######## mux_arbiter4 ########
mux_arbiter4/io_fan.png
Drawn at 6 px/um.
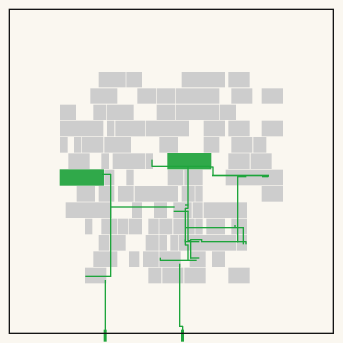

[src/rtl/mux_arb_pkg.sv]
// Shared definitions for the mux_arbiter4 round-robin mux arbiter.
package mux_arb_pkg;

    localparam int N_REQ = 4;
    localparam int SEL_W = 2;

    typedef enum logic {
        ST_IDLE  = 1'b0,
        ST_GRANT = 1'b1
    } state_e;

    // One-hot vector with bit `idx` set.
    function automatic logic [N_REQ-1:0] onehot(input logic [SEL_W-1:0] idx);
        return N_REQ'(1) << idx;
    endfunction

endpackage

[src/rtl/mux_arbiter4_rr_pick.sv]
// rr_pick: combinational rotating priority encoder.
// Picks the first set bit of req in the order ptr, ptr+1, ptr+2, ptr+3 (mod 4).
module rr_pick
    import mux_arb_pkg::*;
(
    input  logic [N_REQ-1:0] req,
    input  logic [SEL_W-1:0] ptr,
    output logic             any,
    output logic [SEL_W-1:0] idx
);

    // Walk the requesters starting at ptr; the first hit wins.
    always_comb begin
        // NOTE: every output gets a default before the loop so no path leaves it unassigned (no latch).
        any = 1'b0;
        idx = ptr;
        for (int i = 0; i < N_REQ; i++) begin
            if (!any && req[ptr + SEL_W'(i)]) begin
                any = 1'b1;
                idx = ptr + SEL_W'(i);
            end
        end
    end

endmodule

[src/rtl/mux_arbiter4.sv]
// mux_arbiter4: round-robin arbiter owning the select of a shared W-bit 4:1 mux.
// Grant and select are registered; y is decoded from the registered select.
// Optional feature: define MUX_ARB_HOLD_LIMIT_EN to cap an owner at MAX_HOLD
// consecutive cycles while others are waiting.
module mux_arbiter4
    import mux_arb_pkg::*;
#(
    parameter int W        = 1,
    parameter int MAX_HOLD = 4
) (
    input  logic             clk,
    input  logic             rst,
    input  logic [N_REQ-1:0] req,
    input  logic [W-1:0]     d0,
    input  logic [W-1:0]     d1,
    input  logic [W-1:0]     d2,
    input  logic [W-1:0]     d3,
    output logic [N_REQ-1:0] gnt,
    output logic [SEL_W-1:0] sel,
    output logic             valid,
    output logic [W-1:0]     y
);

    if (MAX_HOLD < 2 || MAX_HOLD > 255) begin : g_bad_max_hold
        $error("mux_arbiter4: MAX_HOLD must be in 2..255");
    end

    state_e           state_q, state_d;
    logic [SEL_W-1:0] ptr_q, ptr_d;
    logic [SEL_W-1:0] sel_q, sel_d;
    logic [N_REQ-1:0] gnt_q, gnt_d;

    logic [N_REQ-1:0] pick_req;
    logic             pick_any;
    logic [SEL_W-1:0] pick_idx;
    logic             keep;
    logic             new_grant;

    // In GRANT the owner is masked out so the encoder yields the handover winner.
    assign pick_req = (state_q == ST_GRANT) ? (req & ~onehot(sel_q)) : req;

    rr_pick u_rr_pick (
        .req (pick_req),
        .ptr (ptr_q),
        .any (pick_any),
        .idx (pick_idx)
    );

`ifdef MUX_ARB_HOLD_LIMIT_EN
    localparam logic [7:0] HOLD_LAST = 8'(MAX_HOLD - 1);

    logic [7:0] hold_cnt_q, hold_cnt_d;
    logic       at_limit;

    assign at_limit = (hold_cnt_q == HOLD_LAST);
    // Owner keeps the grant unless it has used its quota and someone is waiting.
    assign keep     = req[sel_q] && !(at_limit && pick_any);

    // Hold counter: cleared on a new grant, counts GRANT cycles, wraps at the limit.
    always_comb begin
        hold_cnt_d = 8'd0;
        if (!new_grant && state_q == ST_GRANT && !at_limit) begin
            hold_cnt_d = hold_cnt_q + 8'd1;
        end
    end

    // Hold counter register.
    always_ff @(posedge clk) begin
        if (rst) hold_cnt_q <= 8'd0;
        else     hold_cnt_q <= hold_cnt_d;
    end
`else
    // Without the hold limit the owner keeps the grant as long as it requests.
    assign keep = req[sel_q];
`endif

    // Next-state decode: new grant from IDLE, hold, handover or release to IDLE.
    always_comb begin
        state_d   = state_q;
        ptr_d     = ptr_q;
        sel_d     = sel_q;
        gnt_d     = gnt_q;
        new_grant = 1'b0;
        unique case (state_q)
            ST_IDLE: begin
                new_grant = pick_any;
            end
            ST_GRANT: begin
                if (!keep) begin
                    if (pick_any) begin
                        new_grant = 1'b1;
                    end else begin
                        state_d = ST_IDLE;
                        gnt_d   = '0;
                    end
                end
            end
            default: begin
                state_d = ST_IDLE;
                gnt_d   = '0;
            end
        endcase
        if (new_grant) begin
            state_d = ST_GRANT;
            gnt_d   = onehot(pick_idx);
            sel_d   = pick_idx;
            ptr_d   = pick_idx + SEL_W'(1);
        end
    end

    // State and registered outputs; synchronous reset drops any grant at once.
    always_ff @(posedge clk) begin
        // NOTE: sequential state uses non-blocking assignments so all flops update together.
        if (rst) begin
            state_q <= ST_IDLE;
            ptr_q   <= '0;
            sel_q   <= '0;
            gnt_q   <= '0;
        end else begin
            state_q <= state_d;
            ptr_q   <= ptr_d;
            sel_q   <= sel_d;
            gnt_q   <= gnt_d;
        end
    end

    assign gnt   = gnt_q;
    assign sel   = sel_q;
    assign valid = |gnt_q;

    // Output mux driven by the registered select; forced to zero with no owner.
    always_comb begin
        y = '0;
        if (valid) begin
            unique case (sel_q)
                2'd0:    y = d0;
                2'd1:    y = d1;
                2'd2:    y = d2;
                default: y = d3;
            endcase
        end
    end

endmodule

[config.mk]
export PLATFORM = sky130hd
export DESIGN_NAME = mux_arbiter4
export DESIGN_NICKNAME = d
export VERILOG_FILES = /design/src/rtl/mux_arb_pkg.sv /design/src/rtl/mux_arbiter4_rr_pick.sv /design/src/rtl/mux_arbiter4.sv
export SDC_FILE = /design/constraint.sdc
export NUM_CORES = 1
export LEC_CHECK = 0
export ABC_AREA = 0
export CORE_MARGIN = 8
export CORE_UTILIZATION = 45
export CTS_CLUSTER_SIZE = 24
export DETAILED_ROUTE_END_ITERATION = 8
export PLACE_DENSITY = 0.73
export SYNTH_ARGS = -nofsm -noshare
export SYNTH_HDL_FRONTEND = slang
export SYNTH_SLANG_ARGS = --single-unit
[constraint.sdc]
create_clock -name clk -period 4.7 [get_ports clk]
set_clock_uncertainty 0.2 [all_clocks]
set_input_delay 0.94 -clock clk [delete_from_list [all_inputs] [get_ports clk]]
set_output_delay 0.94 -clock clk [all_outputs]
set_load 0.005 [all_outputs]
######## enemy_hit_resolver ########
==> config.mk <==
export PLATFORM = sky130hd
export DESIGN_NAME = enemy_hit_resolver
export DESIGN_NICKNAME = d
export VERILOG_FILES = /design/src/rtl/enemy_hit_resolver.sv
export SDC_FILE = /design/constraint.sdc
export NUM_CORES = 1
export LEC_CHECK = 0
export CORE_AREA = 10 10 164 90
export DETAILED_ROUTE_END_ITERATION = 10
export DIE_AREA = 0 0 174 100
export DONT_BUFFER_PORTS = 1
export PLACE_DENSITY = 0.7
export SYNTH_ARGS = -nofsm -noshare
export SYNTH_HDL_FRONTEND = slang
export SYNTH_SLANG_ARGS = --single-unit
==> constraint.sdc <==
create_clock -name Clk -period 3.8 [get_ports Clk]
set_input_delay 0.76 -clock Clk [delete_from_list [all_inputs] [get_ports Clk]]
set_output_delay 0.76 -clock Clk [all_outputs]
set_load 0.02 [all_outputs]
==> src/rtl/enemy_hit_resolver.sv <==
`default_nettype none
// ============================================================================
// Module   : enemy_hit_resolver
// Purpose  : Resolves which of the 21 fleet enemies (3 rows x 7 columns) a
//            player missile struck. It watches the per-pixel enemy_on and
//            missile_on overlap during the VGA scan. On an overlap it latches
//            the pixel offset from the fleet origin and divides it by the
//            column and row pitch using repeated subtraction, one step per
//            clock. It then checks the remainders against the sprite box and
//            the alive mask. A hit clears the mask bit, fires a one-cycle
//            kill pulse and adds the row's points to a saturating score.
//            At most one kill is resolved per frame.
// Ports    :
//   Clk          in   1   system clock
//   Reset        in   1   asynchronous active-high reset
//   frame_clk    in   1   frame strobe (asynchronous to Clk, synchronized here)
//   new_wave     in   1   pulse: reload alive mask to all ones
//   DrawX/DrawY  in  10   current pixel coordinates
//   enemy_on     in   1   fleet pixel active
//   missile_on   in   1   missile pixel active
//   fleet_x/y    in  10   fleet origin (top-left)
//   alive_mask   out 21   bit row*7+col, 1 = alive
//   hit_pulse    out  1   one-cycle kill event
//   hit_index    out  5   index of the most recent kill
//   missile_kill out  1   one-cycle missile despawn, coincident with hit_pulse
//   score        out 16   saturating score
//   all_dead     out  1   registered (alive_mask == 0)
// Revision : 1.0 - initial release
// ============================================================================
module enemy_hit_resolver #(
    parameter int COL_PITCH = 73,
    parameter int ROW_PITCH = 50,
    parameter int ENEMY_W   = 48,
    parameter int ENEMY_H   = 32,
    parameter int PTS_ROW0  = 10,
    parameter int PTS_ROW1  = 20,
    parameter int PTS_ROW2  = 30
) (
    input  logic        Clk,
    input  logic        Reset,
    input  logic        frame_clk,
    input  logic        new_wave,
    input  logic [9:0]  DrawX,
    input  logic [9:0]  DrawY,
    input  logic        enemy_on,
    input  logic        missile_on,
    input  logic [9:0]  fleet_x,
    input  logic [9:0]  fleet_y,
    output logic [20:0] alive_mask,
    output logic        hit_pulse,
    output logic [4:0]  hit_index,
    output logic        missile_kill,
    output logic [15:0] score,
    output logic        all_dead
);

    localparam logic [9:0]  C_COL_PITCH = 10'(COL_PITCH);
    localparam logic [9:0]  C_ROW_PITCH = 10'(ROW_PITCH);
    localparam logic [9:0]  C_ENEMY_W   = 10'(ENEMY_W);
    localparam logic [9:0]  C_ENEMY_H   = 10'(ENEMY_H);
    localparam logic [15:0] C_PTS_ROW0  = 16'(PTS_ROW0);
    localparam logic [15:0] C_PTS_ROW1  = 16'(PTS_ROW1);
    localparam logic [15:0] C_PTS_ROW2  = 16'(PTS_ROW2);

    typedef enum logic [2:0] {
        ST_ARMED      = 3'd0,
        ST_DIV_X      = 3'd1,
        ST_DIV_Y      = 3'd2,
        ST_CHECK      = 3'd3,
        ST_COMMIT     = 3'd4,
        ST_WAIT_FRAME = 3'd5
    } state_t;

    state_t       state_q;
    logic [9:0]   rx_q;
    logic [9:0]   ry_q;
    logic [2:0]   col_q;
    logic [1:0]   row_q;
    logic [20:0]  alive_q;
    logic [15:0]  score_q;
    logic [4:0]   hit_index_q;
    logic         hit_pulse_q;
    logic         all_dead_q;
    logic         fsync1_q;
    logic         fsync2_q;
    logic         fprev_q;

    logic         frame_edge_d;
    logic [2:0]   col_inc_d;
    logic [1:0]   row_inc_d;
    logic [4:0]   idx_d;
    logic [15:0]  pts_d;
    logic [16:0]  score_sum_d;
    logic [15:0]  score_d;

    // ------------------------------------------------------------------
    // Datapath helpers
    // ------------------------------------------------------------------
    always_comb begin
        frame_edge_d = fsync2_q & ~fprev_q;
        col_inc_d    = col_q + 3'd1;
        row_inc_d    = row_q + 2'd1;
        idx_d        = (5'(row_q) * 5'd7) + 5'(col_q);

        case (row_q)
            2'd0:    pts_d = C_PTS_ROW0;
            2'd1:    pts_d = C_PTS_ROW1;
            default: pts_d = C_PTS_ROW2;
        endcase

        // A carry out of bit 15 means the score would wrap; clamp instead.
        score_sum_d = {1'b0, score_q} + {1'b0, pts_d};
        score_d     = score_sum_d[16] ? 16'hFFFF : score_sum_d[15:0];
    end

    // ------------------------------------------------------------------
    // Resolver FSM, synchronizer and all registered outputs
    // ------------------------------------------------------------------
    always_ff @(posedge Clk or posedge Reset) begin
        if (Reset) begin
            state_q     <= ST_ARMED;
            rx_q        <= '0;
            ry_q        <= '0;
            col_q       <= '0;
            row_q       <= '0;
            alive_q     <= 21'h1FFFFF;
            score_q     <= '0;
            hit_index_q <= '0;
            hit_pulse_q <= 1'b0;
            all_dead_q  <= 1'b0;
            fsync1_q    <= 1'b0;
            fsync2_q    <= 1'b0;
            fprev_q     <= 1'b0;
        end else begin
            fsync1_q    <= frame_clk;
            fsync2_q    <= fsync1_q;
            fprev_q     <= fsync2_q;
            hit_pulse_q <= 1'b0;
            all_dead_q  <= (alive_q == 21'd0);

            case (state_q)
                ST_ARMED: begin
                    if (enemy_on && missile_on) begin
                        // Pixels left of or above the origin cannot belong
                        // to any enemy; give up for this frame.
                        if ((DrawX < fleet_x) || (DrawY < fleet_y)) begin
                            state_q <= ST_WAIT_FRAME;
                        end else begin
                            // Origin is captured here so fleet motion during
                            // the division cannot disturb the result.
                            rx_q    <= DrawX - fleet_x;
                            ry_q    <= DrawY - fleet_y;
                            col_q   <= '0;
                            row_q   <= '0;
                            state_q <= ST_DIV_X;
                        end
                    end
                end

                ST_DIV_X: begin
                    if (rx_q >= C_COL_PITCH) begin
                        rx_q  <= rx_q - C_COL_PITCH;
                        col_q <= col_inc_d;
                        // Right of the seventh column: not a fleet slot.
                        if (col_inc_d == 3'd7) begin
                            state_q <= ST_WAIT_FRAME;
                        end
                    end else begin
                        state_q <= ST_DIV_Y;
                    end
                end

                ST_DIV_Y: begin
                    if (ry_q >= C_ROW_PITCH) begin
                        ry_q  <= ry_q - C_ROW_PITCH;
                        row_q <= row_inc_d;
                        if (row_inc_d == 2'd3) begin
                            state_q <= ST_WAIT_FRAME;
                        end
                    end else begin
                        state_q <= ST_CHECK;
                    end
                end

                ST_CHECK: begin
                    // Remainder outside the sprite box means the overlap
                    // fell in the gap between enemies.
                    if ((rx_q < C_ENEMY_W) && (ry_q < C_ENEMY_H) && alive_q[idx_d]) begin
                        state_q <= ST_COMMIT;
                    end else begin
                        state_q <= ST_WAIT_FRAME;
                    end
                end

                ST_COMMIT: begin
                    alive_q[idx_d] <= 1'b0;
                    hit_index_q    <= idx_d;
                    hit_pulse_q    <= 1'b1;
                    score_q        <= score_d;
                    state_q        <= ST_WAIT_FRAME;
                end

                ST_WAIT_FRAME: begin
                    if (frame_edge_d) begin
                        state_q <= ST_ARMED;
                    end
                end

                default: begin
                    state_q <= ST_ARMED;
                end
            endcase

            // Placed after the FSM so a wave reload overrides a kill that
            // commits in the same cycle.
            if (new_wave) begin
                alive_q <= 21'h1FFFFF;
            end
        end
    end

    assign alive_mask   = alive_q;
    assign hit_pulse    = hit_pulse_q;
    assign missile_kill = hit_pulse_q;
    assign hit_index    = hit_index_q;
    assign score        = score_q;
    assign all_dead     = all_dead_q;

endmodule
`default_nettype wire
######## wb_queue_flat ########
===== config.mk =====
export PLATFORM = sky130hd
export DESIGN_NAME = wb_queue_flat
export DESIGN_NICKNAME = d
export VERILOG_FILES = /design/src/rtl/wb_queue_if.sv /design/src/rtl/wb_queue.sv /design/src/flat_wrapper.sv
export SDC_FILE = /design/constraint.sdc
export NUM_CORES = 1
export LEC_CHECK = 0
export CORE_MARGIN = 5
export CORE_UTILIZATION = 35
export CTS_BUF_LIST = sky130_fd_sc_hd__clkbuf_4 sky130_fd_sc_hd__clkbuf_8 sky130_fd_sc_hd__clkbuf_16
export CTS_CLUSTER_SIZE = 28
export DETAILED_ROUTE_END_ITERATION = 12
export PLACE_DENSITY = 0.6
export SLEW_MARGIN = 20
export SYNTH_ARGS = -nofsm -noshare
export SYNTH_HDL_FRONTEND = slang
export SYNTH_SLANG_ARGS = --single-unit

===== constraint.sdc =====
create_clock -name clock -period 2.8 [get_ports clock]
set_input_delay 0.28 -clock clock [delete_from_list [all_inputs] [get_ports clock]]
set_output_delay 0.28 -clock clock [all_outputs]
set_load 0.02 [all_outputs]

===== src/rtl/wb_queue_if.sv =====
// Bundle for the write-back queue: producer handshake, register-file write
// port, operand-forwarding lookups and occupancy.
interface wb_queue_if #(
   parameter int CW = 3
) ();
   logic          in_valid;
   logic [4:0]    in_reg;
   logic [31:0]   in_data;
   logic          in_ready;
   logic          wb_stall;
   logic          ctrl_writeEnable;
   logic [4:0]    ctrl_writeReg;
   logic [31:0]   data_writeReg;
   logic [4:0]    ctrl_readRegA;
   logic [4:0]    ctrl_readRegB;
   logic          fwdA_hit;
   logic          fwdB_hit;
   logic [31:0]   fwdA_data;
   logic [31:0]   fwdB_data;
   logic [CW-1:0] count;

   modport slave (
      input  in_valid, in_reg, in_data, wb_stall, ctrl_readRegA, ctrl_readRegB,
      output in_ready, ctrl_writeEnable, ctrl_writeReg, data_writeReg,
             fwdA_hit, fwdB_hit, fwdA_data, fwdB_data, count
   );

   modport master (
      output in_valid, in_reg, in_data, wb_stall, ctrl_readRegA, ctrl_readRegB,
      input  in_ready, ctrl_writeEnable, ctrl_writeReg, data_writeReg,
             fwdA_hit, fwdB_hit, fwdA_data, fwdB_data, count
   );
endinterface


===== src/rtl/wb_queue.sv =====
// Write-back queue: circular FIFO of pending register writes that drains into
// the register file and forwards the youngest pending value to read ports.
module wb_queue #(
   parameter int DEPTH = 4,
   parameter int CW    = 3
) (
   input logic       clock,
   input logic       ctrl_reset,
   wb_queue_if.slave bus
);
   localparam int PW = $clog2(DEPTH);

   typedef struct packed {
      logic [4:0]  rd;
      logic [31:0] data;
   } entry_t;

   entry_t        mem_q [DEPTH];
   logic [PW-1:0] head_q, head_d;
   logic [PW-1:0] tail_q, tail_d;
   logic [CW-1:0] count_q, count_d;

   logic          in_ready;
   logic          enq;
   logic          deq;
   logic [PW-1:0] idx;
   logic          hit_a, hit_b;
   logic [31:0]   data_a, data_b;

   // in_ready looks only at registered occupancy, never at this cycle's drain.
   assign in_ready = (count_q < CW'(DEPTH));

   always_comb begin
      // NOTE: every combinational output gets a default first so no path infers a latch.
      enq     = bus.in_valid && in_ready && (bus.in_reg != 5'd0);
      deq     = (count_q != '0) && !bus.wb_stall;
      head_d  = head_q;
      tail_d  = tail_q;
      count_d = count_q;
      if (deq) head_d = head_q + PW'(1);
      if (enq) tail_d = tail_q + PW'(1);
      if (enq && !deq)      count_d = count_q + CW'(1);
      else if (deq && !enq) count_d = count_q - CW'(1);
   end

   // Scan oldest to youngest so the last match seen is the youngest one.
   always_comb begin
      idx    = head_q;
      hit_a  = 1'b0;
      hit_b  = 1'b0;
      data_a = '0;
      data_b = '0;
      for (int k = 0; k < DEPTH; k++) begin
         idx = head_q + PW'(k);
         if (CW'(k) < count_q) begin
            if ((bus.ctrl_readRegA != 5'd0) && (mem_q[idx].rd == bus.ctrl_readRegA)) begin
               hit_a  = 1'b1;
               data_a = mem_q[idx].data;
            end
            if ((bus.ctrl_readRegB != 5'd0) && (mem_q[idx].rd == bus.ctrl_readRegB)) begin
               hit_b  = 1'b1;
               data_b = mem_q[idx].data;
            end
         end
      end
   end

   assign bus.in_ready         = in_ready;
   assign bus.ctrl_writeEnable = deq;
   assign bus.ctrl_writeReg    = (count_q != '0) ? mem_q[head_q].rd   : 5'd0;
   assign bus.data_writeReg    = (count_q != '0) ? mem_q[head_q].data : 32'd0;
   assign bus.fwdA_hit         = hit_a;
   assign bus.fwdB_hit         = hit_b;
   assign bus.fwdA_data        = data_a;
   assign bus.fwdB_data        = data_b;
   assign bus.count            = count_q;

   always_ff @(posedge clock) begin
      // NOTE: sequential state is assigned with <= so every flop samples pre-edge values.
      if (ctrl_reset) begin
         head_q  <= '0;
         tail_q  <= '0;
         count_q <= '0;
      end else begin
         head_q  <= head_d;
         tail_q  <= tail_d;
         count_q <= count_d;
      end
   end

   // NOTE: entry storage has no reset; slots outside head..count are never read.
   always_ff @(posedge clock) begin
      if (enq) mem_q[tail_q] <= '{rd: bus.in_reg, data: bus.in_data};
   end
endmodule


===== src/flat_wrapper.sv =====
// flat-port wrapper written by rule: the top's interface ports become plain ports
module wb_queue_flat 
#(
   parameter int DEPTH = 4,
   parameter int CW    = 3
)
  (clock, ctrl_reset, bus_in_valid, bus_in_reg, bus_in_data, bus_wb_stall, bus_ctrl_readRegA, bus_ctrl_readRegB, bus_in_ready, bus_ctrl_writeEnable, bus_ctrl_writeReg, bus_data_writeReg, bus_fwdA_hit, bus_fwdB_hit, bus_fwdA_data, bus_fwdB_data, bus_count);
  wb_queue_if #(.CW(CW)) bus_i ();
  input logic clock;
  input logic ctrl_reset;
  input wire logic [$bits(bus_i.in_valid)-1:0] bus_in_valid;
  input wire logic [$bits(bus_i.in_reg)-1:0] bus_in_reg;
  input wire logic [$bits(bus_i.in_data)-1:0] bus_in_data;
  input wire logic [$bits(bus_i.wb_stall)-1:0] bus_wb_stall;
  input wire logic [$bits(bus_i.ctrl_readRegA)-1:0] bus_ctrl_readRegA;
  input wire logic [$bits(bus_i.ctrl_readRegB)-1:0] bus_ctrl_readRegB;
  output wire logic [$bits(bus_i.in_ready)-1:0] bus_in_ready;
  output wire logic [$bits(bus_i.ctrl_writeEnable)-1:0] bus_ctrl_writeEnable;
  output wire logic [$bits(bus_i.ctrl_writeReg)-1:0] bus_ctrl_writeReg;
  output wire logic [$bits(bus_i.data_writeReg)-1:0] bus_data_writeReg;
  output wire logic [$bits(bus_i.fwdA_hit)-1:0] bus_fwdA_hit;
  output wire logic [$bits(bus_i.fwdB_hit)-1:0] bus_fwdB_hit;
  output wire logic [$bits(bus_i.fwdA_data)-1:0] bus_fwdA_data;
  output wire logic [$bits(bus_i.fwdB_data)-1:0] bus_fwdB_data;
  output wire logic [$bits(bus_i.count)-1:0] bus_count;
  assign bus_i.in_valid = bus_in_valid;
  assign bus_i.in_reg = bus_in_reg;
  assign bus_i.in_data = bus_in_data;
  assign bus_i.wb_stall = bus_wb_stall;
  assign bus_i.ctrl_readRegA = bus_ctrl_readRegA;
  assign bus_i.ctrl_readRegB = bus_ctrl_readRegB;
  assign bus_in_ready = bus_i.in_ready;
  assign bus_ctrl_writeEnable = bus_i.ctrl_writeEnable;
  assign bus_ctrl_writeReg = bus_i.ctrl_writeReg;
  assign bus_data_writeReg = bus_i.data_writeReg;
  assign bus_fwdA_hit = bus_i.fwdA_hit;
  assign bus_fwdB_hit = bus_i.fwdB_hit;
  assign bus_fwdA_data = bus_i.fwdA_data;
  assign bus_fwdB_data = bus_i.fwdB_data;
  assign bus_count = bus_i.count;
  wb_queue #(.DEPTH(DEPTH), .CW(CW)) u_core (.clock(clock), .ctrl_reset(ctrl_reset), .bus(bus_i));
endmodule

######## aud_reg_tone_slave ########
### src/rtl/aud_reg_tone_slave.sv
// rtl/aud_reg_tone_slave.sv - write-only AXI-lite register slave driving a PWM-gated square-wave tone
// AW and W are held independently and committed together; registers feed the tone, PWM and duration timer.
module aud_reg_tone_slave #(
  parameter int TICK_DIV = 1000,
  parameter int PWM_BITS = 7
) (
  input  logic                clk,
  input  logic                ARESETn,
  input  logic [3:0]          AWADDR,
  input  logic                AWVALID,
  output logic                AWREADY,
  input  logic [PWM_BITS-1:0] WDATA,
  input  logic                WVALID,
  output logic                WREADY,
  output logic                BVALID,
  input  logic                BREADY,
  output logic [1:0]          BRESP,
  output logic                aud_sig
);

  localparam int PER_W = 2 * PWM_BITS;
  localparam int TICK_W = (TICK_DIV > 1) ? $clog2(TICK_DIV) : 1;
  localparam logic [TICK_W-1:0] TICK_LAST = TICK_W'(TICK_DIV - 1);

  logic                r_aw_held;
  logic                r_w_held;
  logic [3:0]          r_awaddr;
  logic [PWM_BITS-1:0] r_wdata;
  logic                r_bvalid;
  logic [1:0]          r_bresp;
  logic                r_en;
  logic                r_mute;
  logic [PWM_BITS-1:0] r_per_lo;
  logic [PWM_BITS-1:0] r_per_hi;
  logic [PWM_BITS-1:0] r_vol;
  logic [PWM_BITS-1:0] r_remaining;
  logic [TICK_W-1:0]   r_tick_cnt;
  logic [PER_W-1:0]    r_tone_cnt;
  logic                r_sq;
  logic [PWM_BITS-1:0] r_pwm_cnt;
  logic                r_aud_sig;

  logic                w_aw_beat;
  logic                w_w_beat;
  logic                w_commit;
  logic                w_mapped;
  logic                w_wr_ctrl;
  logic                w_wr_per_lo;
  logic                w_wr_per_hi;
  logic                w_wr_vol;
  logic                w_wr_dur;
  logic [PER_W-1:0]    w_period;
  logic                w_tone_run;
  logic                w_tone_wrap;
  logic                w_pwm_on;
  logic                w_timer_run;
  logic                w_tick;
  logic                w_expire;

  assign AWREADY = !r_aw_held && !r_bvalid;
  assign WREADY  = !r_w_held && !r_bvalid;
  assign BVALID  = r_bvalid;
  assign BRESP   = r_bresp;
  assign aud_sig = r_aud_sig;

  assign w_aw_beat   = AWVALID && AWREADY;
  assign w_w_beat    = WVALID && WREADY;
  assign w_commit    = r_aw_held && r_w_held;
  assign w_mapped    = (r_awaddr <= 4'd4);
  assign w_wr_ctrl   = w_commit && (r_awaddr == 4'd0);
  assign w_wr_per_lo = w_commit && (r_awaddr == 4'd1);
  assign w_wr_per_hi = w_commit && (r_awaddr == 4'd2);
  assign w_wr_vol    = w_commit && (r_awaddr == 4'd3);
  assign w_wr_dur    = w_commit && (r_awaddr == 4'd4);

  assign w_period    = {r_per_hi, r_per_lo};
  assign w_tone_run  = r_en && (w_period != '0);
  // >= rather than == so shrinking the period mid-count wraps at once instead of running away
  assign w_tone_wrap = (r_tone_cnt >= (w_period - PER_W'(1)));
  assign w_pwm_on    = (r_pwm_cnt < r_vol);

  assign w_timer_run = r_en && (r_remaining != '0);
  assign w_tick      = w_timer_run && (r_tick_cnt == TICK_LAST);
  assign w_expire    = w_tick && (r_remaining == PWM_BITS'(1));

  always_ff @(posedge clk or negedge ARESETn) begin
    if (!ARESETn) begin
      r_aw_held <= 1'b0;
      r_w_held  <= 1'b0;
      r_awaddr  <= '0;
      r_wdata   <= '0;
      r_bvalid  <= 1'b0;
      r_bresp   <= 2'b00;
    end else begin
      if (w_aw_beat) begin
        r_aw_held <= 1'b1;
        r_awaddr  <= AWADDR;
      end
      if (w_w_beat) begin
        r_w_held <= 1'b1;
        r_wdata  <= WDATA;
      end
      if (w_commit) begin
        r_aw_held <= 1'b0;
        r_w_held  <= 1'b0;
        r_bvalid  <= 1'b1;
        r_bresp   <= w_mapped ? 2'b00 : 2'b10;
      end else if (r_bvalid && BREADY) begin
        r_bvalid <= 1'b0;
      end
    end
  end

  // A CTRL write landing on the expiry edge takes priority over the auto-stop.
  always_ff @(posedge clk or negedge ARESETn) begin
    if (!ARESETn) begin
      r_en        <= 1'b0;
      r_mute      <= 1'b0;
      r_per_lo    <= '0;
      r_per_hi    <= '0;
      r_vol       <= '0;
      r_remaining <= '0;
      r_tick_cnt  <= '0;
    end else begin
      if (w_wr_ctrl) begin
        r_en   <= r_wdata[0];
        r_mute <= r_wdata[1];
      end else if (w_expire) begin
        r_en <= 1'b0;
      end
      if (w_wr_per_lo) r_per_lo <= r_wdata;
      if (w_wr_per_hi) r_per_hi <= r_wdata;
      if (w_wr_vol)    r_vol    <= r_wdata;
      if (w_wr_dur) begin
        r_remaining <= r_wdata;
        r_tick_cnt  <= '0;
      end else if (w_timer_run) begin
        if (w_tick) begin
          r_tick_cnt  <= '0;
          r_remaining <= r_remaining - PWM_BITS'(1);
        end else begin
          r_tick_cnt <= r_tick_cnt + TICK_W'(1);
        end
      end
    end
  end

  always_ff @(posedge clk or negedge ARESETn) begin
    if (!ARESETn) begin
      r_tone_cnt <= '0;
      r_sq       <= 1'b0;
      r_pwm_cnt  <= '0;
      r_aud_sig  <= 1'b0;
    end else begin
      if (!w_tone_run) begin
        r_tone_cnt <= '0;
        r_sq       <= 1'b0;
      end else if (w_tone_wrap) begin
        r_tone_cnt <= '0;
        r_sq       <= !r_sq;
      end else begin
        r_tone_cnt <= r_tone_cnt + PER_W'(1);
      end
      r_pwm_cnt <= r_pwm_cnt + PWM_BITS'(1);
      r_aud_sig <= r_en && !r_mute && r_sq && w_pwm_on;
    end
  end

endmodule
### config.mk
export PLATFORM = sky130hd
export DESIGN_NAME = aud_reg_tone_slave
export DESIGN_NICKNAME = d
export VERILOG_FILES = /design/src/rtl/aud_reg_tone_slave.sv
export SDC_FILE = /design/constraint.sdc
export NUM_CORES = 1
export LEC_CHECK = 0
export CELL_PAD_IN_SITES_DETAIL_PLACEMENT = 1
export CELL_PAD_IN_SITES_GLOBAL_PLACEMENT = 1
export CORE_MARGIN = 2
export CORE_UTILIZATION = 43
export DETAILED_ROUTE_END_ITERATION = 12
export HOLD_SLACK_MARGIN = 0.05
export PLACE_DENSITY_LB_ADDON = 0.1
export SLEW_MARGIN = 30
export SYNTH_ARGS = -nofsm -noshare
export SYNTH_HDL_FRONTEND = slang
export SYNTH_SLANG_ARGS = --single-unit
### constraint.sdc
create_clock -name clk -period 3.4 [get_ports clk]
set_input_delay 0.34 -clock clk [delete_from_list [all_inputs] [get_ports clk]]
set_output_delay 0.34 -clock clk [all_outputs]
set_load 0.05 [all_outputs]

==> gallery <==
Where the registers sit.
picture 1
Drawn at 2 px/um.
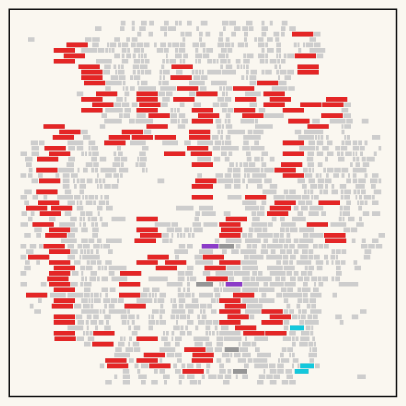
picture 2
Drawn at 3 px/um.
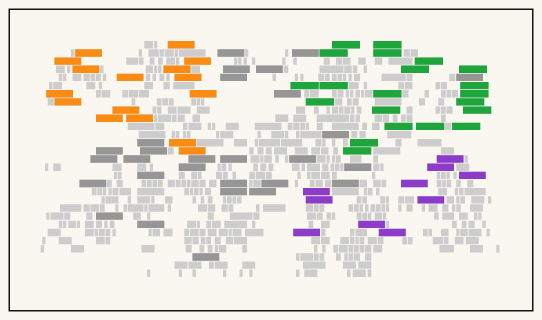
picture 3
Drawn at 4 px/um.
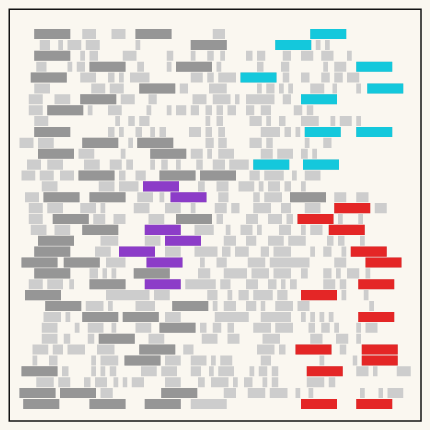
picture 4
Drawn at 6 px/um.
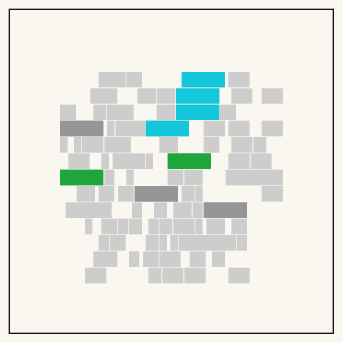
For mux_arbiter4, see picture 4.
For enemy_hit_resolver, see picture 2.
For wb_queue_flat, see picture 1.
For aud_reg_tone_slave, see picture 3.

Key to picture 3:
legend:
  r_tick_cnt:
    color: cyan
    flops: 10
    where: north-east
  r_tone_cnt:
    color: red
    flops: 14
  r_per_hi:
    color: purple
    flops: 7

mux_arbiter4/clocks.png
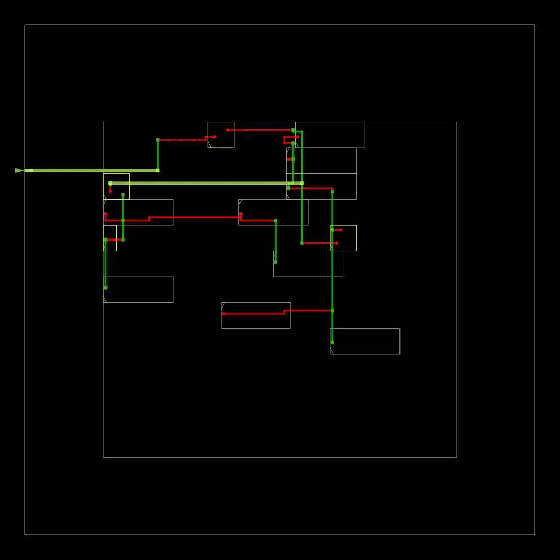
number of clock buffer instances in the layout: 4
Num CTS Buffers: 3
Clk. pwr: 0.0000609 W

About mux_arbiter4/io_fan.png:
legend:
  sel:
    color: green
    direction: output
    end_cells: 2
    buffers: 2
    wire: 149 um
count of input and output buffers: 17
number of I/O pins: 18

==> out/results.env, mux_arbiter4 <==
YOSYS-TOP-CELLS-AREA='sky130_fd_sc_hd__dfxtp_1 (28%), sky130_fd_sc_hd__mux4_1 (8.2%), sky130_fd_sc_hd__ha_1 (7.8%), sky130_fd_sc_hd__a22o_1 (6.8%), sky130_fd_sc_hd__and2_1 (3.9%)'
NFILLCELLS=111
YOSYS-STAT-CELLS=66
LAYOUT.COMB_GATES.MULTI_INPUT=52
TOP_AREA_CELL_CLASS='logic gates'
GLOBALROUTEMET3UTIL_PCT=4.68
HOLD_VIOL=0
LOGIC_AREA_UM2=434
TIMING.HOLD.WS_PS=299
REG2REG_DEPTH=7
MIN_PATH_CELLS=1
CLK_PIN_SLEW_WORST_PATHS_PS=60
VIAS=554
WORST_SKEW_PAIR.LATE_LATENCY_PS=260
P_LEAK_nW=0.336
CP_NUM_CELLS=4
GRT.BUSIEST_LAYER='met2'
POWER_SWITCHING_SHARE_PCT=36.0
SYNTH_ADDER_AREA_SHARE_PCT=7.80
NUM_ANTENNA_CELLS=0
CP-END-KIND='output port'
FLOORPLAN.NETS=80
STATUS='complete, no violations'
SHARE_CLK_OF_TOTAL_POWER_PCT=15.9
MAXIMUM_NUMBER_OF_PINS_ON_ONE_NET_BEFORE_GLOBAL_ROUTE_REPAIR=9
VDD_IR_DROP_MAX_mV=0.255
WORSTSETUPSTARTPOINTTYPE='primary input'
POST-SYNTH-TOP-COUNT-CELL='sky130_fd_sc_hd__dfxtp_1'
MAX_FREQ_MHz=279
NETLIST_INSTANCES=66
DR_WL_MET3_UM=93
TRITONCTS='done'
POSTSYNTHSEQSHARE_PCT=28.1
aud_reg_tone_slave/io_fan.png
Drawn at 4 px/um.
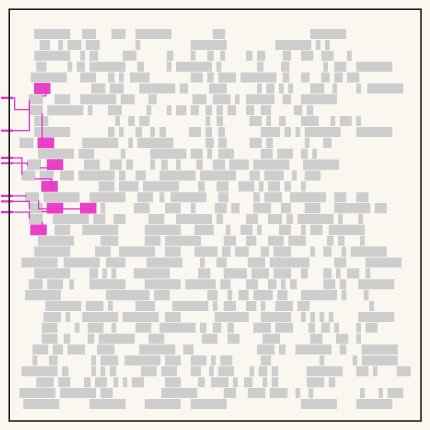
legend:
  WDATA:
    color: magenta
    direction: input
    end_cells: 7
    buffers: 7
    wire: 93.0 um

==> out/results.env, aud_reg_tone_slave <==
STATUS='complete, no violations'
GRT.BUSIEST_LAYER='met2'
DETAILROUTE.WIRELENGTH.MET2_UM=4560
LOGIC_AREA_UM2=2190
PLACED_INSTS=539
DIE_W_UM=103
HOLDBUFCOUNTCTS=1
YOSYS-DOMINANT-COMB-FAMILY='simple AND/OR/NAND/NOR gates'
NETLIST_INSTANCES=393
NON_CLOCK_INVERTER_COUNT=19
FIN_CRIT_SH_PCT=95.4
FINALWORSTSETUPSLACK_PS=155
ROUTE.FINAL.WIRE_LENGTH_UM=9100
FLOORPLAN.NETS=436
CORE_UTIL_FLOORPLAN_PCT=44.8
WORSTPATHCELLLIST='inv_2 -> ha_4 -> or3b_4 -> nor4b_4 -> nand2_2 -> nor3_2 -> xnor2_1 -> ha_1 -> and4_4 -> a2111oi_4 -> buf_4 -> nand3_1 -> and3b_1'
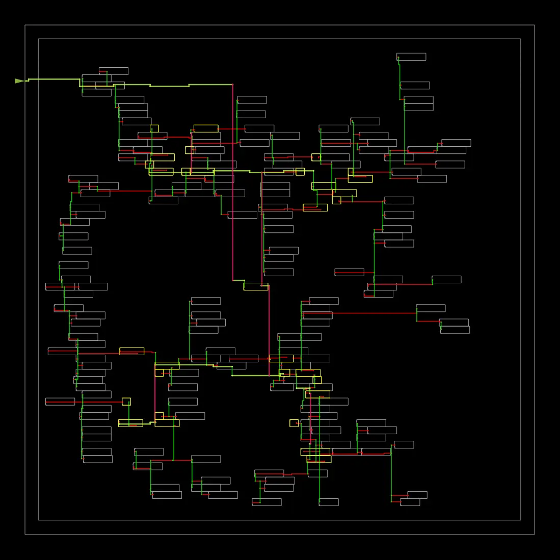
wb_queue_flat/clocks.png
flip-flop and latch count: 157
Num CTS Buffers: 17
number of clock buffer instances in the layout: 17

==> out/results.env, wb_queue_flat <==
FLOW.AREA_GROWTH_FROM_SYNTHESIS_PCT=36.1
VIOLATIONS_IN_THE_FINAL_REPORTS='negative setup slack'
DR_WL_MET3_UM=2060
DR.PASS1.ITERS=5
POSTLAYOUTCOREUTIL_PCT=47.9
POWER_PER_CELL_AREA_nW_PER_UM2=870
STATUS='finished with violations'
FINALWORSTSETUPSLACK_PS=-607
DESIGN_AREA_UM2=15900
CRITICAL-PATH-MAX-STAGE-DELAY_PS=540
CRIT_PATH_MAX_FANOUT=12
CLKCELLAREAFRAC_PCT=3.62
LAYOUT_MIN_CYCLE_TIME_PS=3410
MAXIMUM_NUMBER_OF_PINS_ON_ONE_NET_BEFORE_GLOBAL_ROUTE_REPAIR=86
NETLIST_INSTANCES=1047
POST-SYNTH-TOP-COUNT-CELL='sky130_fd_sc_hd__mux2i_1'
TIMING.CRITICAL_PATH.TO='bus_fwdA_data[31]'
FINALSETUPVIOLATIONS=66
FINAL_LAYOUT_TOP_LOGIC_CELLS='sky130_fd_sc_hd__mux2i_1 (184), sky130_fd_sc_hd__buf_4 (161), sky130_fd_sc_hd__edfxtp_1 (148)'
HOLDBUFCOUNTCTS=0
POWER.CLOCK.TOTAL_W=0.00227
enemy_hit_resolver/cell_density.png
Drawn at 2 px/um. The die is cut into 17 by 10 equal tiles; dark purple is low, yellow is high, 0 to 100% covered.
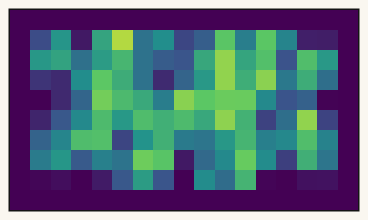
fullest tile: 88%
densest ninth of the die: center
tiles over 75% full: 7.1%
mean over tiles: 31%
emptiest ninth of the die: south-west

==> out/results.env, enemy_hit_resolver <==
CHIPHEIGHT_UM=100
ROUTE.TOP_LAYER_USED='met4'
FIRST_ITER_VIOLATIONS=324
POWER.SHARE.SEQUENTIAL_PCT=34.9
WORST_SKEW_PAIR.LATE_LATENCY_PS=330
DESIGN_AREA_UM2=5660
LAYOUT.CELLS.NON_FILLER=751
GRT_SETUP_UNREPAIRED='no'
ROUTABILITYCONGESTION=0.854
GRT_ANTENNA_BEFORE_REPAIR=1
FP.DIEAREA_UM2=17400
YOSYS-DOMINANT-COMB-FAMILY='simple AND/OR/NAND/NOR gates'
FINAL_LAYOUT_TOP_LOGIC_CELLS='sky130_fd_sc_hd__nand2_1 (71), sky130_fd_sc_hd__dfrtp_1 (54), sky130_fd_sc_hd__o21ai_0 (52)'
CLKCELLAREAFRAC_PCT=5.64
LAYOUT_MIN_CYCLE_TIME_PS=3070
FIRST_GLOBAL_VIAS=4150
YS.WARNINGS.COUNT=0
NON_CLOCK_INVERTER_COUNT=39
TOP_POWER_GROUP='combinational logic'
STATUS='complete, no violations'

######## dbg_mem_bridge ########
dbg_mem_bridge/cell_density.png
Drawn at 2 px/um. The die is cut into 13 by 13 equal tiles; dark purple is low, yellow is high, 0 to 100% covered.
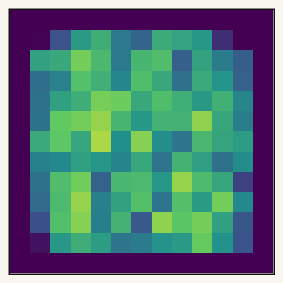

===== src/rtl/dbg_mem_bridge.sv =====
// dbg_mem_bridge
//   Byte-stream debug bridge. Single-byte commands arrive on an rx
//   valid/ready channel and are turned into single-lane accesses on a simple
//   memory bus. Read data and status bytes go back on a tx valid/ready channel.
//
//   Commands (accepted only while idle):
//     "i"            return status {VER, 0, busy, OVR, BERR}
//     "a" + AW/8 B   load the address, most significant byte first
//     "w" + D        write one byte
//     "r"            read one byte
//     "n" + C        read C+1 bytes
//     "W" + C + D..  write C+1 bytes
//   Any other byte in idle is discarded.
//
// Ports
//   clk        in   clock, rising edge
//   nreset     in   asynchronous active-low reset
//   rx_valid   in   command/data byte present
//   rx_data    in   [7:0] command/data byte
//   rx_ready   out  byte accepted when rx_valid && rx_ready
//   tx_valid   out  response byte present
//   tx_data    out  [7:0] response byte
//   tx_ready   in   response byte taken when tx_valid && tx_ready
//   mem_addr   out  [AW-1:0] byte address
//   mem_rd     out  read request
//   mem_we     out  [BW-1:0] one-hot byte-lane write enable
//   mem_wdata  out  [8*BW-1:0] write byte replicated on every lane
//   mem_rdata  in   [8*BW-1:0] read data, valid with mem_ack
//   mem_ack    in   access complete
//   mem_cs     out  mem_rd | (|mem_we)
module dbg_mem_bridge #(
  parameter int          AW  = 16,
  parameter int          BW  = 2,
  parameter int          TMO = 255,
  parameter logic [3:0]  VER = 4'h2
) (
  input  logic            clk,
  input  logic            nreset,
  input  logic            rx_valid,
  input  logic [7:0]      rx_data,
  output logic            rx_ready,
  output logic            tx_valid,
  output logic [7:0]      tx_data,
  input  logic            tx_ready,
  output logic [AW-1:0]   mem_addr,
  output logic            mem_rd,
  output logic [BW-1:0]   mem_we,
  output logic [8*BW-1:0] mem_wdata,
  input  logic [8*BW-1:0] mem_rdata,
  input  logic            mem_ack,
  output logic            mem_cs
);

  localparam logic [2:0] S_IDLE  = 3'd0;
  localparam logic [2:0] S_ADDR  = 3'd1;
  localparam logic [2:0] S_CNT   = 3'd2;
  localparam logic [2:0] S_WDATA = 3'd3;
  localparam logic [2:0] S_BUS   = 3'd4;
  localparam logic [2:0] S_TX    = 3'd5;

  localparam int          LW        = (BW > 1) ? $clog2(BW) : 1;
  localparam logic [1:0]  ABYTES_M1 = 2'(AW / 8 - 1);
  localparam logic [15:0] TMO_M1    = 16'(TMO - 1);

  localparam logic [7:0] C_STAT  = 8'h69;  // "i"
  localparam logic [7:0] C_ADDR  = 8'h61;  // "a"
  localparam logic [7:0] C_WR    = 8'h77;  // "w"
  localparam logic [7:0] C_RD    = 8'h72;  // "r"
  localparam logic [7:0] C_RDN   = 8'h6E;  // "n"
  localparam logic [7:0] C_WRN   = 8'h57;  // "W"

  logic [2:0]    state_q, state_d;
  logic [AW-1:0] addr_q, addr_d;
  logic [1:0]    abyte_q, abyte_d;     // address bytes still expected, minus one
  logic [7:0]    cnt_q, cnt_d;         // transfers remaining after the current one
  logic          wr_burst_q, wr_burst_d;
  logic [BW-1:0] we_q, we_d;
  logic          rd_q, rd_d;
  logic [7:0]    wdata_q, wdata_d;
  logic          tx_valid_q, tx_valid_d;
  logic [7:0]    tx_data_q, tx_data_d;
  logic          stat_q, stat_d;       // byte in TX is a status byte
  logic [15:0]   tmo_q, tmo_d;
  logic          ovr_q, ovr_d;
  logic          berr_q, berr_d;

  logic          rx_fire, tx_fire, cs, tmo_hit, done, berr_set, ovr_set, busy;
  logic [LW-1:0] lane;
  logic [BW-1:0] we_onehot;
  logic [7:0]    rd_byte;
  logic [AW-1:0] addr_shift;
  logic [7:0]    rd_lane [BW];

  // Lane selection from the low address bits; a one-lane bus always uses lane 0.
  generate
    if (BW > 1) begin : g_lane_multi
      assign lane = addr_q[LW-1:0];
    end else begin : g_lane_single
      assign lane = '0;
    end
  endgenerate

  generate
    for (genvar gi = 0; gi < BW; gi++) begin : g_rd_lane
      assign rd_lane[gi] = mem_rdata[8*gi +: 8];
    end
  endgenerate

  // Address bytes arrive MSB first, so each new byte shifts in at the bottom.
  generate
    if (AW > 8) begin : g_addr_wide
      assign addr_shift = {addr_q[AW-9:0], rx_data};
    end else begin : g_addr_byte
      assign addr_shift = rx_data;
    end
  endgenerate

  assign rx_ready  = (state_q == S_IDLE) || (state_q == S_ADDR) ||
                     (state_q == S_CNT)  || (state_q == S_WDATA);
  assign rx_fire   = rx_valid && rx_ready;
  assign tx_fire   = tx_valid_q && tx_ready;
  assign cs        = rd_q | (|we_q);
  assign tmo_hit   = cs && (tmo_q == TMO_M1);
  // A real ack in the timeout cycle wins over the timeout.
  assign done      = cs && (mem_ack || tmo_hit);
  assign berr_set  = tmo_hit && !mem_ack;
  assign ovr_set   = rx_valid && !rx_ready;
  assign rd_byte   = berr_set ? 8'hFF : rd_lane[lane];
  assign we_onehot = BW'(1) << lane;
  // Status can only be requested from idle, so this reads as 0 there.
  assign busy      = (state_q != S_IDLE);

  always_comb begin
    state_d    = state_q;
    addr_d     = addr_q;
    abyte_d    = abyte_q;
    cnt_d      = cnt_q;
    wr_burst_d = wr_burst_q;
    we_d       = we_q;
    rd_d       = rd_q;
    wdata_d    = wdata_q;
    tx_valid_d = tx_valid_q;
    tx_data_d  = tx_data_q;
    stat_d     = stat_q;
    tmo_d      = cs ? (done ? 16'd0 : tmo_q + 16'd1) : 16'd0;
    ovr_d      = ovr_q;
    berr_d     = berr_q;

    // Clearing on the status handshake comes first so a same-cycle set wins.
    if (tx_fire && stat_q) begin
      ovr_d  = 1'b0;
      berr_d = 1'b0;
    end
    if (ovr_set)  ovr_d  = 1'b1;
    if (berr_set) berr_d = 1'b1;

    case (state_q)
      S_IDLE: begin
        if (rx_fire) begin
          case (rx_data)
            C_STAT: begin
              tx_data_d  = {VER, 1'b0, busy, ovr_q, berr_q};
              tx_valid_d = 1'b1;
              stat_d     = 1'b1;
              state_d    = S_TX;
            end
            C_ADDR: begin
              abyte_d = ABYTES_M1;
              state_d = S_ADDR;
            end
            C_WR: begin
              cnt_d      = 8'd0;
              wr_burst_d = 1'b1;
              state_d    = S_WDATA;
            end
            C_RD: begin
              cnt_d   = 8'd0;
              rd_d    = 1'b1;
              state_d = S_BUS;
            end
            C_RDN: begin
              wr_burst_d = 1'b0;
              state_d    = S_CNT;
            end
            C_WRN: begin
              wr_burst_d = 1'b1;
              state_d    = S_CNT;
            end
            default: ;
          endcase
        end
      end
      S_ADDR: begin
        if (rx_fire) begin
          addr_d  = addr_shift;
          abyte_d = abyte_q - 2'd1;
          if (abyte_q == 2'd0) state_d = S_IDLE;
        end
      end
      S_CNT: begin
        if (rx_fire) begin
          cnt_d = rx_data;
          if (wr_burst_q) begin
            state_d = S_WDATA;
          end else begin
            rd_d    = 1'b1;
            state_d = S_BUS;
          end
        end
      end
      S_WDATA: begin
        if (rx_fire) begin
          wdata_d = rx_data;
          we_d    = we_onehot;
          state_d = S_BUS;
        end
      end
      S_BUS: begin
        if (done) begin
          addr_d = addr_q + AW'(1);
          rd_d   = 1'b0;
          we_d   = '0;
          if (rd_q) begin
            tx_data_d  = rd_byte;
            tx_valid_d = 1'b1;
            stat_d     = 1'b0;
            state_d    = S_TX;
          end else if (cnt_q != 8'd0) begin
            cnt_d   = cnt_q - 8'd1;
            state_d = S_WDATA;
          end else begin
            state_d = S_IDLE;
          end
        end
      end
      S_TX: begin
        if (tx_fire) begin
          tx_valid_d = 1'b0;
          if (!stat_q && (cnt_q != 8'd0)) begin
            cnt_d   = cnt_q - 8'd1;
            rd_d    = 1'b1;
            state_d = S_BUS;
          end else begin
            state_d = S_IDLE;
          end
        end
      end
      default: state_d = S_IDLE;
    endcase
  end

  always_ff @(posedge clk or negedge nreset) begin
    if (!nreset) begin
      state_q    <= S_IDLE;
      addr_q     <= '0;
      abyte_q    <= 2'd0;
      cnt_q      <= 8'd0;
      wr_burst_q <= 1'b0;
      we_q       <= '0;
      rd_q       <= 1'b0;
      wdata_q    <= 8'd0;
      tx_valid_q <= 1'b0;
      tx_data_q  <= 8'd0;
      stat_q     <= 1'b0;
      tmo_q      <= 16'd0;
      ovr_q      <= 1'b0;
      berr_q     <= 1'b0;
    end else begin
      state_q    <= state_d;
      addr_q     <= addr_d;
      abyte_q    <= abyte_d;
      cnt_q      <= cnt_d;
      wr_burst_q <= wr_burst_d;
      we_q       <= we_d;
      rd_q       <= rd_d;
      wdata_q    <= wdata_d;
      tx_valid_q <= tx_valid_d;
      tx_data_q  <= tx_data_d;
      stat_q     <= stat_d;
      tmo_q      <= tmo_d;
      ovr_q      <= ovr_d;
      berr_q     <= berr_d;
    end
  end

  assign mem_addr  = addr_q;
  assign mem_rd    = rd_q;
  assign mem_we    = we_q;
  assign mem_wdata = {BW{wdata_q}};
  assign mem_cs    = cs;
  assign tx_valid  = tx_valid_q;
  assign tx_data   = tx_data_q;

endmodule


===== config.mk =====
export PLATFORM = sky130hd
export DESIGN_NAME = dbg_mem_bridge
export DESIGN_NICKNAME = d
export VERILOG_FILES = /design/src/rtl/dbg_mem_bridge.sv
export SDC_FILE = /design/constraint.sdc
export NUM_CORES = 1
export LEC_CHECK = 0
export ABC_AREA = 1
export CELL_PAD_IN_SITES_DETAIL_PLACEMENT = 0
export CELL_PAD_IN_SITES_GLOBAL_PLACEMENT = 1
export CORE_MARGIN = 10
export CORE_UTILIZATION = 35
export DETAILED_ROUTE_END_ITERATION = 10
export MAX_ROUTING_LAYER = met4
export PLACE_DENSITY_LB_ADDON = 0.1
export SYNTH_ARGS = -nofsm -noshare
export SYNTH_HDL_FRONTEND = slang
export SYNTH_SLANG_ARGS = --single-unit

===== constraint.sdc =====
create_clock -name clk -period 1.65 [get_ports clk]
set_clock_uncertainty 0.1 [all_clocks]
set_input_delay 0.33 -clock clk [delete_from_list [all_inputs] [get_ports clk]]
set_output_delay 0.33 -clock clk [all_outputs]
set_load 0.02 [all_outputs]

######## mem_ctrl ########
==> config.mk <==
export PLATFORM = sky130hd
export DESIGN_NAME = mem_ctrl
export DESIGN_NICKNAME = d
export VERILOG_FILES = /design/src/rtl/mem_ctrl_pkg.sv /design/src/rtl/mem_align.sv /design/src/rtl/mem_ctrl.sv
export SDC_FILE = /design/constraint.sdc
export NUM_CORES = 1
export LEC_CHECK = 0
export CAP_MARGIN = 25
export CORE_MARGIN = 2
export CORE_UTILIZATION = 48
export DETAILED_ROUTE_END_ITERATION = 8
export DONT_BUFFER_PORTS = 1
export GPL_TIMING_DRIVEN = 0
export PLACE_DENSITY = 0.71
export SETUP_SLACK_MARGIN = 0.2
export SYNTH_ARGS = -nofsm -noshare
export SYNTH_HDL_FRONTEND = slang
export SYNTH_SLANG_ARGS = --single-unit
==> constraint.sdc <==
create_clock -name clk -period 5.2 [get_ports clk]
set_input_delay 1.04 -clock clk [delete_from_list [all_inputs] [get_ports clk]]
set_output_delay 1.04 -clock clk [all_outputs]
set_load 0.005 [all_outputs]
==> src/rtl/mem_ctrl_pkg.sv <==
// rtl/mem_ctrl_pkg.sv - shared opcodes, width codes, FSM states and decode helpers for mem_ctrl
// The optional trap build is selected with the MEM_MISALIGN_TRAP_EN macro.
package mem_ctrl_pkg;

  localparam logic [6:0] OP_LOAD  = 7'b0000011;
  localparam logic [6:0] OP_STORE = 7'b0100011;

  localparam logic [2:0] F3_B  = 3'b000;
  localparam logic [2:0] F3_H  = 3'b001;
  localparam logic [2:0] F3_W  = 3'b010;
  localparam logic [2:0] F3_BU = 3'b100;
  localparam logic [2:0] F3_HU = 3'b101;

  typedef enum logic [1:0] {
    ST_IDLE = 2'd0,
    ST_BUSY = 2'd1,
    ST_DONE = 2'd2
  } state_t;

  function automatic logic is_mem_op(input logic valid, input logic [6:0] opcode,
                                     input logic [2:0] funct3);
    logic legal;
    legal = 1'b0;
    if (opcode == OP_LOAD)
      legal = (funct3 == F3_B) || (funct3 == F3_H) || (funct3 == F3_W) ||
              (funct3 == F3_BU) || (funct3 == F3_HU);
    else if (opcode == OP_STORE)
      legal = (funct3 == F3_B) || (funct3 == F3_H) || (funct3 == F3_W);
    return valid & legal;
  endfunction

  // funct3[1:0] carries the access size for both signed and unsigned loads.
  function automatic logic is_misaligned(input logic [2:0] funct3, input logic [1:0] off);
    return ((funct3[1:0] == 2'b01) && off[0]) || ((funct3[1:0] == 2'b10) && (off != 2'b00));
  endfunction

endpackage

==> src/rtl/mem_align.sv <==
// rtl/mem_align.sv - byte-enable generation, store lane replication and load extraction
// Purely combinational; misaligned accesses are clipped to the containing word.
module mem_align
  import mem_ctrl_pkg::*;
(
  input  logic [1:0]  st_size,
  input  logic [1:0]  st_off,
  input  logic [31:0] st_data,
  output logic [3:0]  be,
  output logic [31:0] wdata_rep,
  input  logic [2:0]  ld_funct3,
  input  logic [1:0]  ld_off,
  input  logic [31:0] rdata,
  output logic [31:0] ld_data
);

  logic [3:0]  mask;
  logic [31:0] shifted;

  always_comb begin
    mask      = 4'b1111;
    wdata_rep = st_data;
    case (st_size)
      2'b00: begin
        mask      = 4'b0001;
        wdata_rep = {4{st_data[7:0]}};
      end
      2'b01: begin
        mask      = 4'b0011;
        wdata_rep = {2{st_data[15:0]}};
      end
      default: ;
    endcase
    be = mask << st_off;
  end

  always_comb begin
    shifted = rdata >> {ld_off, 3'b000};
    case (ld_funct3)
      F3_B:    ld_data = {{24{shifted[7]}}, shifted[7:0]};
      F3_BU:   ld_data = {24'h0, shifted[7:0]};
      F3_H:    ld_data = {{16{shifted[15]}}, shifted[15:0]};
      F3_HU:   ld_data = {16'h0, shifted[15:0]};
      default: ld_data = shifted;
    endcase
  end

endmodule

==> src/rtl/mem_ctrl.sv <==
// rtl/mem_ctrl.sv - MEM-stage load/store controller: req/ack bus, pipeline stall, timeout
// Define MEM_MISALIGN_TRAP_EN to trap misaligned H/W accesses instead of clipping them.
module mem_ctrl
  import mem_ctrl_pkg::*;
#(
  parameter int TIMEOUT = 16
) (
  input  logic        clk,
  input  logic        rst_n,
  input  logic        valid_i,
  input  logic [6:0]  opcode_i,
  input  logic [2:0]  funct3_i,
  input  logic [31:0] addr_i,
  input  logic [31:0] wdata_i,
  output logic        stall_o,
  output logic        dmem_req_o,
  output logic        dmem_we_o,
  output logic [31:0] dmem_addr_o,
  output logic [3:0]  dmem_be_o,
  output logic [31:0] dmem_wdata_o,
  input  logic        dmem_ack_i,
  input  logic [31:0] dmem_rdata_i,
  output logic [31:0] load_data_o,
  output logic        load_valid_o,
  output logic        bus_err_o,
  output logic        misalign_o
);

  localparam int CW = $clog2(TIMEOUT);

  state_t        state, nstate;
  logic [CW-1:0] cnt;
  logic [31:0]   addr_q, wdata_q;
  logic [3:0]    be_q;
  logic [2:0]    f3_q;
  logic          we_q;
  logic          mem_op, mis, expire, busy;
  logic [3:0]    be_c;
  logic [31:0]   wdata_c, ld_ext;

  assign mem_op = is_mem_op(valid_i, opcode_i, funct3_i);
  assign busy   = (state == ST_BUSY);
  // Ack in the final cycle beats the timeout.
  assign expire = (cnt == CW'(TIMEOUT - 1)) && !dmem_ack_i;

  mem_align u_align (
    .st_size   (funct3_i[1:0]),
    .st_off    (addr_i[1:0]),
    .st_data   (wdata_i),
    .be        (be_c),
    .wdata_rep (wdata_c),
    .ld_funct3 (f3_q),
    .ld_off    (addr_q[1:0]),
    .rdata     (dmem_rdata_i),
    .ld_data   (ld_ext)
  );

`ifdef MEM_MISALIGN_TRAP_EN
  logic misalign_q;
  assign mis = is_misaligned(funct3_i, addr_i[1:0]);
  always_ff @(posedge clk or negedge rst_n) begin
    if (!rst_n) misalign_q <= 1'b0;
    else        misalign_q <= (state == ST_IDLE) && mem_op && mis;
  end
  assign misalign_o = misalign_q;
`else
  assign mis        = 1'b0;
  assign misalign_o = 1'b0;
`endif

  always_comb begin
    nstate  = state;
    stall_o = 1'b0;
    case (state)
      ST_IDLE: if (mem_op) begin
        stall_o = 1'b1;
        nstate  = mis ? ST_DONE : ST_BUSY;
      end
      ST_BUSY: begin
        stall_o = 1'b1;
        if (dmem_ack_i || expire) nstate = ST_DONE;
      end
      default: nstate = ST_IDLE;
    endcase
  end

  always_ff @(posedge clk or negedge rst_n) begin
    if (!rst_n) begin
      state        <= ST_IDLE;
      cnt          <= '0;
      addr_q       <= '0;
      wdata_q      <= '0;
      be_q         <= '0;
      f3_q         <= '0;
      we_q         <= 1'b0;
      load_data_o  <= '0;
      load_valid_o <= 1'b0;
      bus_err_o    <= 1'b0;
    end else begin
      state        <= nstate;
      load_valid_o <= 1'b0;
      bus_err_o    <= 1'b0;
      case (state)
        ST_IDLE: if (mem_op) begin
          addr_q  <= addr_i;
          wdata_q <= wdata_c;
          be_q    <= be_c;
          f3_q    <= funct3_i;
          we_q    <= (opcode_i == OP_STORE);
          cnt     <= '0;
        end
        ST_BUSY: begin
          cnt <= cnt + CW'(1);
          if (dmem_ack_i) begin
            if (!we_q) begin
              load_data_o  <= ld_ext;
              load_valid_o <= 1'b1;
            end
          end else if (expire) begin
            load_data_o <= '0;
            bus_err_o   <= 1'b1;
          end
        end
        default: ;
      endcase
    end
  end

  assign dmem_req_o   = busy;
  assign dmem_we_o    = busy & we_q;
  assign dmem_addr_o  = busy ? {addr_q[31:2], 2'b00} : 32'h0;
  assign dmem_be_o    = busy ? be_q : 4'h0;
  assign dmem_wdata_o = busy ? wdata_q : 32'h0;

endmodule

######## touch_scan_ctrl ########
## src/rtl/touch_scan_ctrl.sv

```systemverilog
// touch_scan_ctrl: periodic touch-panel scan sequencer with press/release debounce, 4-entry event FIFO and Avalon-MM slave.
// Latency: avl_readdata and irq are registered (1 cycle); an event is in the FIFO 1 cycle after EVAL.
// Backpressure: none toward the driver; a full FIFO drops new events and sets sticky ovf.
// Optional: `define TOUCH_MOVE_FILTER_EN suppresses moves smaller than MOVE_THR on both axes.
module touch_scan_ctrl #(
  parameter int CLK_FREQ    = 50000000,
  parameter int SCAN_HZ     = 100,
  parameter int TIMEOUT_CYC = 1000000,
  parameter int DEB_CNT     = 2,
  parameter int MOVE_THR    = 4
) (
  input  logic        clk,
  input  logic        rst_n,
  output logic        scan_req,
  input  logic        scan_done,
  input  logic        scan_err,
  input  logic [2:0]  tp_num,
  input  logic [31:0] tp1_xy,
  input  logic [2:0]  avl_address,
  input  logic        avl_write,
  input  logic [31:0] avl_writedata,
  input  logic        avl_read,
  output logic [31:0] avl_readdata,
  output logic        irq
);

  localparam logic [31:0] PER_LAST = 32'(CLK_FREQ / SCAN_HZ - 1);
  localparam logic [31:0] TMO_LAST = 32'(TIMEOUT_CYC - 1);
  localparam logic [2:0]  DEB_N    = 3'(DEB_CNT);

  // Reject configurations the 3-bit debounce counter or the move filter cannot honour.
  if (DEB_CNT < 1 || DEB_CNT > 7 || MOVE_THR < 1 || CLK_FREQ < SCAN_HZ) begin : g_bad_cfg
    $error("touch_scan_ctrl: DEB_CNT must be 1..7, MOVE_THR >= 1, CLK_FREQ >= SCAN_HZ");
  end

  typedef enum logic [1:0] {S_IDLE, S_WAIT, S_BUSY, S_EVAL} state_t;

  state_t      r_state, w_state_nxt;
  logic [31:0] r_per_cnt, r_tmo_cnt;
  logic        r_en, r_irq_en, r_ovf, r_tmo, r_err;
  logic        r_pressed, w_pressed_nxt;
  logic [2:0]  r_deb_cnt, w_deb_nxt, w_deb_inc;
  logic        r_smp_touch;
  logic [29:0] r_smp_xy, r_last_xy, w_last_nxt;
  logic [31:0] r_fifo [4];
  logic [1:0]  r_wr_ptr, r_rd_ptr;
  logic [2:0]  r_fifo_cnt;
  logic        r_scan_req, r_irq;
  logic [31:0] r_readdata, w_rd_mux;

  logic        w_req_start, w_set_tmo, w_set_err, w_smp_ld, w_eval;
  logic        w_push, w_push_ok, w_drop, w_pop, w_full, w_move_ok;
  logic [31:0] w_push_dat;
  logic        w_ctrl_wr, w_clr;
  logic        w_unused;

  // Field bits beyond the 15-bit coordinates and unused ctrl bits are intentionally ignored.
  assign w_unused = ^{tp1_xy[31], tp1_xy[15], avl_writedata[31:3]};

  assign scan_req     = r_scan_req;
  assign irq          = r_irq;
  assign avl_readdata = r_readdata;

  assign w_ctrl_wr = avl_write && (avl_address == 3'd2);
  assign w_clr     = w_ctrl_wr && avl_writedata[2];
  assign w_full    = (r_fifo_cnt == 3'd4);
  assign w_pop     = avl_read && (avl_address == 3'd1) && (r_fifo_cnt != 3'd0);
  // A push into a full FIFO still succeeds when the head leaves in the same cycle.
  assign w_push_ok = w_push && (!w_full || w_pop);
  assign w_drop    = w_push && w_full && !w_pop;
  assign w_deb_inc = r_deb_cnt + 3'd1;

  // Next-state logic of the scan sequencer; en is only sampled outside a transaction.
  always_comb begin
    w_state_nxt = r_state;
    w_req_start = 1'b0;
    w_set_tmo   = 1'b0;
    w_set_err   = 1'b0;
    w_smp_ld    = 1'b0;
    w_eval      = 1'b0;
    case (r_state)
      S_IDLE: if (r_en) w_state_nxt = S_WAIT;
      S_WAIT: begin
        if (!r_en) begin
          w_state_nxt = S_IDLE;
        end else if (r_per_cnt == PER_LAST) begin
          w_state_nxt = S_BUSY;
          w_req_start = 1'b1;
        end
      end
      S_BUSY: begin
        if (scan_err) begin
          w_set_err   = 1'b1;
          w_state_nxt = S_WAIT;
        end else if (scan_done) begin
          w_smp_ld    = 1'b1;
          w_state_nxt = S_EVAL;
        end else if (r_tmo_cnt == TMO_LAST) begin
          w_set_tmo   = 1'b1;
          w_state_nxt = S_WAIT;
        end
      end
      S_EVAL: begin
        w_eval      = 1'b1;
        w_state_nxt = r_en ? S_WAIT : S_IDLE;
      end
      default: w_state_nxt = S_IDLE;
    endcase
  end

`ifdef TOUCH_MOVE_FILTER_EN
  localparam logic [14:0] THR = 15'(MOVE_THR);
  logic [14:0] w_dx, w_dy;
  assign w_dx = (r_smp_xy[29:15] >= r_last_xy[29:15]) ? (r_smp_xy[29:15] - r_last_xy[29:15])
                                                       : (r_last_xy[29:15] - r_smp_xy[29:15]);
  assign w_dy = (r_smp_xy[14:0] >= r_last_xy[14:0]) ? (r_smp_xy[14:0] - r_last_xy[14:0])
                                                     : (r_last_xy[14:0] - r_smp_xy[14:0]);
  assign w_move_ok = (w_dx >= THR) || (w_dy >= THR);
`else
  assign w_move_ok = (r_smp_xy != r_last_xy);
`endif

  // Debounce and event generation, evaluated once per completed scan.
  always_comb begin
    w_push        = 1'b0;
    w_push_dat    = 32'd0;
    w_pressed_nxt = r_pressed;
    w_deb_nxt     = r_deb_cnt;
    w_last_nxt    = r_last_xy;
    if (w_eval) begin
      if (r_smp_touch != r_pressed) begin
        if (w_deb_inc == DEB_N) begin
          w_pressed_nxt = ~r_pressed;
          w_deb_nxt     = 3'd0;
          w_push        = 1'b1;
          if (!r_pressed) begin
            w_push_dat = {2'b01, r_smp_xy};
            w_last_nxt = r_smp_xy;
          end else begin
            w_push_dat = {2'b11, r_last_xy};
          end
        end else begin
          w_deb_nxt = w_deb_inc;
        end
      end else begin
        w_deb_nxt = 3'd0;
        if (r_pressed && r_smp_touch && w_move_ok) begin
          w_push     = 1'b1;
          w_push_dat = {2'b10, r_smp_xy};
          w_last_nxt = r_smp_xy;
        end
      end
    end
  end

  // Register read mux; the FIFO data port reads 0 when empty.
  always_comb begin
    w_rd_mux = 32'd0;
    case (avl_address)
      3'd0: w_rd_mux = {24'd0, r_fifo_cnt, r_err, r_tmo, r_ovf, (r_state == S_BUSY), r_pressed};
      3'd1: w_rd_mux = (r_fifo_cnt != 3'd0) ? r_fifo[r_rd_ptr] : 32'd0;
      3'd2: w_rd_mux = {30'd0, r_irq_en, r_en};
      default: w_rd_mux = 32'd0;
    endcase
  end

  // Sequencer state, counters, sample latch and debounce state.
  always_ff @(posedge clk) begin
    if (!rst_n) begin
      r_state     <= S_IDLE;
      r_per_cnt   <= 32'd0;
      r_tmo_cnt   <= 32'd0;
      r_scan_req  <= 1'b0;
      r_smp_touch <= 1'b0;
      r_smp_xy    <= 30'd0;
      r_pressed   <= 1'b0;
      r_deb_cnt   <= 3'd0;
      r_last_xy   <= 30'd0;
    end else begin
      r_state    <= w_state_nxt;
      r_per_cnt  <= (r_state == S_WAIT) ? r_per_cnt + 32'd1 : 32'd0;
      r_tmo_cnt  <= (r_state == S_BUSY) ? r_tmo_cnt + 32'd1 : 32'd0;
      r_scan_req <= w_req_start;
      if (w_smp_ld) begin
        r_smp_touch <= (tp_num != 3'd0);
        r_smp_xy    <= {tp1_xy[30:16], tp1_xy[14:0]};
      end
      r_pressed <= w_pressed_nxt;
      r_deb_cnt <= w_deb_nxt;
      r_last_xy <= w_last_nxt;
    end
  end

  // Control register, sticky flags, FIFO pointers, irq and read data.
  always_ff @(posedge clk) begin
    if (!rst_n) begin
      r_en       <= 1'b0;
      r_irq_en   <= 1'b0;
      r_ovf      <= 1'b0;
      r_tmo      <= 1'b0;
      r_err      <= 1'b0;
      r_wr_ptr   <= 2'd0;
      r_rd_ptr   <= 2'd0;
      r_fifo_cnt <= 3'd0;
      r_irq      <= 1'b0;
      r_readdata <= 32'd0;
    end else begin
      if (w_ctrl_wr) begin
        r_en     <= avl_writedata[0];
        r_irq_en <= avl_writedata[1];
      end
      r_ovf <= (r_ovf & ~w_clr) | w_drop;
      r_tmo <= (r_tmo & ~w_clr) | w_set_tmo;
      r_err <= (r_err & ~w_clr) | w_set_err;
      if (w_push_ok) r_wr_ptr <= r_wr_ptr + 2'd1;
      if (w_pop)     r_rd_ptr <= r_rd_ptr + 2'd1;
      r_fifo_cnt <= r_fifo_cnt + {2'd0, w_push_ok} - {2'd0, w_pop};
      r_irq      <= r_irq_en && (r_fifo_cnt != 3'd0);
      if (avl_read) r_readdata <= w_rd_mux;
    end
  end

  // Event storage needs no reset; occupancy is tracked by the pointers.
  always_ff @(posedge clk) begin
    if (w_push_ok) r_fifo[r_wr_ptr] <= w_push_dat;
  end

endmodule

```

## config.mk

```make
export PLATFORM = sky130hd
export DESIGN_NAME = touch_scan_ctrl
export DESIGN_NICKNAME = d
export VERILOG_FILES = /design/src/rtl/touch_scan_ctrl.sv
export SDC_FILE = /design/constraint.sdc
export NUM_CORES = 1
export LEC_CHECK = 0
export CORE_MARGIN = 4
export CORE_UTILIZATION = 48
export CTS_CLUSTER_DIAMETER = 80
export DETAILED_ROUTE_END_ITERATION = 12
export PLACE_DENSITY = 0.8
export SYNTH_ARGS = -nofsm -noshare
export SYNTH_HDL_FRONTEND = slang
export SYNTH_SLANG_ARGS = --single-unit
```

## constraint.sdc

```tcl
create_clock -name clk -period 4.6 [get_ports clk]
set_clock_uncertainty 0.15 [all_clocks]
set_input_delay 1.15 -clock clk [delete_from_list [all_inputs] [get_ports clk]]
set_output_delay 1.15 -clock clk [all_outputs]
set_load 0.005 [all_outputs]
```

######## drca_arbiter ########
### src/rtl/drca_arbiter.sv
// drca_arbiter: round-robin sequencer sharing one DRCA adder among R requesters.
// One operation per grant: IDLE (grant) -> EXEC (adder enabled) -> HOLD (result).
module drca_arbiter #(
    parameter int N = 8,
    parameter int R = 4,
    localparam int IDW = $clog2(R)
) (
    input  logic           clk,
    input  logic           rst,
    input  logic [R-1:0]   req,
    input  logic [R*N-1:0] a_in,
    input  logic [R*N-1:0] b_in,
    input  logic [R-1:0]   cin_in,
    output logic [R-1:0]   gnt,
    output logic           add_en,
    output logic [N-1:0]   add_a,
    output logic [N-1:0]   add_b,
    output logic           add_cin,
    input  logic [N-1:0]   add_s,
    input  logic           add_cout,
    output logic           res_valid,
    input  logic           res_ready,
    output logic [IDW-1:0] res_id,
    output logic [N-1:0]   res_sum,
    output logic           res_cout,
    output logic           busy
);

    localparam logic [1:0] IDLE = 2'd0;
    localparam logic [1:0] EXEC = 2'd1;
    localparam logic [1:0] HOLD = 2'd2;

    logic [1:0]     state;
    logic [IDW-1:0] ptr;
    logic [IDW-1:0] id_q;
    logic [N-1:0]   op_a;
    logic [N-1:0]   op_b;
    logic           op_cin;

    logic [IDW-1:0] pick;
    logic [IDW-1:0] ptr_nxt;
    logic           found;
    logic           grant;
    int             j;

    // Search upward from ptr with wrap; first asserted request wins.
    always_comb begin
        pick  = '0;
        found = 1'b0;
        j     = 0;
        for (int k = 0; k < R; k++) begin
            j = int'(ptr) + k;
            if (j >= R) j = j - R;
            if (!found && req[j]) begin
                found = 1'b1;
                pick  = IDW'(j);
            end
        end
        ptr_nxt = IDW'((int'(pick) + 1) % R);
    end

    assign grant = found && (state == IDLE) && !rst;

    always_comb begin
        gnt = '0;
        if (grant) gnt[pick] = 1'b1;
    end

    assign add_en  = (state == EXEC);
    assign add_a   = op_a;
    assign add_b   = op_b;
    assign add_cin = op_cin;
    assign res_id  = id_q;
    assign busy    = (state != IDLE);

    always_ff @(posedge clk) begin
        if (rst) begin
            state     <= IDLE;
            ptr       <= '0;
            id_q      <= '0;
            op_a      <= '0;
            op_b      <= '0;
            op_cin    <= 1'b0;
            res_sum   <= '0;
            res_cout  <= 1'b0;
            res_valid <= 1'b0;
        end else begin
            unique case (state)
                IDLE: begin
                    if (grant) begin
                        op_a   <= a_in[int'(pick)*N +: N];
                        op_b   <= b_in[int'(pick)*N +: N];
                        op_cin <= cin_in[pick];
                        id_q   <= pick;
                        ptr    <= ptr_nxt;
                        state  <= EXEC;
                    end
                end
                EXEC: begin
                    res_sum   <= add_s;
                    res_cout  <= add_cout;
                    res_valid <= 1'b1;
                    state     <= HOLD;
                end
                HOLD: begin
                    if (res_ready) begin
                        res_valid <= 1'b0;
                        state     <= IDLE;
                    end
                end
                default: state <= IDLE;
            endcase
        end
    end

endmodule

### config.mk
export PLATFORM = sky130hd
export DESIGN_NAME = drca_arbiter
export DESIGN_NICKNAME = d
export VERILOG_FILES = /design/src/rtl/drca_arbiter.sv
export SDC_FILE = /design/constraint.sdc
export NUM_CORES = 1
export LEC_CHECK = 0
export ABC_AREA = 1
export CORE_MARGIN = 1
export CORE_UTILIZATION = 33
export CTS_BUF_LIST = sky130_fd_sc_hd__clkbuf_16
export DETAILED_ROUTE_END_ITERATION = 7
export GPL_TIMING_DRIVEN = 0
export HOLD_SLACK_MARGIN = 0.08
export PLACE_DENSITY = 0.72
export SLEW_MARGIN = 20
export SYNTH_ARGS = -nofsm -noshare
export SYNTH_HDL_FRONTEND = slang
export SYNTH_SLANG_ARGS = --single-unit
### constraint.sdc
create_clock -name clk -period 2.1 [get_ports clk]
set_clock_uncertainty 0.15 [all_clocks]
set_input_delay 0.21 -clock clk [delete_from_list [all_inputs] [get_ports clk]]
set_output_delay 0.21 -clock clk [all_outputs]
set_load 0.01 [all_outputs]

==> gallery <==
Selected gate families.
shot_01.png
Drawn at 6 px/um.
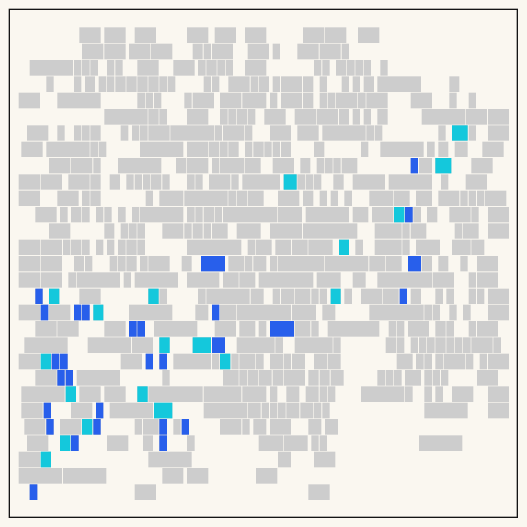
shot_02.png
Drawn at 3 px/um.
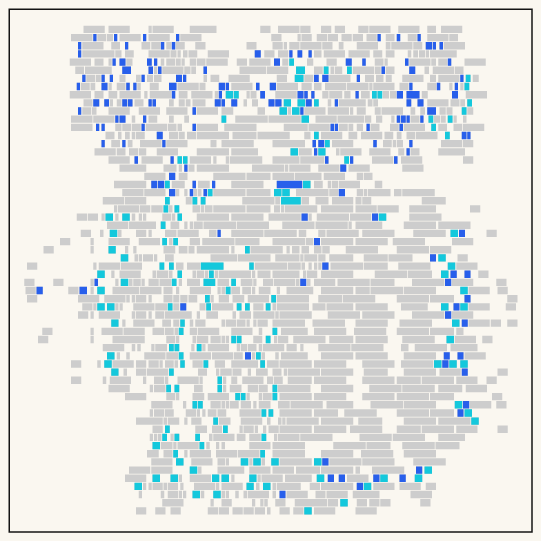
shot_03.png
Drawn at 4 px/um.
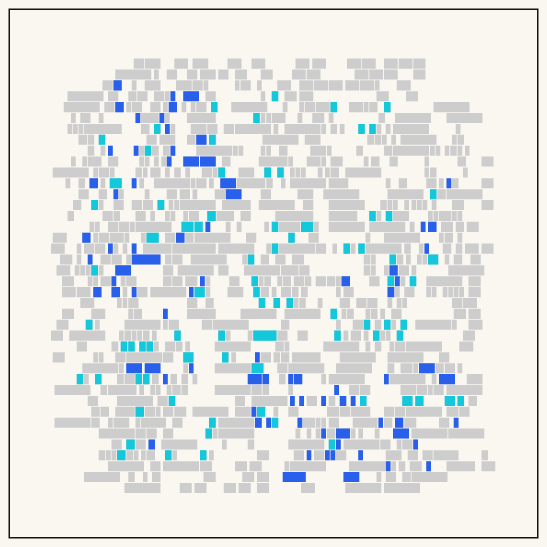
shot_04.png
Drawn at 4 px/um.
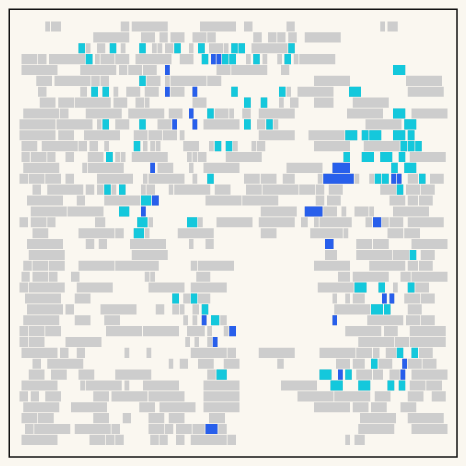
- smallest die: shot_01.png
- most cells: shot_02.png
| picture | from |
|---|---|
| shot_03.png | dbg_mem_bridge |
| shot_01.png | drca_arbiter |
| shot_04.png | mem_ctrl |
| shot_02.png | touch_scan_ctrl |

mem_ctrl/flops_by_reg.png
Drawn at 3 px/um.
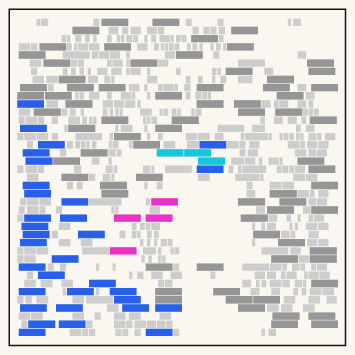
legend:
  cnt:
    color: magenta
    flops: 4
  f3_q:
    color: cyan
    flops: 3
  addr_q:
    color: blue
    flops: 32
sequential cell power: 0.000997 W
fraction of standard cell area that is sequential: 46.4%

==> out/results.env, mem_ctrl <==
GLOBALROUTEMET3UTIL_PCT=8.17
SHARE_CLK_OF_TOTAL_POWER_PCT=37.3
FINALWORSTSETUPSLACK_PS=1520
TOTAL_POWER_W=0.00192
GR-USAGE-MET1_PCT=28.6
MAX_FREQ_MHz=271
CLOCK_PATH_BUFFERS=2
POWER.SHARE.SEQUENTIAL_PCT=52.1
ROUTABILITYCONGESTION=0.907
POST_SYNTH_MUX_AREA_SHARE_PCT=18.9
YOSYS.AREA_SHARE.XOR_XNOR_PCT=0.158
FINAL_LAYOUT_TOP_LOGIC_CELLS='sky130_fd_sc_hd__dfrtp_1 (112), sky130_fd_sc_hd__and2_1 (67), sky130_fd_sc_hd__mux2_2 (51)'
POSTSYNTH.TOPFLOPCELL='sky130_fd_sc_hd__dfrtp_1'
NUM-NONCLK-BUFFERS=42
CRIT_PATH_MAX_FANOUT=10
CLKSINKCOUNT=112
DR.PASS1.ITERS=6
NON_CLOCK_INVERTER_COUNT=2
SYNTHDISTINCTLIBCELLS=39
SYNTH_ADDER_AREA_SHARE_PCT=0.225
GRTUSAGETOTAL_PCT=23.2
POSTSYNTHSEQSHARE_PCT=50.5
SYNTH-COMPOUND-AREA-SHARE_PCT=11.9
ROUTE.TOP_LAYER_USED='met4'
STATUS='complete, no violations'
MAXIMUM_NUMBER_OF_PINS_ON_ONE_NET_BEFORE_GLOBAL_ROUTE_REPAIR=113
DETAIL_ROUTE_ANTENNA_NETS=0
dbg_mem_bridge/clocks.png
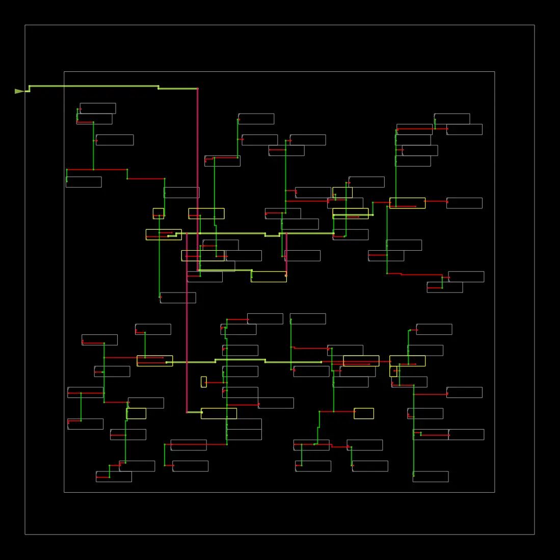
Clk. pwr: 0.00200 W
clock latency at the later pin of the worst-skew pair: 330 ps
Num CTS Buffers: 9

## Picture notes: dbg_mem_bridge/cell_density.png
tiles over 75% full: 10%
fullest tile: 87%
nearly empty tiles: 30%
mean over tiles: 39%
densest ninth of the die: center
emptiest ninth of the die: north-east
floorplan core density: 36.1%
final core utilization: 57.6%

==> out/results.env, dbg_mem_bridge <==
MAX_FREQ_MHz=541
AREA.SHARE.COMBINATIONAL_PCT=37.9
GLOBALROUTEOVERFLOWTOTAL=0
VIAS=4700
FINALWORSTSETUPSLACK_PS=-199
POWER_PER_CELL_AREA_nW_PER_UM2=1860
R2R_SETUP_SLACK_PS=-200
POSTSYNTHSEQSHARE_PCT=39.5
FP.DIEAREA_UM2=17400
NUM-CLOCK-BUFFERS=13
NUM_ANTENNA_CELLS=0
STATUS='finished with violations'
CLOCK_PATH_BUFFERS=2
ROUTABILITYCONGESTION=0.939
TOP_AREA_CELL='sky130_fd_sc_hd__dfrtp_1'
VDD_IR_DROP_MAX_mV=0.928
VIOLATIONS_IN_THE_FINAL_REPORTS='negative setup slack'
WORST_HOLD_STARTPOINT='abyte_q[0]'
LAY_TOP_COUNT='sky130_fd_sc_hd__nand2_1'
POST-ROUTE-DRC-COUNT=0
TOP_POWER_GROUP='combinational logic'
FLIP_FLOP_AND_LATCH_COUNT=69
FINALSETUPVIOLATIONS=40
touch_scan_ctrl/flops_by_reg.png
Drawn at 2 px/um.
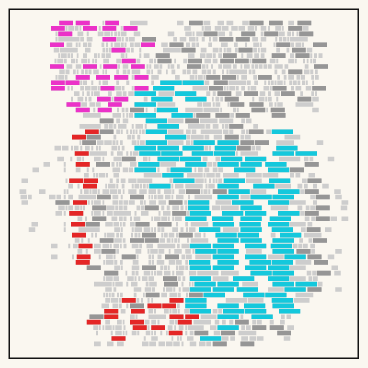
legend:
  r_fifo:
    color: cyan
    flops: 128
  r_smp_xy:
    color: red
    flops: 30
  r_per_cnt:
    color: magenta
    flops: 32
    where: north-west
not colored: 117

touch_scan_ctrl/clocks.png
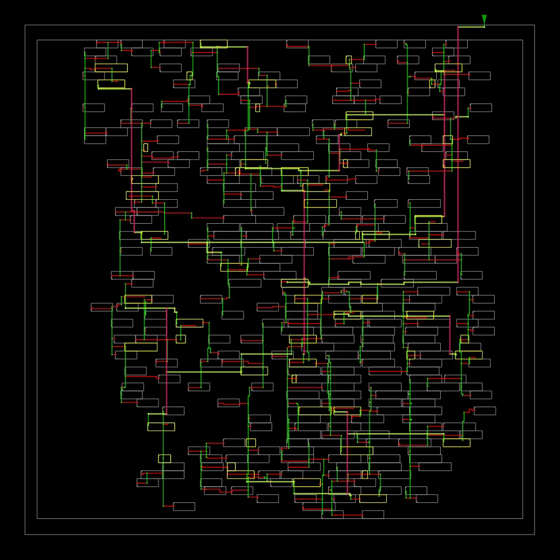
number of clock buffer instances in the layout: 34
clock latency at the later pin of the worst-skew pair: 550 ps
Num CTS Buffers: 30
flip-flop and latch count: 307

==> out/results.env, touch_scan_ctrl <==
STATUS='complete, no violations'
MAX_FREQ_MHz=267
CTSROOTBUFFERMASTER='sky130_fd_sc_hd__clkbuf_16'
POST-SYNTH-TOP-AREA-FRACTION_PCT=29.1
CHIPHEIGHT_UM=174
SHARE_CLK_OF_TOTAL_POWER_PCT=47.8
POST-SYNTH-TOP-COUNT-CELL='sky130_fd_sc_hd__nand2_1'
TOP_AREA_CELL='sky130_fd_sc_hd__edfxtp_1'
CP_DATA_ARRIVAL_TIME_PS=4040
YS.WARNINGS.COUNT=0
TIMING.HOLD.WS_PS=300
PG_SEQ_W=0.00283
ROUTE.FINAL.WIRE_LENGTH_UM=27500
GR-USAGE-MET1_PCT=23.8
LAYOUT.CELLS.NON_FILLER=1622
CORE_UTIL_FLOORPLAN_PCT=48.8
VDD_IR_DROP_MAX_mV=0.279
POSTSYNTH.TOPFLOPCELL='sky130_fd_sc_hd__dfxtp_1'
TIMING.CRITICAL_PATH.TO='r_fifo_cnt[2]'
CRIT_PATH_MAX_FANOUT=7
drca_arbiter/flops_by_reg.png
Drawn at 4 px/um.
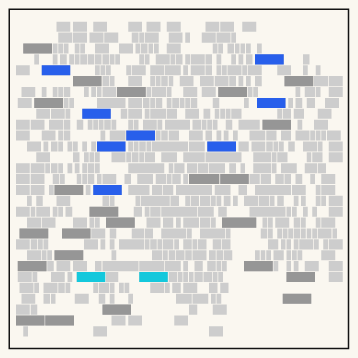
legend:
  state:
    color: cyan
    flops: 2
  add_b:
    color: blue
    flops: 8

==> out/results.env, drca_arbiter <==
TIGHTESTPINTRANSITION_PS=348
CRITICAL-PATH-MAX-STAGE-DELAY_PS=430
SLEW-LIMIT-HEADROOM_PCT=76.8
POWER_PER_CELL_AREA_nW_PER_UM2=1430
CRIT-REG2REG-CAPTURE='add_a[6]'
WORST_SKEW_PAIR.LATE_LATENCY_PS=280
POST-SYNTH-TOP-COUNT-CELL='sky130_fd_sc_hd__nand2_1'
VIOLATIONS_IN_THE_FINAL_REPORTS='design-rule violations, negative setup slack'
TAP-CELL-COUNT=77
GRT_PASS1_WL_UM=12400
COMB_CELL_POWER_W=0.00411
DIE_W_UM=84.4
FLOORPLAN.CORE_AREA_UM2=6460
GLOBALROUTEMET3UTIL_PCT=5.51
PWR-SHARE-COMB_PCT=70.8
TOP_AREA_CELL_CLASS='non-clock buffers'
USE_MET2_PCT=38.9
CRITICAL-PATH-TOP-CELL-BY-COUNT='sky130_fd_sc_hd__nand3_2'
FF_LATCH_AREA_UM2=666
YS.WARNINGS.COUNT=0
STATUS='finished with violations'
CORE_UTIL_FLOORPLAN_PCT=34.7
POWER.SHARE.SEQUENTIAL_PCT=16.9
NETS=616
FINALWORSTSETUPSLACK_PS=-306
PLACED_INSTS=574
WORSTPATHBUFFERINVERTERCOUNT=5
GRT_ANTENNA_BEFORE_REPAIR=0
NFILLCELLS=556
POWER_SWITCHING_SHARE_PCT=44.9
ROUTE.TOP_LAYER_USED='met4'
DR.PASS1.ITERS=6
CLKSINKCOUNT=33
WORST_SETUP_PATH_STARTPOINT='req[3]'
POWER.CLOCK.TOTAL_W=0.000717
FP.DIEAREA_UM2=7130
FLOORPLAN.NETS=467
FINALSETUPVIOLATIONS=18
POST-ROUTE-DRC-COUNT=8

######## instr_fetch_queue ########
**src/rtl/instr_fetch_queue_pkg.sv**
```systemverilog
// Shared decode field widths and fetch FSM encoding for the instruction fetch front end.
package instr_fetch_queue_pkg;

  localparam int unsigned OP_CODE_LEN = 6;
  localparam int unsigned FUNCT_LEN   = 6;

  typedef enum logic {
    FETCH_S_RUN   = 1'b0,
    FETCH_S_DRAIN = 1'b1
  } fetch_state_e;

endpackage

```
**src/rtl/instr_fetch_queue_fetch_fifo.sv**
```systemverilog
// Synchronous DEPTH-entry FIFO with push, pop and clear; head is read straight from storage registers.
module fetch_fifo #(
  parameter int unsigned WIDTH = 64,
  parameter int unsigned DEPTH = 4
) (
  input  logic                     clk,
  input  logic                     rst,
  input  logic                     clear,
  input  logic                     push,
  input  logic [WIDTH-1:0]         push_data,
  input  logic                     pop,
  output logic [WIDTH-1:0]         head,
  output logic [$clog2(DEPTH):0]   count
);

  localparam int unsigned AW = $clog2(DEPTH);
  localparam logic [AW:0] FULL = (AW+1)'(DEPTH);

  logic [WIDTH-1:0] mem_q [DEPTH];
  logic [WIDTH-1:0] mem_d [DEPTH];
  logic [AW-1:0]    rd_ptr_q, rd_ptr_d;
  logic [AW-1:0]    wr_ptr_q, wr_ptr_d;
  logic [AW:0]      count_q, count_d;
  logic             do_push, do_pop;

  always_comb begin
    do_pop   = pop && (count_q != '0);
    do_push  = push && ((count_q != FULL) || do_pop);
    mem_d    = mem_q;
    rd_ptr_d = rd_ptr_q;
    wr_ptr_d = wr_ptr_q;
    count_d  = count_q;
    if (do_push) begin
      mem_d[wr_ptr_q] = push_data;
      wr_ptr_d        = wr_ptr_q + 1'b1;
    end
    if (do_pop) rd_ptr_d = rd_ptr_q + 1'b1;
    case ({do_push, do_pop})
      2'b10:   count_d = count_q + 1'b1;
      2'b01:   count_d = count_q - 1'b1;
      default: count_d = count_q;
    endcase
    if (clear) begin
      rd_ptr_d = '0;
      wr_ptr_d = '0;
      count_d  = '0;
    end
  end

  always_ff @(posedge clk) begin
    if (rst) begin
      mem_q    <= '{default: '0};
      rd_ptr_q <= '0;
      wr_ptr_q <= '0;
      count_q  <= '0;
    end else begin
      mem_q    <= mem_d;
      rd_ptr_q <= rd_ptr_d;
      wr_ptr_q <= wr_ptr_d;
      count_q  <= count_d;
    end
  end

  assign head  = mem_q[rd_ptr_q];
  assign count = count_q;

endmodule

```
**src/rtl/instr_fetch_queue.sv**
```systemverilog
// In-order instruction fetch with a credit-limited request stream, a {pc, instr} buffer
// toward decode, and flush/restart on redirect with draining of stale responses.
module instr_fetch_queue
  import instr_fetch_queue_pkg::*;
#(
  parameter int unsigned DEPTH    = 4,
  parameter logic [31:0] RESET_PC = 32'h0000_0000
) (
  input  logic                   clk,
  input  logic                   rst,
  output logic                   imem_req,
  output logic [31:0]            imem_addr,
  input  logic                   imem_gnt,
  input  logic                   imem_rvalid,
  input  logic [31:0]            imem_rdata,
  input  logic                   redirect,
  input  logic [31:0]            redirect_pc,
  output logic                   dec_valid,
  input  logic                   dec_ready,
  output logic [31:0]            dec_instr,
  output logic [31:0]            dec_pc,
  output logic [OP_CODE_LEN-1:0] dec_opcode,
  output logic [FUNCT_LEN-1:0]   dec_funct
);

  localparam int unsigned CW         = $clog2(DEPTH) + 1;
  localparam logic [CW:0] CREDIT_MAX = (CW+1)'(DEPTH);

  logic [31:0]  pc_q, pc_d;
  logic [CW-1:0] discard_q, discard_d;
  fetch_state_e state_q, state_d;

  logic [CW-1:0] count;
  logic [CW-1:0] inflight;
  logic [63:0]   head;
  logic [31:0]   addr_head;
  logic [CW:0]   credit;
  logic          grant, rvalid_ok, push, pop;

  always_comb begin
    credit    = {1'b0, count} + {1'b0, inflight} - {1'b0, discard_q};
    imem_req  = !rst && !redirect && (credit < CREDIT_MAX);
    imem_addr = pc_q;
    grant     = imem_req && imem_gnt;
    rvalid_ok = imem_rvalid && (inflight != '0);
    dec_valid = (count != '0);
    pop       = dec_valid && dec_ready;
    push      = rvalid_ok && (state_q == FETCH_S_RUN) && !redirect;

    pc_d = pc_q;
    if (grant)    pc_d = pc_q + 32'd4;
    if (redirect) pc_d = redirect_pc;

    // A redirect dooms everything still outstanding, so the drain count is reloaded
    // from the in-flight total rather than accumulated onto an older drain.
    discard_d = discard_q;
    if (rvalid_ok && (state_q == FETCH_S_DRAIN)) discard_d = discard_q - 1'b1;
    if (redirect) discard_d = inflight - CW'(rvalid_ok);

    state_d = (discard_d != '0) ? FETCH_S_DRAIN : FETCH_S_RUN;
  end

  always_ff @(posedge clk) begin
    if (rst) begin
      pc_q      <= RESET_PC;
      discard_q <= '0;
      state_q   <= FETCH_S_RUN;
    end else begin
      pc_q      <= pc_d;
      discard_q <= discard_d;
      state_q   <= state_d;
    end
  end

  fetch_fifo #(
    .WIDTH (64),
    .DEPTH (DEPTH)
  ) u_instr_fifo (
    .clk       (clk),
    .rst       (rst),
    .clear     (redirect),
    .push      (push),
    .push_data ({addr_head, imem_rdata}),
    .pop       (pop),
    .head      (head),
    .count     (count)
  );

  // Occupancy of this queue is the in-flight count; doomed addresses stay queued
  // and are popped as their responses return, keeping it aligned with memory order.
  fetch_fifo #(
    .WIDTH (32),
    .DEPTH (DEPTH)
  ) u_addr_fifo (
    .clk       (clk),
    .rst       (rst),
    .clear     (1'b0),
    .push      (grant),
    .push_data (pc_q),
    .pop       (rvalid_ok),
    .head      (addr_head),
    .count     (inflight)
  );

  assign dec_pc     = head[63:32];
  assign dec_instr  = head[31:0];
  assign dec_opcode = head[31:26];
  assign dec_funct  = head[5:0];

endmodule
```
**config.mk**
```make
export PLATFORM = sky130hd
export DESIGN_NAME = instr_fetch_queue
export DESIGN_NICKNAME = d
export VERILOG_FILES = /design/src/rtl/instr_fetch_queue_pkg.sv /design/src/rtl/instr_fetch_queue_fetch_fifo.sv /design/src/rtl/instr_fetch_queue.sv
export SDC_FILE = /design/constraint.sdc
export NUM_CORES = 1
export LEC_CHECK = 0
export CORE_MARGIN = 4
export CORE_UTILIZATION = 40
export CTS_CLUSTER_SIZE = 25
export DETAILED_ROUTE_END_ITERATION = 8
export GPL_ROUTABILITY_DRIVEN = 0
export GPL_TIMING_DRIVEN = 0
export PLACE_DENSITY = 0.64
export SYNTH_ARGS = -nofsm -noshare
export SYNTH_HDL_FRONTEND = slang
export SYNTH_HIERARCHICAL = 1
export SYNTH_SLANG_ARGS = --single-unit
```
**constraint.sdc**
```tcl
create_clock -name clk -period 5.9 [get_ports clk]
set_clock_uncertainty 0.1 [all_clocks]
set_input_delay 1.18 -clock clk [delete_from_list [all_inputs] [get_ports clk]]
set_output_delay 1.18 -clock clk [all_outputs]
set_load 0.05 [all_outputs]
```
######## axis_accum_bcd ########
==> src/rtl/seg7_pkg.sv <==
// Shared types and seven-segment encoding helpers for the BCD display path.
package seg7_pkg;

  // Frame accumulator control states
  typedef enum logic [1:0] {
    ST_ACC  = 2'd0,
    ST_CONV = 2'd1,
    ST_OUT  = 2'd2
  } acc_state_t;

  // Segment codes are gfedcba, active-high
  localparam logic [6:0] SEG_BLANK = 7'b0000000;
  localparam logic [6:0] SEG_DASH  = 7'b1000000;

  localparam logic [6:0] SEG_DIGITS [10] = '{
    7'b0111111,  // 0
    7'b0000110,  // 1
    7'b1011011,  // 2
    7'b1001111,  // 3
    7'b1100110,  // 4
    7'b1101101,  // 5
    7'b1111101,  // 6
    7'b0000111,  // 7
    7'b1111111,  // 8
    7'b1101111   // 9
  };

  // Non-decimal nibbles should never reach the display; show a dash if they do
  function automatic logic [6:0] bcd_to_seg(input logic [3:0] d);
    logic [6:0] seg;
    if (d <= 4'd9) begin
      seg = SEG_DIGITS[d];
    end else begin
      seg = SEG_DASH;
    end
    return seg;
  endfunction

endpackage

==> src/rtl/bin2bcd_seq.sv <==
// Sequential double-dabble: one add-3/shift step per cycle, SUMW steps total.
// The first step is folded into the start cycle so the result lands SUMW
// cycles after start. Bits shifted out of the top digit mean the value does
// not fit in D digits; they are kept in a sticky carry.
module bin2bcd_seq
  import seg7_pkg::*;
#(
  parameter int SUMW = 11,
  parameter int D    = 3
) (
  input  logic                clk,
  input  logic                rstn,
  input  logic                start,
  input  logic [SUMW-1:0]     bin,
  output logic                busy,
  output logic                done,
  output logic [D-1:0][3:0]   bcd,
  output logic                ovf
);

  localparam int CNTW = $clog2(SUMW + 1);

  logic [SUMW-1:0]   r_bin;
  logic [D-1:0][3:0] r_bcd;
  logic              r_carry;
  logic              r_busy;
  logic              r_done;
  logic [CNTW-1:0]   r_cnt;

  logic [SUMW-1:0]   w_src_bin;
  logic [D-1:0][3:0] w_src_bcd;
  logic [D-1:0][3:0] w_adj;
  logic [4*D-1:0]    w_flat;
  logic [D-1:0][3:0] w_next_bcd;
  logic [SUMW-1:0]   w_next_bin;
  logic              w_carry;

  // One double-dabble step from either the fresh operand or the running state
  always_comb begin
    w_src_bin = '0;
    w_src_bcd = '0;
    if (start) begin
      w_src_bin = bin;
      w_src_bcd = '0;
    end else begin
      w_src_bin = r_bin;
      w_src_bcd = r_bcd;
    end
    for (int i = 0; i < D; i++) begin
      if (w_src_bcd[i] >= 4'd5) begin
        w_adj[i] = w_src_bcd[i] + 4'd3;
      end else begin
        w_adj[i] = w_src_bcd[i];
      end
    end
    w_flat     = w_adj;
    w_carry    = w_flat[4*D-1];
    w_next_bcd = {w_flat[4*D-2:0], w_src_bin[SUMW-1]};
    w_next_bin = {w_src_bin[SUMW-2:0], 1'b0};
  end

  // Step sequencing, sticky overflow and the one-cycle done pulse
  always_ff @(posedge clk or negedge rstn) begin
    if (!rstn) begin
      r_bin   <= '0;
      r_bcd   <= '0;
      r_carry <= 1'b0;
      r_busy  <= 1'b0;
      r_done  <= 1'b0;
      r_cnt   <= '0;
    end else begin
      r_done <= 1'b0;
      if (start) begin
        r_bin   <= w_next_bin;
        r_bcd   <= w_next_bcd;
        r_carry <= w_carry;
        r_cnt   <= CNTW'(SUMW - 1);
        r_busy  <= 1'b1;
      end else if (r_busy) begin
        r_bin   <= w_next_bin;
        r_bcd   <= w_next_bcd;
        r_carry <= r_carry | w_carry;
        r_cnt   <= r_cnt - 1'b1;
        if (r_cnt == CNTW'(1)) begin
          r_busy <= 1'b0;
          r_done <= 1'b1;
        end else begin
          r_busy <= 1'b1;
        end
      end else begin
        r_busy <= 1'b0;
      end
    end
  end

  assign busy = r_busy;
  assign done = r_done;
  assign bcd  = r_bcd;
  assign ovf  = r_carry | (r_bcd[D-1] > 4'd9);

endmodule

==> src/rtl/axis_accum_bcd.sv <==
// AXI-Stream frame accumulator: sums up to N beats (or until s_last), converts
// the sum to D BCD digits and holds the seven-segment codes on the master port
// until accepted.
module axis_accum_bcd
  import seg7_pkg::*;
#(
  parameter int W     = 8,
  parameter int N     = 5,
  parameter int D     = 3,
  parameter bit BLANK = 1'b1
) (
  input  logic                    clk,
  input  logic                    rstn,
  input  logic                    s_valid,
  output logic                    s_ready,
  input  logic [W-1:0]            s_data,
  input  logic                    s_last,
  output logic                    m_valid,
  input  logic                    m_ready,
  output logic [D-1:0][6:0]       m_data,
  output logic                    m_ovf,
  output logic [$clog2(N+1)-1:0]  m_count
);

  localparam int SUMW = W + $clog2(N + 1);
  localparam int CW   = $clog2(N + 1);

  acc_state_t        r_state;
  logic [SUMW-1:0]   r_sum;
  logic [CW-1:0]     r_cnt;
  logic              r_start;
  logic [D-1:0][6:0] r_m_data;
  logic              r_m_ovf;
  logic [CW-1:0]     r_m_count;

  logic              w_busy;
  logic              w_done;
  logic [D-1:0][3:0] w_bcd;
  logic              w_ovf;
  logic [SUMW-1:0]   w_sum_nxt;
  logic [CW-1:0]     w_cnt_nxt;
  logic              w_close;
  logic              w_accept;
  logic [D-1:0][6:0] w_seg;
  logic              w_lead;

  bin2bcd_seq #(
    .SUMW (SUMW),
    .D    (D)
  ) u_bin2bcd (
    .clk   (clk),
    .rstn  (rstn),
    .start (r_start),
    .bin   (r_sum),
    .busy  (w_busy),
    .done  (w_done),
    .bcd   (w_bcd),
    .ovf   (w_ovf)
  );

  // Next accumulator values and frame-close detection for the current beat
  always_comb begin
    w_accept  = s_valid && (r_state == ST_ACC);
    w_sum_nxt = r_sum + {{(SUMW-W){1'b0}}, s_data};
    w_cnt_nxt = r_cnt + 1'b1;
    w_close   = (r_cnt == CW'(N - 1)) || s_last;
  end

  // Segment encoding with dash-on-overflow and leading-zero blanking
  always_comb begin
    w_seg  = '0;
    w_lead = 1'b1;
    for (int i = D - 1; i >= 0; i--) begin
      if (w_ovf) begin
        w_seg[i] = SEG_DASH;
      end else if (BLANK && w_lead && (i != 0) && (w_bcd[i] == 4'd0)) begin
        w_seg[i] = SEG_BLANK;
      end else begin
        w_seg[i] = bcd_to_seg(w_bcd[i]);
      end
      if (w_bcd[i] != 4'd0) begin
        w_lead = 1'b0;
      end else begin
        w_lead = w_lead;
      end
    end
  end

  // Frame FSM: accumulate, convert, then hold the result until accepted
  always_ff @(posedge clk or negedge rstn) begin
    if (!rstn) begin
      r_state   <= ST_ACC;
      r_sum     <= '0;
      r_cnt     <= '0;
      r_start   <= 1'b0;
      r_m_data  <= '0;
      r_m_ovf   <= 1'b0;
      r_m_count <= '0;
    end else begin
      case (r_state)
        ST_ACC: begin
          if (w_accept) begin
            r_sum <= w_sum_nxt;
            r_cnt <= w_cnt_nxt;
            if (w_close) begin
              r_state <= ST_CONV;
              r_start <= 1'b1;
            end
          end
        end
        ST_CONV: begin
          r_start <= 1'b0;
          if (w_done) begin
            r_m_data  <= w_seg;
            r_m_ovf   <= w_ovf;
            r_m_count <= r_cnt;
            r_state   <= ST_OUT;
          end
        end
        ST_OUT: begin
          if (m_ready) begin
            r_state <= ST_ACC;
            r_sum   <= '0;
            r_cnt   <= '0;
          end
        end
        default: begin
          r_state <= ST_ACC;
          r_sum   <= '0;
          r_cnt   <= '0;
          r_start <= 1'b0;
        end
      endcase
    end
  end

  assign s_ready = (r_state == ST_ACC);
  assign m_valid = (r_state == ST_OUT);
  assign m_data  = r_m_data;
  assign m_ovf   = r_m_ovf;
  assign m_count = r_m_count;

endmodule
==> config.mk <==
export PLATFORM = sky130hd
export DESIGN_NAME = axis_accum_bcd
export DESIGN_NICKNAME = d
export VERILOG_FILES = /design/src/rtl/seg7_pkg.sv /design/src/rtl/bin2bcd_seq.sv /design/src/rtl/axis_accum_bcd.sv
export SDC_FILE = /design/constraint.sdc
export NUM_CORES = 1
export LEC_CHECK = 0
export ABC_CLOCK_PERIOD_IN_PS = 3500
export CORE_ASPECT_RATIO = 0.8
export CORE_MARGIN = 2
export CORE_UTILIZATION = 62
export CTS_CLUSTER_DIAMETER = 40
export DETAILED_ROUTE_END_ITERATION = 8
export HOLD_SLACK_MARGIN = 0.08
export PLACE_DENSITY = 0.87
export SYNTH_ARGS = -nofsm -noshare
export SYNTH_HDL_FRONTEND = slang
export SYNTH_SLANG_ARGS = --single-unit
==> constraint.sdc <==
create_clock -name clk -period 3.5 [get_ports clk]
set_clock_uncertainty 0.1 [all_clocks]
set_input_delay 1.05 -clock clk [delete_from_list [all_inputs] [get_ports clk]]
set_output_delay 1.05 -clock clk [all_outputs]
set_load 0.005 [all_outputs]
instr_fetch_queue/io_fan.png
Drawn at 1.5 px/um.
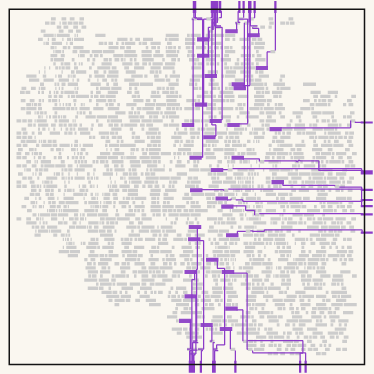
legend:
  dec_pc:
    color: purple
    direction: output
    end_cells: 32
    buffers: 32
    wire: 2110 um

instr_fetch_queue/clocks.png
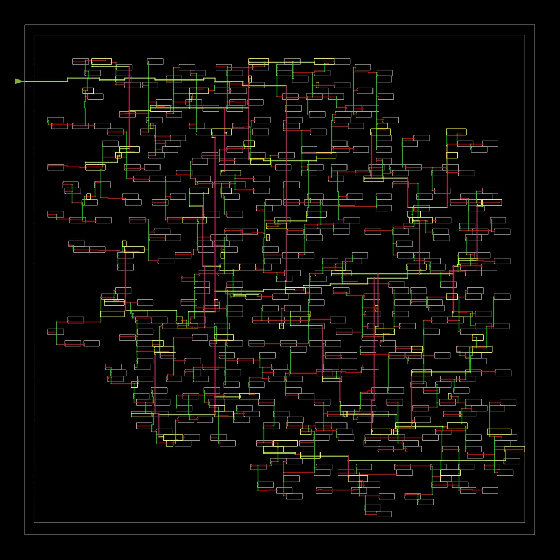
clock latency at the later pin of the worst-skew pair: 580 ps
number of clock buffer instances in the layout: 70
Clk. pwr: 0.00306 W
Clock Sink Count: 434

==> out/results.env, instr_fetch_queue <==
TIMING.CRITICAL_PATH.TO='imem_req'
CP_NUM_CELLS=10
CRITICAL-PATH-MAX-STAGE-DELAY_PS=800
YS.WARNINGS.COUNT=6
CTS_BUFFERS=48
WORSTPATHBUFFERINVERTERCOUNT=5
DETAILROUTE.WIRELENGTH.MET2_UM=27300
POSTLAYOUTCOREUTIL_PCT=48.8
YOSYS.AREA_SHARE.XOR_XNOR_PCT=0.759
ROUTE.FINAL.WIRE_LENGTH_UM=56800
CORE_UTIL_FLOORPLAN_PCT=40.5
CRITICAL-PATH-TOP-CELL-BY-COUNT='sky130_fd_sc_hd__inv_1'
COMB_CELL_POWER_W=0.000390
R2R_SETUP_SLACK_PS=1330
VIAS=14741
TRITONCTS='done'
POST-SYNTH-TOP-AREA-FRACTION_PCT=41.9
STATUS='complete, no violations'
TIMING.HOLD.WS_PS=372
GRT_ANTENNA_BEFORE_REPAIR=0
WORSTPATHCELLLIST='inv_1 -> fa_1 -> inv_1 -> ha_1 -> and3b_1 -> clkbuf_1 -> nor4_1 -> o21ai_0 -> inv_1 -> clkdlybuf4s50_1'
PLACED_INSTS=2739
VIAS_PER_CELL=5.22
CRIT_PATH_MAX_FANOUT=7
POSTSYNTHSEQSHARE_PCT=41.9
FINAL_MAX_SLEW_VIOL_COUNT=0
REGISTER_WITH_THE_MOST_FLIP_FLOPS='u_instr_fifo/mem_q'
YOSYS-STAT-CELLS=1879
axis_accum_bcd/cell_density.png
Drawn at 3 px/um. The die is cut into 9 by 8 equal tiles; dark purple is low, yellow is high, 0 to 100% covered.
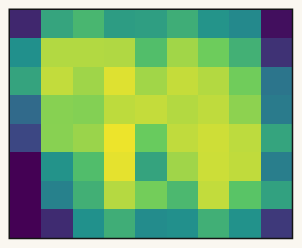
tiles over 75% full: 46%
emptiest ninth of the die: south-west
nearly empty tiles: 4.2%
densest ninth of the die: center
placeable core region: 6310 um2
final core utilization: 74.3%
floorplan core density: 63.6%

==> out/results.env, axis_accum_bcd <==
CPMAXSTAGEDELAYCELL='sky130_fd_sc_hd__clkdlybuf4s50_1'
NETS=512
WORSTPATHBUFFERINVERTERCOUNT=1
DRIVE_GT1_SHARE_PCT=5.15
WORST_R2R_STARTPOINT='r_start'
POST_SYNTH.CELL_AREA_AVG_UM2=9.37
NUM_ANTENNA_CELLS=0
SYNTH-SEQ-CELLS=71
FP.DIEAREA_UM2=7130
MAXCAPVIOLCOUNT=0
FINAL_LAYOUT_TOP_LOGIC_CELLS='sky130_fd_sc_hd__dfrtp_1 (71), sky130_fd_sc_hd__nand2_1 (55), sky130_fd_sc_hd__o21ai_0 (45)'
CTS-HTREE-LEVELS=3
POST-SYNTH-TOP-COUNT-CELL='sky130_fd_sc_hd__dfrtp_1'
STATUS='complete, no violations'
YOSYS.AREA_SHARE.XOR_XNOR_PCT=3.49
VDD_IR_DROP_MAX_mV=0.495
TOP_LEVEL_PORTS=40
FIN_CRIT_SH_PCT=82.5
POSTSYNTH.TOPFLOPCELL='sky130_fd_sc_hd__dfrtp_1'
POSTSYNTHSEQSHARE_PCT=44.3
MAX_FREQ_MHz=346
CRITICAL-PATH-TOP-DELAY-FAMILY='buffers and inverters'
LAYOUT.COMB_GATES.MULTI_INPUT=314
POWER.SHARE.SEQUENTIAL_PCT=37.9
PLACE_HPWL_UM=5490
YOSYS-STAT-CELLS=428
COMB_CELL_POWER_W=0.00174
DETAIL_ROUTE_ANTENNA_NETS=0
CP_NUM_CELLS=2
FINAL_MAX_SLEW_VIOL_COUNT=0
VIAS=3152
CRITICAL-PATH-MAX-STAGE-DELAY_PS=550
TIMING.HOLD.WS_PS=375
MIN_PATH_CELLS=2
LAY_TOP_COUNT='sky130_fd_sc_hd__dfrtp_1'
PRE_CTS_SLACK_PS=327
POST-SYNTH-TOP-AREA-FRACTION_PCT=44.3
SYNTH-COMPOUND-AREA-SHARE_PCT=18.4
WORST_HOLD_PATH_TYPE='reg2reg'
FIRST_GLOBAL_VIAS=3126
HOLDBUFCOUNTCTS=0
ROUTE.FINAL.WIRE_LENGTH_UM=8040
FLOW.AREA_GROWTH_FROM_SYNTHESIS_PCT=16.8
CLKSINKCOUNT=71
PWR-SHARE-COMB_PCT=43.2
CP-END-KIND='output port'
GRT_SETUP_UNREPAIRED='no'
LAYOUT_MIN_CYCLE_TIME_PS=2890
DESIGN_AREA_UM2=4690

==> notes/layouts.md <==
Pictures saved along the way, in no particular order.

Selected gate families.
(a)
Drawn at 4 px/um.
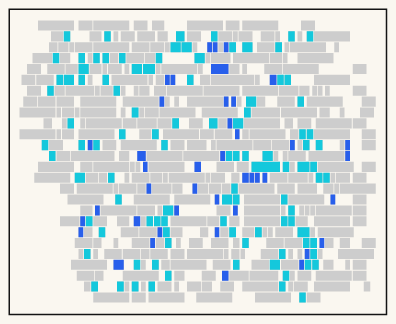
(b)
Drawn at 2 px/um.
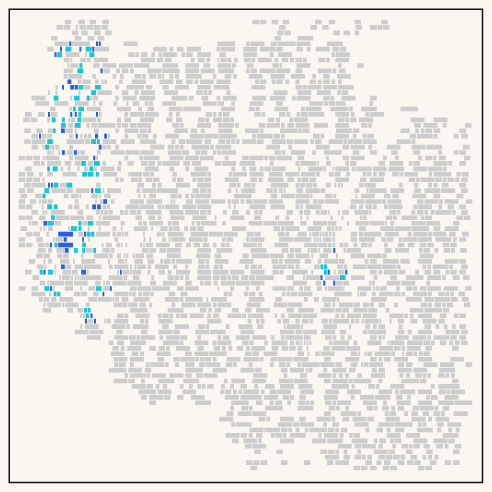
The one with the largest die is (b).
For instr_fetch_queue, see (b).
For axis_accum_bcd, see (a).

Key to (a):
legend:
  aoi and oai cells:
    color: cyan
    cells: 101
  nor cells:
    color: blue
    cells: 42


######## loop_mem_ctrl_flat ########
loop_mem_ctrl_flat/flops_by_reg.png
Drawn at 3 px/um.
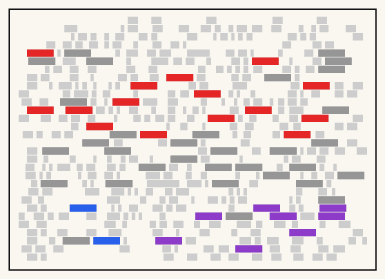

<file path="src/rtl/loop_mem_ctrl_if.sv">
// Sample-RAM bus between the loop sequencer (master) and a single-port
// synchronous RAM (slave) with one cycle of read latency.
`timescale 1ns/1ps
interface loop_mem_ctrl_if #(
    parameter int DATA_W = 8,
    parameter int ADDR_W = 14
);
    logic [ADDR_W-1:0] mem_addr;
    logic              mem_we;
    logic              mem_re;
    logic [DATA_W-1:0] mem_wdata;
    logic [DATA_W-1:0] mem_rdata;

    modport master (
        output mem_addr,
        output mem_we,
        output mem_re,
        output mem_wdata,
        input  mem_rdata
    );

    modport slave (
        input  mem_addr,
        input  mem_we,
        input  mem_re,
        input  mem_wdata,
        output mem_rdata
    );
endinterface

</file>
<file path="src/rtl/loop_mem_ctrl.sv">
// Looper sample-memory sequencer: records samples on sample_tick, plays the
// stored loop back with wrap-around, and flags a full memory to the mode FSM.
`timescale 1ns/1ps
module loop_mem_ctrl #(
    parameter int DATA_W = 8,
    parameter int ADDR_W = 14,
    parameter int DEPTH  = 16384
) (
    input  logic                clk,
    input  logic                rst_n,
    input  logic                rec_en,
    input  logic                play_en,
    input  logic                sample_tick,
    input  logic [DATA_W-1:0]   sample_in,
    loop_mem_ctrl_if.master     mem,
    output logic [DATA_W-1:0]   audio_out,
    output logic                audio_valid,
    output logic                loop_wrap,
    output logic                rec_done,
    output logic [ADDR_W:0]     loop_len
);

    typedef enum logic [1:0] {
        S_IDLE,
        S_REC,
        S_FULL,
        S_PLAY
    } state_t;

    localparam logic [ADDR_W:0] DEPTH_L = (ADDR_W+1)'(DEPTH);
    localparam logic [ADDR_W:0] LAST_WR = (ADDR_W+1)'(DEPTH - 1);

    state_t              state_reg, state_next;
    logic [ADDR_W:0]     wr_ptr_reg, wr_ptr_next;
    logic [ADDR_W:0]     rd_ptr_reg, rd_ptr_next;
    logic [ADDR_W:0]     loop_len_reg, loop_len_next;
    logic [DATA_W-1:0]   hold_reg, hold_next;
    logic                rd_pend_reg;
    logic                rec_done_reg, rec_done_next;

    logic                wr_fire;
    logic                rd_fire;
    logic                wrap_c;
    logic [ADDR_W:0]     addr_sel;

    // Read data is shown straight from the RAM on its valid cycle and latched
    // into hold_reg so the output keeps it until the next read returns.
    assign audio_out   = rd_pend_reg ? mem.mem_rdata : hold_reg;
    assign audio_valid = rd_pend_reg;
    assign loop_wrap   = wrap_c;
    assign rec_done    = rec_done_reg;
    assign loop_len    = loop_len_reg;

    assign mem.mem_we    = wr_fire;
    assign mem.mem_re    = rd_fire;
    assign mem.mem_addr  = addr_sel[ADDR_W-1:0];
    assign mem.mem_wdata = wr_fire ? sample_in : '0;

    always_comb begin
        state_next    = state_reg;
        wr_ptr_next   = wr_ptr_reg;
        rd_ptr_next   = rd_ptr_reg;
        loop_len_next = loop_len_reg;
        hold_next     = audio_out;
        rec_done_next = 1'b0;
        wr_fire       = 1'b0;
        rd_fire       = 1'b0;
        wrap_c        = 1'b0;
        addr_sel      = '0;

        case (state_reg)
            S_IDLE: begin
                // Ticks arriving while still idle are dropped.
                if (rec_en) begin
                    state_next  = S_REC;
                    wr_ptr_next = '0;
                    hold_next   = '0;
                end else if (play_en) begin
                    state_next  = S_PLAY;
                    rd_ptr_next = '0;
                end
            end

            S_REC: begin
                if (!rec_en) begin
                    state_next    = S_IDLE;
                    loop_len_next = wr_ptr_reg;
                end else if (sample_tick) begin
                    wr_fire     = 1'b1;
                    addr_sel    = wr_ptr_reg;
                    wr_ptr_next = wr_ptr_reg + 1'b1;
                    if (wr_ptr_reg == LAST_WR) begin
                        state_next    = S_FULL;
                        loop_len_next = DEPTH_L;
                        rec_done_next = 1'b1;
                    end
                end
            end

            S_FULL: begin
                if (!rec_en) begin
                    state_next = S_IDLE;
                end
            end

            S_PLAY: begin
                if (loop_len_reg == '0) begin
                    hold_next = '0;
                end
                if (!play_en || rec_en) begin
                    state_next = S_IDLE;
                end else if (sample_tick && (loop_len_reg != '0)) begin
                    rd_fire  = 1'b1;
                    addr_sel = rd_ptr_reg;
                    if (rd_ptr_reg == loop_len_reg - 1'b1) begin
                        rd_ptr_next = '0;
                        wrap_c      = 1'b1;
                    end else begin
                        rd_ptr_next = rd_ptr_reg + 1'b1;
                    end
                end
            end

            default: begin
                state_next = S_IDLE;
            end
        endcase
    end

    always_ff @(posedge clk or negedge rst_n) begin
        if (!rst_n) begin
            state_reg    <= S_IDLE;
            wr_ptr_reg   <= '0;
            rd_ptr_reg   <= '0;
            loop_len_reg <= '0;
            hold_reg     <= '0;
            rd_pend_reg  <= 1'b0;
            rec_done_reg <= 1'b0;
        end else begin
            state_reg    <= state_next;
            wr_ptr_reg   <= wr_ptr_next;
            rd_ptr_reg   <= rd_ptr_next;
            loop_len_reg <= loop_len_next;
            hold_reg     <= hold_next;
            rd_pend_reg  <= rd_fire;
            rec_done_reg <= rec_done_next;
        end
    end

endmodule

</file>
<file path="src/flat_wrapper.sv">
// flat-port wrapper written by rule: the top's interface ports become plain ports
module loop_mem_ctrl_flat 
#(
    parameter int DATA_W = 8,
    parameter int ADDR_W = 14,
    parameter int DEPTH  = 16384
)
  (clk, rst_n, rec_en, play_en, sample_tick, sample_in, audio_out, audio_valid, loop_wrap, rec_done, loop_len, mem_mem_addr, mem_mem_we, mem_mem_re, mem_mem_wdata, mem_mem_rdata);
  loop_mem_ctrl_if #(.DATA_W(DATA_W), .ADDR_W(ADDR_W)) mem_i ();
  input  logic clk;
  input  logic rst_n;
  input  logic rec_en;
  input  logic play_en;
  input  logic sample_tick;
  input  logic [DATA_W-1:0] sample_in;
  output logic [DATA_W-1:0] audio_out;
  output logic audio_valid;
  output logic loop_wrap;
  output logic rec_done;
  output logic [ADDR_W:0] loop_len;
  output wire logic [$bits(mem_i.mem_addr)-1:0] mem_mem_addr;
  output wire logic [$bits(mem_i.mem_we)-1:0] mem_mem_we;
  output wire logic [$bits(mem_i.mem_re)-1:0] mem_mem_re;
  output wire logic [$bits(mem_i.mem_wdata)-1:0] mem_mem_wdata;
  input wire logic [$bits(mem_i.mem_rdata)-1:0] mem_mem_rdata;
  assign mem_mem_addr = mem_i.mem_addr;
  assign mem_mem_we = mem_i.mem_we;
  assign mem_mem_re = mem_i.mem_re;
  assign mem_mem_wdata = mem_i.mem_wdata;
  assign mem_i.mem_rdata = mem_mem_rdata;
  loop_mem_ctrl #(.DATA_W(DATA_W), .ADDR_W(ADDR_W), .DEPTH(DEPTH)) u_core (.clk(clk), .rst_n(rst_n), .rec_en(rec_en), .play_en(play_en), .sample_tick(sample_tick), .sample_in(sample_in), .mem(mem_i), .audio_out(audio_out), .audio_valid(audio_valid), .loop_wrap(loop_wrap), .rec_done(rec_done), .loop_len(loop_len));
endmodule
</file>
<file path="config.mk">
export PLATFORM = sky130hd
export DESIGN_NAME = loop_mem_ctrl_flat
export DESIGN_NICKNAME = d
export VERILOG_FILES = /design/src/rtl/loop_mem_ctrl_if.sv /design/src/rtl/loop_mem_ctrl.sv /design/src/flat_wrapper.sv
export SDC_FILE = /design/constraint.sdc
export NUM_CORES = 1
export LEC_CHECK = 0
export CAP_MARGIN = 5
export CELL_PAD_IN_SITES_DETAIL_PLACEMENT = 1
export CELL_PAD_IN_SITES_GLOBAL_PLACEMENT = 2
export CORE_ASPECT_RATIO = 0.7
export CORE_MARGIN = 2
export CORE_UTILIZATION = 35
export CTS_BUF_LIST = sky130_fd_sc_hd__clkbuf_8
export DETAILED_ROUTE_END_ITERATION = 8
export PLACE_DENSITY_LB_ADDON = 0.05
export REMOVE_ABC_BUFFERS = 1
export SLEW_MARGIN = 20
export SYNTH_ARGS = -nofsm -noshare
export SYNTH_HDL_FRONTEND = slang
export SYNTH_SLANG_ARGS = --single-unit
</file>
<file path="constraint.sdc">
create_clock -name clk -period 5.5 [get_ports clk]
set_input_delay 1.1 -clock clk [delete_from_list [all_inputs] [get_ports clk]]
set_output_delay 1.1 -clock clk [all_outputs]
set_load 0.005 [all_outputs]
</file>
######## instr_fetch ########
==> src/rtl/instr_fetch.sv <==
// instr_fetch: sequential instruction fetch unit with a small in-order buffer.
//
// The fetch PC addresses a combinational instruction memory. Each cycle the
// returned word is pushed into a circular FIFO together with its PC, provided
// there is room (or the head leaves in the same cycle). Decode drains the head
// with a valid/ready handshake. A redirect flushes the buffer and reloads the
// fetch PC with the target, forced to word alignment. A misaligned target
// raises a one-cycle align_err_o pulse.
//
// Ports:
//   clk_i, rst_ni        clock, async active-low reset
//   fetch_en_i           fetch permitted this cycle
//   imem_addr_o/rdata_i  combinational instruction memory port
//   redirect_i/pc_i      branch/jump redirect request and target
//   instr_valid_o/o/pc_o head of the instruction buffer
//   instr_ready_i        decode accepts the head
//   align_err_o          pulse: last redirect target was not word-aligned
module instr_fetch #(
    parameter logic [31:0] RESET_PC  = 32'h0000_0000,
    parameter int          BUF_DEPTH = 2              // 2 or 4
) (
    input  logic        clk_i,
    input  logic        rst_ni,
    input  logic        fetch_en_i,
    output logic [31:0] imem_addr_o,
    input  logic [31:0] imem_rdata_i,
    input  logic        redirect_i,
    input  logic [31:0] redirect_pc_i,
    output logic        instr_valid_o,
    output logic [31:0] instr_o,
    output logic [31:0] instr_pc_o,
    input  logic        instr_ready_i,
    output logic        align_err_o
);

    localparam int PW = $clog2(BUF_DEPTH);
    localparam int CW = PW + 1;
    localparam logic [PW-1:0] LAST_IDX = PW'(BUF_DEPTH - 1);

    typedef struct packed {
        logic [31:0] pc;
        logic [31:0] instr;
    } entry_t;

    entry_t        buf_q [BUF_DEPTH];
    logic [31:0]   fetch_pc;
    logic [PW-1:0] wptr, rptr;
    logic [CW-1:0] count;
    logic          full, push, pop;

    assign imem_addr_o   = fetch_pc;
    assign full          = (count == CW'(BUF_DEPTH));
    assign instr_valid_o = (count != '0);
    assign pop           = instr_valid_o && instr_ready_i;
    // A full buffer may still accept a word when the head leaves this cycle.
    assign push          = fetch_en_i && !redirect_i && (!full || pop);

    // Gate the head with valid so unreset storage never reaches the outputs.
    assign instr_o    = instr_valid_o ? buf_q[rptr].instr : 32'h0;
    assign instr_pc_o = instr_valid_o ? buf_q[rptr].pc    : 32'h0;

    always_ff @(posedge clk_i or negedge rst_ni) begin
        if (!rst_ni) begin
            fetch_pc    <= RESET_PC;
            wptr        <= '0;
            rptr        <= '0;
            count       <= '0;
            align_err_o <= 1'b0;
        end else begin
            align_err_o <= redirect_i && (redirect_pc_i[1:0] != 2'b00);
            if (redirect_i) begin
                // Flush wins over any pop/push in the same cycle.
                fetch_pc <= {redirect_pc_i[31:2], 2'b00};
                wptr     <= '0;
                rptr     <= '0;
                count    <= '0;
            end else begin
                if (push) begin
                    fetch_pc <= fetch_pc + 32'd4;
                    wptr     <= (wptr == LAST_IDX) ? '0 : wptr + 1'b1;
                end
                if (pop)
                    rptr <= (rptr == LAST_IDX) ? '0 : rptr + 1'b1;
                if (push && !pop)
                    count <= count + 1'b1;
                else if (pop && !push)
                    count <= count - 1'b1;
            end
        end
    end

    // Data storage is write-only on push; no reset needed.
    always_ff @(posedge clk_i) begin
        if (push)
            buf_q[wptr] <= '{pc: fetch_pc, instr: imem_rdata_i};
    end

endmodule

==> config.mk <==
export PLATFORM = sky130hd
export DESIGN_NAME = instr_fetch
export DESIGN_NICKNAME = d
export VERILOG_FILES = /design/src/rtl/instr_fetch.sv
export SDC_FILE = /design/constraint.sdc
export NUM_CORES = 1
export LEC_CHECK = 0
export ABC_AREA = 1
export CORE_MARGIN = 2
export CORE_UTILIZATION = 45
export DETAILED_ROUTE_END_ITERATION = 10
export PLACE_DENSITY = 0.76
export SYNTH_ARGS = -nofsm -noshare
export SYNTH_HDL_FRONTEND = slang
export SYNTH_SLANG_ARGS = --single-unit
==> constraint.sdc <==
create_clock -name clk_i -period 4.1 [get_ports clk_i]
set_input_delay 0.82 -clock clk_i [delete_from_list [all_inputs] [get_ports clk_i]]
set_output_delay 0.82 -clock clk_i [all_outputs]
set_load 0.01 [all_outputs]
######## pulse_stretcher ########
===== src/rtl/pulse_stretcher.sv =====
// Pulse stretcher: holds each new output level for a minimum number of enable
// ticks so that a far-end debouncer with the same counts accepts every edge.
module pulse_stretcher #(
   parameter int unsigned COUNT      = 1,
   parameter int unsigned HIGH_COUNT = COUNT,
   parameter int unsigned LOW_COUNT  = COUNT
) (
   input  logic clock_i,
   input  logic reset_ni,
   input  logic enable_i,
   input  logic in_i,
   output logic out_o,
   output logic busy_o,
   output logic changed_o
);

   localparam int unsigned HIGH_W = $clog2(HIGH_COUNT);
   localparam int unsigned LOW_W  = $clog2(LOW_COUNT);
   localparam int unsigned CNT_W  = ((HIGH_W > LOW_W) ? HIGH_W : LOW_W) + 1;

   localparam logic [CNT_W-1:0] HIGH_LOAD = CNT_W'(HIGH_COUNT);
   localparam logic [CNT_W-1:0] LOW_LOAD  = CNT_W'(LOW_COUNT);
   localparam logic [CNT_W-1:0] CNT_ONE   = CNT_W'(1);

   typedef enum logic {
      IDLE = 1'b0,
      HOLD = 1'b1
   } state_t;

   logic [1:0]       in_sync_q;
   state_t           state_q, state_d;
   logic             out_q, out_d;
   logic             changed_q, changed_d;
   logic             busy_q;
   logic [CNT_W-1:0] counter_q, counter_d;

   always_ff @(posedge clock_i or negedge reset_ni) begin
      if (!reset_ni) begin
         in_sync_q <= 2'b00;
         state_q   <= IDLE;
         out_q     <= 1'b0;
         changed_q <= 1'b0;
         busy_q    <= 1'b0;
         counter_q <= '0;
      end else begin
         in_sync_q <= {in_sync_q[0], in_i};
         state_q   <= state_d;
         out_q     <= out_d;
         changed_q <= changed_d;
         busy_q    <= (state_d == HOLD);
         counter_q <= counter_d;
      end
   end

   // The counter is loaded on the toggle edge; ticks only count from the next cycle on.
   always_comb begin
      state_d   = state_q;
      out_d     = out_q;
      changed_d = 1'b0;
      counter_d = counter_q;
      if (state_q == IDLE) begin
         if (in_sync_q[1] != out_q) begin
            out_d     = in_sync_q[1];
            changed_d = 1'b1;
            counter_d = in_sync_q[1] ? HIGH_LOAD : LOW_LOAD;
            state_d   = HOLD;
         end
      end else begin
         if (enable_i) begin
            counter_d = counter_q - CNT_ONE;
            if (counter_q == CNT_ONE) begin
               state_d = IDLE;
            end
         end
      end
   end

   assign out_o     = out_q;
   assign busy_o    = busy_q;
   assign changed_o = changed_q;

endmodule

===== config.mk =====
export PLATFORM = sky130hd
export DESIGN_NAME = pulse_stretcher
export DESIGN_NICKNAME = d
export VERILOG_FILES = /design/src/rtl/pulse_stretcher.sv
export SDC_FILE = /design/constraint.sdc
export NUM_CORES = 1
export LEC_CHECK = 0
export CORE_AREA = 2 2 39 41
export DETAILED_ROUTE_END_ITERATION = 8
export DIE_AREA = 0 0 41 43
export GPL_ROUTABILITY_DRIVEN = 0
export GPL_TIMING_DRIVEN = 0
export MAX_ROUTING_LAYER = met4
export PLACE_DENSITY_LB_ADDON = 0.12
export SYNTH_ARGS = -nofsm -noshare
export SYNTH_HDL_FRONTEND = slang
export SYNTH_SLANG_ARGS = --single-unit

===== constraint.sdc =====
create_clock -name clock_i -period 1.55 [get_ports clock_i]
set_clock_uncertainty 0.15 [all_clocks]
set_input_delay 0.31 -clock clock_i [delete_from_list [all_inputs] [get_ports clock_i]]
set_output_delay 0.31 -clock clock_i [all_outputs]
set_load 0.02 [all_outputs]

######## alu32_seq ########
$ cat src/rtl/alu32_seq.sv
// Nibble-serial WIDTH-bit ALU: one 4-bit slice per clock, LSB first, carry chained.
// Optional ALU32_SEQ_ABORT_EN adds an abort input that cancels an in-flight op.

module alu32_seq_nib (
    input  logic [2:0] op,
    input  logic [3:0] a,
    input  logic [3:0] b,
    input  logic       cin,
    output logic [3:0] r,
    output logic       cout
);
    logic [4:0] s;

    always_comb begin
        s    = '0;
        r    = '0;
        cout = 1'b0;
        case (op)
            3'b000: r = ~a;
            3'b001: r = ~b;
            3'b010: r = a & b;
            3'b011: r = a | b;
            3'b100: r = a ^ b;
            3'b101: r = ~(a ^ b);
            3'b110: begin
                s    = {1'b0, a} + {1'b0, b} + {4'b0, cin};
                r    = s[3:0];
                cout = s[4];
            end
            default: begin
                s    = {1'b0, a} + {1'b0, ~b} + {4'b0, cin};
                r    = s[3:0];
                cout = s[4];
            end
        endcase
    end
endmodule

module alu32_seq #(
    parameter int WIDTH = 32
) (
    input  logic             clk,
    input  logic             reset_n,
    input  logic             start,
`ifdef ALU32_SEQ_ABORT_EN
    input  logic             abort,
`endif
    input  logic [WIDTH-1:0] a,
    input  logic [WIDTH-1:0] b,
    input  logic [2:0]       op,
    output logic             busy,
    output logic             done,
    output logic [WIDTH-1:0] result,
    output logic             c,
    output logic             n,
    output logic             z,
    output logic             v
);
    localparam int NSLICE = WIDTH / 4;
    localparam int CW     = (NSLICE > 1) ? $clog2(NSLICE) : 1;

    typedef enum logic [1:0] {IDLE, BUSY, DONE} state_t;
    state_t state, state_d;

    logic [WIDTH-1:0] a_sr, b_sr, acc, acc_nxt;
    logic [2:0]       op_q;
    logic [CW-1:0]    cnt;
    logic             carry, a_msb, b_msb;
    logic             load, last, abort_i, v_nxt;
    logic [3:0]       nib_r;
    logic             nib_cout;

`ifdef ALU32_SEQ_ABORT_EN
    assign abort_i = abort;
`else
    assign abort_i = 1'b0;
`endif

    alu32_seq_nib u_nib (
        .op   (op_q),
        .a    (a_sr[3:0]),
        .b    (b_sr[3:0]),
        .cin  (carry),
        .r    (nib_r),
        .cout (nib_cout)
    );

    assign last    = (cnt == CW'(NSLICE - 1));
    assign acc_nxt = {nib_r, acc[WIDTH-1:4]};
    assign busy    = (state == BUSY);
    assign done    = (state == DONE);

    // Overflow only needs the operand MSBs captured at start and the top result bit.
    always_comb begin
        v_nxt = 1'b0;
        if (op_q == 3'b110)
            v_nxt = (a_msb == b_msb) && (nib_r[3] != a_msb);
        else if (op_q == 3'b111)
            v_nxt = (a_msb != b_msb) && (nib_r[3] != a_msb);
    end

    always_ff @(posedge clk or negedge reset_n) begin
        if (!reset_n) state <= IDLE;
        else          state <= state_d;
    end

    always_comb begin
        state_d = state;
        load    = 1'b0;
        case (state)
            IDLE, DONE: begin
                if (start) begin
                    load    = 1'b1;
                    state_d = BUSY;
                end else begin
                    state_d = IDLE;
                end
            end
            BUSY: begin
                if (abort_i)   state_d = IDLE;
                else if (last) state_d = DONE;
            end
            default: state_d = IDLE;
        endcase
    end

    always_ff @(posedge clk or negedge reset_n) begin
        if (!reset_n) begin
            a_sr   <= '0;
            b_sr   <= '0;
            acc    <= '0;
            op_q   <= '0;
            cnt    <= '0;
            carry  <= 1'b0;
            a_msb  <= 1'b0;
            b_msb  <= 1'b0;
            result <= '0;
            c      <= 1'b0;
            n      <= 1'b0;
            z      <= 1'b0;
            v      <= 1'b0;
        end else if (load) begin
            a_sr  <= a;
            b_sr  <= b;
            op_q  <= op;
            acc   <= '0;
            cnt   <= '0;
            carry <= (op == 3'b111);
            a_msb <= a[WIDTH-1];
            b_msb <= b[WIDTH-1];
        end else if (state == BUSY) begin
            a_sr  <= a_sr >> 4;
            b_sr  <= b_sr >> 4;
            acc   <= acc_nxt;
            cnt   <= cnt + CW'(1);
            carry <= nib_cout;
            if (last && !abort_i) begin
                result <= acc_nxt;
                c      <= nib_cout;
                n      <= acc_nxt[WIDTH-1];
                z      <= (acc_nxt == '0);
                v      <= v_nxt;
            end
        end
    end
endmodule
$ cat config.mk
export PLATFORM = sky130hd
export DESIGN_NAME = alu32_seq
export DESIGN_NICKNAME = d
export VERILOG_FILES = /design/src/rtl/alu32_seq.sv
export SDC_FILE = /design/constraint.sdc
export NUM_CORES = 1
export LEC_CHECK = 0
export CAP_MARGIN = 10
export CORE_MARGIN = 1.5
export CORE_UTILIZATION = 30
export DETAILED_ROUTE_END_ITERATION = 6
export GPL_ROUTABILITY_DRIVEN = 1
export PLACE_DENSITY = 0.58
export SLEW_MARGIN = 15
export SYNTH_ARGS = -nofsm -noshare
export SYNTH_HDL_FRONTEND = slang
export SYNTH_HIERARCHICAL = 1
export SYNTH_SLANG_ARGS = --single-unit
$ cat constraint.sdc
create_clock -name clk -period 3.4 [get_ports clk]
set_input_delay 0.34 -clock clk [delete_from_list [all_inputs] [get_ports clk]]
set_output_delay 0.34 -clock clk [all_outputs]
set_load 0.03 [all_outputs]

==> notes/layouts.md <==
Pictures saved along the way, in no particular order.

Selected gate families.
panel A
Drawn at 3 px/um.
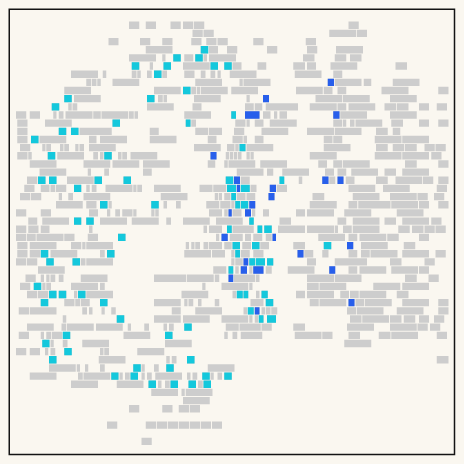
panel B
Drawn at 4 px/um.
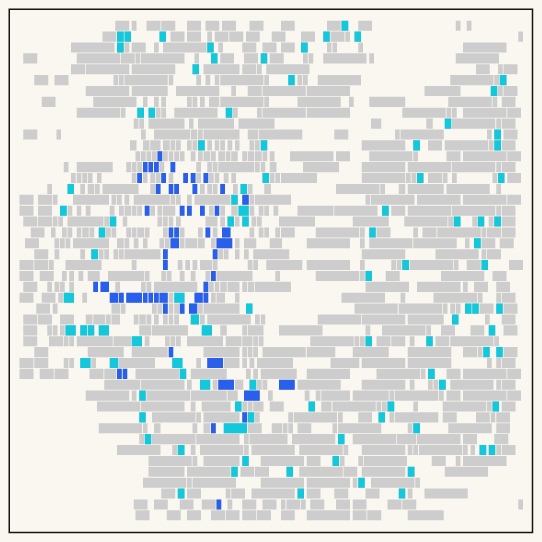
panel C
Drawn at 4 px/um.
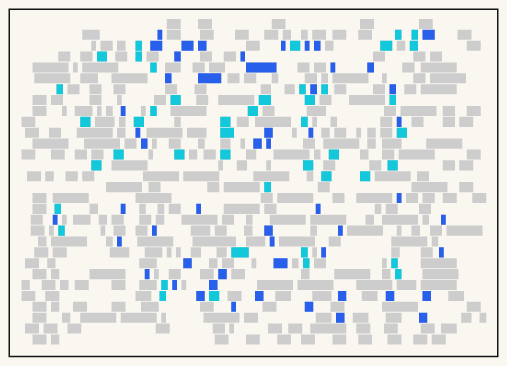
The one with the largest die is panel A.
The one with the most cells is panel B.
instr_fetch: panel B
alu32_seq: panel A
loop_mem_ctrl_flat: panel C

Key to panel A:
legend:
  nor cells:
    color: blue
    cells: 25
    where: center
  aoi and oai cells:
    color: cyan
    cells: 85

instr_fetch/io_fan.png
Drawn at 3 px/um.
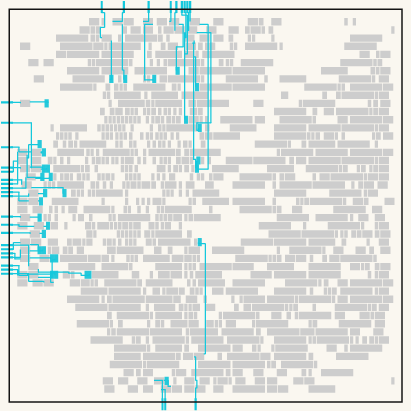
legend:
  redirect_pc_i:
    color: cyan
    direction: input
    end_cells: 31
    buffers: 32
    wire: 681 um

==> out/results.env, instr_fetch <==
POSTLAYOUTCOREUTIL_PCT=61.2
CRIT-REG2REG-CAPTURE='imem_addr_o[18]'
CRIT_TYPE='reg2out'
USE_MET2_PCT=34.3
GRT_ANTENNA_BEFORE_REPAIR=0
TIMING.SETUP.TNS_PS=0
SYNTH-SEQ-CELLS=159
P_LEAK_nW=3.75
TOTAL_POWER_W=0.00470
TOP_POWER_GROUP='sequential cells'
YS.WARNINGS.COUNT=0
SHARE_CLK_OF_TOTAL_POWER_PCT=33.6
FLOORPLAN.ROWS=46
FP.DIEAREA_UM2=17000
CLKSINKCOUNT=159
STATUS='complete, no violations'
YOSYS.AREA_SHARE.XOR_XNOR_PCT=1.22
COMB_CELL_POWER_W=0.00111
VIAS_PER_CELL=5.04
POST-ROUTE-DRC-COUNT=0
POSTSYNTHSEQSHARE_PCT=64.0
ROUTE.FINAL.WIRE_LENGTH_UM=17900
VIAS=5724
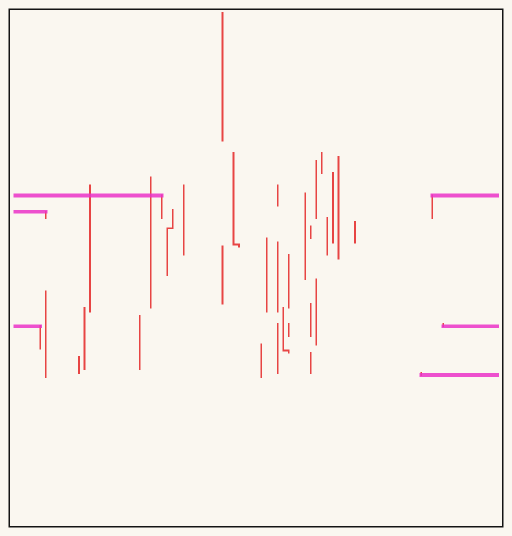
pulse_stretcher/wires.png
Drawn at 12 px/um. Two of the layers only.
legend:
  metal 3:
    color: magenta
    wire_length: 33.0 um
  metal 2:
    color: red
    wire_length: 155 um
global routing usage summed across all routing layers: 5.68%
via count of the routed design: 148
detailed-route wire length per cell: 8.73 um

==> out/results.env, pulse_stretcher <==
SEQ-CELL-SHARE_PCT=49.0
REG2REG_DEPTH=1
CTS-HTREE-LEVELS=1
CP_NUM_CELLS=1
SLEW-LIMIT-HEADROOM_PCT=81.1
R2R_SETUP_SLACK_PS=480
BUFFER_AREA_SHARE_PCT=18.4
POST-SYNTH-TOP-COUNT-CELL='sky130_fd_sc_hd__dfrtp_1'
LAY_TOP_COUNT='sky130_fd_sc_hd__dfrtp_1'
POWER_REPORT.INTERNAL_TOTAL_W=0.000388
POSTLAYOUTCOREUTIL_PCT=22.2
DRT-MET1-WL_UM=161
YS.WARNINGS.COUNT=0
TIGHTESTPINTRANSITION_PS=282
TOP_AREA_CELL='sky130_fd_sc_hd__dfrtp_1'
MAXIMUM_NUMBER_OF_PINS_ON_ONE_NET_BEFORE_GLOBAL_ROUTE_REPAIR=8
SHARE_CLK_OF_TOTAL_POWER_PCT=24.2
TIMING.SETUP.TNS_PS=0
SYNTH_ADDER_AREA_SHARE_PCT=0
CP_DATA_ARRIVAL_TIME_PS=1050
POSTCTSRESIZEDCELLS=3
NUM-CLOCK-BUFFERS=3
CRIT_TYPE='reg2out'
CLKSINKCOUNT=6
YOSYS-TOP-CELLS-AREA='sky130_fd_sc_hd__dfrtp_1 (72%), sky130_fd_sc_hd__mux2_2 (5.4%), sky130_fd_sc_hd__xnor2_1 (4.2%), sky130_fd_sc_hd__a211oi_1 (3.6%), sky130_fd_sc_hd__nor2_1 (3.6%)'
FIN_CRIT_SH_PCT=97.1
FLOW.AREA_GROWTH_FROM_SYNTHESIS_PCT=47.6
TRITONCTS='done'
POST_SYNTH_MUX_AREA_SHARE_PCT=5.42
POST-ROUTE-DRC-COUNT=0
HOLDBUFCOUNTCTS=0
SYNTH-SEQ-CELLS=6
STATUS='complete, no violations'
LAYOUT.CELLS.NON_FILLER=40
GRT.BUSIEST_LAYER='met2'
CRIT_PATH_MAX_FANOUT=7
SYNTH_SIMPLE_GATE_AREA_SHARE_PCT=10.2
FINALWORSTSETUPSLACK_PS=44.5
POWER.CLOCK.TOTAL_W=0.000141
YOSYS.AREA_SHARE.XOR_XNOR_PCT=4.22
GLOBALROUTEMET3UTIL_PCT=6.28
FINAL_MAX_SLEW_VIOL_COUNT=0
TIMING.CRITICAL_PATH.TO='busy_o'
WORSTPATHCELLLIST='dlygate4sd2_1'
GRT_SETUP_UNREPAIRED='no'
POSTSYNTHSEQSHARE_PCT=72.3
FF_LATCH_AREA_UM2=150
LAYOUT.COMB_GATES.MULTI_INPUT=8
FINALSETUPVIOLATIONS=0
WORST_PATH_REQUIRED_PS=1090
CP-END-KIND='output port'
CPMAXSTAGEDELAYCELL='sky130_fd_sc_hd__dfrtp_1'
CLKCELLAREAFRAC_PCT=7.35
TOP_LEVEL_PORTS=7
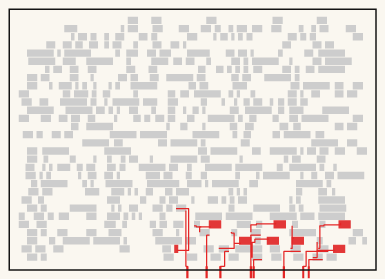
loop_mem_ctrl_flat/io_fan.png
Drawn at 3 px/um.
legend:
  audio_out:
    color: red
    direction: output
    end_cells: 8
    buffers: 8
    wire: 196 um
number of I/O pins: 71
count of input and output buffers: 70

loop_mem_ctrl_flat/clocks.png
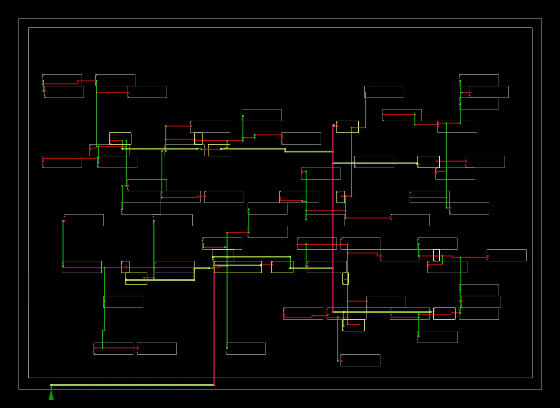
number of clock buffer instances in the layout: 9
Clock Sink Count: 57
Num CTS Buffers: 9
clock latency at the later pin of the worst-skew pair: 350 ps
flip-flop and latch count: 57

Notes on loop_mem_ctrl_flat/flops_by_reg.png above:
legend:
  u_core.hold_reg:
    color: purple
    flops: 8
  u_core.rd_ptr_reg:
    color: red
    flops: 15
  u_core.state_reg:
    color: blue
    flops: 2
not colored: 32
final core utilization: 45.9%
FF+latch area: 1430 um2
sequential cell power: 0.000513 W

==> out/results.env, loop_mem_ctrl_flat <==
CP_NUM_CELLS=10
POST_SYNTH.CELL_AREA_AVG_UM2=9.85
AREA.SHARE.COMBINATIONAL_PCT=42.1
YOSYS-TOP-CELLS-AREA='sky130_fd_sc_hd__dfrtp_1 (42%), sky130_fd_sc_hd__a22o_1 (6.7%), sky130_fd_sc_hd__xor2_1 (5.9%), sky130_fd_sc_hd__xnor2_1 (5.2%), sky130_fd_sc_hd__a211oi_1 (3.5%)'
ROUTE.TOP_LAYER_USED='met4'
FINAL_MAX_SLEW_VIOL_COUNT=0
POST-ROUTE-DRC-COUNT=0
STATUS='complete, no violations'
NETLIST_INSTANCES=345
WORSTPATHBUFFERINVERTERCOUNT=3
YS.WARNINGS.COUNT=0
POWER.SHARE.SEQUENTIAL_PCT=36.3
DIE_W_UM=122
CP-END-KIND='output port'
LAYOUT.CELLS.NON_FILLER=546
LAYOUT.COMB_GATES.MULTI_INPUT=259
SYNTHARSTFLOPSHARE_PCT=100
FIRST_ITER_VIOLATIONS=136
TAP-CELL-COUNT=128
CRIT_PATH_MAX_FANOUT=16
HOLD_VIOL=0
CLOCK_PATH_BUFFERS=2
LAY_TOP_COUNT='sky130_fd_sc_hd__clkdlybuf4s50_1'
GLOBALROUTEMET3UTIL_PCT=5.99
FLOORPLAN.ROWS=30
DRT-MET1-WL_UM=5390
WORSTPATHCELLLIST='inv_1 -> ha_1 -> or3b_4 -> nor3_4 -> xnor2_1 -> or4_4 -> nor4_4 -> buf_4 -> and2_1 -> clkdlybuf4s50_1'
HOLDBUFCOUNTCTS=0
REG2REG_DEPTH=9
PLACE_HPWL_UM=7450
FINALWORSTSETUPSLACK_PS=870
SYNTH-COMPOUND-AREA-SHARE_PCT=16.1
WORST_R2R_STARTPOINT='u_core.loop_len[0]'
COMB_CELL_POWER_W=0.000533
CLKCELLAREAFRAC_PCT=4.01
DESIGN_AREA_UM2=4400
FIN_CRIT_SH_PCT=84.2
VIAS=2933
NETLIST_AREA_UM2=3400
YOSYSCHIPAREA_UM2=3400
SWITCHING_POWER_W=0.000526
alu32_seq/cell_density.png
Drawn at 2 px/um. The die is cut into 15 by 15 equal tiles; dark purple is low, yellow is high, 0 to 100% covered.
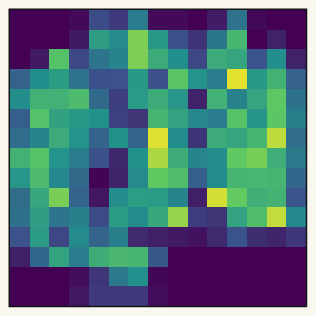
densest ninth of the die: east
fullest tile: 96%
mean over tiles: 36%
emptiest ninth of the die: south-east
nearly empty tiles: 18%
tiles over 75% full: 5.8%

==> out/results.env, alu32_seq <==
P_LEAK_nW=3.67
POWER.CLOCK.TOTAL_W=0.00202
DESIGN_AREA_UM2=8140
PLACE_AREA_UM2=7490
CP-END-KIND='flop'
GRT_ANTENNA_BEFORE_REPAIR=0
FIRST_GLOBAL_VIAS=4829
DR.PASS1.ITERS=4
FINAL_LAYOUT_TOP_LOGIC_CELLS='sky130_fd_sc_hd__dfrtp_1 (138), sky130_fd_sc_hd__clkdlybuf4s50_1 (106), sky130_fd_sc_hd__nand2_1 (81)'
USE_MET2_PCT=23.2
DIE_W_UM=148
FLOW.AREA_GROWTH_FROM_SYNTHESIS_PCT=29.2
DR_WL_MET3_UM=798
SYNTH_ADDER_AREA_SHARE_PCT=3.85
WORST_HOLD_PATH_TYPE='in2async'
VIAS_PER_CELL=5.08
CPMAXSTAGEDELAYCELL='sky130_fd_sc_hd__fa_1'
CRITICAL-PATH-TOP-CELL-BY-COUNT='sky130_fd_sc_hd__fa_1'
TOP_REGS='a_sr (32), b_sr (32), result (32)'
YOSYS.AREA_SHARE.XOR_XNOR_PCT=0.556
SEQ-CELL-SHARE_PCT=42.4
WL_PER_CELL_UM=16.1
STATUS='complete, no violations'
ROUTABILITYCONGESTION=0.838
NFILLCELLS=1961

######## fpu_div_seq ########
fpu_div_seq/clocks.png
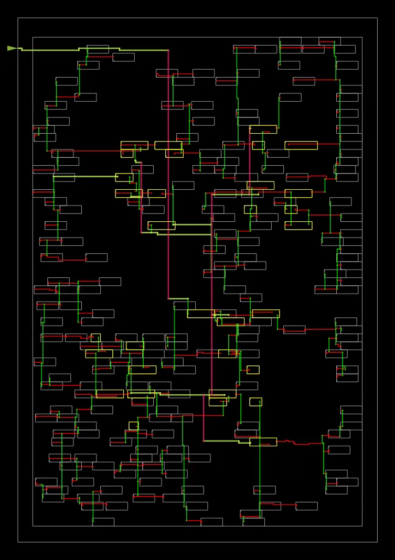

==> config.mk <==
export PLATFORM = sky130hd
export DESIGN_NAME = fpu_div_seq
export DESIGN_NICKNAME = d
export VERILOG_FILES = /design/src/rtl/fpu_div_seq.sv
export SDC_FILE = /design/constraint.sdc
export NUM_CORES = 1
export LEC_CHECK = 0
export CORE_ASPECT_RATIO = 1.5
export CORE_MARGIN = 5
export CORE_UTILIZATION = 60
export DETAILED_ROUTE_END_ITERATION = 6
export DONT_BUFFER_PORTS = 1
export PLACE_DENSITY_LB_ADDON = 0.08
export SYNTH_ARGS = -nofsm -noshare
export SYNTH_HDL_FRONTEND = slang
export SYNTH_SLANG_ARGS = --single-unit
==> constraint.sdc <==
create_clock -name CLK -period 8.7 [get_ports CLK]
set_input_delay 2.61 -clock CLK [delete_from_list [all_inputs] [get_ports CLK]]
set_output_delay 2.61 -clock CLK [all_outputs]
set_load 0.01 [all_outputs]
==> src/rtl/fpu_div_seq.sv <==
`default_nettype none
// +--------------------------------------------------------------------------+
// | Module      : fpu_div_seq                                                |
// | Description : Multi-cycle IEEE-754 single-precision divider (fdiv.s).    |
// |               Radix-2 restoring division producing 26 quotient bits,     |
// |               round-to-nearest-even, subnormal operands and results      |
// |               flushed to zero. Stalls the core until the result is       |
// |               presented for exactly one cycle alongside DONE.            |
// | Ports       : CLK    - core clock, rising edge                           |
// |               RST    - synchronous active-low reset                      |
// |               START  - divide request, accepted only when idle           |
// |               OP_A   - dividend, captured with START                     |
// |               OP_B   - divisor, captured with START                      |
// |               STALL  - combinational hold request for PC/IF              |
// |               BUSY   - registered, high while a division is in flight    |
// |               DONE   - registered one-cycle completion pulse             |
// |               RESULT - quotient, valid only while DONE is high           |
// |               FLAGS  - {NV,DZ,OF,UF,NX}, valid only while DONE is high   |
// | Revision    : 1.0 - initial release                                      |
// +--------------------------------------------------------------------------+
module fpu_div_seq #(
    parameter int unsigned BITS_PER_CYC = 1,            // 1 or 2
    parameter logic [31:0] QNAN         = 32'h7FC0_0000
) (
    input  logic        CLK,
    input  logic        RST,
    input  logic        START,
    input  logic [31:0] OP_A,
    input  logic [31:0] OP_B,
    output logic        STALL,
    output logic        BUSY,
    output logic        DONE,
    output logic [31:0] RESULT,
    output logic [4:0]  FLAGS
);

    localparam int unsigned c_QBITS    = 26;
    localparam logic [4:0]  c_LAST_CNT = 5'(c_QBITS / BITS_PER_CYC - 1);

    typedef enum logic [2:0] {
        S_IDLE = 3'd0,
        S_PREP = 3'd1,
        S_DIV  = 3'd2,
        S_NORM = 3'd3,
        S_DONE = 3'd4
    } state_t;

    state_t             r_state;
    state_t             w_state_nxt;
    logic [31:0]        r_a;
    logic [31:0]        r_b;
    logic               r_sign;
    logic signed [9:0]  r_exp;
    logic [23:0]        r_mb;
    logic [24:0]        r_rem;
    logic [25:0]        r_q;
    logic [4:0]         r_cnt;
    logic               r_busy;
    logic               r_done;
    logic [31:0]        r_result;
    logic [4:0]         r_flags;

    // ------------------------------------------------------------------
    // Operand unpack and special-case classification (used in PREP)
    // ------------------------------------------------------------------
    logic [7:0]         w_ea, w_eb;
    logic [22:0]        w_fa, w_fb;
    logic               w_sign;
    logic               w_a_nan, w_b_nan, w_a_snan, w_b_snan;
    logic               w_a_inf, w_b_inf, w_a_zero, w_b_zero;
    logic               w_special;
    logic signed [9:0]  w_exp_init;
    logic [31:0]        w_spec_res;
    logic [4:0]         w_spec_flags;

    assign w_ea     = r_a[30:23];
    assign w_eb     = r_b[30:23];
    assign w_fa     = r_a[22:0];
    assign w_fb     = r_b[22:0];
    assign w_sign   = r_a[31] ^ r_b[31];
    assign w_a_nan  = (w_ea == 8'hFF) && (w_fa != 23'd0);
    assign w_b_nan  = (w_eb == 8'hFF) && (w_fb != 23'd0);
    // A NaN with the quiet bit clear is signalling
    assign w_a_snan = w_a_nan && !w_fa[22];
    assign w_b_snan = w_b_nan && !w_fb[22];
    assign w_a_inf  = (w_ea == 8'hFF) && (w_fa == 23'd0);
    assign w_b_inf  = (w_eb == 8'hFF) && (w_fb == 23'd0);
    // Zero exponent covers subnormals too: they are flushed to signed zero
    assign w_a_zero = (w_ea == 8'h00);
    assign w_b_zero = (w_eb == 8'h00);
    assign w_special = w_a_nan | w_b_nan | w_a_inf | w_b_inf | w_a_zero | w_b_zero;
    assign w_exp_init = $signed({2'b00, w_ea}) - $signed({2'b00, w_eb}) + 10'sd127;

    always_comb begin
        w_spec_res   = {w_sign, 31'd0};
        w_spec_flags = 5'd0;
        if (w_a_nan || w_b_nan) begin
            w_spec_res      = QNAN;
            w_spec_flags[4] = w_a_snan | w_b_snan;
        end else if ((w_a_zero && w_b_zero) || (w_a_inf && w_b_inf)) begin
            w_spec_res      = QNAN;
            w_spec_flags[4] = 1'b1;
        end else if (w_b_zero) begin
            w_spec_res      = {w_sign, 8'hFF, 23'd0};
            w_spec_flags[3] = 1'b1;
        end else if (w_a_inf) begin
            w_spec_res      = {w_sign, 8'hFF, 23'd0};
        end
        // Remaining specials are 0/x and x/inf: signed zero (the default)
    end

    // ------------------------------------------------------------------
    // Restoring division step, BITS_PER_CYC quotient bits per cycle
    // ------------------------------------------------------------------
    logic [24:0] w_rem_nxt;
    logic [25:0] w_q_nxt;

    always_comb begin
        w_rem_nxt = r_rem;
        w_q_nxt   = r_q;
        for (int i = 0; i < int'(BITS_PER_CYC); i++) begin
            if (w_rem_nxt >= {1'b0, r_mb}) begin
                w_rem_nxt = (w_rem_nxt - {1'b0, r_mb}) << 1;
                w_q_nxt   = {w_q_nxt[24:0], 1'b1};
            end else begin
                w_rem_nxt = w_rem_nxt << 1;
                w_q_nxt   = {w_q_nxt[24:0], 1'b0};
            end
        end
    end

    // ------------------------------------------------------------------
    // Normalise, round to nearest even, range check (used in NORM)
    // ------------------------------------------------------------------
    logic [22:0]        w_man;
    logic               w_g, w_s, w_inc;
    logic [23:0]        w_man_rnd;
    logic signed [9:0]  w_exp_n, w_exp_r;
    logic [31:0]        w_norm_res;
    logic [4:0]         w_norm_flags;

    always_comb begin
        if (r_q[25]) begin
            w_man   = r_q[24:2];
            w_g     = r_q[1];
            w_s     = r_q[0] | (r_rem != 25'd0);
            w_exp_n = r_exp;
        end else begin
            w_man   = r_q[23:1];
            w_g     = r_q[0];
            w_s     = (r_rem != 25'd0);
            w_exp_n = r_exp - 10'sd1;
        end
        w_inc     = w_g & (w_s | w_man[0]);
        w_man_rnd = {1'b0, w_man} + {23'd0, w_inc};
        // Carry out of the fraction leaves it at zero and bumps the exponent
        w_exp_r   = w_man_rnd[23] ? (w_exp_n + 10'sd1) : w_exp_n;

        if (w_exp_r >= 10'sd255) begin
            w_norm_res   = {r_sign, 8'hFF, 23'd0};
            w_norm_flags = 5'b00101;
        end else if (w_exp_r <= 10'sd0) begin
            w_norm_res   = {r_sign, 31'd0};
            w_norm_flags = 5'b00011;
        end else begin
            w_norm_res   = {r_sign, w_exp_r[7:0], w_man_rnd[22:0]};
            w_norm_flags = {4'd0, w_g | w_s};
        end
    end

    // ------------------------------------------------------------------
    // Control: next state and stall
    // ------------------------------------------------------------------
    always_comb begin
        w_state_nxt = r_state;
        STALL       = 1'b0;
        case (r_state)
            S_IDLE: begin
                if (START) begin
                    w_state_nxt = S_PREP;
                    STALL       = 1'b1;
                end
            end
            S_PREP: begin
                STALL       = 1'b1;
                w_state_nxt = w_special ? S_DONE : S_DIV;
            end
            S_DIV: begin
                STALL = 1'b1;
                if (r_cnt == c_LAST_CNT) begin
                    w_state_nxt = S_NORM;
                end
            end
            S_NORM: begin
                STALL       = 1'b1;
                w_state_nxt = S_DONE;
            end
            S_DONE:  w_state_nxt = S_IDLE;
            default: w_state_nxt = S_IDLE;
        endcase
    end

    always_ff @(posedge CLK) begin
        if (!RST) begin
            r_state  <= S_IDLE;
            r_a      <= 32'd0;
            r_b      <= 32'd0;
            r_sign   <= 1'b0;
            r_exp    <= 10'sd0;
            r_mb     <= 24'd0;
            r_rem    <= 25'd0;
            r_q      <= 26'd0;
            r_cnt    <= 5'd0;
            r_busy   <= 1'b0;
            r_done   <= 1'b0;
            r_result <= 32'd0;
            r_flags  <= 5'd0;
        end else begin
            r_state <= w_state_nxt;
            r_busy  <= (w_state_nxt == S_PREP) || (w_state_nxt == S_DIV) ||
                       (w_state_nxt == S_NORM);
            r_done  <= (w_state_nxt == S_DONE);
            case (r_state)
                S_IDLE: begin
                    if (START) begin
                        r_a <= OP_A;
                        r_b <= OP_B;
                    end
                end
                S_PREP: begin
                    r_sign <= w_sign;
                    if (w_special) begin
                        r_result <= w_spec_res;
                        r_flags  <= w_spec_flags;
                    end else begin
                        r_exp <= w_exp_init;
                        r_mb  <= {1'b1, w_fb};
                        r_rem <= {2'b01, w_fa};
                        r_q   <= 26'd0;
                        r_cnt <= 5'd0;
                    end
                end
                S_DIV: begin
                    r_rem <= w_rem_nxt;
                    r_q   <= w_q_nxt;
                    r_cnt <= r_cnt + 5'd1;
                end
                S_NORM: begin
                    r_result <= w_norm_res;
                    r_flags  <= w_norm_flags;
                end
                S_DONE: begin
                    r_result <= 32'd0;
                    r_flags  <= 5'd0;
                end
                default: ;
            endcase
        end
    end

    assign BUSY   = r_busy;
    assign DONE   = r_done;
    assign RESULT = r_result;
    assign FLAGS  = r_flags;

endmodule
`default_nettype wire
######## muldiv_ctrl ########
`src/rtl/muldiv_pkg.sv`:
```
// Shared encodings for the iterative multiply/divide sequencer.
// Imported by the controller and its datapath step.
package muldiv_pkg;

  localparam int ITERS_DEFAULT = 32;

  typedef enum logic [1:0] {
    OP_MULT  = 2'd0,
    OP_MULTU = 2'd1,
    OP_DIV   = 2'd2,
    OP_DIVU  = 2'd3
  } op_e;

  typedef enum logic [1:0] {
    S_IDLE = 2'd0,
    S_ITER = 2'd1,
    S_FIX  = 2'd2
  } state_e;

  function automatic logic op_is_signed(input logic [1:0] op);
    return ~op[0];
  endfunction

  function automatic logic op_is_div(input logic [1:0] op);
    return op[1];
  endfunction

endpackage

```
`src/rtl/muldiv_step.sv`:
```
// One iteration of shift-add multiply or restoring shift-subtract divide.
// Purely combinational; the controller registers acc_next.
module muldiv_step
  import muldiv_pkg::*;
#(
  parameter int WIDTH = 32
) (
  input  logic [2*WIDTH:0]  acc,
  input  logic [WIDTH-1:0]  opnd,
  input  logic              div_mode,
  output logic [2*WIDTH:0]  acc_next
);

  logic [WIDTH:0]   sum;
  logic [2*WIDTH:0] sh;
  logic [WIDTH+1:0] diff;

  always_comb begin
    sum  = {1'b0, acc[2*WIDTH-1:WIDTH]} + {1'b0, opnd};
    sh   = {acc[2*WIDTH-1:0], 1'b0};
    diff = {1'b0, sh[2*WIDTH:WIDTH]} - {2'b00, opnd};
    acc_next = acc;
    if (div_mode) begin
      // borrow out means the trial subtract failed: keep the shifted value
      if (diff[WIDTH+1])
        acc_next = sh;
      else
        acc_next = {diff[WIDTH:0], sh[WIDTH-1:1], 1'b1};
    end else begin
      if (acc[0])
        acc_next = {1'b0, sum, acc[WIDTH-1:1]};
      else
        acc_next = {2'b00, acc[2*WIDTH-1:1]};
    end
  end

endmodule

```
`src/rtl/muldiv_ctrl.sv`:
```
// Multi-cycle MULT/MULTU/DIV/DIVU sequencer owning HI/LO.
// Stalls EX-stage HI/LO consumers and new mul/div ops while busy.
module muldiv_ctrl
  import muldiv_pkg::*;
#(
  parameter int WIDTH = 32,
  parameter int ITERS = ITERS_DEFAULT
) (
  input  logic             clk,
  input  logic             rst,
  input  logic             start_i,
  input  logic [1:0]       op_i,
  input  logic [WIDTH-1:0] a_i,
  input  logic [WIDTH-1:0] b_i,
  input  logic             mf_req_i,
  input  logic             mt_hi_i,
  input  logic             mt_lo_i,
  input  logic [WIDTH-1:0] mt_data_i,
  input  logic             flush_i,
  output logic [WIDTH-1:0] hi_o,
  output logic [WIDTH-1:0] lo_o,
  output logic             busy_o,
  output logic             done_o,
  output logic             stall_o
);

  localparam int CW = $clog2(ITERS);
  localparam logic [CW-1:0] LAST = CW'(ITERS - 1);

  state_e state, state_nxt;

  logic [CW-1:0]    count;
  logic [2*WIDTH:0] acc;
  logic [2*WIDTH:0] acc_step;
  logic [WIDTH-1:0] opnd;
  logic [WIDTH-1:0] a_raw;
  logic             div_q;
  logic             neg_res;
  logic             neg_rem;
  logic             b_zero;

  logic             accept;
  logic             mt_ok;
  logic             a_neg;
  logic             b_neg;
  logic [WIDTH-1:0] a_mag;
  logic [WIDTH-1:0] b_mag;

  logic [2*WIDTH-1:0] prod_fix;
  logic [WIDTH-1:0]   quot_fix;
  logic [WIDTH-1:0]   rem_fix;

  assign accept = (state == S_IDLE) & start_i & ~flush_i;
  assign mt_ok  = (state == S_IDLE) & ~flush_i;

  assign a_neg = op_is_signed(op_i) & a_i[WIDTH-1];
  assign b_neg = op_is_signed(op_i) & b_i[WIDTH-1];
  assign a_mag = a_neg ? (~a_i + 1'b1) : a_i;
  assign b_mag = b_neg ? (~b_i + 1'b1) : b_i;

  assign prod_fix = neg_res ? (~acc[2*WIDTH-1:0] + 1'b1)
                            : acc[2*WIDTH-1:0];
  assign quot_fix = neg_res ? (~acc[WIDTH-1:0] + 1'b1)
                            : acc[WIDTH-1:0];
  assign rem_fix  = neg_rem ? (~acc[2*WIDTH-1:WIDTH] + 1'b1)
                            : acc[2*WIDTH-1:WIDTH];

  assign busy_o  = (state != S_IDLE);
  assign stall_o = busy_o & (mf_req_i | start_i | mt_hi_i | mt_lo_i);

  muldiv_step #(.WIDTH(WIDTH)) u_step (
    .acc      (acc),
    .opnd     (opnd),
    .div_mode (div_q),
    .acc_next (acc_step)
  );

  always_comb begin
    state_nxt = state;
    unique case (state)
      S_IDLE: if (accept) state_nxt = S_ITER;
      S_ITER: begin
        if (flush_i)
          state_nxt = S_IDLE;
        else if (count == LAST)
          state_nxt = S_FIX;
      end
      S_FIX:   state_nxt = S_IDLE;
      default: state_nxt = S_IDLE;
    endcase
  end

  always_ff @(posedge clk or posedge rst) begin
    if (rst) state <= S_IDLE;
    else     state <= state_nxt;
  end

  always_ff @(posedge clk or posedge rst) begin
    if (rst) begin
      count   <= '0;
      acc     <= '0;
      opnd    <= '0;
      a_raw   <= '0;
      div_q   <= 1'b0;
      neg_res <= 1'b0;
      neg_rem <= 1'b0;
      b_zero  <= 1'b0;
      hi_o    <= '0;
      lo_o    <= '0;
      done_o  <= 1'b0;
    end else begin
      done_o <= 1'b0;
      if (mt_ok && mt_hi_i) hi_o <= mt_data_i;
      if (mt_ok && mt_lo_i) lo_o <= mt_data_i;
      if (accept) begin
        // multiplier rides in the low half; dividend for divide
        count   <= '0;
        div_q   <= op_is_div(op_i);
        acc     <= {{(WIDTH+1){1'b0}},
                    op_is_div(op_i) ? a_mag : b_mag};
        opnd    <= op_is_div(op_i) ? b_mag : a_mag;
        a_raw   <= a_i;
        neg_res <= a_neg ^ b_neg;
        neg_rem <= a_neg;
        b_zero  <= (b_i == '0);
      end
      if (state == S_ITER && !flush_i) begin
        acc   <= acc_step;
        count <= count + 1'b1;
      end
      if (state == S_FIX && !flush_i) begin
        done_o <= 1'b1;
        if (!div_q) begin
          hi_o <= prod_fix[2*WIDTH-1:WIDTH];
          lo_o <= prod_fix[WIDTH-1:0];
        end else if (b_zero) begin
          hi_o <= a_raw;
          lo_o <= '1;
        end else begin
          hi_o <= rem_fix;
          lo_o <= quot_fix;
        end
      end
    end
  end

endmodule

```
`config.mk`:
```
export PLATFORM = sky130hd
export DESIGN_NAME = muldiv_ctrl
export DESIGN_NICKNAME = d
export VERILOG_FILES = /design/src/rtl/muldiv_pkg.sv /design/src/rtl/muldiv_step.sv /design/src/rtl/muldiv_ctrl.sv
export SDC_FILE = /design/constraint.sdc
export NUM_CORES = 1
export LEC_CHECK = 0
export CAP_MARGIN = 30
export CORE_MARGIN = 1.5
export CORE_UTILIZATION = 45
export CTS_BUF_LIST = sky130_fd_sc_hd__clkbuf_16
export DETAILED_ROUTE_END_ITERATION = 7
export GPL_ROUTABILITY_DRIVEN = 0
export HOLD_SLACK_MARGIN = 0.12
export PLACE_DENSITY = 0.65
export SLEW_MARGIN = 20
export SYNTH_ARGS = -nofsm -noshare
export SYNTH_HDL_FRONTEND = slang
export SYNTH_SLANG_ARGS = --single-unit
```
`constraint.sdc`:
```
create_clock -name clk -period 16.4 [get_ports clk]
set_input_delay 1.64 -clock clk [delete_from_list [all_inputs] [get_ports clk]]
set_output_delay 1.64 -clock clk [all_outputs]
set_load 0.02 [all_outputs]
```
######## dot_product_reader ########
===== config.mk =====
export PLATFORM = sky130hd
export DESIGN_NAME = dot_product_reader
export DESIGN_NICKNAME = d
export VERILOG_FILES = /design/src/rtl/dot_product_reader.sv
export SDC_FILE = /design/constraint.sdc
export NUM_CORES = 1
export LEC_CHECK = 0
export CAP_MARGIN = 40
export CORE_ASPECT_RATIO = 2
export CORE_MARGIN = 2
export CORE_UTILIZATION = 25
export DETAILED_ROUTE_END_ITERATION = 8
export PLACE_DENSITY = 0.43
export SLEW_MARGIN = 20
export SYNTH_ARGS = -nofsm -noshare
export SYNTH_HDL_FRONTEND = slang
export SYNTH_SLANG_ARGS = --single-unit

===== constraint.sdc =====
create_clock -name clk -period 4.4 [get_ports clk]
set_clock_uncertainty 0.05 [all_clocks]
set_input_delay 0.88 -clock clk [delete_from_list [all_inputs] [get_ports clk]]
set_output_delay 0.88 -clock clk [all_outputs]
set_load 0.01 [all_outputs]

===== src/rtl/dot_product_reader.sv =====
// dot_product_reader
//   Read-side sequencer for the dot-product datapath. On start it streams addresses
//   0..length-1 to the A and B operand memories, multiplies the returned operand pairs,
//   accumulates them and presents the sum through a valid/ready handshake.
//
//   Configuration macro: DOT_SIGNED_EN
//     defined   - operands are two's complement, sign-extended; result is two's complement
//     undefined - operands are unsigned, zero-extended (default)
//
// Ports
//   clk           clock, rising edge
//   rst_n         asynchronous active-low reset
//   start         request a dot product (sampled only in idle)
//   length        element count 0..2**ADDR_WIDTH (sampled with start)
//   read_en       registered read strobe to both memories
//   read_address  registered shared read address
//   data_a        memory A read data, valid one cycle after a read_en edge
//   data_b        memory B read data, same timing as data_a
//   busy          high whenever not idle
//   result        accumulated sum, stable while result_valid
//   result_valid  result available
//   result_ready  consumer accepts result when high together with result_valid

module dot_product_reader #(
  parameter int unsigned DATA_WIDTH = 8,
  parameter int unsigned ADDR_WIDTH = 4,
  parameter int unsigned ACC_WIDTH  = 2 * DATA_WIDTH + ADDR_WIDTH
) (
  input  logic                  clk,
  input  logic                  rst_n,
  input  logic                  start,
  input  logic [ADDR_WIDTH:0]   length,
  output logic                  read_en,
  output logic [ADDR_WIDTH-1:0] read_address,
  input  logic [DATA_WIDTH-1:0] data_a,
  input  logic [DATA_WIDTH-1:0] data_b,
  output logic                  busy,
  output logic [ACC_WIDTH-1:0]  result,
  output logic                  result_valid,
  input  logic                  result_ready
);

  typedef enum logic [1:0] {StIdle, StRead, StDrain, StDone} state_e;

  state_e                state_q, state_d;
  logic                  read_en_q, read_en_d;
  logic [ADDR_WIDTH-1:0] addr_q, addr_d;
  logic [ADDR_WIDTH:0]   len_q, len_d;
  logic                  rd_valid_q, rd_valid_d;
  logic [ACC_WIDTH-1:0]  acc_q, acc_d;
  logic [ACC_WIDTH-1:0]  result_q, result_d;
  logic                  valid_q, valid_d;

  logic [ACC_WIDTH-1:0]  ext_a, ext_b, product;
  logic                  last_addr;

`ifdef DOT_SIGNED_EN
  assign ext_a = {{(ACC_WIDTH - DATA_WIDTH){data_a[DATA_WIDTH-1]}}, data_a};
  assign ext_b = {{(ACC_WIDTH - DATA_WIDTH){data_b[DATA_WIDTH-1]}}, data_b};
`else
  assign ext_a = {{(ACC_WIDTH - DATA_WIDTH){1'b0}}, data_a};
  assign ext_b = {{(ACC_WIDTH - DATA_WIDTH){1'b0}}, data_b};
`endif

  // Truncated product is exact modulo 2**ACC_WIDTH for both signednesses.
  assign product = ext_a * ext_b;

  // Compare at ADDR_WIDTH+1 bits so a full-length run (2**ADDR_WIDTH) ends on the top address.
  assign last_addr = ({1'b0, addr_q} == (len_q - {{ADDR_WIDTH{1'b0}}, 1'b1}));

  always_ff @(posedge clk or negedge rst_n) begin
    if (!rst_n) begin
      state_q    <= StIdle;
      read_en_q  <= 1'b0;
      addr_q     <= '0;
      len_q      <= '0;
      rd_valid_q <= 1'b0;
      acc_q      <= '0;
      result_q   <= '0;
      valid_q    <= 1'b0;
    end else begin
      state_q    <= state_d;
      read_en_q  <= read_en_d;
      addr_q     <= addr_d;
      len_q      <= len_d;
      rd_valid_q <= rd_valid_d;
      acc_q      <= acc_d;
      result_q   <= result_d;
      valid_q    <= valid_d;
    end
  end

  always_comb begin
    state_d    = state_q;
    read_en_d  = 1'b0;
    addr_d     = addr_q;
    len_d      = len_q;
    rd_valid_d = read_en_q;  // memory data returns one cycle after the strobe
    acc_d      = acc_q;
    result_d   = result_q;
    valid_d    = valid_q;

    if (rd_valid_q) begin
      acc_d = acc_q + product;
    end

    unique case (state_q)
      StIdle: begin
        if (start) begin
          if (length != '0) begin
            acc_d     = '0;
            len_d     = length;
            read_en_d = 1'b1;
            addr_d    = '0;
            state_d   = StRead;
          end else begin
            result_d = '0;
            valid_d  = 1'b1;
            state_d  = StDone;
          end
        end
      end
      StRead: begin
        if (last_addr) begin
          state_d = StDrain;
        end else begin
          read_en_d = 1'b1;
          addr_d    = addr_q + 1'b1;
        end
      end
      StDrain: begin
        // Once the delayed strobe drops the final product has been accumulated.
        if (!rd_valid_q) begin
          result_d = acc_q;
          valid_d  = 1'b1;
          state_d  = StDone;
        end
      end
      StDone: begin
        if (result_ready) begin
          valid_d = 1'b0;
          state_d = StIdle;
        end
      end
      default: state_d = StIdle;
    endcase
  end

  assign read_en      = read_en_q;
  assign read_address = addr_q;
  assign busy         = (state_q != StIdle);
  assign result       = result_q;
  assign result_valid = valid_q;

endmodule


fpu_div_seq/logic_types.png
Drawn at 3 px/um.
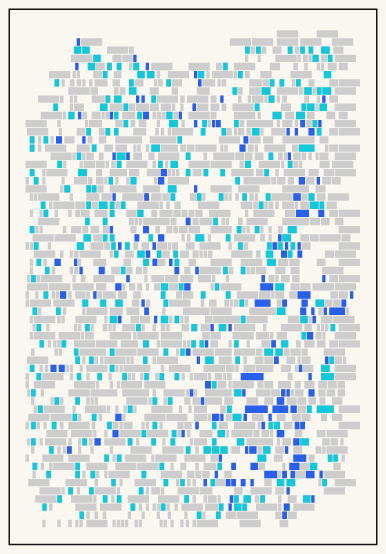
legend:
  nor cells:
    color: blue
    cells: 150
  aoi and oai cells:
    color: cyan
    cells: 287
    where: spread over the die
proportion of cell area occupied by multi-input gates: 56.4%
most frequent logic cell in the layout: sky130_fd_sc_hd__nand2_1
number of standard cells in the layout, taps in and fillers out: 1662

## Picture notes: fpu_div_seq/clocks.png
Clock Sink Count: 197
Num CTS Buffers: 17
clock latency at the later pin of the worst-skew pair: 440 ps
Post-Route Skew: 14.3 ps
number of clock buffer instances in the layout: 17

==> out/results.env, fpu_div_seq <==
STATUS='complete, no violations'
TIGHTESTPINTRANSITION_PS=1010
MIN_PATH_CELLS=2
SHARE_CLK_OF_TOTAL_POWER_PCT=29.9
POWER_SWITCHING_SHARE_PCT=38.3
CTS-HTREE-LEVELS=4
PRE_CTS_SLACK_PS=3250
DR_WL_MET3_UM=1200
NETLIST_INSTANCES=1477
CP_NUM_CELLS=2
YOSYSCHIPAREA_UM2=11300
VDD_IR_DROP_MAX_mV=0.133
LAYOUT_MIN_CYCLE_TIME_PS=5450
TAP-CELL-COUNT=252
GRT_PASS1_WL_UM=48200
DRIVE_GT1_SHARE_PCT=5.67
LAYOUT.COMB_GATES.MULTI_INPUT=1118
YOSYS-DOMINANT-COMB-FAMILY='simple AND/OR/NAND/NOR gates'
TOP_AREA_CELL='sky130_fd_sc_hd__dfxtp_1'
FP.DIEAREA_UM2=21700
DETAIL_ROUTE_ANTENNA_NETS=0
VIAS_PER_CELL=6.19
GLOBALROUTEOVERFLOWTOTAL=0
WORSTPATHBUFFERINVERTERCOUNT=0
YS.WARNINGS.COUNT=0
POST-SYNTH-TOP-AREA-FRACTION_PCT=35.0
MAXCAPVIOLCOUNT=0
WORSTSETUPSTARTPOINTTYPE='primary input'
FINAL_LAYOUT_TOP_LOGIC_CELLS='sky130_fd_sc_hd__nand2_1 (311), sky130_fd_sc_hd__dfxtp_1 (196), sky130_fd_sc_hd__a21oi_1 (168)'
SYNTH_SIMPLE_GATE_AREA_SHARE_PCT=26.0
REG2REG_DEPTH=9
SYNTH_ADDER_AREA_SHARE_PCT=4.57
WORST_R2R_STARTPOINT='r_q[25]'
BUFFER_AREA_SHARE_PCT=0.632
SLEW-LIMIT-HEADROOM_PCT=32.8
MIN_DELAY_WORST_ENDPOINT='r_mb[21]'
DETAILROUTE.WIRELENGTH.MET2_UM=15300
R2R_SETUP_SLACK_PS=4610
GRTUSAGETOTAL_PCT=27.7
SWITCHING_POWER_W=0.00107
POSTSYNTH.TOPFLOPCELL='sky130_fd_sc_hd__dfxtp_1'
HOLD_VIOL=0
COMB_CELL_POWER_W=0.000936
NUM-NONCLK-BUFFERS=10
SYNTH-COMPOUND-AREA-SHARE_PCT=21.7
DRT-MET1-WL_UM=11800
CRIT_TYPE='in2out'
PWR-SHARE-COMB_PCT=33.6
GR-USAGE-MET1_PCT=31.5
YOSYS-STAT-CELLS=1477
CRIT-REG2REG-CAPTURE='RESULT[11]'
POWER.CLOCK.TOTAL_W=0.000833
MAX_FREQ_MHz=184
SYNTH-SEQ-CELLS=197
FLIP_FLOP_AND_LATCH_COUNT=197
NUM_ANTENNA_CELLS=0
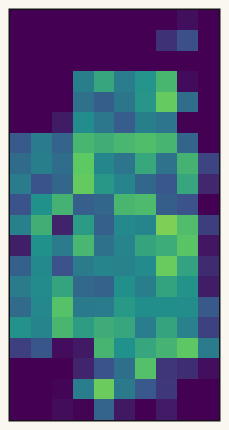
dot_product_reader/cell_density.png
Drawn at 2 px/um. The die is cut into 10 by 20 equal tiles; dark purple is low, yellow is high, 0 to 100% covered.
mean over tiles: 30%
nearly empty tiles: 28%
emptiest ninth of the die: north-west
fullest tile: 80%
floorplan core density: 25.5%
final core utilization: 34.4%
placeable core region: 19800 um2

==> out/results.env, dot_product_reader <==
POWER_PER_CELL_AREA_nW_PER_UM2=871
GRT_PASS1_WL_UM=23300
LAYOUT.COMB_GATES.MULTI_INPUT=366
WORSTPATHBUFFERINVERTERCOUNT=4
STATUS='finished with violations'
LAYOUT_MIN_CYCLE_TIME_PS=4560
CLKSINKCOUNT=54
VIOLATIONS_IN_THE_FINAL_REPORTS='negative setup slack'
CP_NUM_CELLS=16
NETLIST_INSTANCES=542
FINALWORSTSETUPSLACK_PS=-163
SEQ-CELL-SHARE_PCT=19.8
NON_CLOCK_INVERTER_COUNT=108
POST-ROUTE-DRC-COUNT=0
WORST_SKEW_PAIR.LATE_LATENCY_PS=290
NETLIST_AREA_UM2=5050
NUM-NONCLK-BUFFERS=108
WORST_R2R_STARTPOINT='acc_q[7]'
YOSYSCHIPAREA_UM2=5050
SYNTH-COMPOUND-AREA-SHARE_PCT=11.2
POST_SYNTH_MUX_AREA_SHARE_PCT=3.27
PORTBUFFERS=51
FINALSETUPVIOLATIONS=9
muldiv_ctrl/cell_density.png
Drawn at 1.5 px/um. The die is cut into 20 by 20 equal tiles; dark purple is low, yellow is high, 0 to 100% covered.
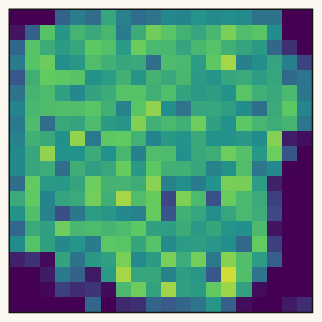
fullest tile: 93%
nearly empty tiles: 10%
tiles over 75% full: 10%
mean over tiles: 49%

muldiv_ctrl/clocks.png
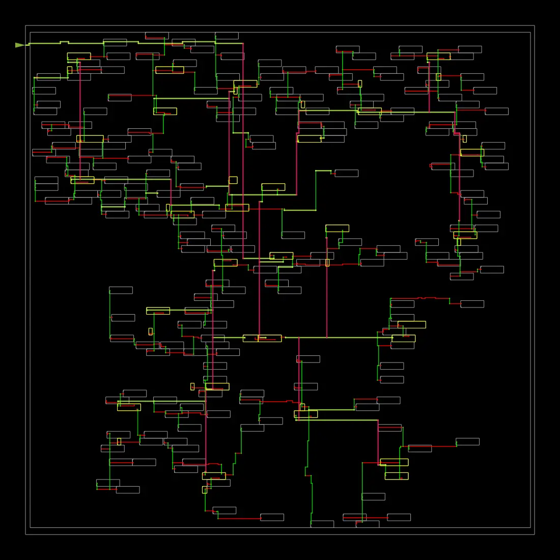
number of clock buffer instances in the layout: 24
flip-flop and latch count: 204
Clock Sink Count: 204

==> out/results.env, muldiv_ctrl <==
POSTSYNTHSEQSHARE_PCT=28.9
TOP_AREA_CELL='sky130_fd_sc_hd__dfrtp_1'
CTS-HTREE-LEVELS=1
BUFFER_AREA_SHARE_PCT=9.81
LOGIC_AREA_UM2=11700
FIRST_ITER_VIOLATIONS=2465
MAX_FREQ_MHz=217
COMB_CELL_POWER_W=0.00201
STATUS='complete, no violations'
WARNING_COUNT=29
TOTAL_POWER_W=0.00344
POSTLAYOUTCOREUTIL_PCT=52.8
HOLDBUFCOUNTCTS=0
GRTUSAGETOTAL_PCT=34.0
MAXCAPVIOLCOUNT=0
ROUTE.FINAL.WIRE_LENGTH_UM=70100
CRITICAL-PATH-MAX-STAGE-DELAY_PS=530
VDD_IR_DROP_MAX_mV=0.0830
PORTBUFFERS=171
CRITICAL-PATH-TOP-DELAY-FAMILY='buffers and inverters'
NETS=2524
VIAS=18663
PG_SEQ_W=0.000882
DRIVE_GT1_SHARE_PCT=5.03
HOLD_VIOL=0
POWER_SWITCHING_SHARE_PCT=49.8

######## perceptron_epoch_sequencer ########
--- src/rtl/perceptron_epoch_sequencer_pkg.sv ---
// Shared types for the perceptron epoch sequencer: FSM states and the default
// sample layout.
package train_pkg;
  localparam int XW_D = 7;
  localparam int TW_D = 2;
  localparam int WW   = 14;

  typedef enum logic [2:0] {
    IDLE, FETCH, LATCH, EVAL, CHECK, UPDATE, NEXT, DONE
  } state_t;

  // Buffer word layout at the default widths; the top packs {x1, x2, t} the same way.
  typedef struct packed {
    logic [XW_D-1:0] x1;
    logic [XW_D-1:0] x2;
    logic [TW_D-1:0] t;
  } sample_t;
endpackage

--- src/rtl/perceptron_epoch_sequencer_sample_buffer.sv ---
// Single-write, registered-read sample RAM. Read data holds until the next read.
module sample_buffer #(
  parameter int DEPTH = 16,
  parameter int DW    = 16,
  parameter int AW    = $clog2(DEPTH)
) (
  input  logic          Clk,
  input  logic          Rst,
  input  logic          we,
  input  logic [AW-1:0] waddr,
  input  logic [DW-1:0] wdata,
  input  logic          re,
  input  logic [AW-1:0] raddr,
  output logic [DW-1:0] rdata
);
  logic [DW-1:0] mem [DEPTH];

  always_ff @(posedge Clk)
    if (we) mem[waddr] <= wdata;

  always_ff @(posedge Clk or posedge Rst)
    if (Rst)     rdata <= '0;
    else if (re) rdata <= mem[raddr];
endmodule

--- src/rtl/perceptron_epoch_sequencer.sv ---
// Epoch sequencer: buffers training samples, then replays them through the
// perceptron datapath with one-hot load/update enables until convergence or EPOCH_MAX.
module perceptron_epoch_sequencer
  import train_pkg::*;
#(
  parameter int DEPTH     = 16,
  parameter int XW        = XW_D,
  parameter int TW        = TW_D,
  parameter int EPOCH_MAX = 100,
  parameter int EPW       = 8,
  parameter int UPW       = 16
) (
  input  logic           Clk,
  input  logic           Rst,
  input  logic           s_valid,
  output logic           s_ready,
  input  logic [XW-1:0]  s_x1,
  input  logic [XW-1:0]  s_x2,
  input  logic [TW-1:0]  s_t,
  input  logic           start,
  input  logic           clr,
  input  logic           TtoY_Flag,
  output logic [XW-1:0]  x1,
  output logic [XW-1:0]  x2,
  output logic [TW-1:0]  t,
  output logic           enx1,
  output logic           enx2,
  output logic           ent,
  output logic           eny,
  output logic           enw1,
  output logic           enw2,
  output logic           enb,
  output logic           busy,
  output logic           done,
  output logic           converged,
  output logic [EPW-1:0] epoch_count,
  output logic [UPW-1:0] update_total
);
  localparam int AW = $clog2(DEPTH);
  localparam int NW = AW + 1;
  localparam int DW = 2 * XW + TW;

  state_t        state;
  logic [NW-1:0] n_samples;
  logic [AW-1:0] rd_ptr;
  logic [UPW-1:0] epoch_upd;
  logic [DW-1:0] rdata;
  logic          wr;
  logic [NW-1:0] eff_count;

  assign s_ready   = (state == IDLE || state == DONE) && (n_samples < NW'(DEPTH)) && !Rst;
  assign wr        = s_valid && s_ready;
  assign eff_count = n_samples + NW'(wr);

  sample_buffer #(.DEPTH(DEPTH), .DW(DW), .AW(AW)) u_buf (
    .Clk   (Clk),
    .Rst   (Rst),
    .we    (wr),
    .waddr (n_samples[AW-1:0]),
    .wdata ({s_x1, s_x2, s_t}),
    .re    (state == FETCH),
    .raddr (rd_ptr),
    .rdata (rdata)
  );

  // The buffer's read register only changes at the end of FETCH, so the
  // datapath operands are valid from LATCH until the next LATCH.
  assign {x1, x2, t} = rdata;

  always_ff @(posedge Clk or posedge Rst) begin
    if (Rst) begin
      state        <= IDLE;
      n_samples    <= '0;
      rd_ptr       <= '0;
      epoch_upd    <= '0;
      epoch_count  <= '0;
      update_total <= '0;
      {enx1, enx2, ent, eny, enw1, enw2, enb} <= '0;
      busy         <= 1'b0;
      done         <= 1'b0;
      converged    <= 1'b0;
    end else begin
      {enx1, enx2, ent, eny, enw1, enw2, enb} <= '0;
      case (state)
        IDLE, DONE: begin
          if (wr) n_samples <= n_samples + NW'(1);
          if (clr) begin
            n_samples <= '0;
            done      <= 1'b0;
            converged <= 1'b0;
            state     <= IDLE;
          end else if (start && eff_count != '0) begin
            epoch_count  <= '0;
            update_total <= '0;
            epoch_upd    <= '0;
            rd_ptr       <= '0;
            done         <= 1'b0;
            converged    <= 1'b0;
            busy         <= 1'b1;
            state        <= FETCH;
          end
        end
        FETCH: begin
          {enx1, enx2, ent} <= 3'b111;
          state <= LATCH;
        end
        LATCH: begin
          eny   <= 1'b1;
          state <= EVAL;
        end
        EVAL:  state <= CHECK;
        CHECK: begin
          if (TtoY_Flag) state <= NEXT;
          else begin
            {enw1, enw2, enb} <= 3'b111;
            if (!(&update_total)) update_total <= update_total + UPW'(1);
            if (!(&epoch_upd))    epoch_upd    <= epoch_upd + UPW'(1);
            state <= UPDATE;
          end
        end
        UPDATE: state <= NEXT;
        NEXT: begin
          if ({1'b0, rd_ptr} == n_samples - NW'(1)) begin
            epoch_count <= epoch_count + EPW'(1);
            if (epoch_upd == '0) begin
              converged <= 1'b1;
              done      <= 1'b1;
              busy      <= 1'b0;
              state     <= DONE;
            end else if (epoch_count + EPW'(1) == EPW'(EPOCH_MAX)) begin
              done  <= 1'b1;
              busy  <= 1'b0;
              state <= DONE;
            end else begin
              rd_ptr    <= '0;
              epoch_upd <= '0;
              state     <= FETCH;
            end
          end else begin
            rd_ptr <= rd_ptr + AW'(1);
            state  <= FETCH;
          end
        end
        default: state <= IDLE;
      endcase
    end
  end
endmodule

--- config.mk ---
export PLATFORM = sky130hd
export DESIGN_NAME = perceptron_epoch_sequencer
export DESIGN_NICKNAME = d
export VERILOG_FILES = /design/src/rtl/perceptron_epoch_sequencer_pkg.sv /design/src/rtl/perceptron_epoch_sequencer_sample_buffer.sv /design/src/rtl/perceptron_epoch_sequencer.sv
export SDC_FILE = /design/constraint.sdc
export NUM_CORES = 1
export LEC_CHECK = 0
export CAP_MARGIN = 5
export CORE_UTILIZATION = 60
export CTS_CLUSTER_SIZE = 25
export DETAILED_ROUTE_END_ITERATION = 8
export PLACE_DENSITY = 0.8
export SYNTH_ARGS = -nofsm -noshare
export SYNTH_HDL_FRONTEND = slang
export SYNTH_SLANG_ARGS = --single-unit
--- constraint.sdc ---
create_clock -name Clk -period 4.6 [get_ports Clk]
set_clock_uncertainty 0.05 [all_clocks]
set_input_delay 1.38 -clock Clk [delete_from_list [all_inputs] [get_ports Clk]]
set_output_delay 1.38 -clock Clk [all_outputs]
set_load 0.03 [all_outputs]
######## spi_count_reader ########
### src/rtl/spi_count_pkg.sv
// Shared opcodes, frame geometry, status bit positions and FSM states for the
// SPI count reader.
package spi_count_pkg;

    localparam logic [7:0] CMD_READ   = 8'hA1;
    localparam logic [7:0] CMD_STATUS = 8'hA2;
    localparam logic [3:0] CMD_SET_HI = 4'h5;

    localparam int CMD_BITS   = 8;
    localparam int FRAME_BITS = 40;
    localparam int CNT_W      = 6;
    localparam int STATUS_W   = 8;

    localparam int STAT_EMPTY    = 7;
    localparam int STAT_UNDERRUN = 6;
    localparam int STAT_LOST     = 5;

    typedef enum logic [2:0] {
        IDLE,
        CMD,
        FETCH,
        RESP,
        WAIT_CS
    } state_t;

endpackage

### src/rtl/spi_sync_edge.sv
// N-stage synchronizer for an asynchronous SPI pin, with rise/fall strobes
// taken from the two oldest stages.
module spi_sync_edge #(
    parameter int STAGES = 3
) (
    input  logic clk_12mhz,
    input  logic reset,
    input  logic raw,
    output logic level,
    output logic rise,
    output logic fall
);
    logic [STAGES-1:0] sync;

    // Clearing to zero means a chip select already low at reset release is
    // not mistaken for a fresh frame start.
    always_ff @(posedge clk_12mhz) begin
        if (reset) begin
            sync <= '0;
        end else begin
            sync <= {sync[STAGES-2:0], raw};
        end
    end

    assign level = sync[STAGES-1];
    assign rise  = ~sync[STAGES-1] &  sync[STAGES-2];
    assign fall  =  sync[STAGES-1] & ~sync[STAGES-2];

endmodule

### src/rtl/spi_count_reader.sv
// SPI mode-0 slave that pops count-FIFO words for the host MCU and latches
// the pre-buffer command nibble.
module spi_count_reader
    import spi_count_pkg::*;
#(
    parameter int DATA_W      = 24,
    parameter int LEVEL_W     = 4,
    parameter int SYNC_STAGES = 3
) (
    input  logic               clk_12mhz,
    input  logic               reset,
    input  logic               spi_sck,
    input  logic               spi_cs_n,
    input  logic               spi_mosi,
    output logic               spi_miso,
    output logic               spi_miso_oe,
    input  logic [DATA_W-1:0]  fifo_dout,
    input  logic               fifo_empty,
    input  logic [LEVEL_W-1:0] fifo_level,
    output logic               fifo_rd_en,
    output logic [3:0]         spi_cmd,
    output logic               frame_done
);
    localparam int RESP_W = STATUS_W + DATA_W;

    state_t state, state_next;

    logic sck_rise, sck_fall, cs_rise, cs_fall, mosi;
    logic sck_level_unused, cs_level_unused;
    logic [1:0] mosi_edge_unused;

    logic [CNT_W-1:0]    bit_cnt;
    logic [CMD_BITS-1:0] cmd_shift;
    logic [CMD_BITS-1:0] opcode;
    logic [RESP_W-1:0]   resp;
    logic [STATUS_W-1:0] status;
    logic underrun, lost, popped, is_status;

    logic pop, load_status, capture, shift_resp, shift_cmd, set_cmd;
    logic set_underrun, set_lost, done, clear_sticky, cnt_clear, cnt_inc;

    spi_sync_edge #(.STAGES(SYNC_STAGES)) u_sck (
        .clk_12mhz(clk_12mhz), .reset(reset), .raw(spi_sck),
        .level(sck_level_unused), .rise(sck_rise), .fall(sck_fall)
    );

    spi_sync_edge #(.STAGES(SYNC_STAGES)) u_cs (
        .clk_12mhz(clk_12mhz), .reset(reset), .raw(spi_cs_n),
        .level(cs_level_unused), .rise(cs_rise), .fall(cs_fall)
    );

    spi_sync_edge #(.STAGES(SYNC_STAGES)) u_mosi (
        .clk_12mhz(clk_12mhz), .reset(reset), .raw(spi_mosi),
        .level(mosi), .rise(mosi_edge_unused[0]), .fall(mosi_edge_unused[1])
    );

    assign opcode = {cmd_shift[CMD_BITS-2:0], mosi};

    always_comb begin
        status                = '0;
        status[STAT_EMPTY]    = fifo_empty;
        status[STAT_UNDERRUN] = underrun;
        status[STAT_LOST]     = lost;
        status[LEVEL_W-1:0]   = fifo_level;
    end

    always_ff @(posedge clk_12mhz) begin
        if (reset) begin
            state <= IDLE;
        end else begin
            state <= state_next;
        end
    end

    always_comb begin
        state_next   = state;
        pop          = 1'b0;
        load_status  = 1'b0;
        capture      = 1'b0;
        shift_resp   = 1'b0;
        shift_cmd    = 1'b0;
        set_cmd      = 1'b0;
        set_underrun = 1'b0;
        set_lost     = 1'b0;
        done         = 1'b0;
        clear_sticky = 1'b0;
        cnt_clear    = 1'b0;
        cnt_inc      = 1'b0;
        if (state != IDLE && cs_rise) begin
            state_next = IDLE;
            set_lost   = popped && (state == FETCH || state == RESP);
        end else begin
            case (state)
                IDLE: begin
                    if (cs_fall) begin
                        state_next = CMD;
                        cnt_clear  = 1'b1;
                    end
                end
                CMD: begin
                    if (sck_rise) begin
                        cnt_inc   = 1'b1;
                        shift_cmd = 1'b1;
                        if (bit_cnt == CNT_W'(CMD_BITS - 1)) begin
                            load_status = 1'b1;
                            if (opcode == CMD_READ && !fifo_empty) begin
                                pop        = 1'b1;
                                state_next = FETCH;
                            end else begin
                                state_next   = RESP;
                                set_underrun = (opcode == CMD_READ);
                                set_cmd      = (opcode[7:4] == CMD_SET_HI);
                            end
                        end
                    end
                end
                // First FETCH cycle carries the pop strobe; FIFO data lands on the second.
                FETCH: begin
                    cnt_inc = sck_rise;
                    if (!fifo_rd_en) begin
                        capture    = 1'b1;
                        state_next = RESP;
                    end
                end
                RESP: begin
                    shift_resp = sck_fall && (bit_cnt > CNT_W'(CMD_BITS));
                    if (sck_rise) begin
                        cnt_inc = 1'b1;
                        if (bit_cnt == CNT_W'(FRAME_BITS - 1)) begin
                            state_next   = WAIT_CS;
                            done         = 1'b1;
                            clear_sticky = is_status;
                        end
                    end
                end
                WAIT_CS: begin
                end
                default: state_next = IDLE;
            endcase
        end
    end

    always_ff @(posedge clk_12mhz) begin
        if (reset) begin
            bit_cnt    <= '0;
            cmd_shift  <= '0;
            resp       <= '0;
            underrun   <= 1'b0;
            lost       <= 1'b0;
            popped     <= 1'b0;
            is_status  <= 1'b0;
            fifo_rd_en <= 1'b0;
            frame_done <= 1'b0;
            spi_cmd    <= '0;
        end else begin
            fifo_rd_en <= pop;
            frame_done <= done;
            if (cnt_clear) begin
                bit_cnt <= '0;
                popped  <= 1'b0;
            end else if (cnt_inc && bit_cnt != CNT_W'(FRAME_BITS)) begin
                bit_cnt <= bit_cnt + 1'b1;
            end
            if (pop) begin
                popped <= 1'b1;
            end
            if (shift_cmd) begin
                cmd_shift <= opcode;
            end
            if (load_status) begin
                resp      <= {status, {DATA_W{1'b0}}};
                is_status <= (opcode == CMD_STATUS);
            end else if (capture) begin
                resp[DATA_W-1:0] <= fifo_dout;
            end else if (shift_resp) begin
                resp <= {resp[RESP_W-2:0], 1'b0};
            end
            if (set_cmd) begin
                spi_cmd <= opcode[3:0];
            end
            // Clear first so a coincident set wins.
            if (clear_sticky) begin
                underrun <= 1'b0;
                lost     <= 1'b0;
            end
            if (set_underrun) begin
                underrun <= 1'b1;
            end
            if (set_lost) begin
                lost <= 1'b1;
            end
        end
    end

    assign spi_miso_oe = (state != IDLE);
    assign spi_miso    = (state == FETCH || state == RESP) ? resp[RESP_W-1] : 1'b0;

endmodule

### config.mk
export PLATFORM = sky130hd
export DESIGN_NAME = spi_count_reader
export DESIGN_NICKNAME = d
export VERILOG_FILES = /design/src/rtl/spi_count_pkg.sv /design/src/rtl/spi_sync_edge.sv /design/src/rtl/spi_count_reader.sv
export SDC_FILE = /design/constraint.sdc
export NUM_CORES = 1
export LEC_CHECK = 0
export CAP_MARGIN = 20
export CORE_MARGIN = 2
export CORE_UTILIZATION = 54
export DETAILED_ROUTE_END_ITERATION = 8
export PLACE_DENSITY = 0.78
export REMOVE_ABC_BUFFERS = 1
export SLEW_MARGIN = 20
export SYNTH_ARGS = -nofsm -noshare
export SYNTH_HDL_FRONTEND = slang
export SYNTH_HIERARCHICAL = 1
export SYNTH_SLANG_ARGS = --single-unit
### constraint.sdc
create_clock -name clk_12mhz -period 2.6 [get_ports clk_12mhz]
set_input_delay 0.52 -clock clk_12mhz [delete_from_list [all_inputs] [get_ports clk_12mhz]]
set_output_delay 0.52 -clock clk_12mhz [all_outputs]
set_load 0.005 [all_outputs]
######## ahb_lite_req_master ########
<file path="src/rtl/ahb_lite_req_master_pkg.sv">
// Shared AHB-Lite encodings and default widths for the request master.
// Also holds the alignment helper used by the request-port assertion.
package ahb_lite_req_master_pkg;

    localparam int ADDR_W = 32;
    localparam int DATA_W = 32;

    typedef enum logic [1:0] {
        HTRANS_IDLE   = 2'b00,
        HTRANS_NONSEQ = 2'b10
    } htrans_e;

    localparam logic [2:0] HBURST_SINGLE   = 3'b000;
    localparam logic [2:0] HSIZE_BYTE      = 3'd0;
    localparam logic [2:0] HSIZE_HALF      = 3'd1;
    localparam logic [2:0] HSIZE_WORD      = 3'd2;
    localparam logic [3:0] HPROT_DATA_PRIV = 4'b0011;
    localparam logic       HRESP_OKAY      = 1'b0;
    localparam logic       HRESP_ERROR     = 1'b1;

    // Only the low address byte matters for sizes up to 128 bytes.
    function automatic logic is_aligned(input logic [7:0] addr_lo, input logic [2:0] size);
        logic [7:0] mask;
        mask = (8'd1 << size) - 8'd1;
        return (addr_lo & mask) == 8'd0;
    endfunction

endpackage

</file>
<file path="src/rtl/ahb_lite_req_master.sv">
// Single-beat AHB-Lite master: valid/ready requests in, NONSEQ/SINGLE transfers out,
// in-order responses back. Two pipeline stages (address, data) plus the ERROR flag err2.
module ahb_lite_req_master
    import ahb_lite_req_master_pkg::*;
#(
    parameter int ADDR = ADDR_W,
    parameter int DATA = DATA_W
) (
    input  logic            hclk,
    input  logic            hreset,
    input  logic            req_valid,
    output logic            req_ready,
    input  logic            req_write,
    input  logic [ADDR-1:0] req_addr,
    input  logic [2:0]      req_size,
    input  logic [DATA-1:0] req_wdata,
    output logic            rsp_valid,
    output logic [DATA-1:0] rsp_rdata,
    output logic            rsp_err,
    output logic [1:0]      htrans,
    output logic [2:0]      hburst,
    output logic [2:0]      hsize,
    output logic [3:0]      hprot,
    output logic            hmastlock,
    output logic [ADDR-1:0] haddr,
    output logic            hwrite,
    output logic [DATA-1:0] hwdata,
    input  logic [DATA-1:0] hrdata,
    input  logic            hresp,
    input  logic            hready
);

    localparam int MAX_SIZE = $clog2(DATA / 8);

    logic            aph_valid_q, aph_valid_d;
    logic [ADDR-1:0] aph_addr_q,  aph_addr_d;
    logic [2:0]      aph_size_q,  aph_size_d;
    logic            aph_write_q, aph_write_d;
    logic [DATA-1:0] aph_wdata_q, aph_wdata_d;
    logic            dph_valid_q, dph_valid_d;
    logic            dph_write_q, dph_write_d;
    logic [DATA-1:0] dph_wdata_q, dph_wdata_d;
    logic            err2_q,      err2_d;
    logic            rsp_valid_q, rsp_valid_d;
    logic            rsp_err_q,   rsp_err_d;
    logic [DATA-1:0] rsp_rdata_q, rsp_rdata_d;

    logic err_first;
    logic accept;
    logic done;

    always_comb begin
        err_first = dph_valid_q & hresp & ~hready;
        req_ready = ~err2_q & (~aph_valid_q | (hready & ~err_first));
        accept    = req_valid & req_ready;
        done      = dph_valid_q & hready;

        aph_valid_d = aph_valid_q;
        aph_addr_d  = aph_addr_q;
        aph_size_d  = aph_size_q;
        aph_write_d = aph_write_q;
        aph_wdata_d = aph_wdata_q;
        dph_valid_d = dph_valid_q;
        dph_write_d = dph_write_q;
        dph_wdata_d = dph_wdata_q;
        err2_d      = err2_q;

        if (err2_q) begin
            // Second ERROR cycle: drop the failed data phase, keep the cancelled APH for re-issue.
            if (hready) begin
                dph_valid_d = 1'b0;
                err2_d      = 1'b0;
            end
        end else if (hready) begin
            dph_valid_d = aph_valid_q;
            dph_write_d = aph_write_q;
            dph_wdata_d = aph_wdata_q;
            aph_valid_d = accept;
        end else if (err_first) begin
            err2_d = 1'b1;
        end

        // accept during a wait state is only possible into an empty APH
        if (accept) begin
            aph_valid_d = 1'b1;
            aph_addr_d  = req_addr;
            aph_size_d  = req_size;
            aph_write_d = req_write;
            aph_wdata_d = req_wdata;
        end

        rsp_valid_d = done;
        rsp_err_d   = done & hresp;
        rsp_rdata_d = (done & ~dph_write_q) ? hrdata : '0;
    end

    always_ff @(posedge hclk or posedge hreset) begin
        if (hreset) begin
            aph_valid_q <= 1'b0;
            aph_addr_q  <= '0;
            aph_size_q  <= '0;
            aph_write_q <= 1'b0;
            aph_wdata_q <= '0;
            dph_valid_q <= 1'b0;
            dph_write_q <= 1'b0;
            dph_wdata_q <= '0;
            err2_q      <= 1'b0;
            rsp_valid_q <= 1'b0;
            rsp_err_q   <= 1'b0;
            rsp_rdata_q <= '0;
        end else begin
            aph_valid_q <= aph_valid_d;
            aph_addr_q  <= aph_addr_d;
            aph_size_q  <= aph_size_d;
            aph_write_q <= aph_write_d;
            aph_wdata_q <= aph_wdata_d;
            dph_valid_q <= dph_valid_d;
            dph_write_q <= dph_write_d;
            dph_wdata_q <= dph_wdata_d;
            err2_q      <= err2_d;
            rsp_valid_q <= rsp_valid_d;
            rsp_err_q   <= rsp_err_d;
            rsp_rdata_q <= rsp_rdata_d;
        end
    end

    assign htrans    = (aph_valid_q & ~err2_q) ? HTRANS_NONSEQ : HTRANS_IDLE;
    assign haddr     = aph_valid_q ? aph_addr_q : '0;
    assign hsize     = aph_valid_q ? aph_size_q : '0;
    assign hwrite    = aph_valid_q & aph_write_q;
    assign hwdata    = (dph_valid_q & dph_write_q) ? dph_wdata_q : '0;
    assign hburst    = HBURST_SINGLE;
    assign hprot     = HPROT_DATA_PRIV;
    assign hmastlock = 1'b0;

    assign rsp_valid = rsp_valid_q;
    assign rsp_err   = rsp_err_q;
    assign rsp_rdata = rsp_rdata_q;

    a_req_legal : assert property (@(posedge hclk) disable iff (hreset)
        req_valid |-> (is_aligned(req_addr[7:0], req_size) && (req_size <= 3'(MAX_SIZE))));

endmodule

</file>
<file path="config.mk">
export PLATFORM = sky130hd
export DESIGN_NAME = ahb_lite_req_master
export DESIGN_NICKNAME = d
export VERILOG_FILES = /design/src/rtl/ahb_lite_req_master_pkg.sv /design/src/rtl/ahb_lite_req_master.sv
export SDC_FILE = /design/constraint.sdc
export NUM_CORES = 1
export LEC_CHECK = 0
export ABC_AREA = 1
export CORE_MARGIN = 8
export CORE_UTILIZATION = 48
export DETAILED_ROUTE_END_ITERATION = 8
export PLACE_DENSITY_LB_ADDON = 0.05
export SYNTH_ARGS = -nofsm -noshare
export SYNTH_HDL_FRONTEND = slang
export SYNTH_SLANG_ARGS = --single-unit
</file>
<file path="constraint.sdc">
create_clock -name hclk -period 10.8 [get_ports hclk]
set_clock_uncertainty 0.15 [all_clocks]
set_input_delay 1.08 -clock hclk [delete_from_list [all_inputs] [get_ports hclk]]
set_output_delay 1.08 -clock hclk [all_outputs]
set_load 0.005 [all_outputs]
</file>
######## imm_extend_pipe_flat ########
`config.mk`:
```
export PLATFORM = sky130hd
export DESIGN_NAME = imm_extend_pipe_flat
export DESIGN_NICKNAME = d
export VERILOG_FILES = /design/src/rtl/imm_extend_pipe_pkg.sv /design/src/rtl/imm_extend_pipe_if.sv /design/src/rtl/imm_extend_pipe_core.sv /design/src/rtl/imm_extend_pipe.sv /design/src/flat_wrapper.sv
export SDC_FILE = /design/constraint.sdc
export NUM_CORES = 1
export LEC_CHECK = 0
export CAP_MARGIN = 30
export CORE_UTILIZATION = 45
export DETAILED_ROUTE_END_ITERATION = 16
export PLACE_DENSITY = 0.73
export SETUP_SLACK_MARGIN = 0.2
export SLEW_MARGIN = 20
export SYNTH_ARGS = -nofsm -noshare
export SYNTH_HDL_FRONTEND = slang
export SYNTH_SLANG_ARGS = --single-unit
```
`constraint.sdc`:
```
create_clock -name clk -period 3.24 [get_ports clk]
set_input_delay 0.972 -clock clk [delete_from_list [all_inputs] [get_ports clk]]
set_output_delay 0.972 -clock clk [all_outputs]
set_load 0.05 [all_outputs]
```
`src/rtl/imm_extend_pipe_pkg.sv`:
```
// Shared package for the immediate extender pipe: mode encodings and
// default datapath widths.
package imm_ext_pkg;

  localparam int IMM_IN_W_DEF  = 8;
  localparam int IMM_OUT_W_DEF = 16;

  typedef enum logic [1:0] {
    IMM_ZERO  = 2'b00,
    IMM_SIGN  = 2'b01,
    IMM_UPPER = 2'b10,
    IMM_RSVD  = 2'b11
  } imm_mode_e;

endpackage

```
`src/rtl/imm_extend_pipe_if.sv`:
```
// Valid/ready bundle for imm_extend_pipe: request side (in_*) and
// result side (out_*). slave = the block, master = its environment.
interface imm_extend_pipe_if #(
  parameter int IN_W  = 8,
  parameter int OUT_W = 16
);

  logic             in_valid;
  logic             in_ready;
  logic [IN_W-1:0]  in_imm;
  logic [1:0]       in_mode;
  logic             out_valid;
  logic             out_ready;
  logic [OUT_W-1:0] out_data;
  logic             out_err;

  modport slave (
    input  in_valid, in_imm, in_mode, out_ready,
    output in_ready, out_valid, out_data, out_err
  );

  modport master (
    output in_valid, in_imm, in_mode, out_ready,
    input  in_ready, out_valid, out_data, out_err
  );

endinterface

```
`src/rtl/imm_extend_pipe_core.sv`:
```
// imm_ext_core: combinational immediate extension.
// in_imm/in_mode -> data (OUT_W), err (reserved mode).
module imm_ext_core
  import imm_ext_pkg::*;
#(
  parameter int IN_W  = IMM_IN_W_DEF,
  parameter int OUT_W = IMM_OUT_W_DEF
) (
  input  logic [IN_W-1:0]  in_imm,
  input  logic [1:0]       in_mode,
  output logic [OUT_W-1:0] data,
  output logic             err
);

  always_comb begin
    data = '0;
    err  = 1'b0;
    unique case (1'b1)
      (in_mode == IMM_ZERO):
        data = OUT_W'(in_imm);
      (in_mode == IMM_SIGN):
        data = OUT_W'($signed(in_imm));
      (in_mode == IMM_UPPER):
        data = OUT_W'(in_imm) << (OUT_W - IN_W);
      (in_mode == IMM_RSVD):
        err = 1'b1;
      default: ;
    endcase
  end

endmodule

```
`src/rtl/imm_extend_pipe.sv`:
```
// Immediate extender with a 2-entry FIFO skid buffer (1-cycle latency).
// Ports: clk, rst (sync, active-high), bus (imm_extend_pipe_if.slave),
// neg_count[15:0] only when IMMEXT_STATS_EN is defined.
module imm_extend_pipe
  import imm_ext_pkg::*;
#(
  parameter int IN_W  = IMM_IN_W_DEF,
  parameter int OUT_W = IMM_OUT_W_DEF
) (
  input  logic clk,
  input  logic rst,
  imm_extend_pipe_if.slave bus
`ifdef IMMEXT_STATS_EN
  ,
  output logic [15:0] neg_count
`endif
);

  if (IN_W > OUT_W) begin : g_bad_w
    $error("imm_extend_pipe: IN_W must not exceed OUT_W");
  end

  logic [OUT_W-1:0] ext_data;
  logic             ext_err;

  imm_ext_core #(
    .IN_W  (IN_W),
    .OUT_W (OUT_W)
  ) u_core (
    .in_imm  (bus.in_imm),
    .in_mode (bus.in_mode),
    .data    (ext_data),
    .err     (ext_err)
  );

  logic [1:0]       count;
  logic             wr_ptr;
  logic             rd_ptr;
  logic [OUT_W-1:0] data_q [2];
  logic             err_q  [2];
  logic             push;
  logic             pop;

  assign bus.in_ready  = (count != 2'd2);
  assign bus.out_valid = (count != 2'd0);
  assign bus.out_data  = data_q[rd_ptr];
  assign bus.out_err   = err_q[rd_ptr];

  assign push = bus.in_valid && bus.in_ready;
  assign pop  = bus.out_valid && bus.out_ready;

  always_ff @(posedge clk) begin
    if (rst) begin
      count     <= 2'd0;
      wr_ptr    <= 1'b0;
      rd_ptr    <= 1'b0;
      data_q[0] <= '0;
      data_q[1] <= '0;
      err_q[0]  <= 1'b0;
      err_q[1]  <= 1'b0;
    end else begin
      if (push) begin
        data_q[wr_ptr] <= ext_data;
        err_q[wr_ptr]  <= ext_err;
        wr_ptr         <= ~wr_ptr;
      end
      if (pop)
        rd_ptr <= ~rd_ptr;
      unique case ({push, pop})
        2'b10:   count <= count + 2'd1;
        2'b01:   count <= count - 2'd1;
        default: count <= count;
      endcase
    end
  end

`ifdef IMMEXT_STATS_EN
  logic [1:0] mode_q [2];
  logic       head_neg;

  assign head_neg = (mode_q[rd_ptr] == IMM_SIGN) &&
                    data_q[rd_ptr][IN_W-1];

  always_ff @(posedge clk) begin
    if (rst) begin
      mode_q[0] <= 2'b00;
      mode_q[1] <= 2'b00;
      neg_count <= 16'd0;
    end else begin
      if (push)
        mode_q[wr_ptr] <= bus.in_mode;
      if (pop && head_neg && neg_count != 16'hFFFF)
        neg_count <= neg_count + 16'd1;
    end
  end
`endif

endmodule

```
`src/flat_wrapper.sv`:
```
// flat-port wrapper written by rule: the top's interface ports become plain ports
module imm_extend_pipe_flat import imm_ext_pkg::*;
#(
  parameter int IN_W  = IMM_IN_W_DEF,
  parameter int OUT_W = IMM_OUT_W_DEF
)
  (clk, rst, bus_in_valid, bus_in_imm, bus_in_mode, bus_out_ready, bus_in_ready, bus_out_valid, bus_out_data, bus_out_err);
  imm_extend_pipe_if #(.IN_W(IN_W), .OUT_W(OUT_W)) bus_i ();
  input  logic clk;
  input  logic rst;
  input wire logic [$bits(bus_i.in_valid)-1:0] bus_in_valid;
  input wire logic [$bits(bus_i.in_imm)-1:0] bus_in_imm;
  input wire logic [$bits(bus_i.in_mode)-1:0] bus_in_mode;
  input wire logic [$bits(bus_i.out_ready)-1:0] bus_out_ready;
  output wire logic [$bits(bus_i.in_ready)-1:0] bus_in_ready;
  output wire logic [$bits(bus_i.out_valid)-1:0] bus_out_valid;
  output wire logic [$bits(bus_i.out_data)-1:0] bus_out_data;
  output wire logic [$bits(bus_i.out_err)-1:0] bus_out_err;
  assign bus_i.in_valid = bus_in_valid;
  assign bus_i.in_imm = bus_in_imm;
  assign bus_i.in_mode = bus_in_mode;
  assign bus_i.out_ready = bus_out_ready;
  assign bus_in_ready = bus_i.in_ready;
  assign bus_out_valid = bus_i.out_valid;
  assign bus_out_data = bus_i.out_data;
  assign bus_out_err = bus_i.out_err;
  imm_extend_pipe #(.IN_W(IN_W), .OUT_W(OUT_W)) u_core (.clk(clk), .rst(rst), .bus(bus_i));
endmodule
```
perceptron_epoch_sequencer/cell_density.png
Drawn at 2 px/um. The die is cut into 15 by 15 equal tiles; dark purple is low, yellow is high, 0 to 100% covered.
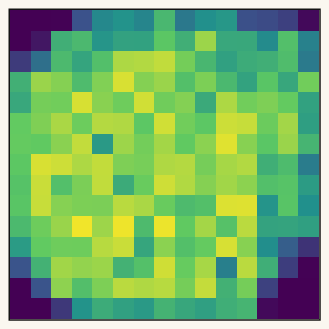
mean over tiles: 67%
tiles over 75% full: 49%
nearly empty tiles: 5.3%

perceptron_epoch_sequencer/clocks.png
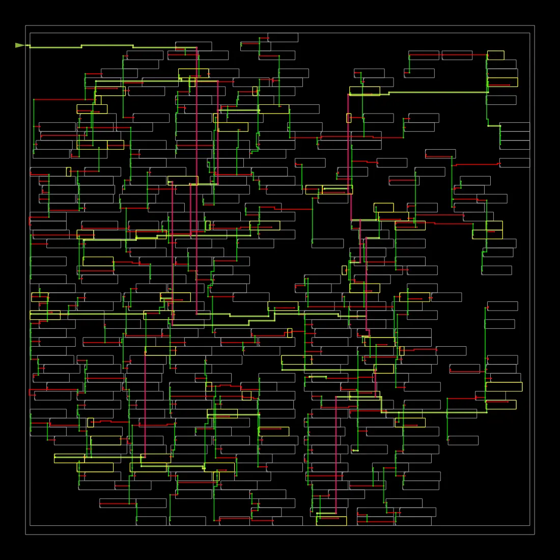
Num CTS Buffers: 34
Clk. pwr: 0.00276 W
number of clock buffer instances in the layout: 48
clock latency at the later pin of the worst-skew pair: 510 ps

==> out/results.env, perceptron_epoch_sequencer <==
CLKSINKCOUNT=330
MIN_DELAY_WORST_ENDPOINT='u_buf.rdata[15]'
PWR-SHARE-COMB_PCT=28.4
CP_DATA_ARRIVAL_TIME_PS=2830
WORST_HOLD_STARTPOINT='u_buf.rdata[15]'
DRIVE_GT1_SHARE_PCT=21.1
NON_CLOCK_INVERTER_COUNT=14
VIAS_PER_CELL=6.51
ROUTABILITYCONGESTION=0.860
YOSYS-TOP-CELLS-COUNT='sky130_fd_sc_hd__edfxtp_1 (256), sky130_fd_sc_hd__dfrtp_1 (74), sky130_fd_sc_hd__mux4_2 (71)'
FLOORPLAN.ROWS=55
CP_NUM_CELLS=4
NUM_ANTENNA_CELLS=0
YOSYS.AREA_SHARE.XOR_XNOR_PCT=1.43
POSTSYNTH.TOPFLOPCELL='sky130_fd_sc_hd__edfxtp_1'
STATUS='complete, no violations'
NETS=963
ROUTE.TOP_LAYER_USED='met4'
LAYOUT.COMB_GATES.MULTI_INPUT=446
PG_SEQ_W=0.00374
FINAL_MAX_SLEW_VIOL_COUNT=0
ROUTE.FINAL.WIRE_LENGTH_UM=29900
imm_extend_pipe_flat/logic_types.png
Drawn at 8 px/um.
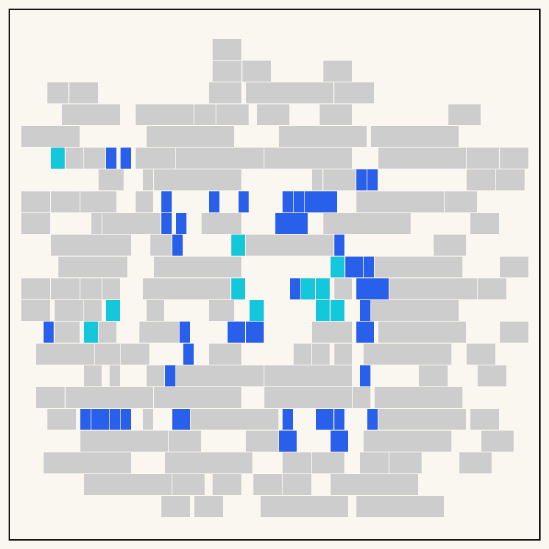
legend:
  aoi and oai cells:
    color: cyan
    cells: 11
  nor cells:
    color: blue
    cells: 39

==> out/results.env, imm_extend_pipe_flat <==
STATUS='complete, no violations'
WORST_SKEW_PAIR.LATE_LATENCY_PS=290
WORST_HOLD_STARTPOINT='u_core.rd_ptr'
POSTSYNTHSEQSHARE_PCT=60.6
GRT_SETUP_UNREPAIRED='no'
GRT.BUSIEST_LAYER='met2'
POST_SYNTH.CELL_AREA_AVG_UM2=13.1
TIMING.HOLD.WS_PS=532
COMB_CELL_POWER_W=0.000767
POSTCTSRESIZEDCELLS=0
CLKSINKCOUNT=39
PORTBUFFERS=32
CRIT_PATH_MAX_FANOUT=6
CP-END-KIND='output port'
PWR-SHARE-COMB_PCT=44.4
POST_SYNTH_MUX_AREA_SHARE_PCT=10.3
FP.DIEAREA_UM2=4370
TOP_POWER_GROUP='combinational logic'
FLOORPLAN.ROWS=22
NETLIST_INSTANCES=141
YOSYS-TOP-CELLS-AREA='sky130_fd_sc_hd__edfxtp_1 (55%), sky130_fd_sc_hd__mux2_2 (10%), sky130_fd_sc_hd__nor2_1 (5.5%), sky130_fd_sc_hd__dfxtp_1 (5.4%), sky130_fd_sc_hd__nand2b_1 (3.7%)'
SYNTH_SIMPLE_GATE_AREA_SHARE_PCT=18.8
YOSYSCHIPAREA_UM2=1850
CPMAXSTAGEDELAYCELL='sky130_fd_sc_hd__clkdlybuf4s50_1'
SWITCHING_POWER_W=0.000660
FINAL_LAYOUT_TOP_LOGIC_CELLS='sky130_fd_sc_hd__edfxtp_1 (34), sky130_fd_sc_hd__clkdlybuf4s50_1 (32), sky130_fd_sc_hd__nor2_1 (27)'
CTSROOTBUFFERMASTER='sky130_fd_sc_hd__clkbuf_8'
TIMING.CRITICAL_PATH.TO='bus_in_ready'
SHARE_CLK_OF_TOTAL_POWER_PCT=17.3
ROUTABILITYCONGESTION=0.772
MIN_PATH_CELLS=2
TOP_LEVEL_PORTS=33
DIE_W_UM=66.1
NETS=188
P_LEAK_nW=0.811
CP_DATA_ARRIVAL_TIME_PS=1910
LAYOUT.CELLS.NON_FILLER=222
HOLDBUFCOUNTCTS=0
TIMING.SETUP.TNS_PS=0
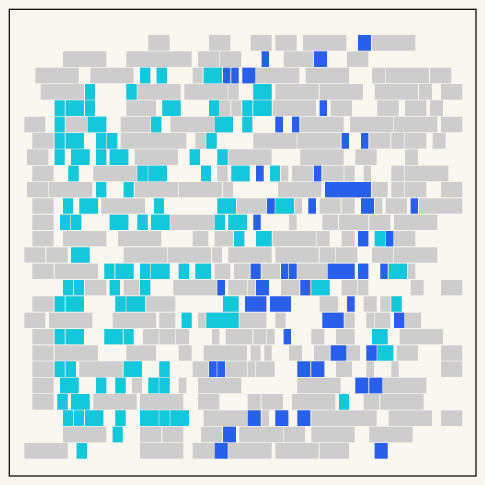
spi_count_reader/logic_types.png
Drawn at 6 px/um.
legend:
  nor cells:
    color: blue
    cells: 50
  aoi and oai cells:
    color: cyan
    cells: 100
proportion of cell area occupied by multi-input gates: 39.8%
number of standard cells in the layout, taps in and fillers out: 436
most frequent logic cell in the layout: sky130_fd_sc_hd__dfxtp_1

==> out/results.env, spi_count_reader <==
SEQ-CELL-SHARE_PCT=36.9
GRT_PASS1_WL_UM=10600
POWER.SHARE.SEQUENTIAL_PCT=47.6
CTSROOTBUFFERMASTER='sky130_fd_sc_hd__clkbuf_8'
MAXCAPVIOLCOUNT=0
TOP_REGS='resp (32), cmd_shift (7), bit_cnt (6)'
SWITCHING_POWER_W=0.000448
TOP_POWER_GROUP='clock'
FINALSETUPVIOLATIONS=0
REG2REG_DEPTH=5
DRIVE_GT1_SHARE_PCT=9.02
NETLIST_INSTANCES=324
MIN_DELAY_WORST_ENDPOINT='u_mosi/sync[2]'
NFILLCELLS=424
CLOCK_PATH_BUFFERS=2
GLOBALROUTEMET3UTIL_PCT=6.40
DR_WL_MET3_UM=218
PLACE_HPWL_UM=4160
REGISTER_WITH_THE_MOST_FLIP_FLOPS='resp'
STATUS='complete, no violations'
POWER_SWITCHING_SHARE_PCT=20.6
GRT.BUSIEST_LAYER='met2'
CLKCELLAREAFRAC_PCT=6.60
POSTLAYOUTCOREUTIL_PCT=70.4
CTS-HTREE-LEVELS=3
FLOORPLAN.ROWS=26
FINALWORSTSETUPSLACK_PS=306
DRT-MET1-WL_UM=2870
HOLD_VIOL=0
DR.PASS1.ITERS=4
ROUTE.FINAL.WIRE_LENGTH_UM=6200
DESIGN_AREA_UM2=3640
NON_CLOCK_INVERTER_COUNT=6
PLACE_AREA_UM2=3400
WORST_HOLD_STARTPOINT='u_mosi/sync[1]'
NUM-CLOCK-BUFFERS=9
SHARE_CLK_OF_TOTAL_POWER_PCT=47.9
CLK_PIN_SLEW_WORST_PATHS_PS=80
FP.DIEAREA_UM2=6010
TOTAL_POWER_W=0.00217
POWER_REPORT.INTERNAL_TOTAL_W=0.00173
WORST_HOLD_PATH_TYPE='reg2reg'
PLACED_INSTS=420
TOP_LEVEL_PORTS=42
WORST_CLOCK_SKEW_PS=10.2
LAYOUT.COMB_GATES.MULTI_INPUT=224
WARNING_COUNT=26
PRE_CTS_SLACK_PS=306
CP-END-KIND='flop'
GRT_ANTENNA_BEFORE_REPAIR=0
VIAS_PER_CELL=5.76
GRT_SETUP_UNREPAIRED='no'
BUFFER_AREA_SHARE_PCT=13.8
FLOORPLAN.CORE_AREA_UM2=5170
ahb_lite_req_master/logic_types.png
Drawn at 4 px/um.
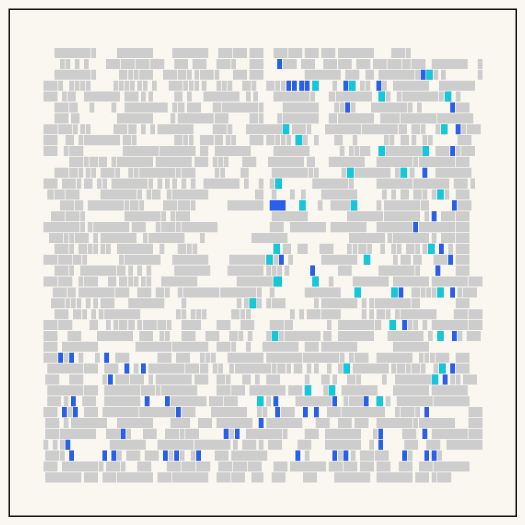
legend:
  nor cells:
    color: blue
    cells: 67
    where: spread over the die
  aoi and oai cells:
    color: cyan
    cells: 36
number of standard cells in the layout, taps in and fillers out: 1028
proportion of cell area occupied by multi-input gates: 20.2%

==> out/results.env, ahb_lite_req_master <==
STATUS='complete, no violations'
POST-SYNTH-TOP-AREA-FRACTION_PCT=59.1
TIMING.HOLD.WS_PS=319
POST_SYNTH_MUX_AREA_SHARE_PCT=0
DIE_W_UM=126
WORST_HOLD_STARTPOINT='aph_wdata_q[23]'
TIMING.CRITICAL_PATH.TO='htrans[1]'
CLK_PIN_SLEW_WORST_PATHS_PS=60
SHARE_CLK_OF_TOTAL_POWER_PCT=35.0
VIAS=5008
YOSYS-TOP-CELLS-AREA='sky130_fd_sc_hd__dfrtp_1 (59%), sky130_fd_sc_hd__nand2_1 (14%), sky130_fd_sc_hd__nand4_1 (7.3%), sky130_fd_sc_hd__inv_1 (6.7%), sky130_fd_sc_hd__nor2_1 (4.2%)'
USE_MET2_PCT=33.5
PLACE_HPWL_UM=10600
DETAIL_ROUTE_ANTENNA_NETS=0
FIN_CRIT_SH_PCT=34.8
WORST_SETUP_PATH_STARTPOINT='aph_valid_q'
GRT_PASS1_WL_UM=26000
POWER_REPORT.INTERNAL_TOTAL_W=0.00118
TOP_POWER_GROUP='sequential cells'
SYNTH-COMPOUND-AREA-SHARE_PCT=3.10
TOP_LEVEL_PORTS=218
FLIP_FLOP_AND_LATCH_COUNT=138
CTS-HTREE-LEVELS=4
FINAL_LAYOUT_TOP_LOGIC_CELLS='sky130_fd_sc_hd__nand2_1 (211), sky130_fd_sc_hd__clkdlybuf4s50_1 (207), sky130_fd_sc_hd__dfrtp_1 (138)'
POSTCTSRESIZEDCELLS=0
PG_SEQ_W=0.000686
NETLIST_AREA_UM2=5850
SLEW-LIMIT-HEADROOM_PCT=12.8
REG2REG_DEPTH=5
WORSTPATHBUFFERINVERTERCOUNT=2
NUMBER_OF_FLOPS_MAPPED_TO_ENABLE_CELLS_BY_YOSYS=0
SYNTH_SIMPLE_GATE_AREA_SHARE_PCT=25.4
SYNTHDISTINCTLIBCELLS=18
POSTCTSSETUPREPAIRBUFS=0
NETS=974
POSTLAYOUTCOREUTIL_PCT=70.6
FP.DIEAREA_UM2=16000

==> screenshots <==
Where the registers sit.
Plate I
Drawn at 2 px/um.
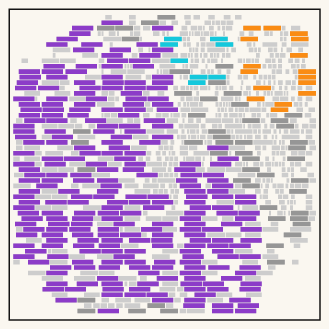
Plate II
Drawn at 3 px/um.
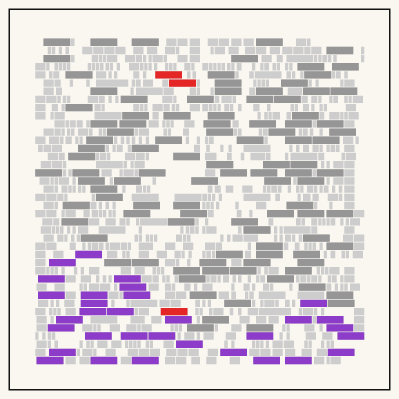
Plate III
Drawn at 4 px/um.
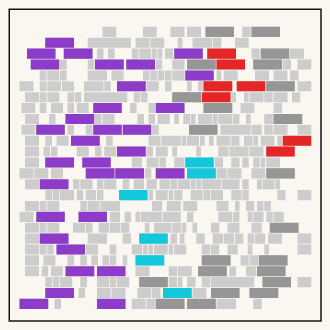
Plate IV
Drawn at 6 px/um.
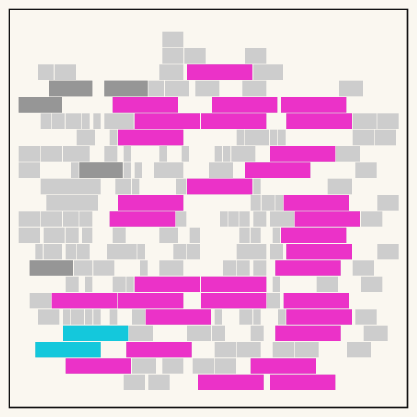
Plate III is spi_count_reader.
Plate I is perceptron_epoch_sequencer.
Plate II is ahb_lite_req_master.
Plate IV is imm_extend_pipe_flat.
The one with the fewest sequential cells is Plate IV.
The one with the fewest cells is Plate IV.

Key to Plate III:
legend:
  resp:
    color: purple
    flops: 32
  bit_cnt:
    color: cyan
    flops: 6
  cmd_shift:
    color: red
    flops: 7
not colored: 22



==> gallery <==
Wires at chosen ports, followed through buffers.
image #1
Drawn at 2 px/um.
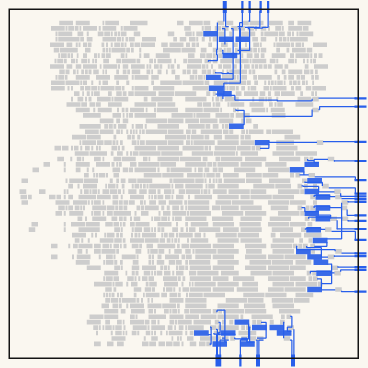
image #2
Drawn at 4 px/um.
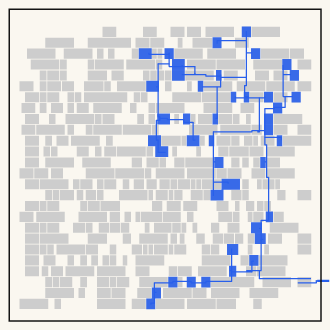
image #3
Drawn at 3 px/um.
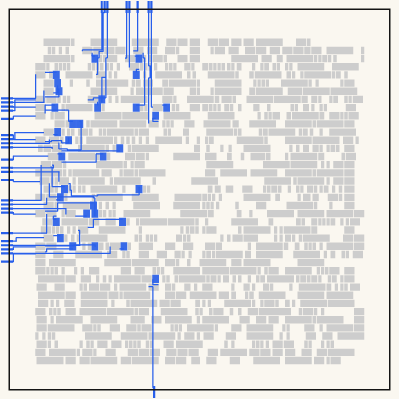
image #4
Drawn at 3 px/um.
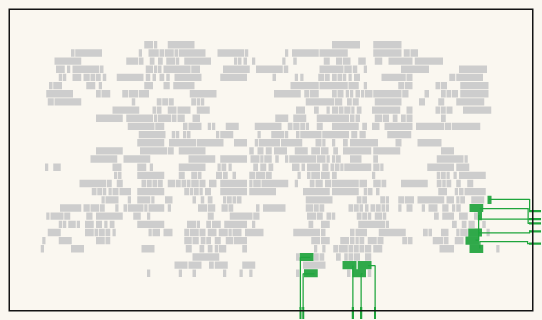
image #5
Drawn at 2 px/um.
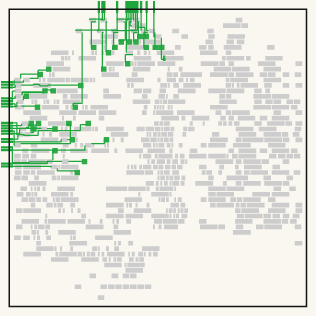
image #6
Drawn at 2 px/um.
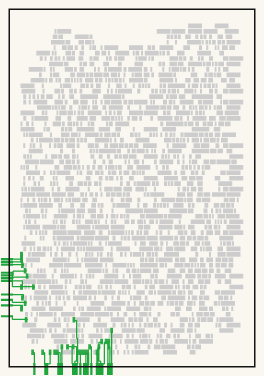
- touch_scan_ctrl = image #1
- spi_count_reader = image #2
- alu32_seq = image #5
- enemy_hit_resolver = image #4
- fpu_div_seq = image #6
- ahb_lite_req_master = image #3
Of these, smallest die: image #2

Key to image #4:
legend:
  DrawX:
    color: green
    direction: input
    end_cells: 11
    buffers: 0
    wire: 183 um


==> gallery <==
Selected gate families.
(a)
Drawn at 2 px/um.
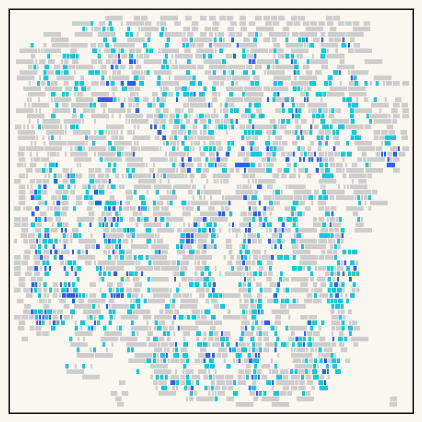
(b)
Drawn at 4 px/um.
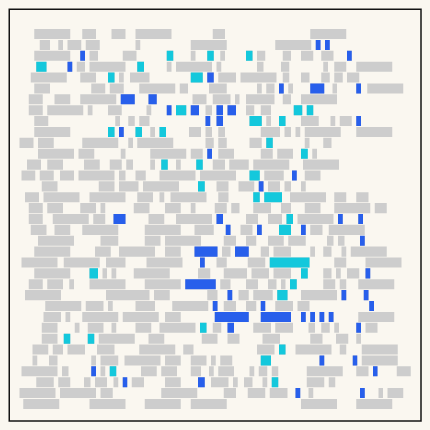
(c)
Drawn at 3 px/um.
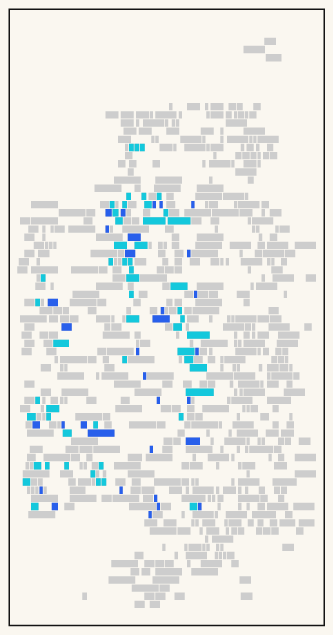
(d)
Drawn at 3 px/um.
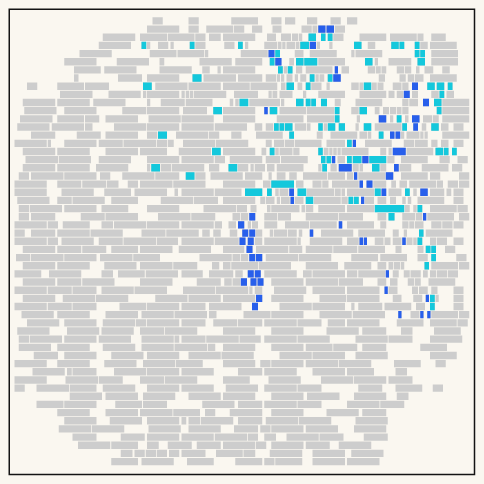
(e)
Drawn at 10 px/um.
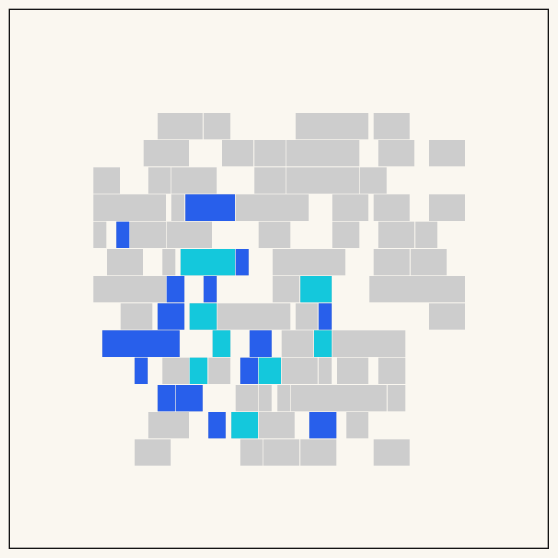
(f)
Drawn at 2 px/um.
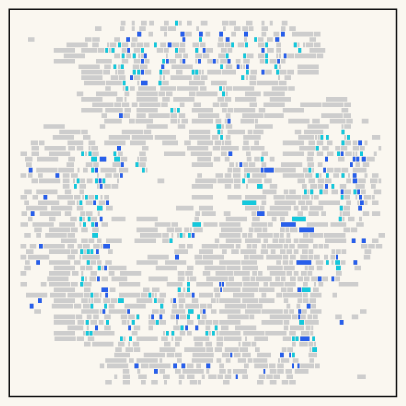
- dot_product_reader = (c)
- aud_reg_tone_slave = (b)
- perceptron_epoch_sequencer = (d)
- mux_arbiter4 = (e)
- wb_queue_flat = (f)
- muldiv_ctrl = (a)
Of these, fewest cells: (e)
Of these, most cells: (a)

Power and IR drop assume default switching activity.
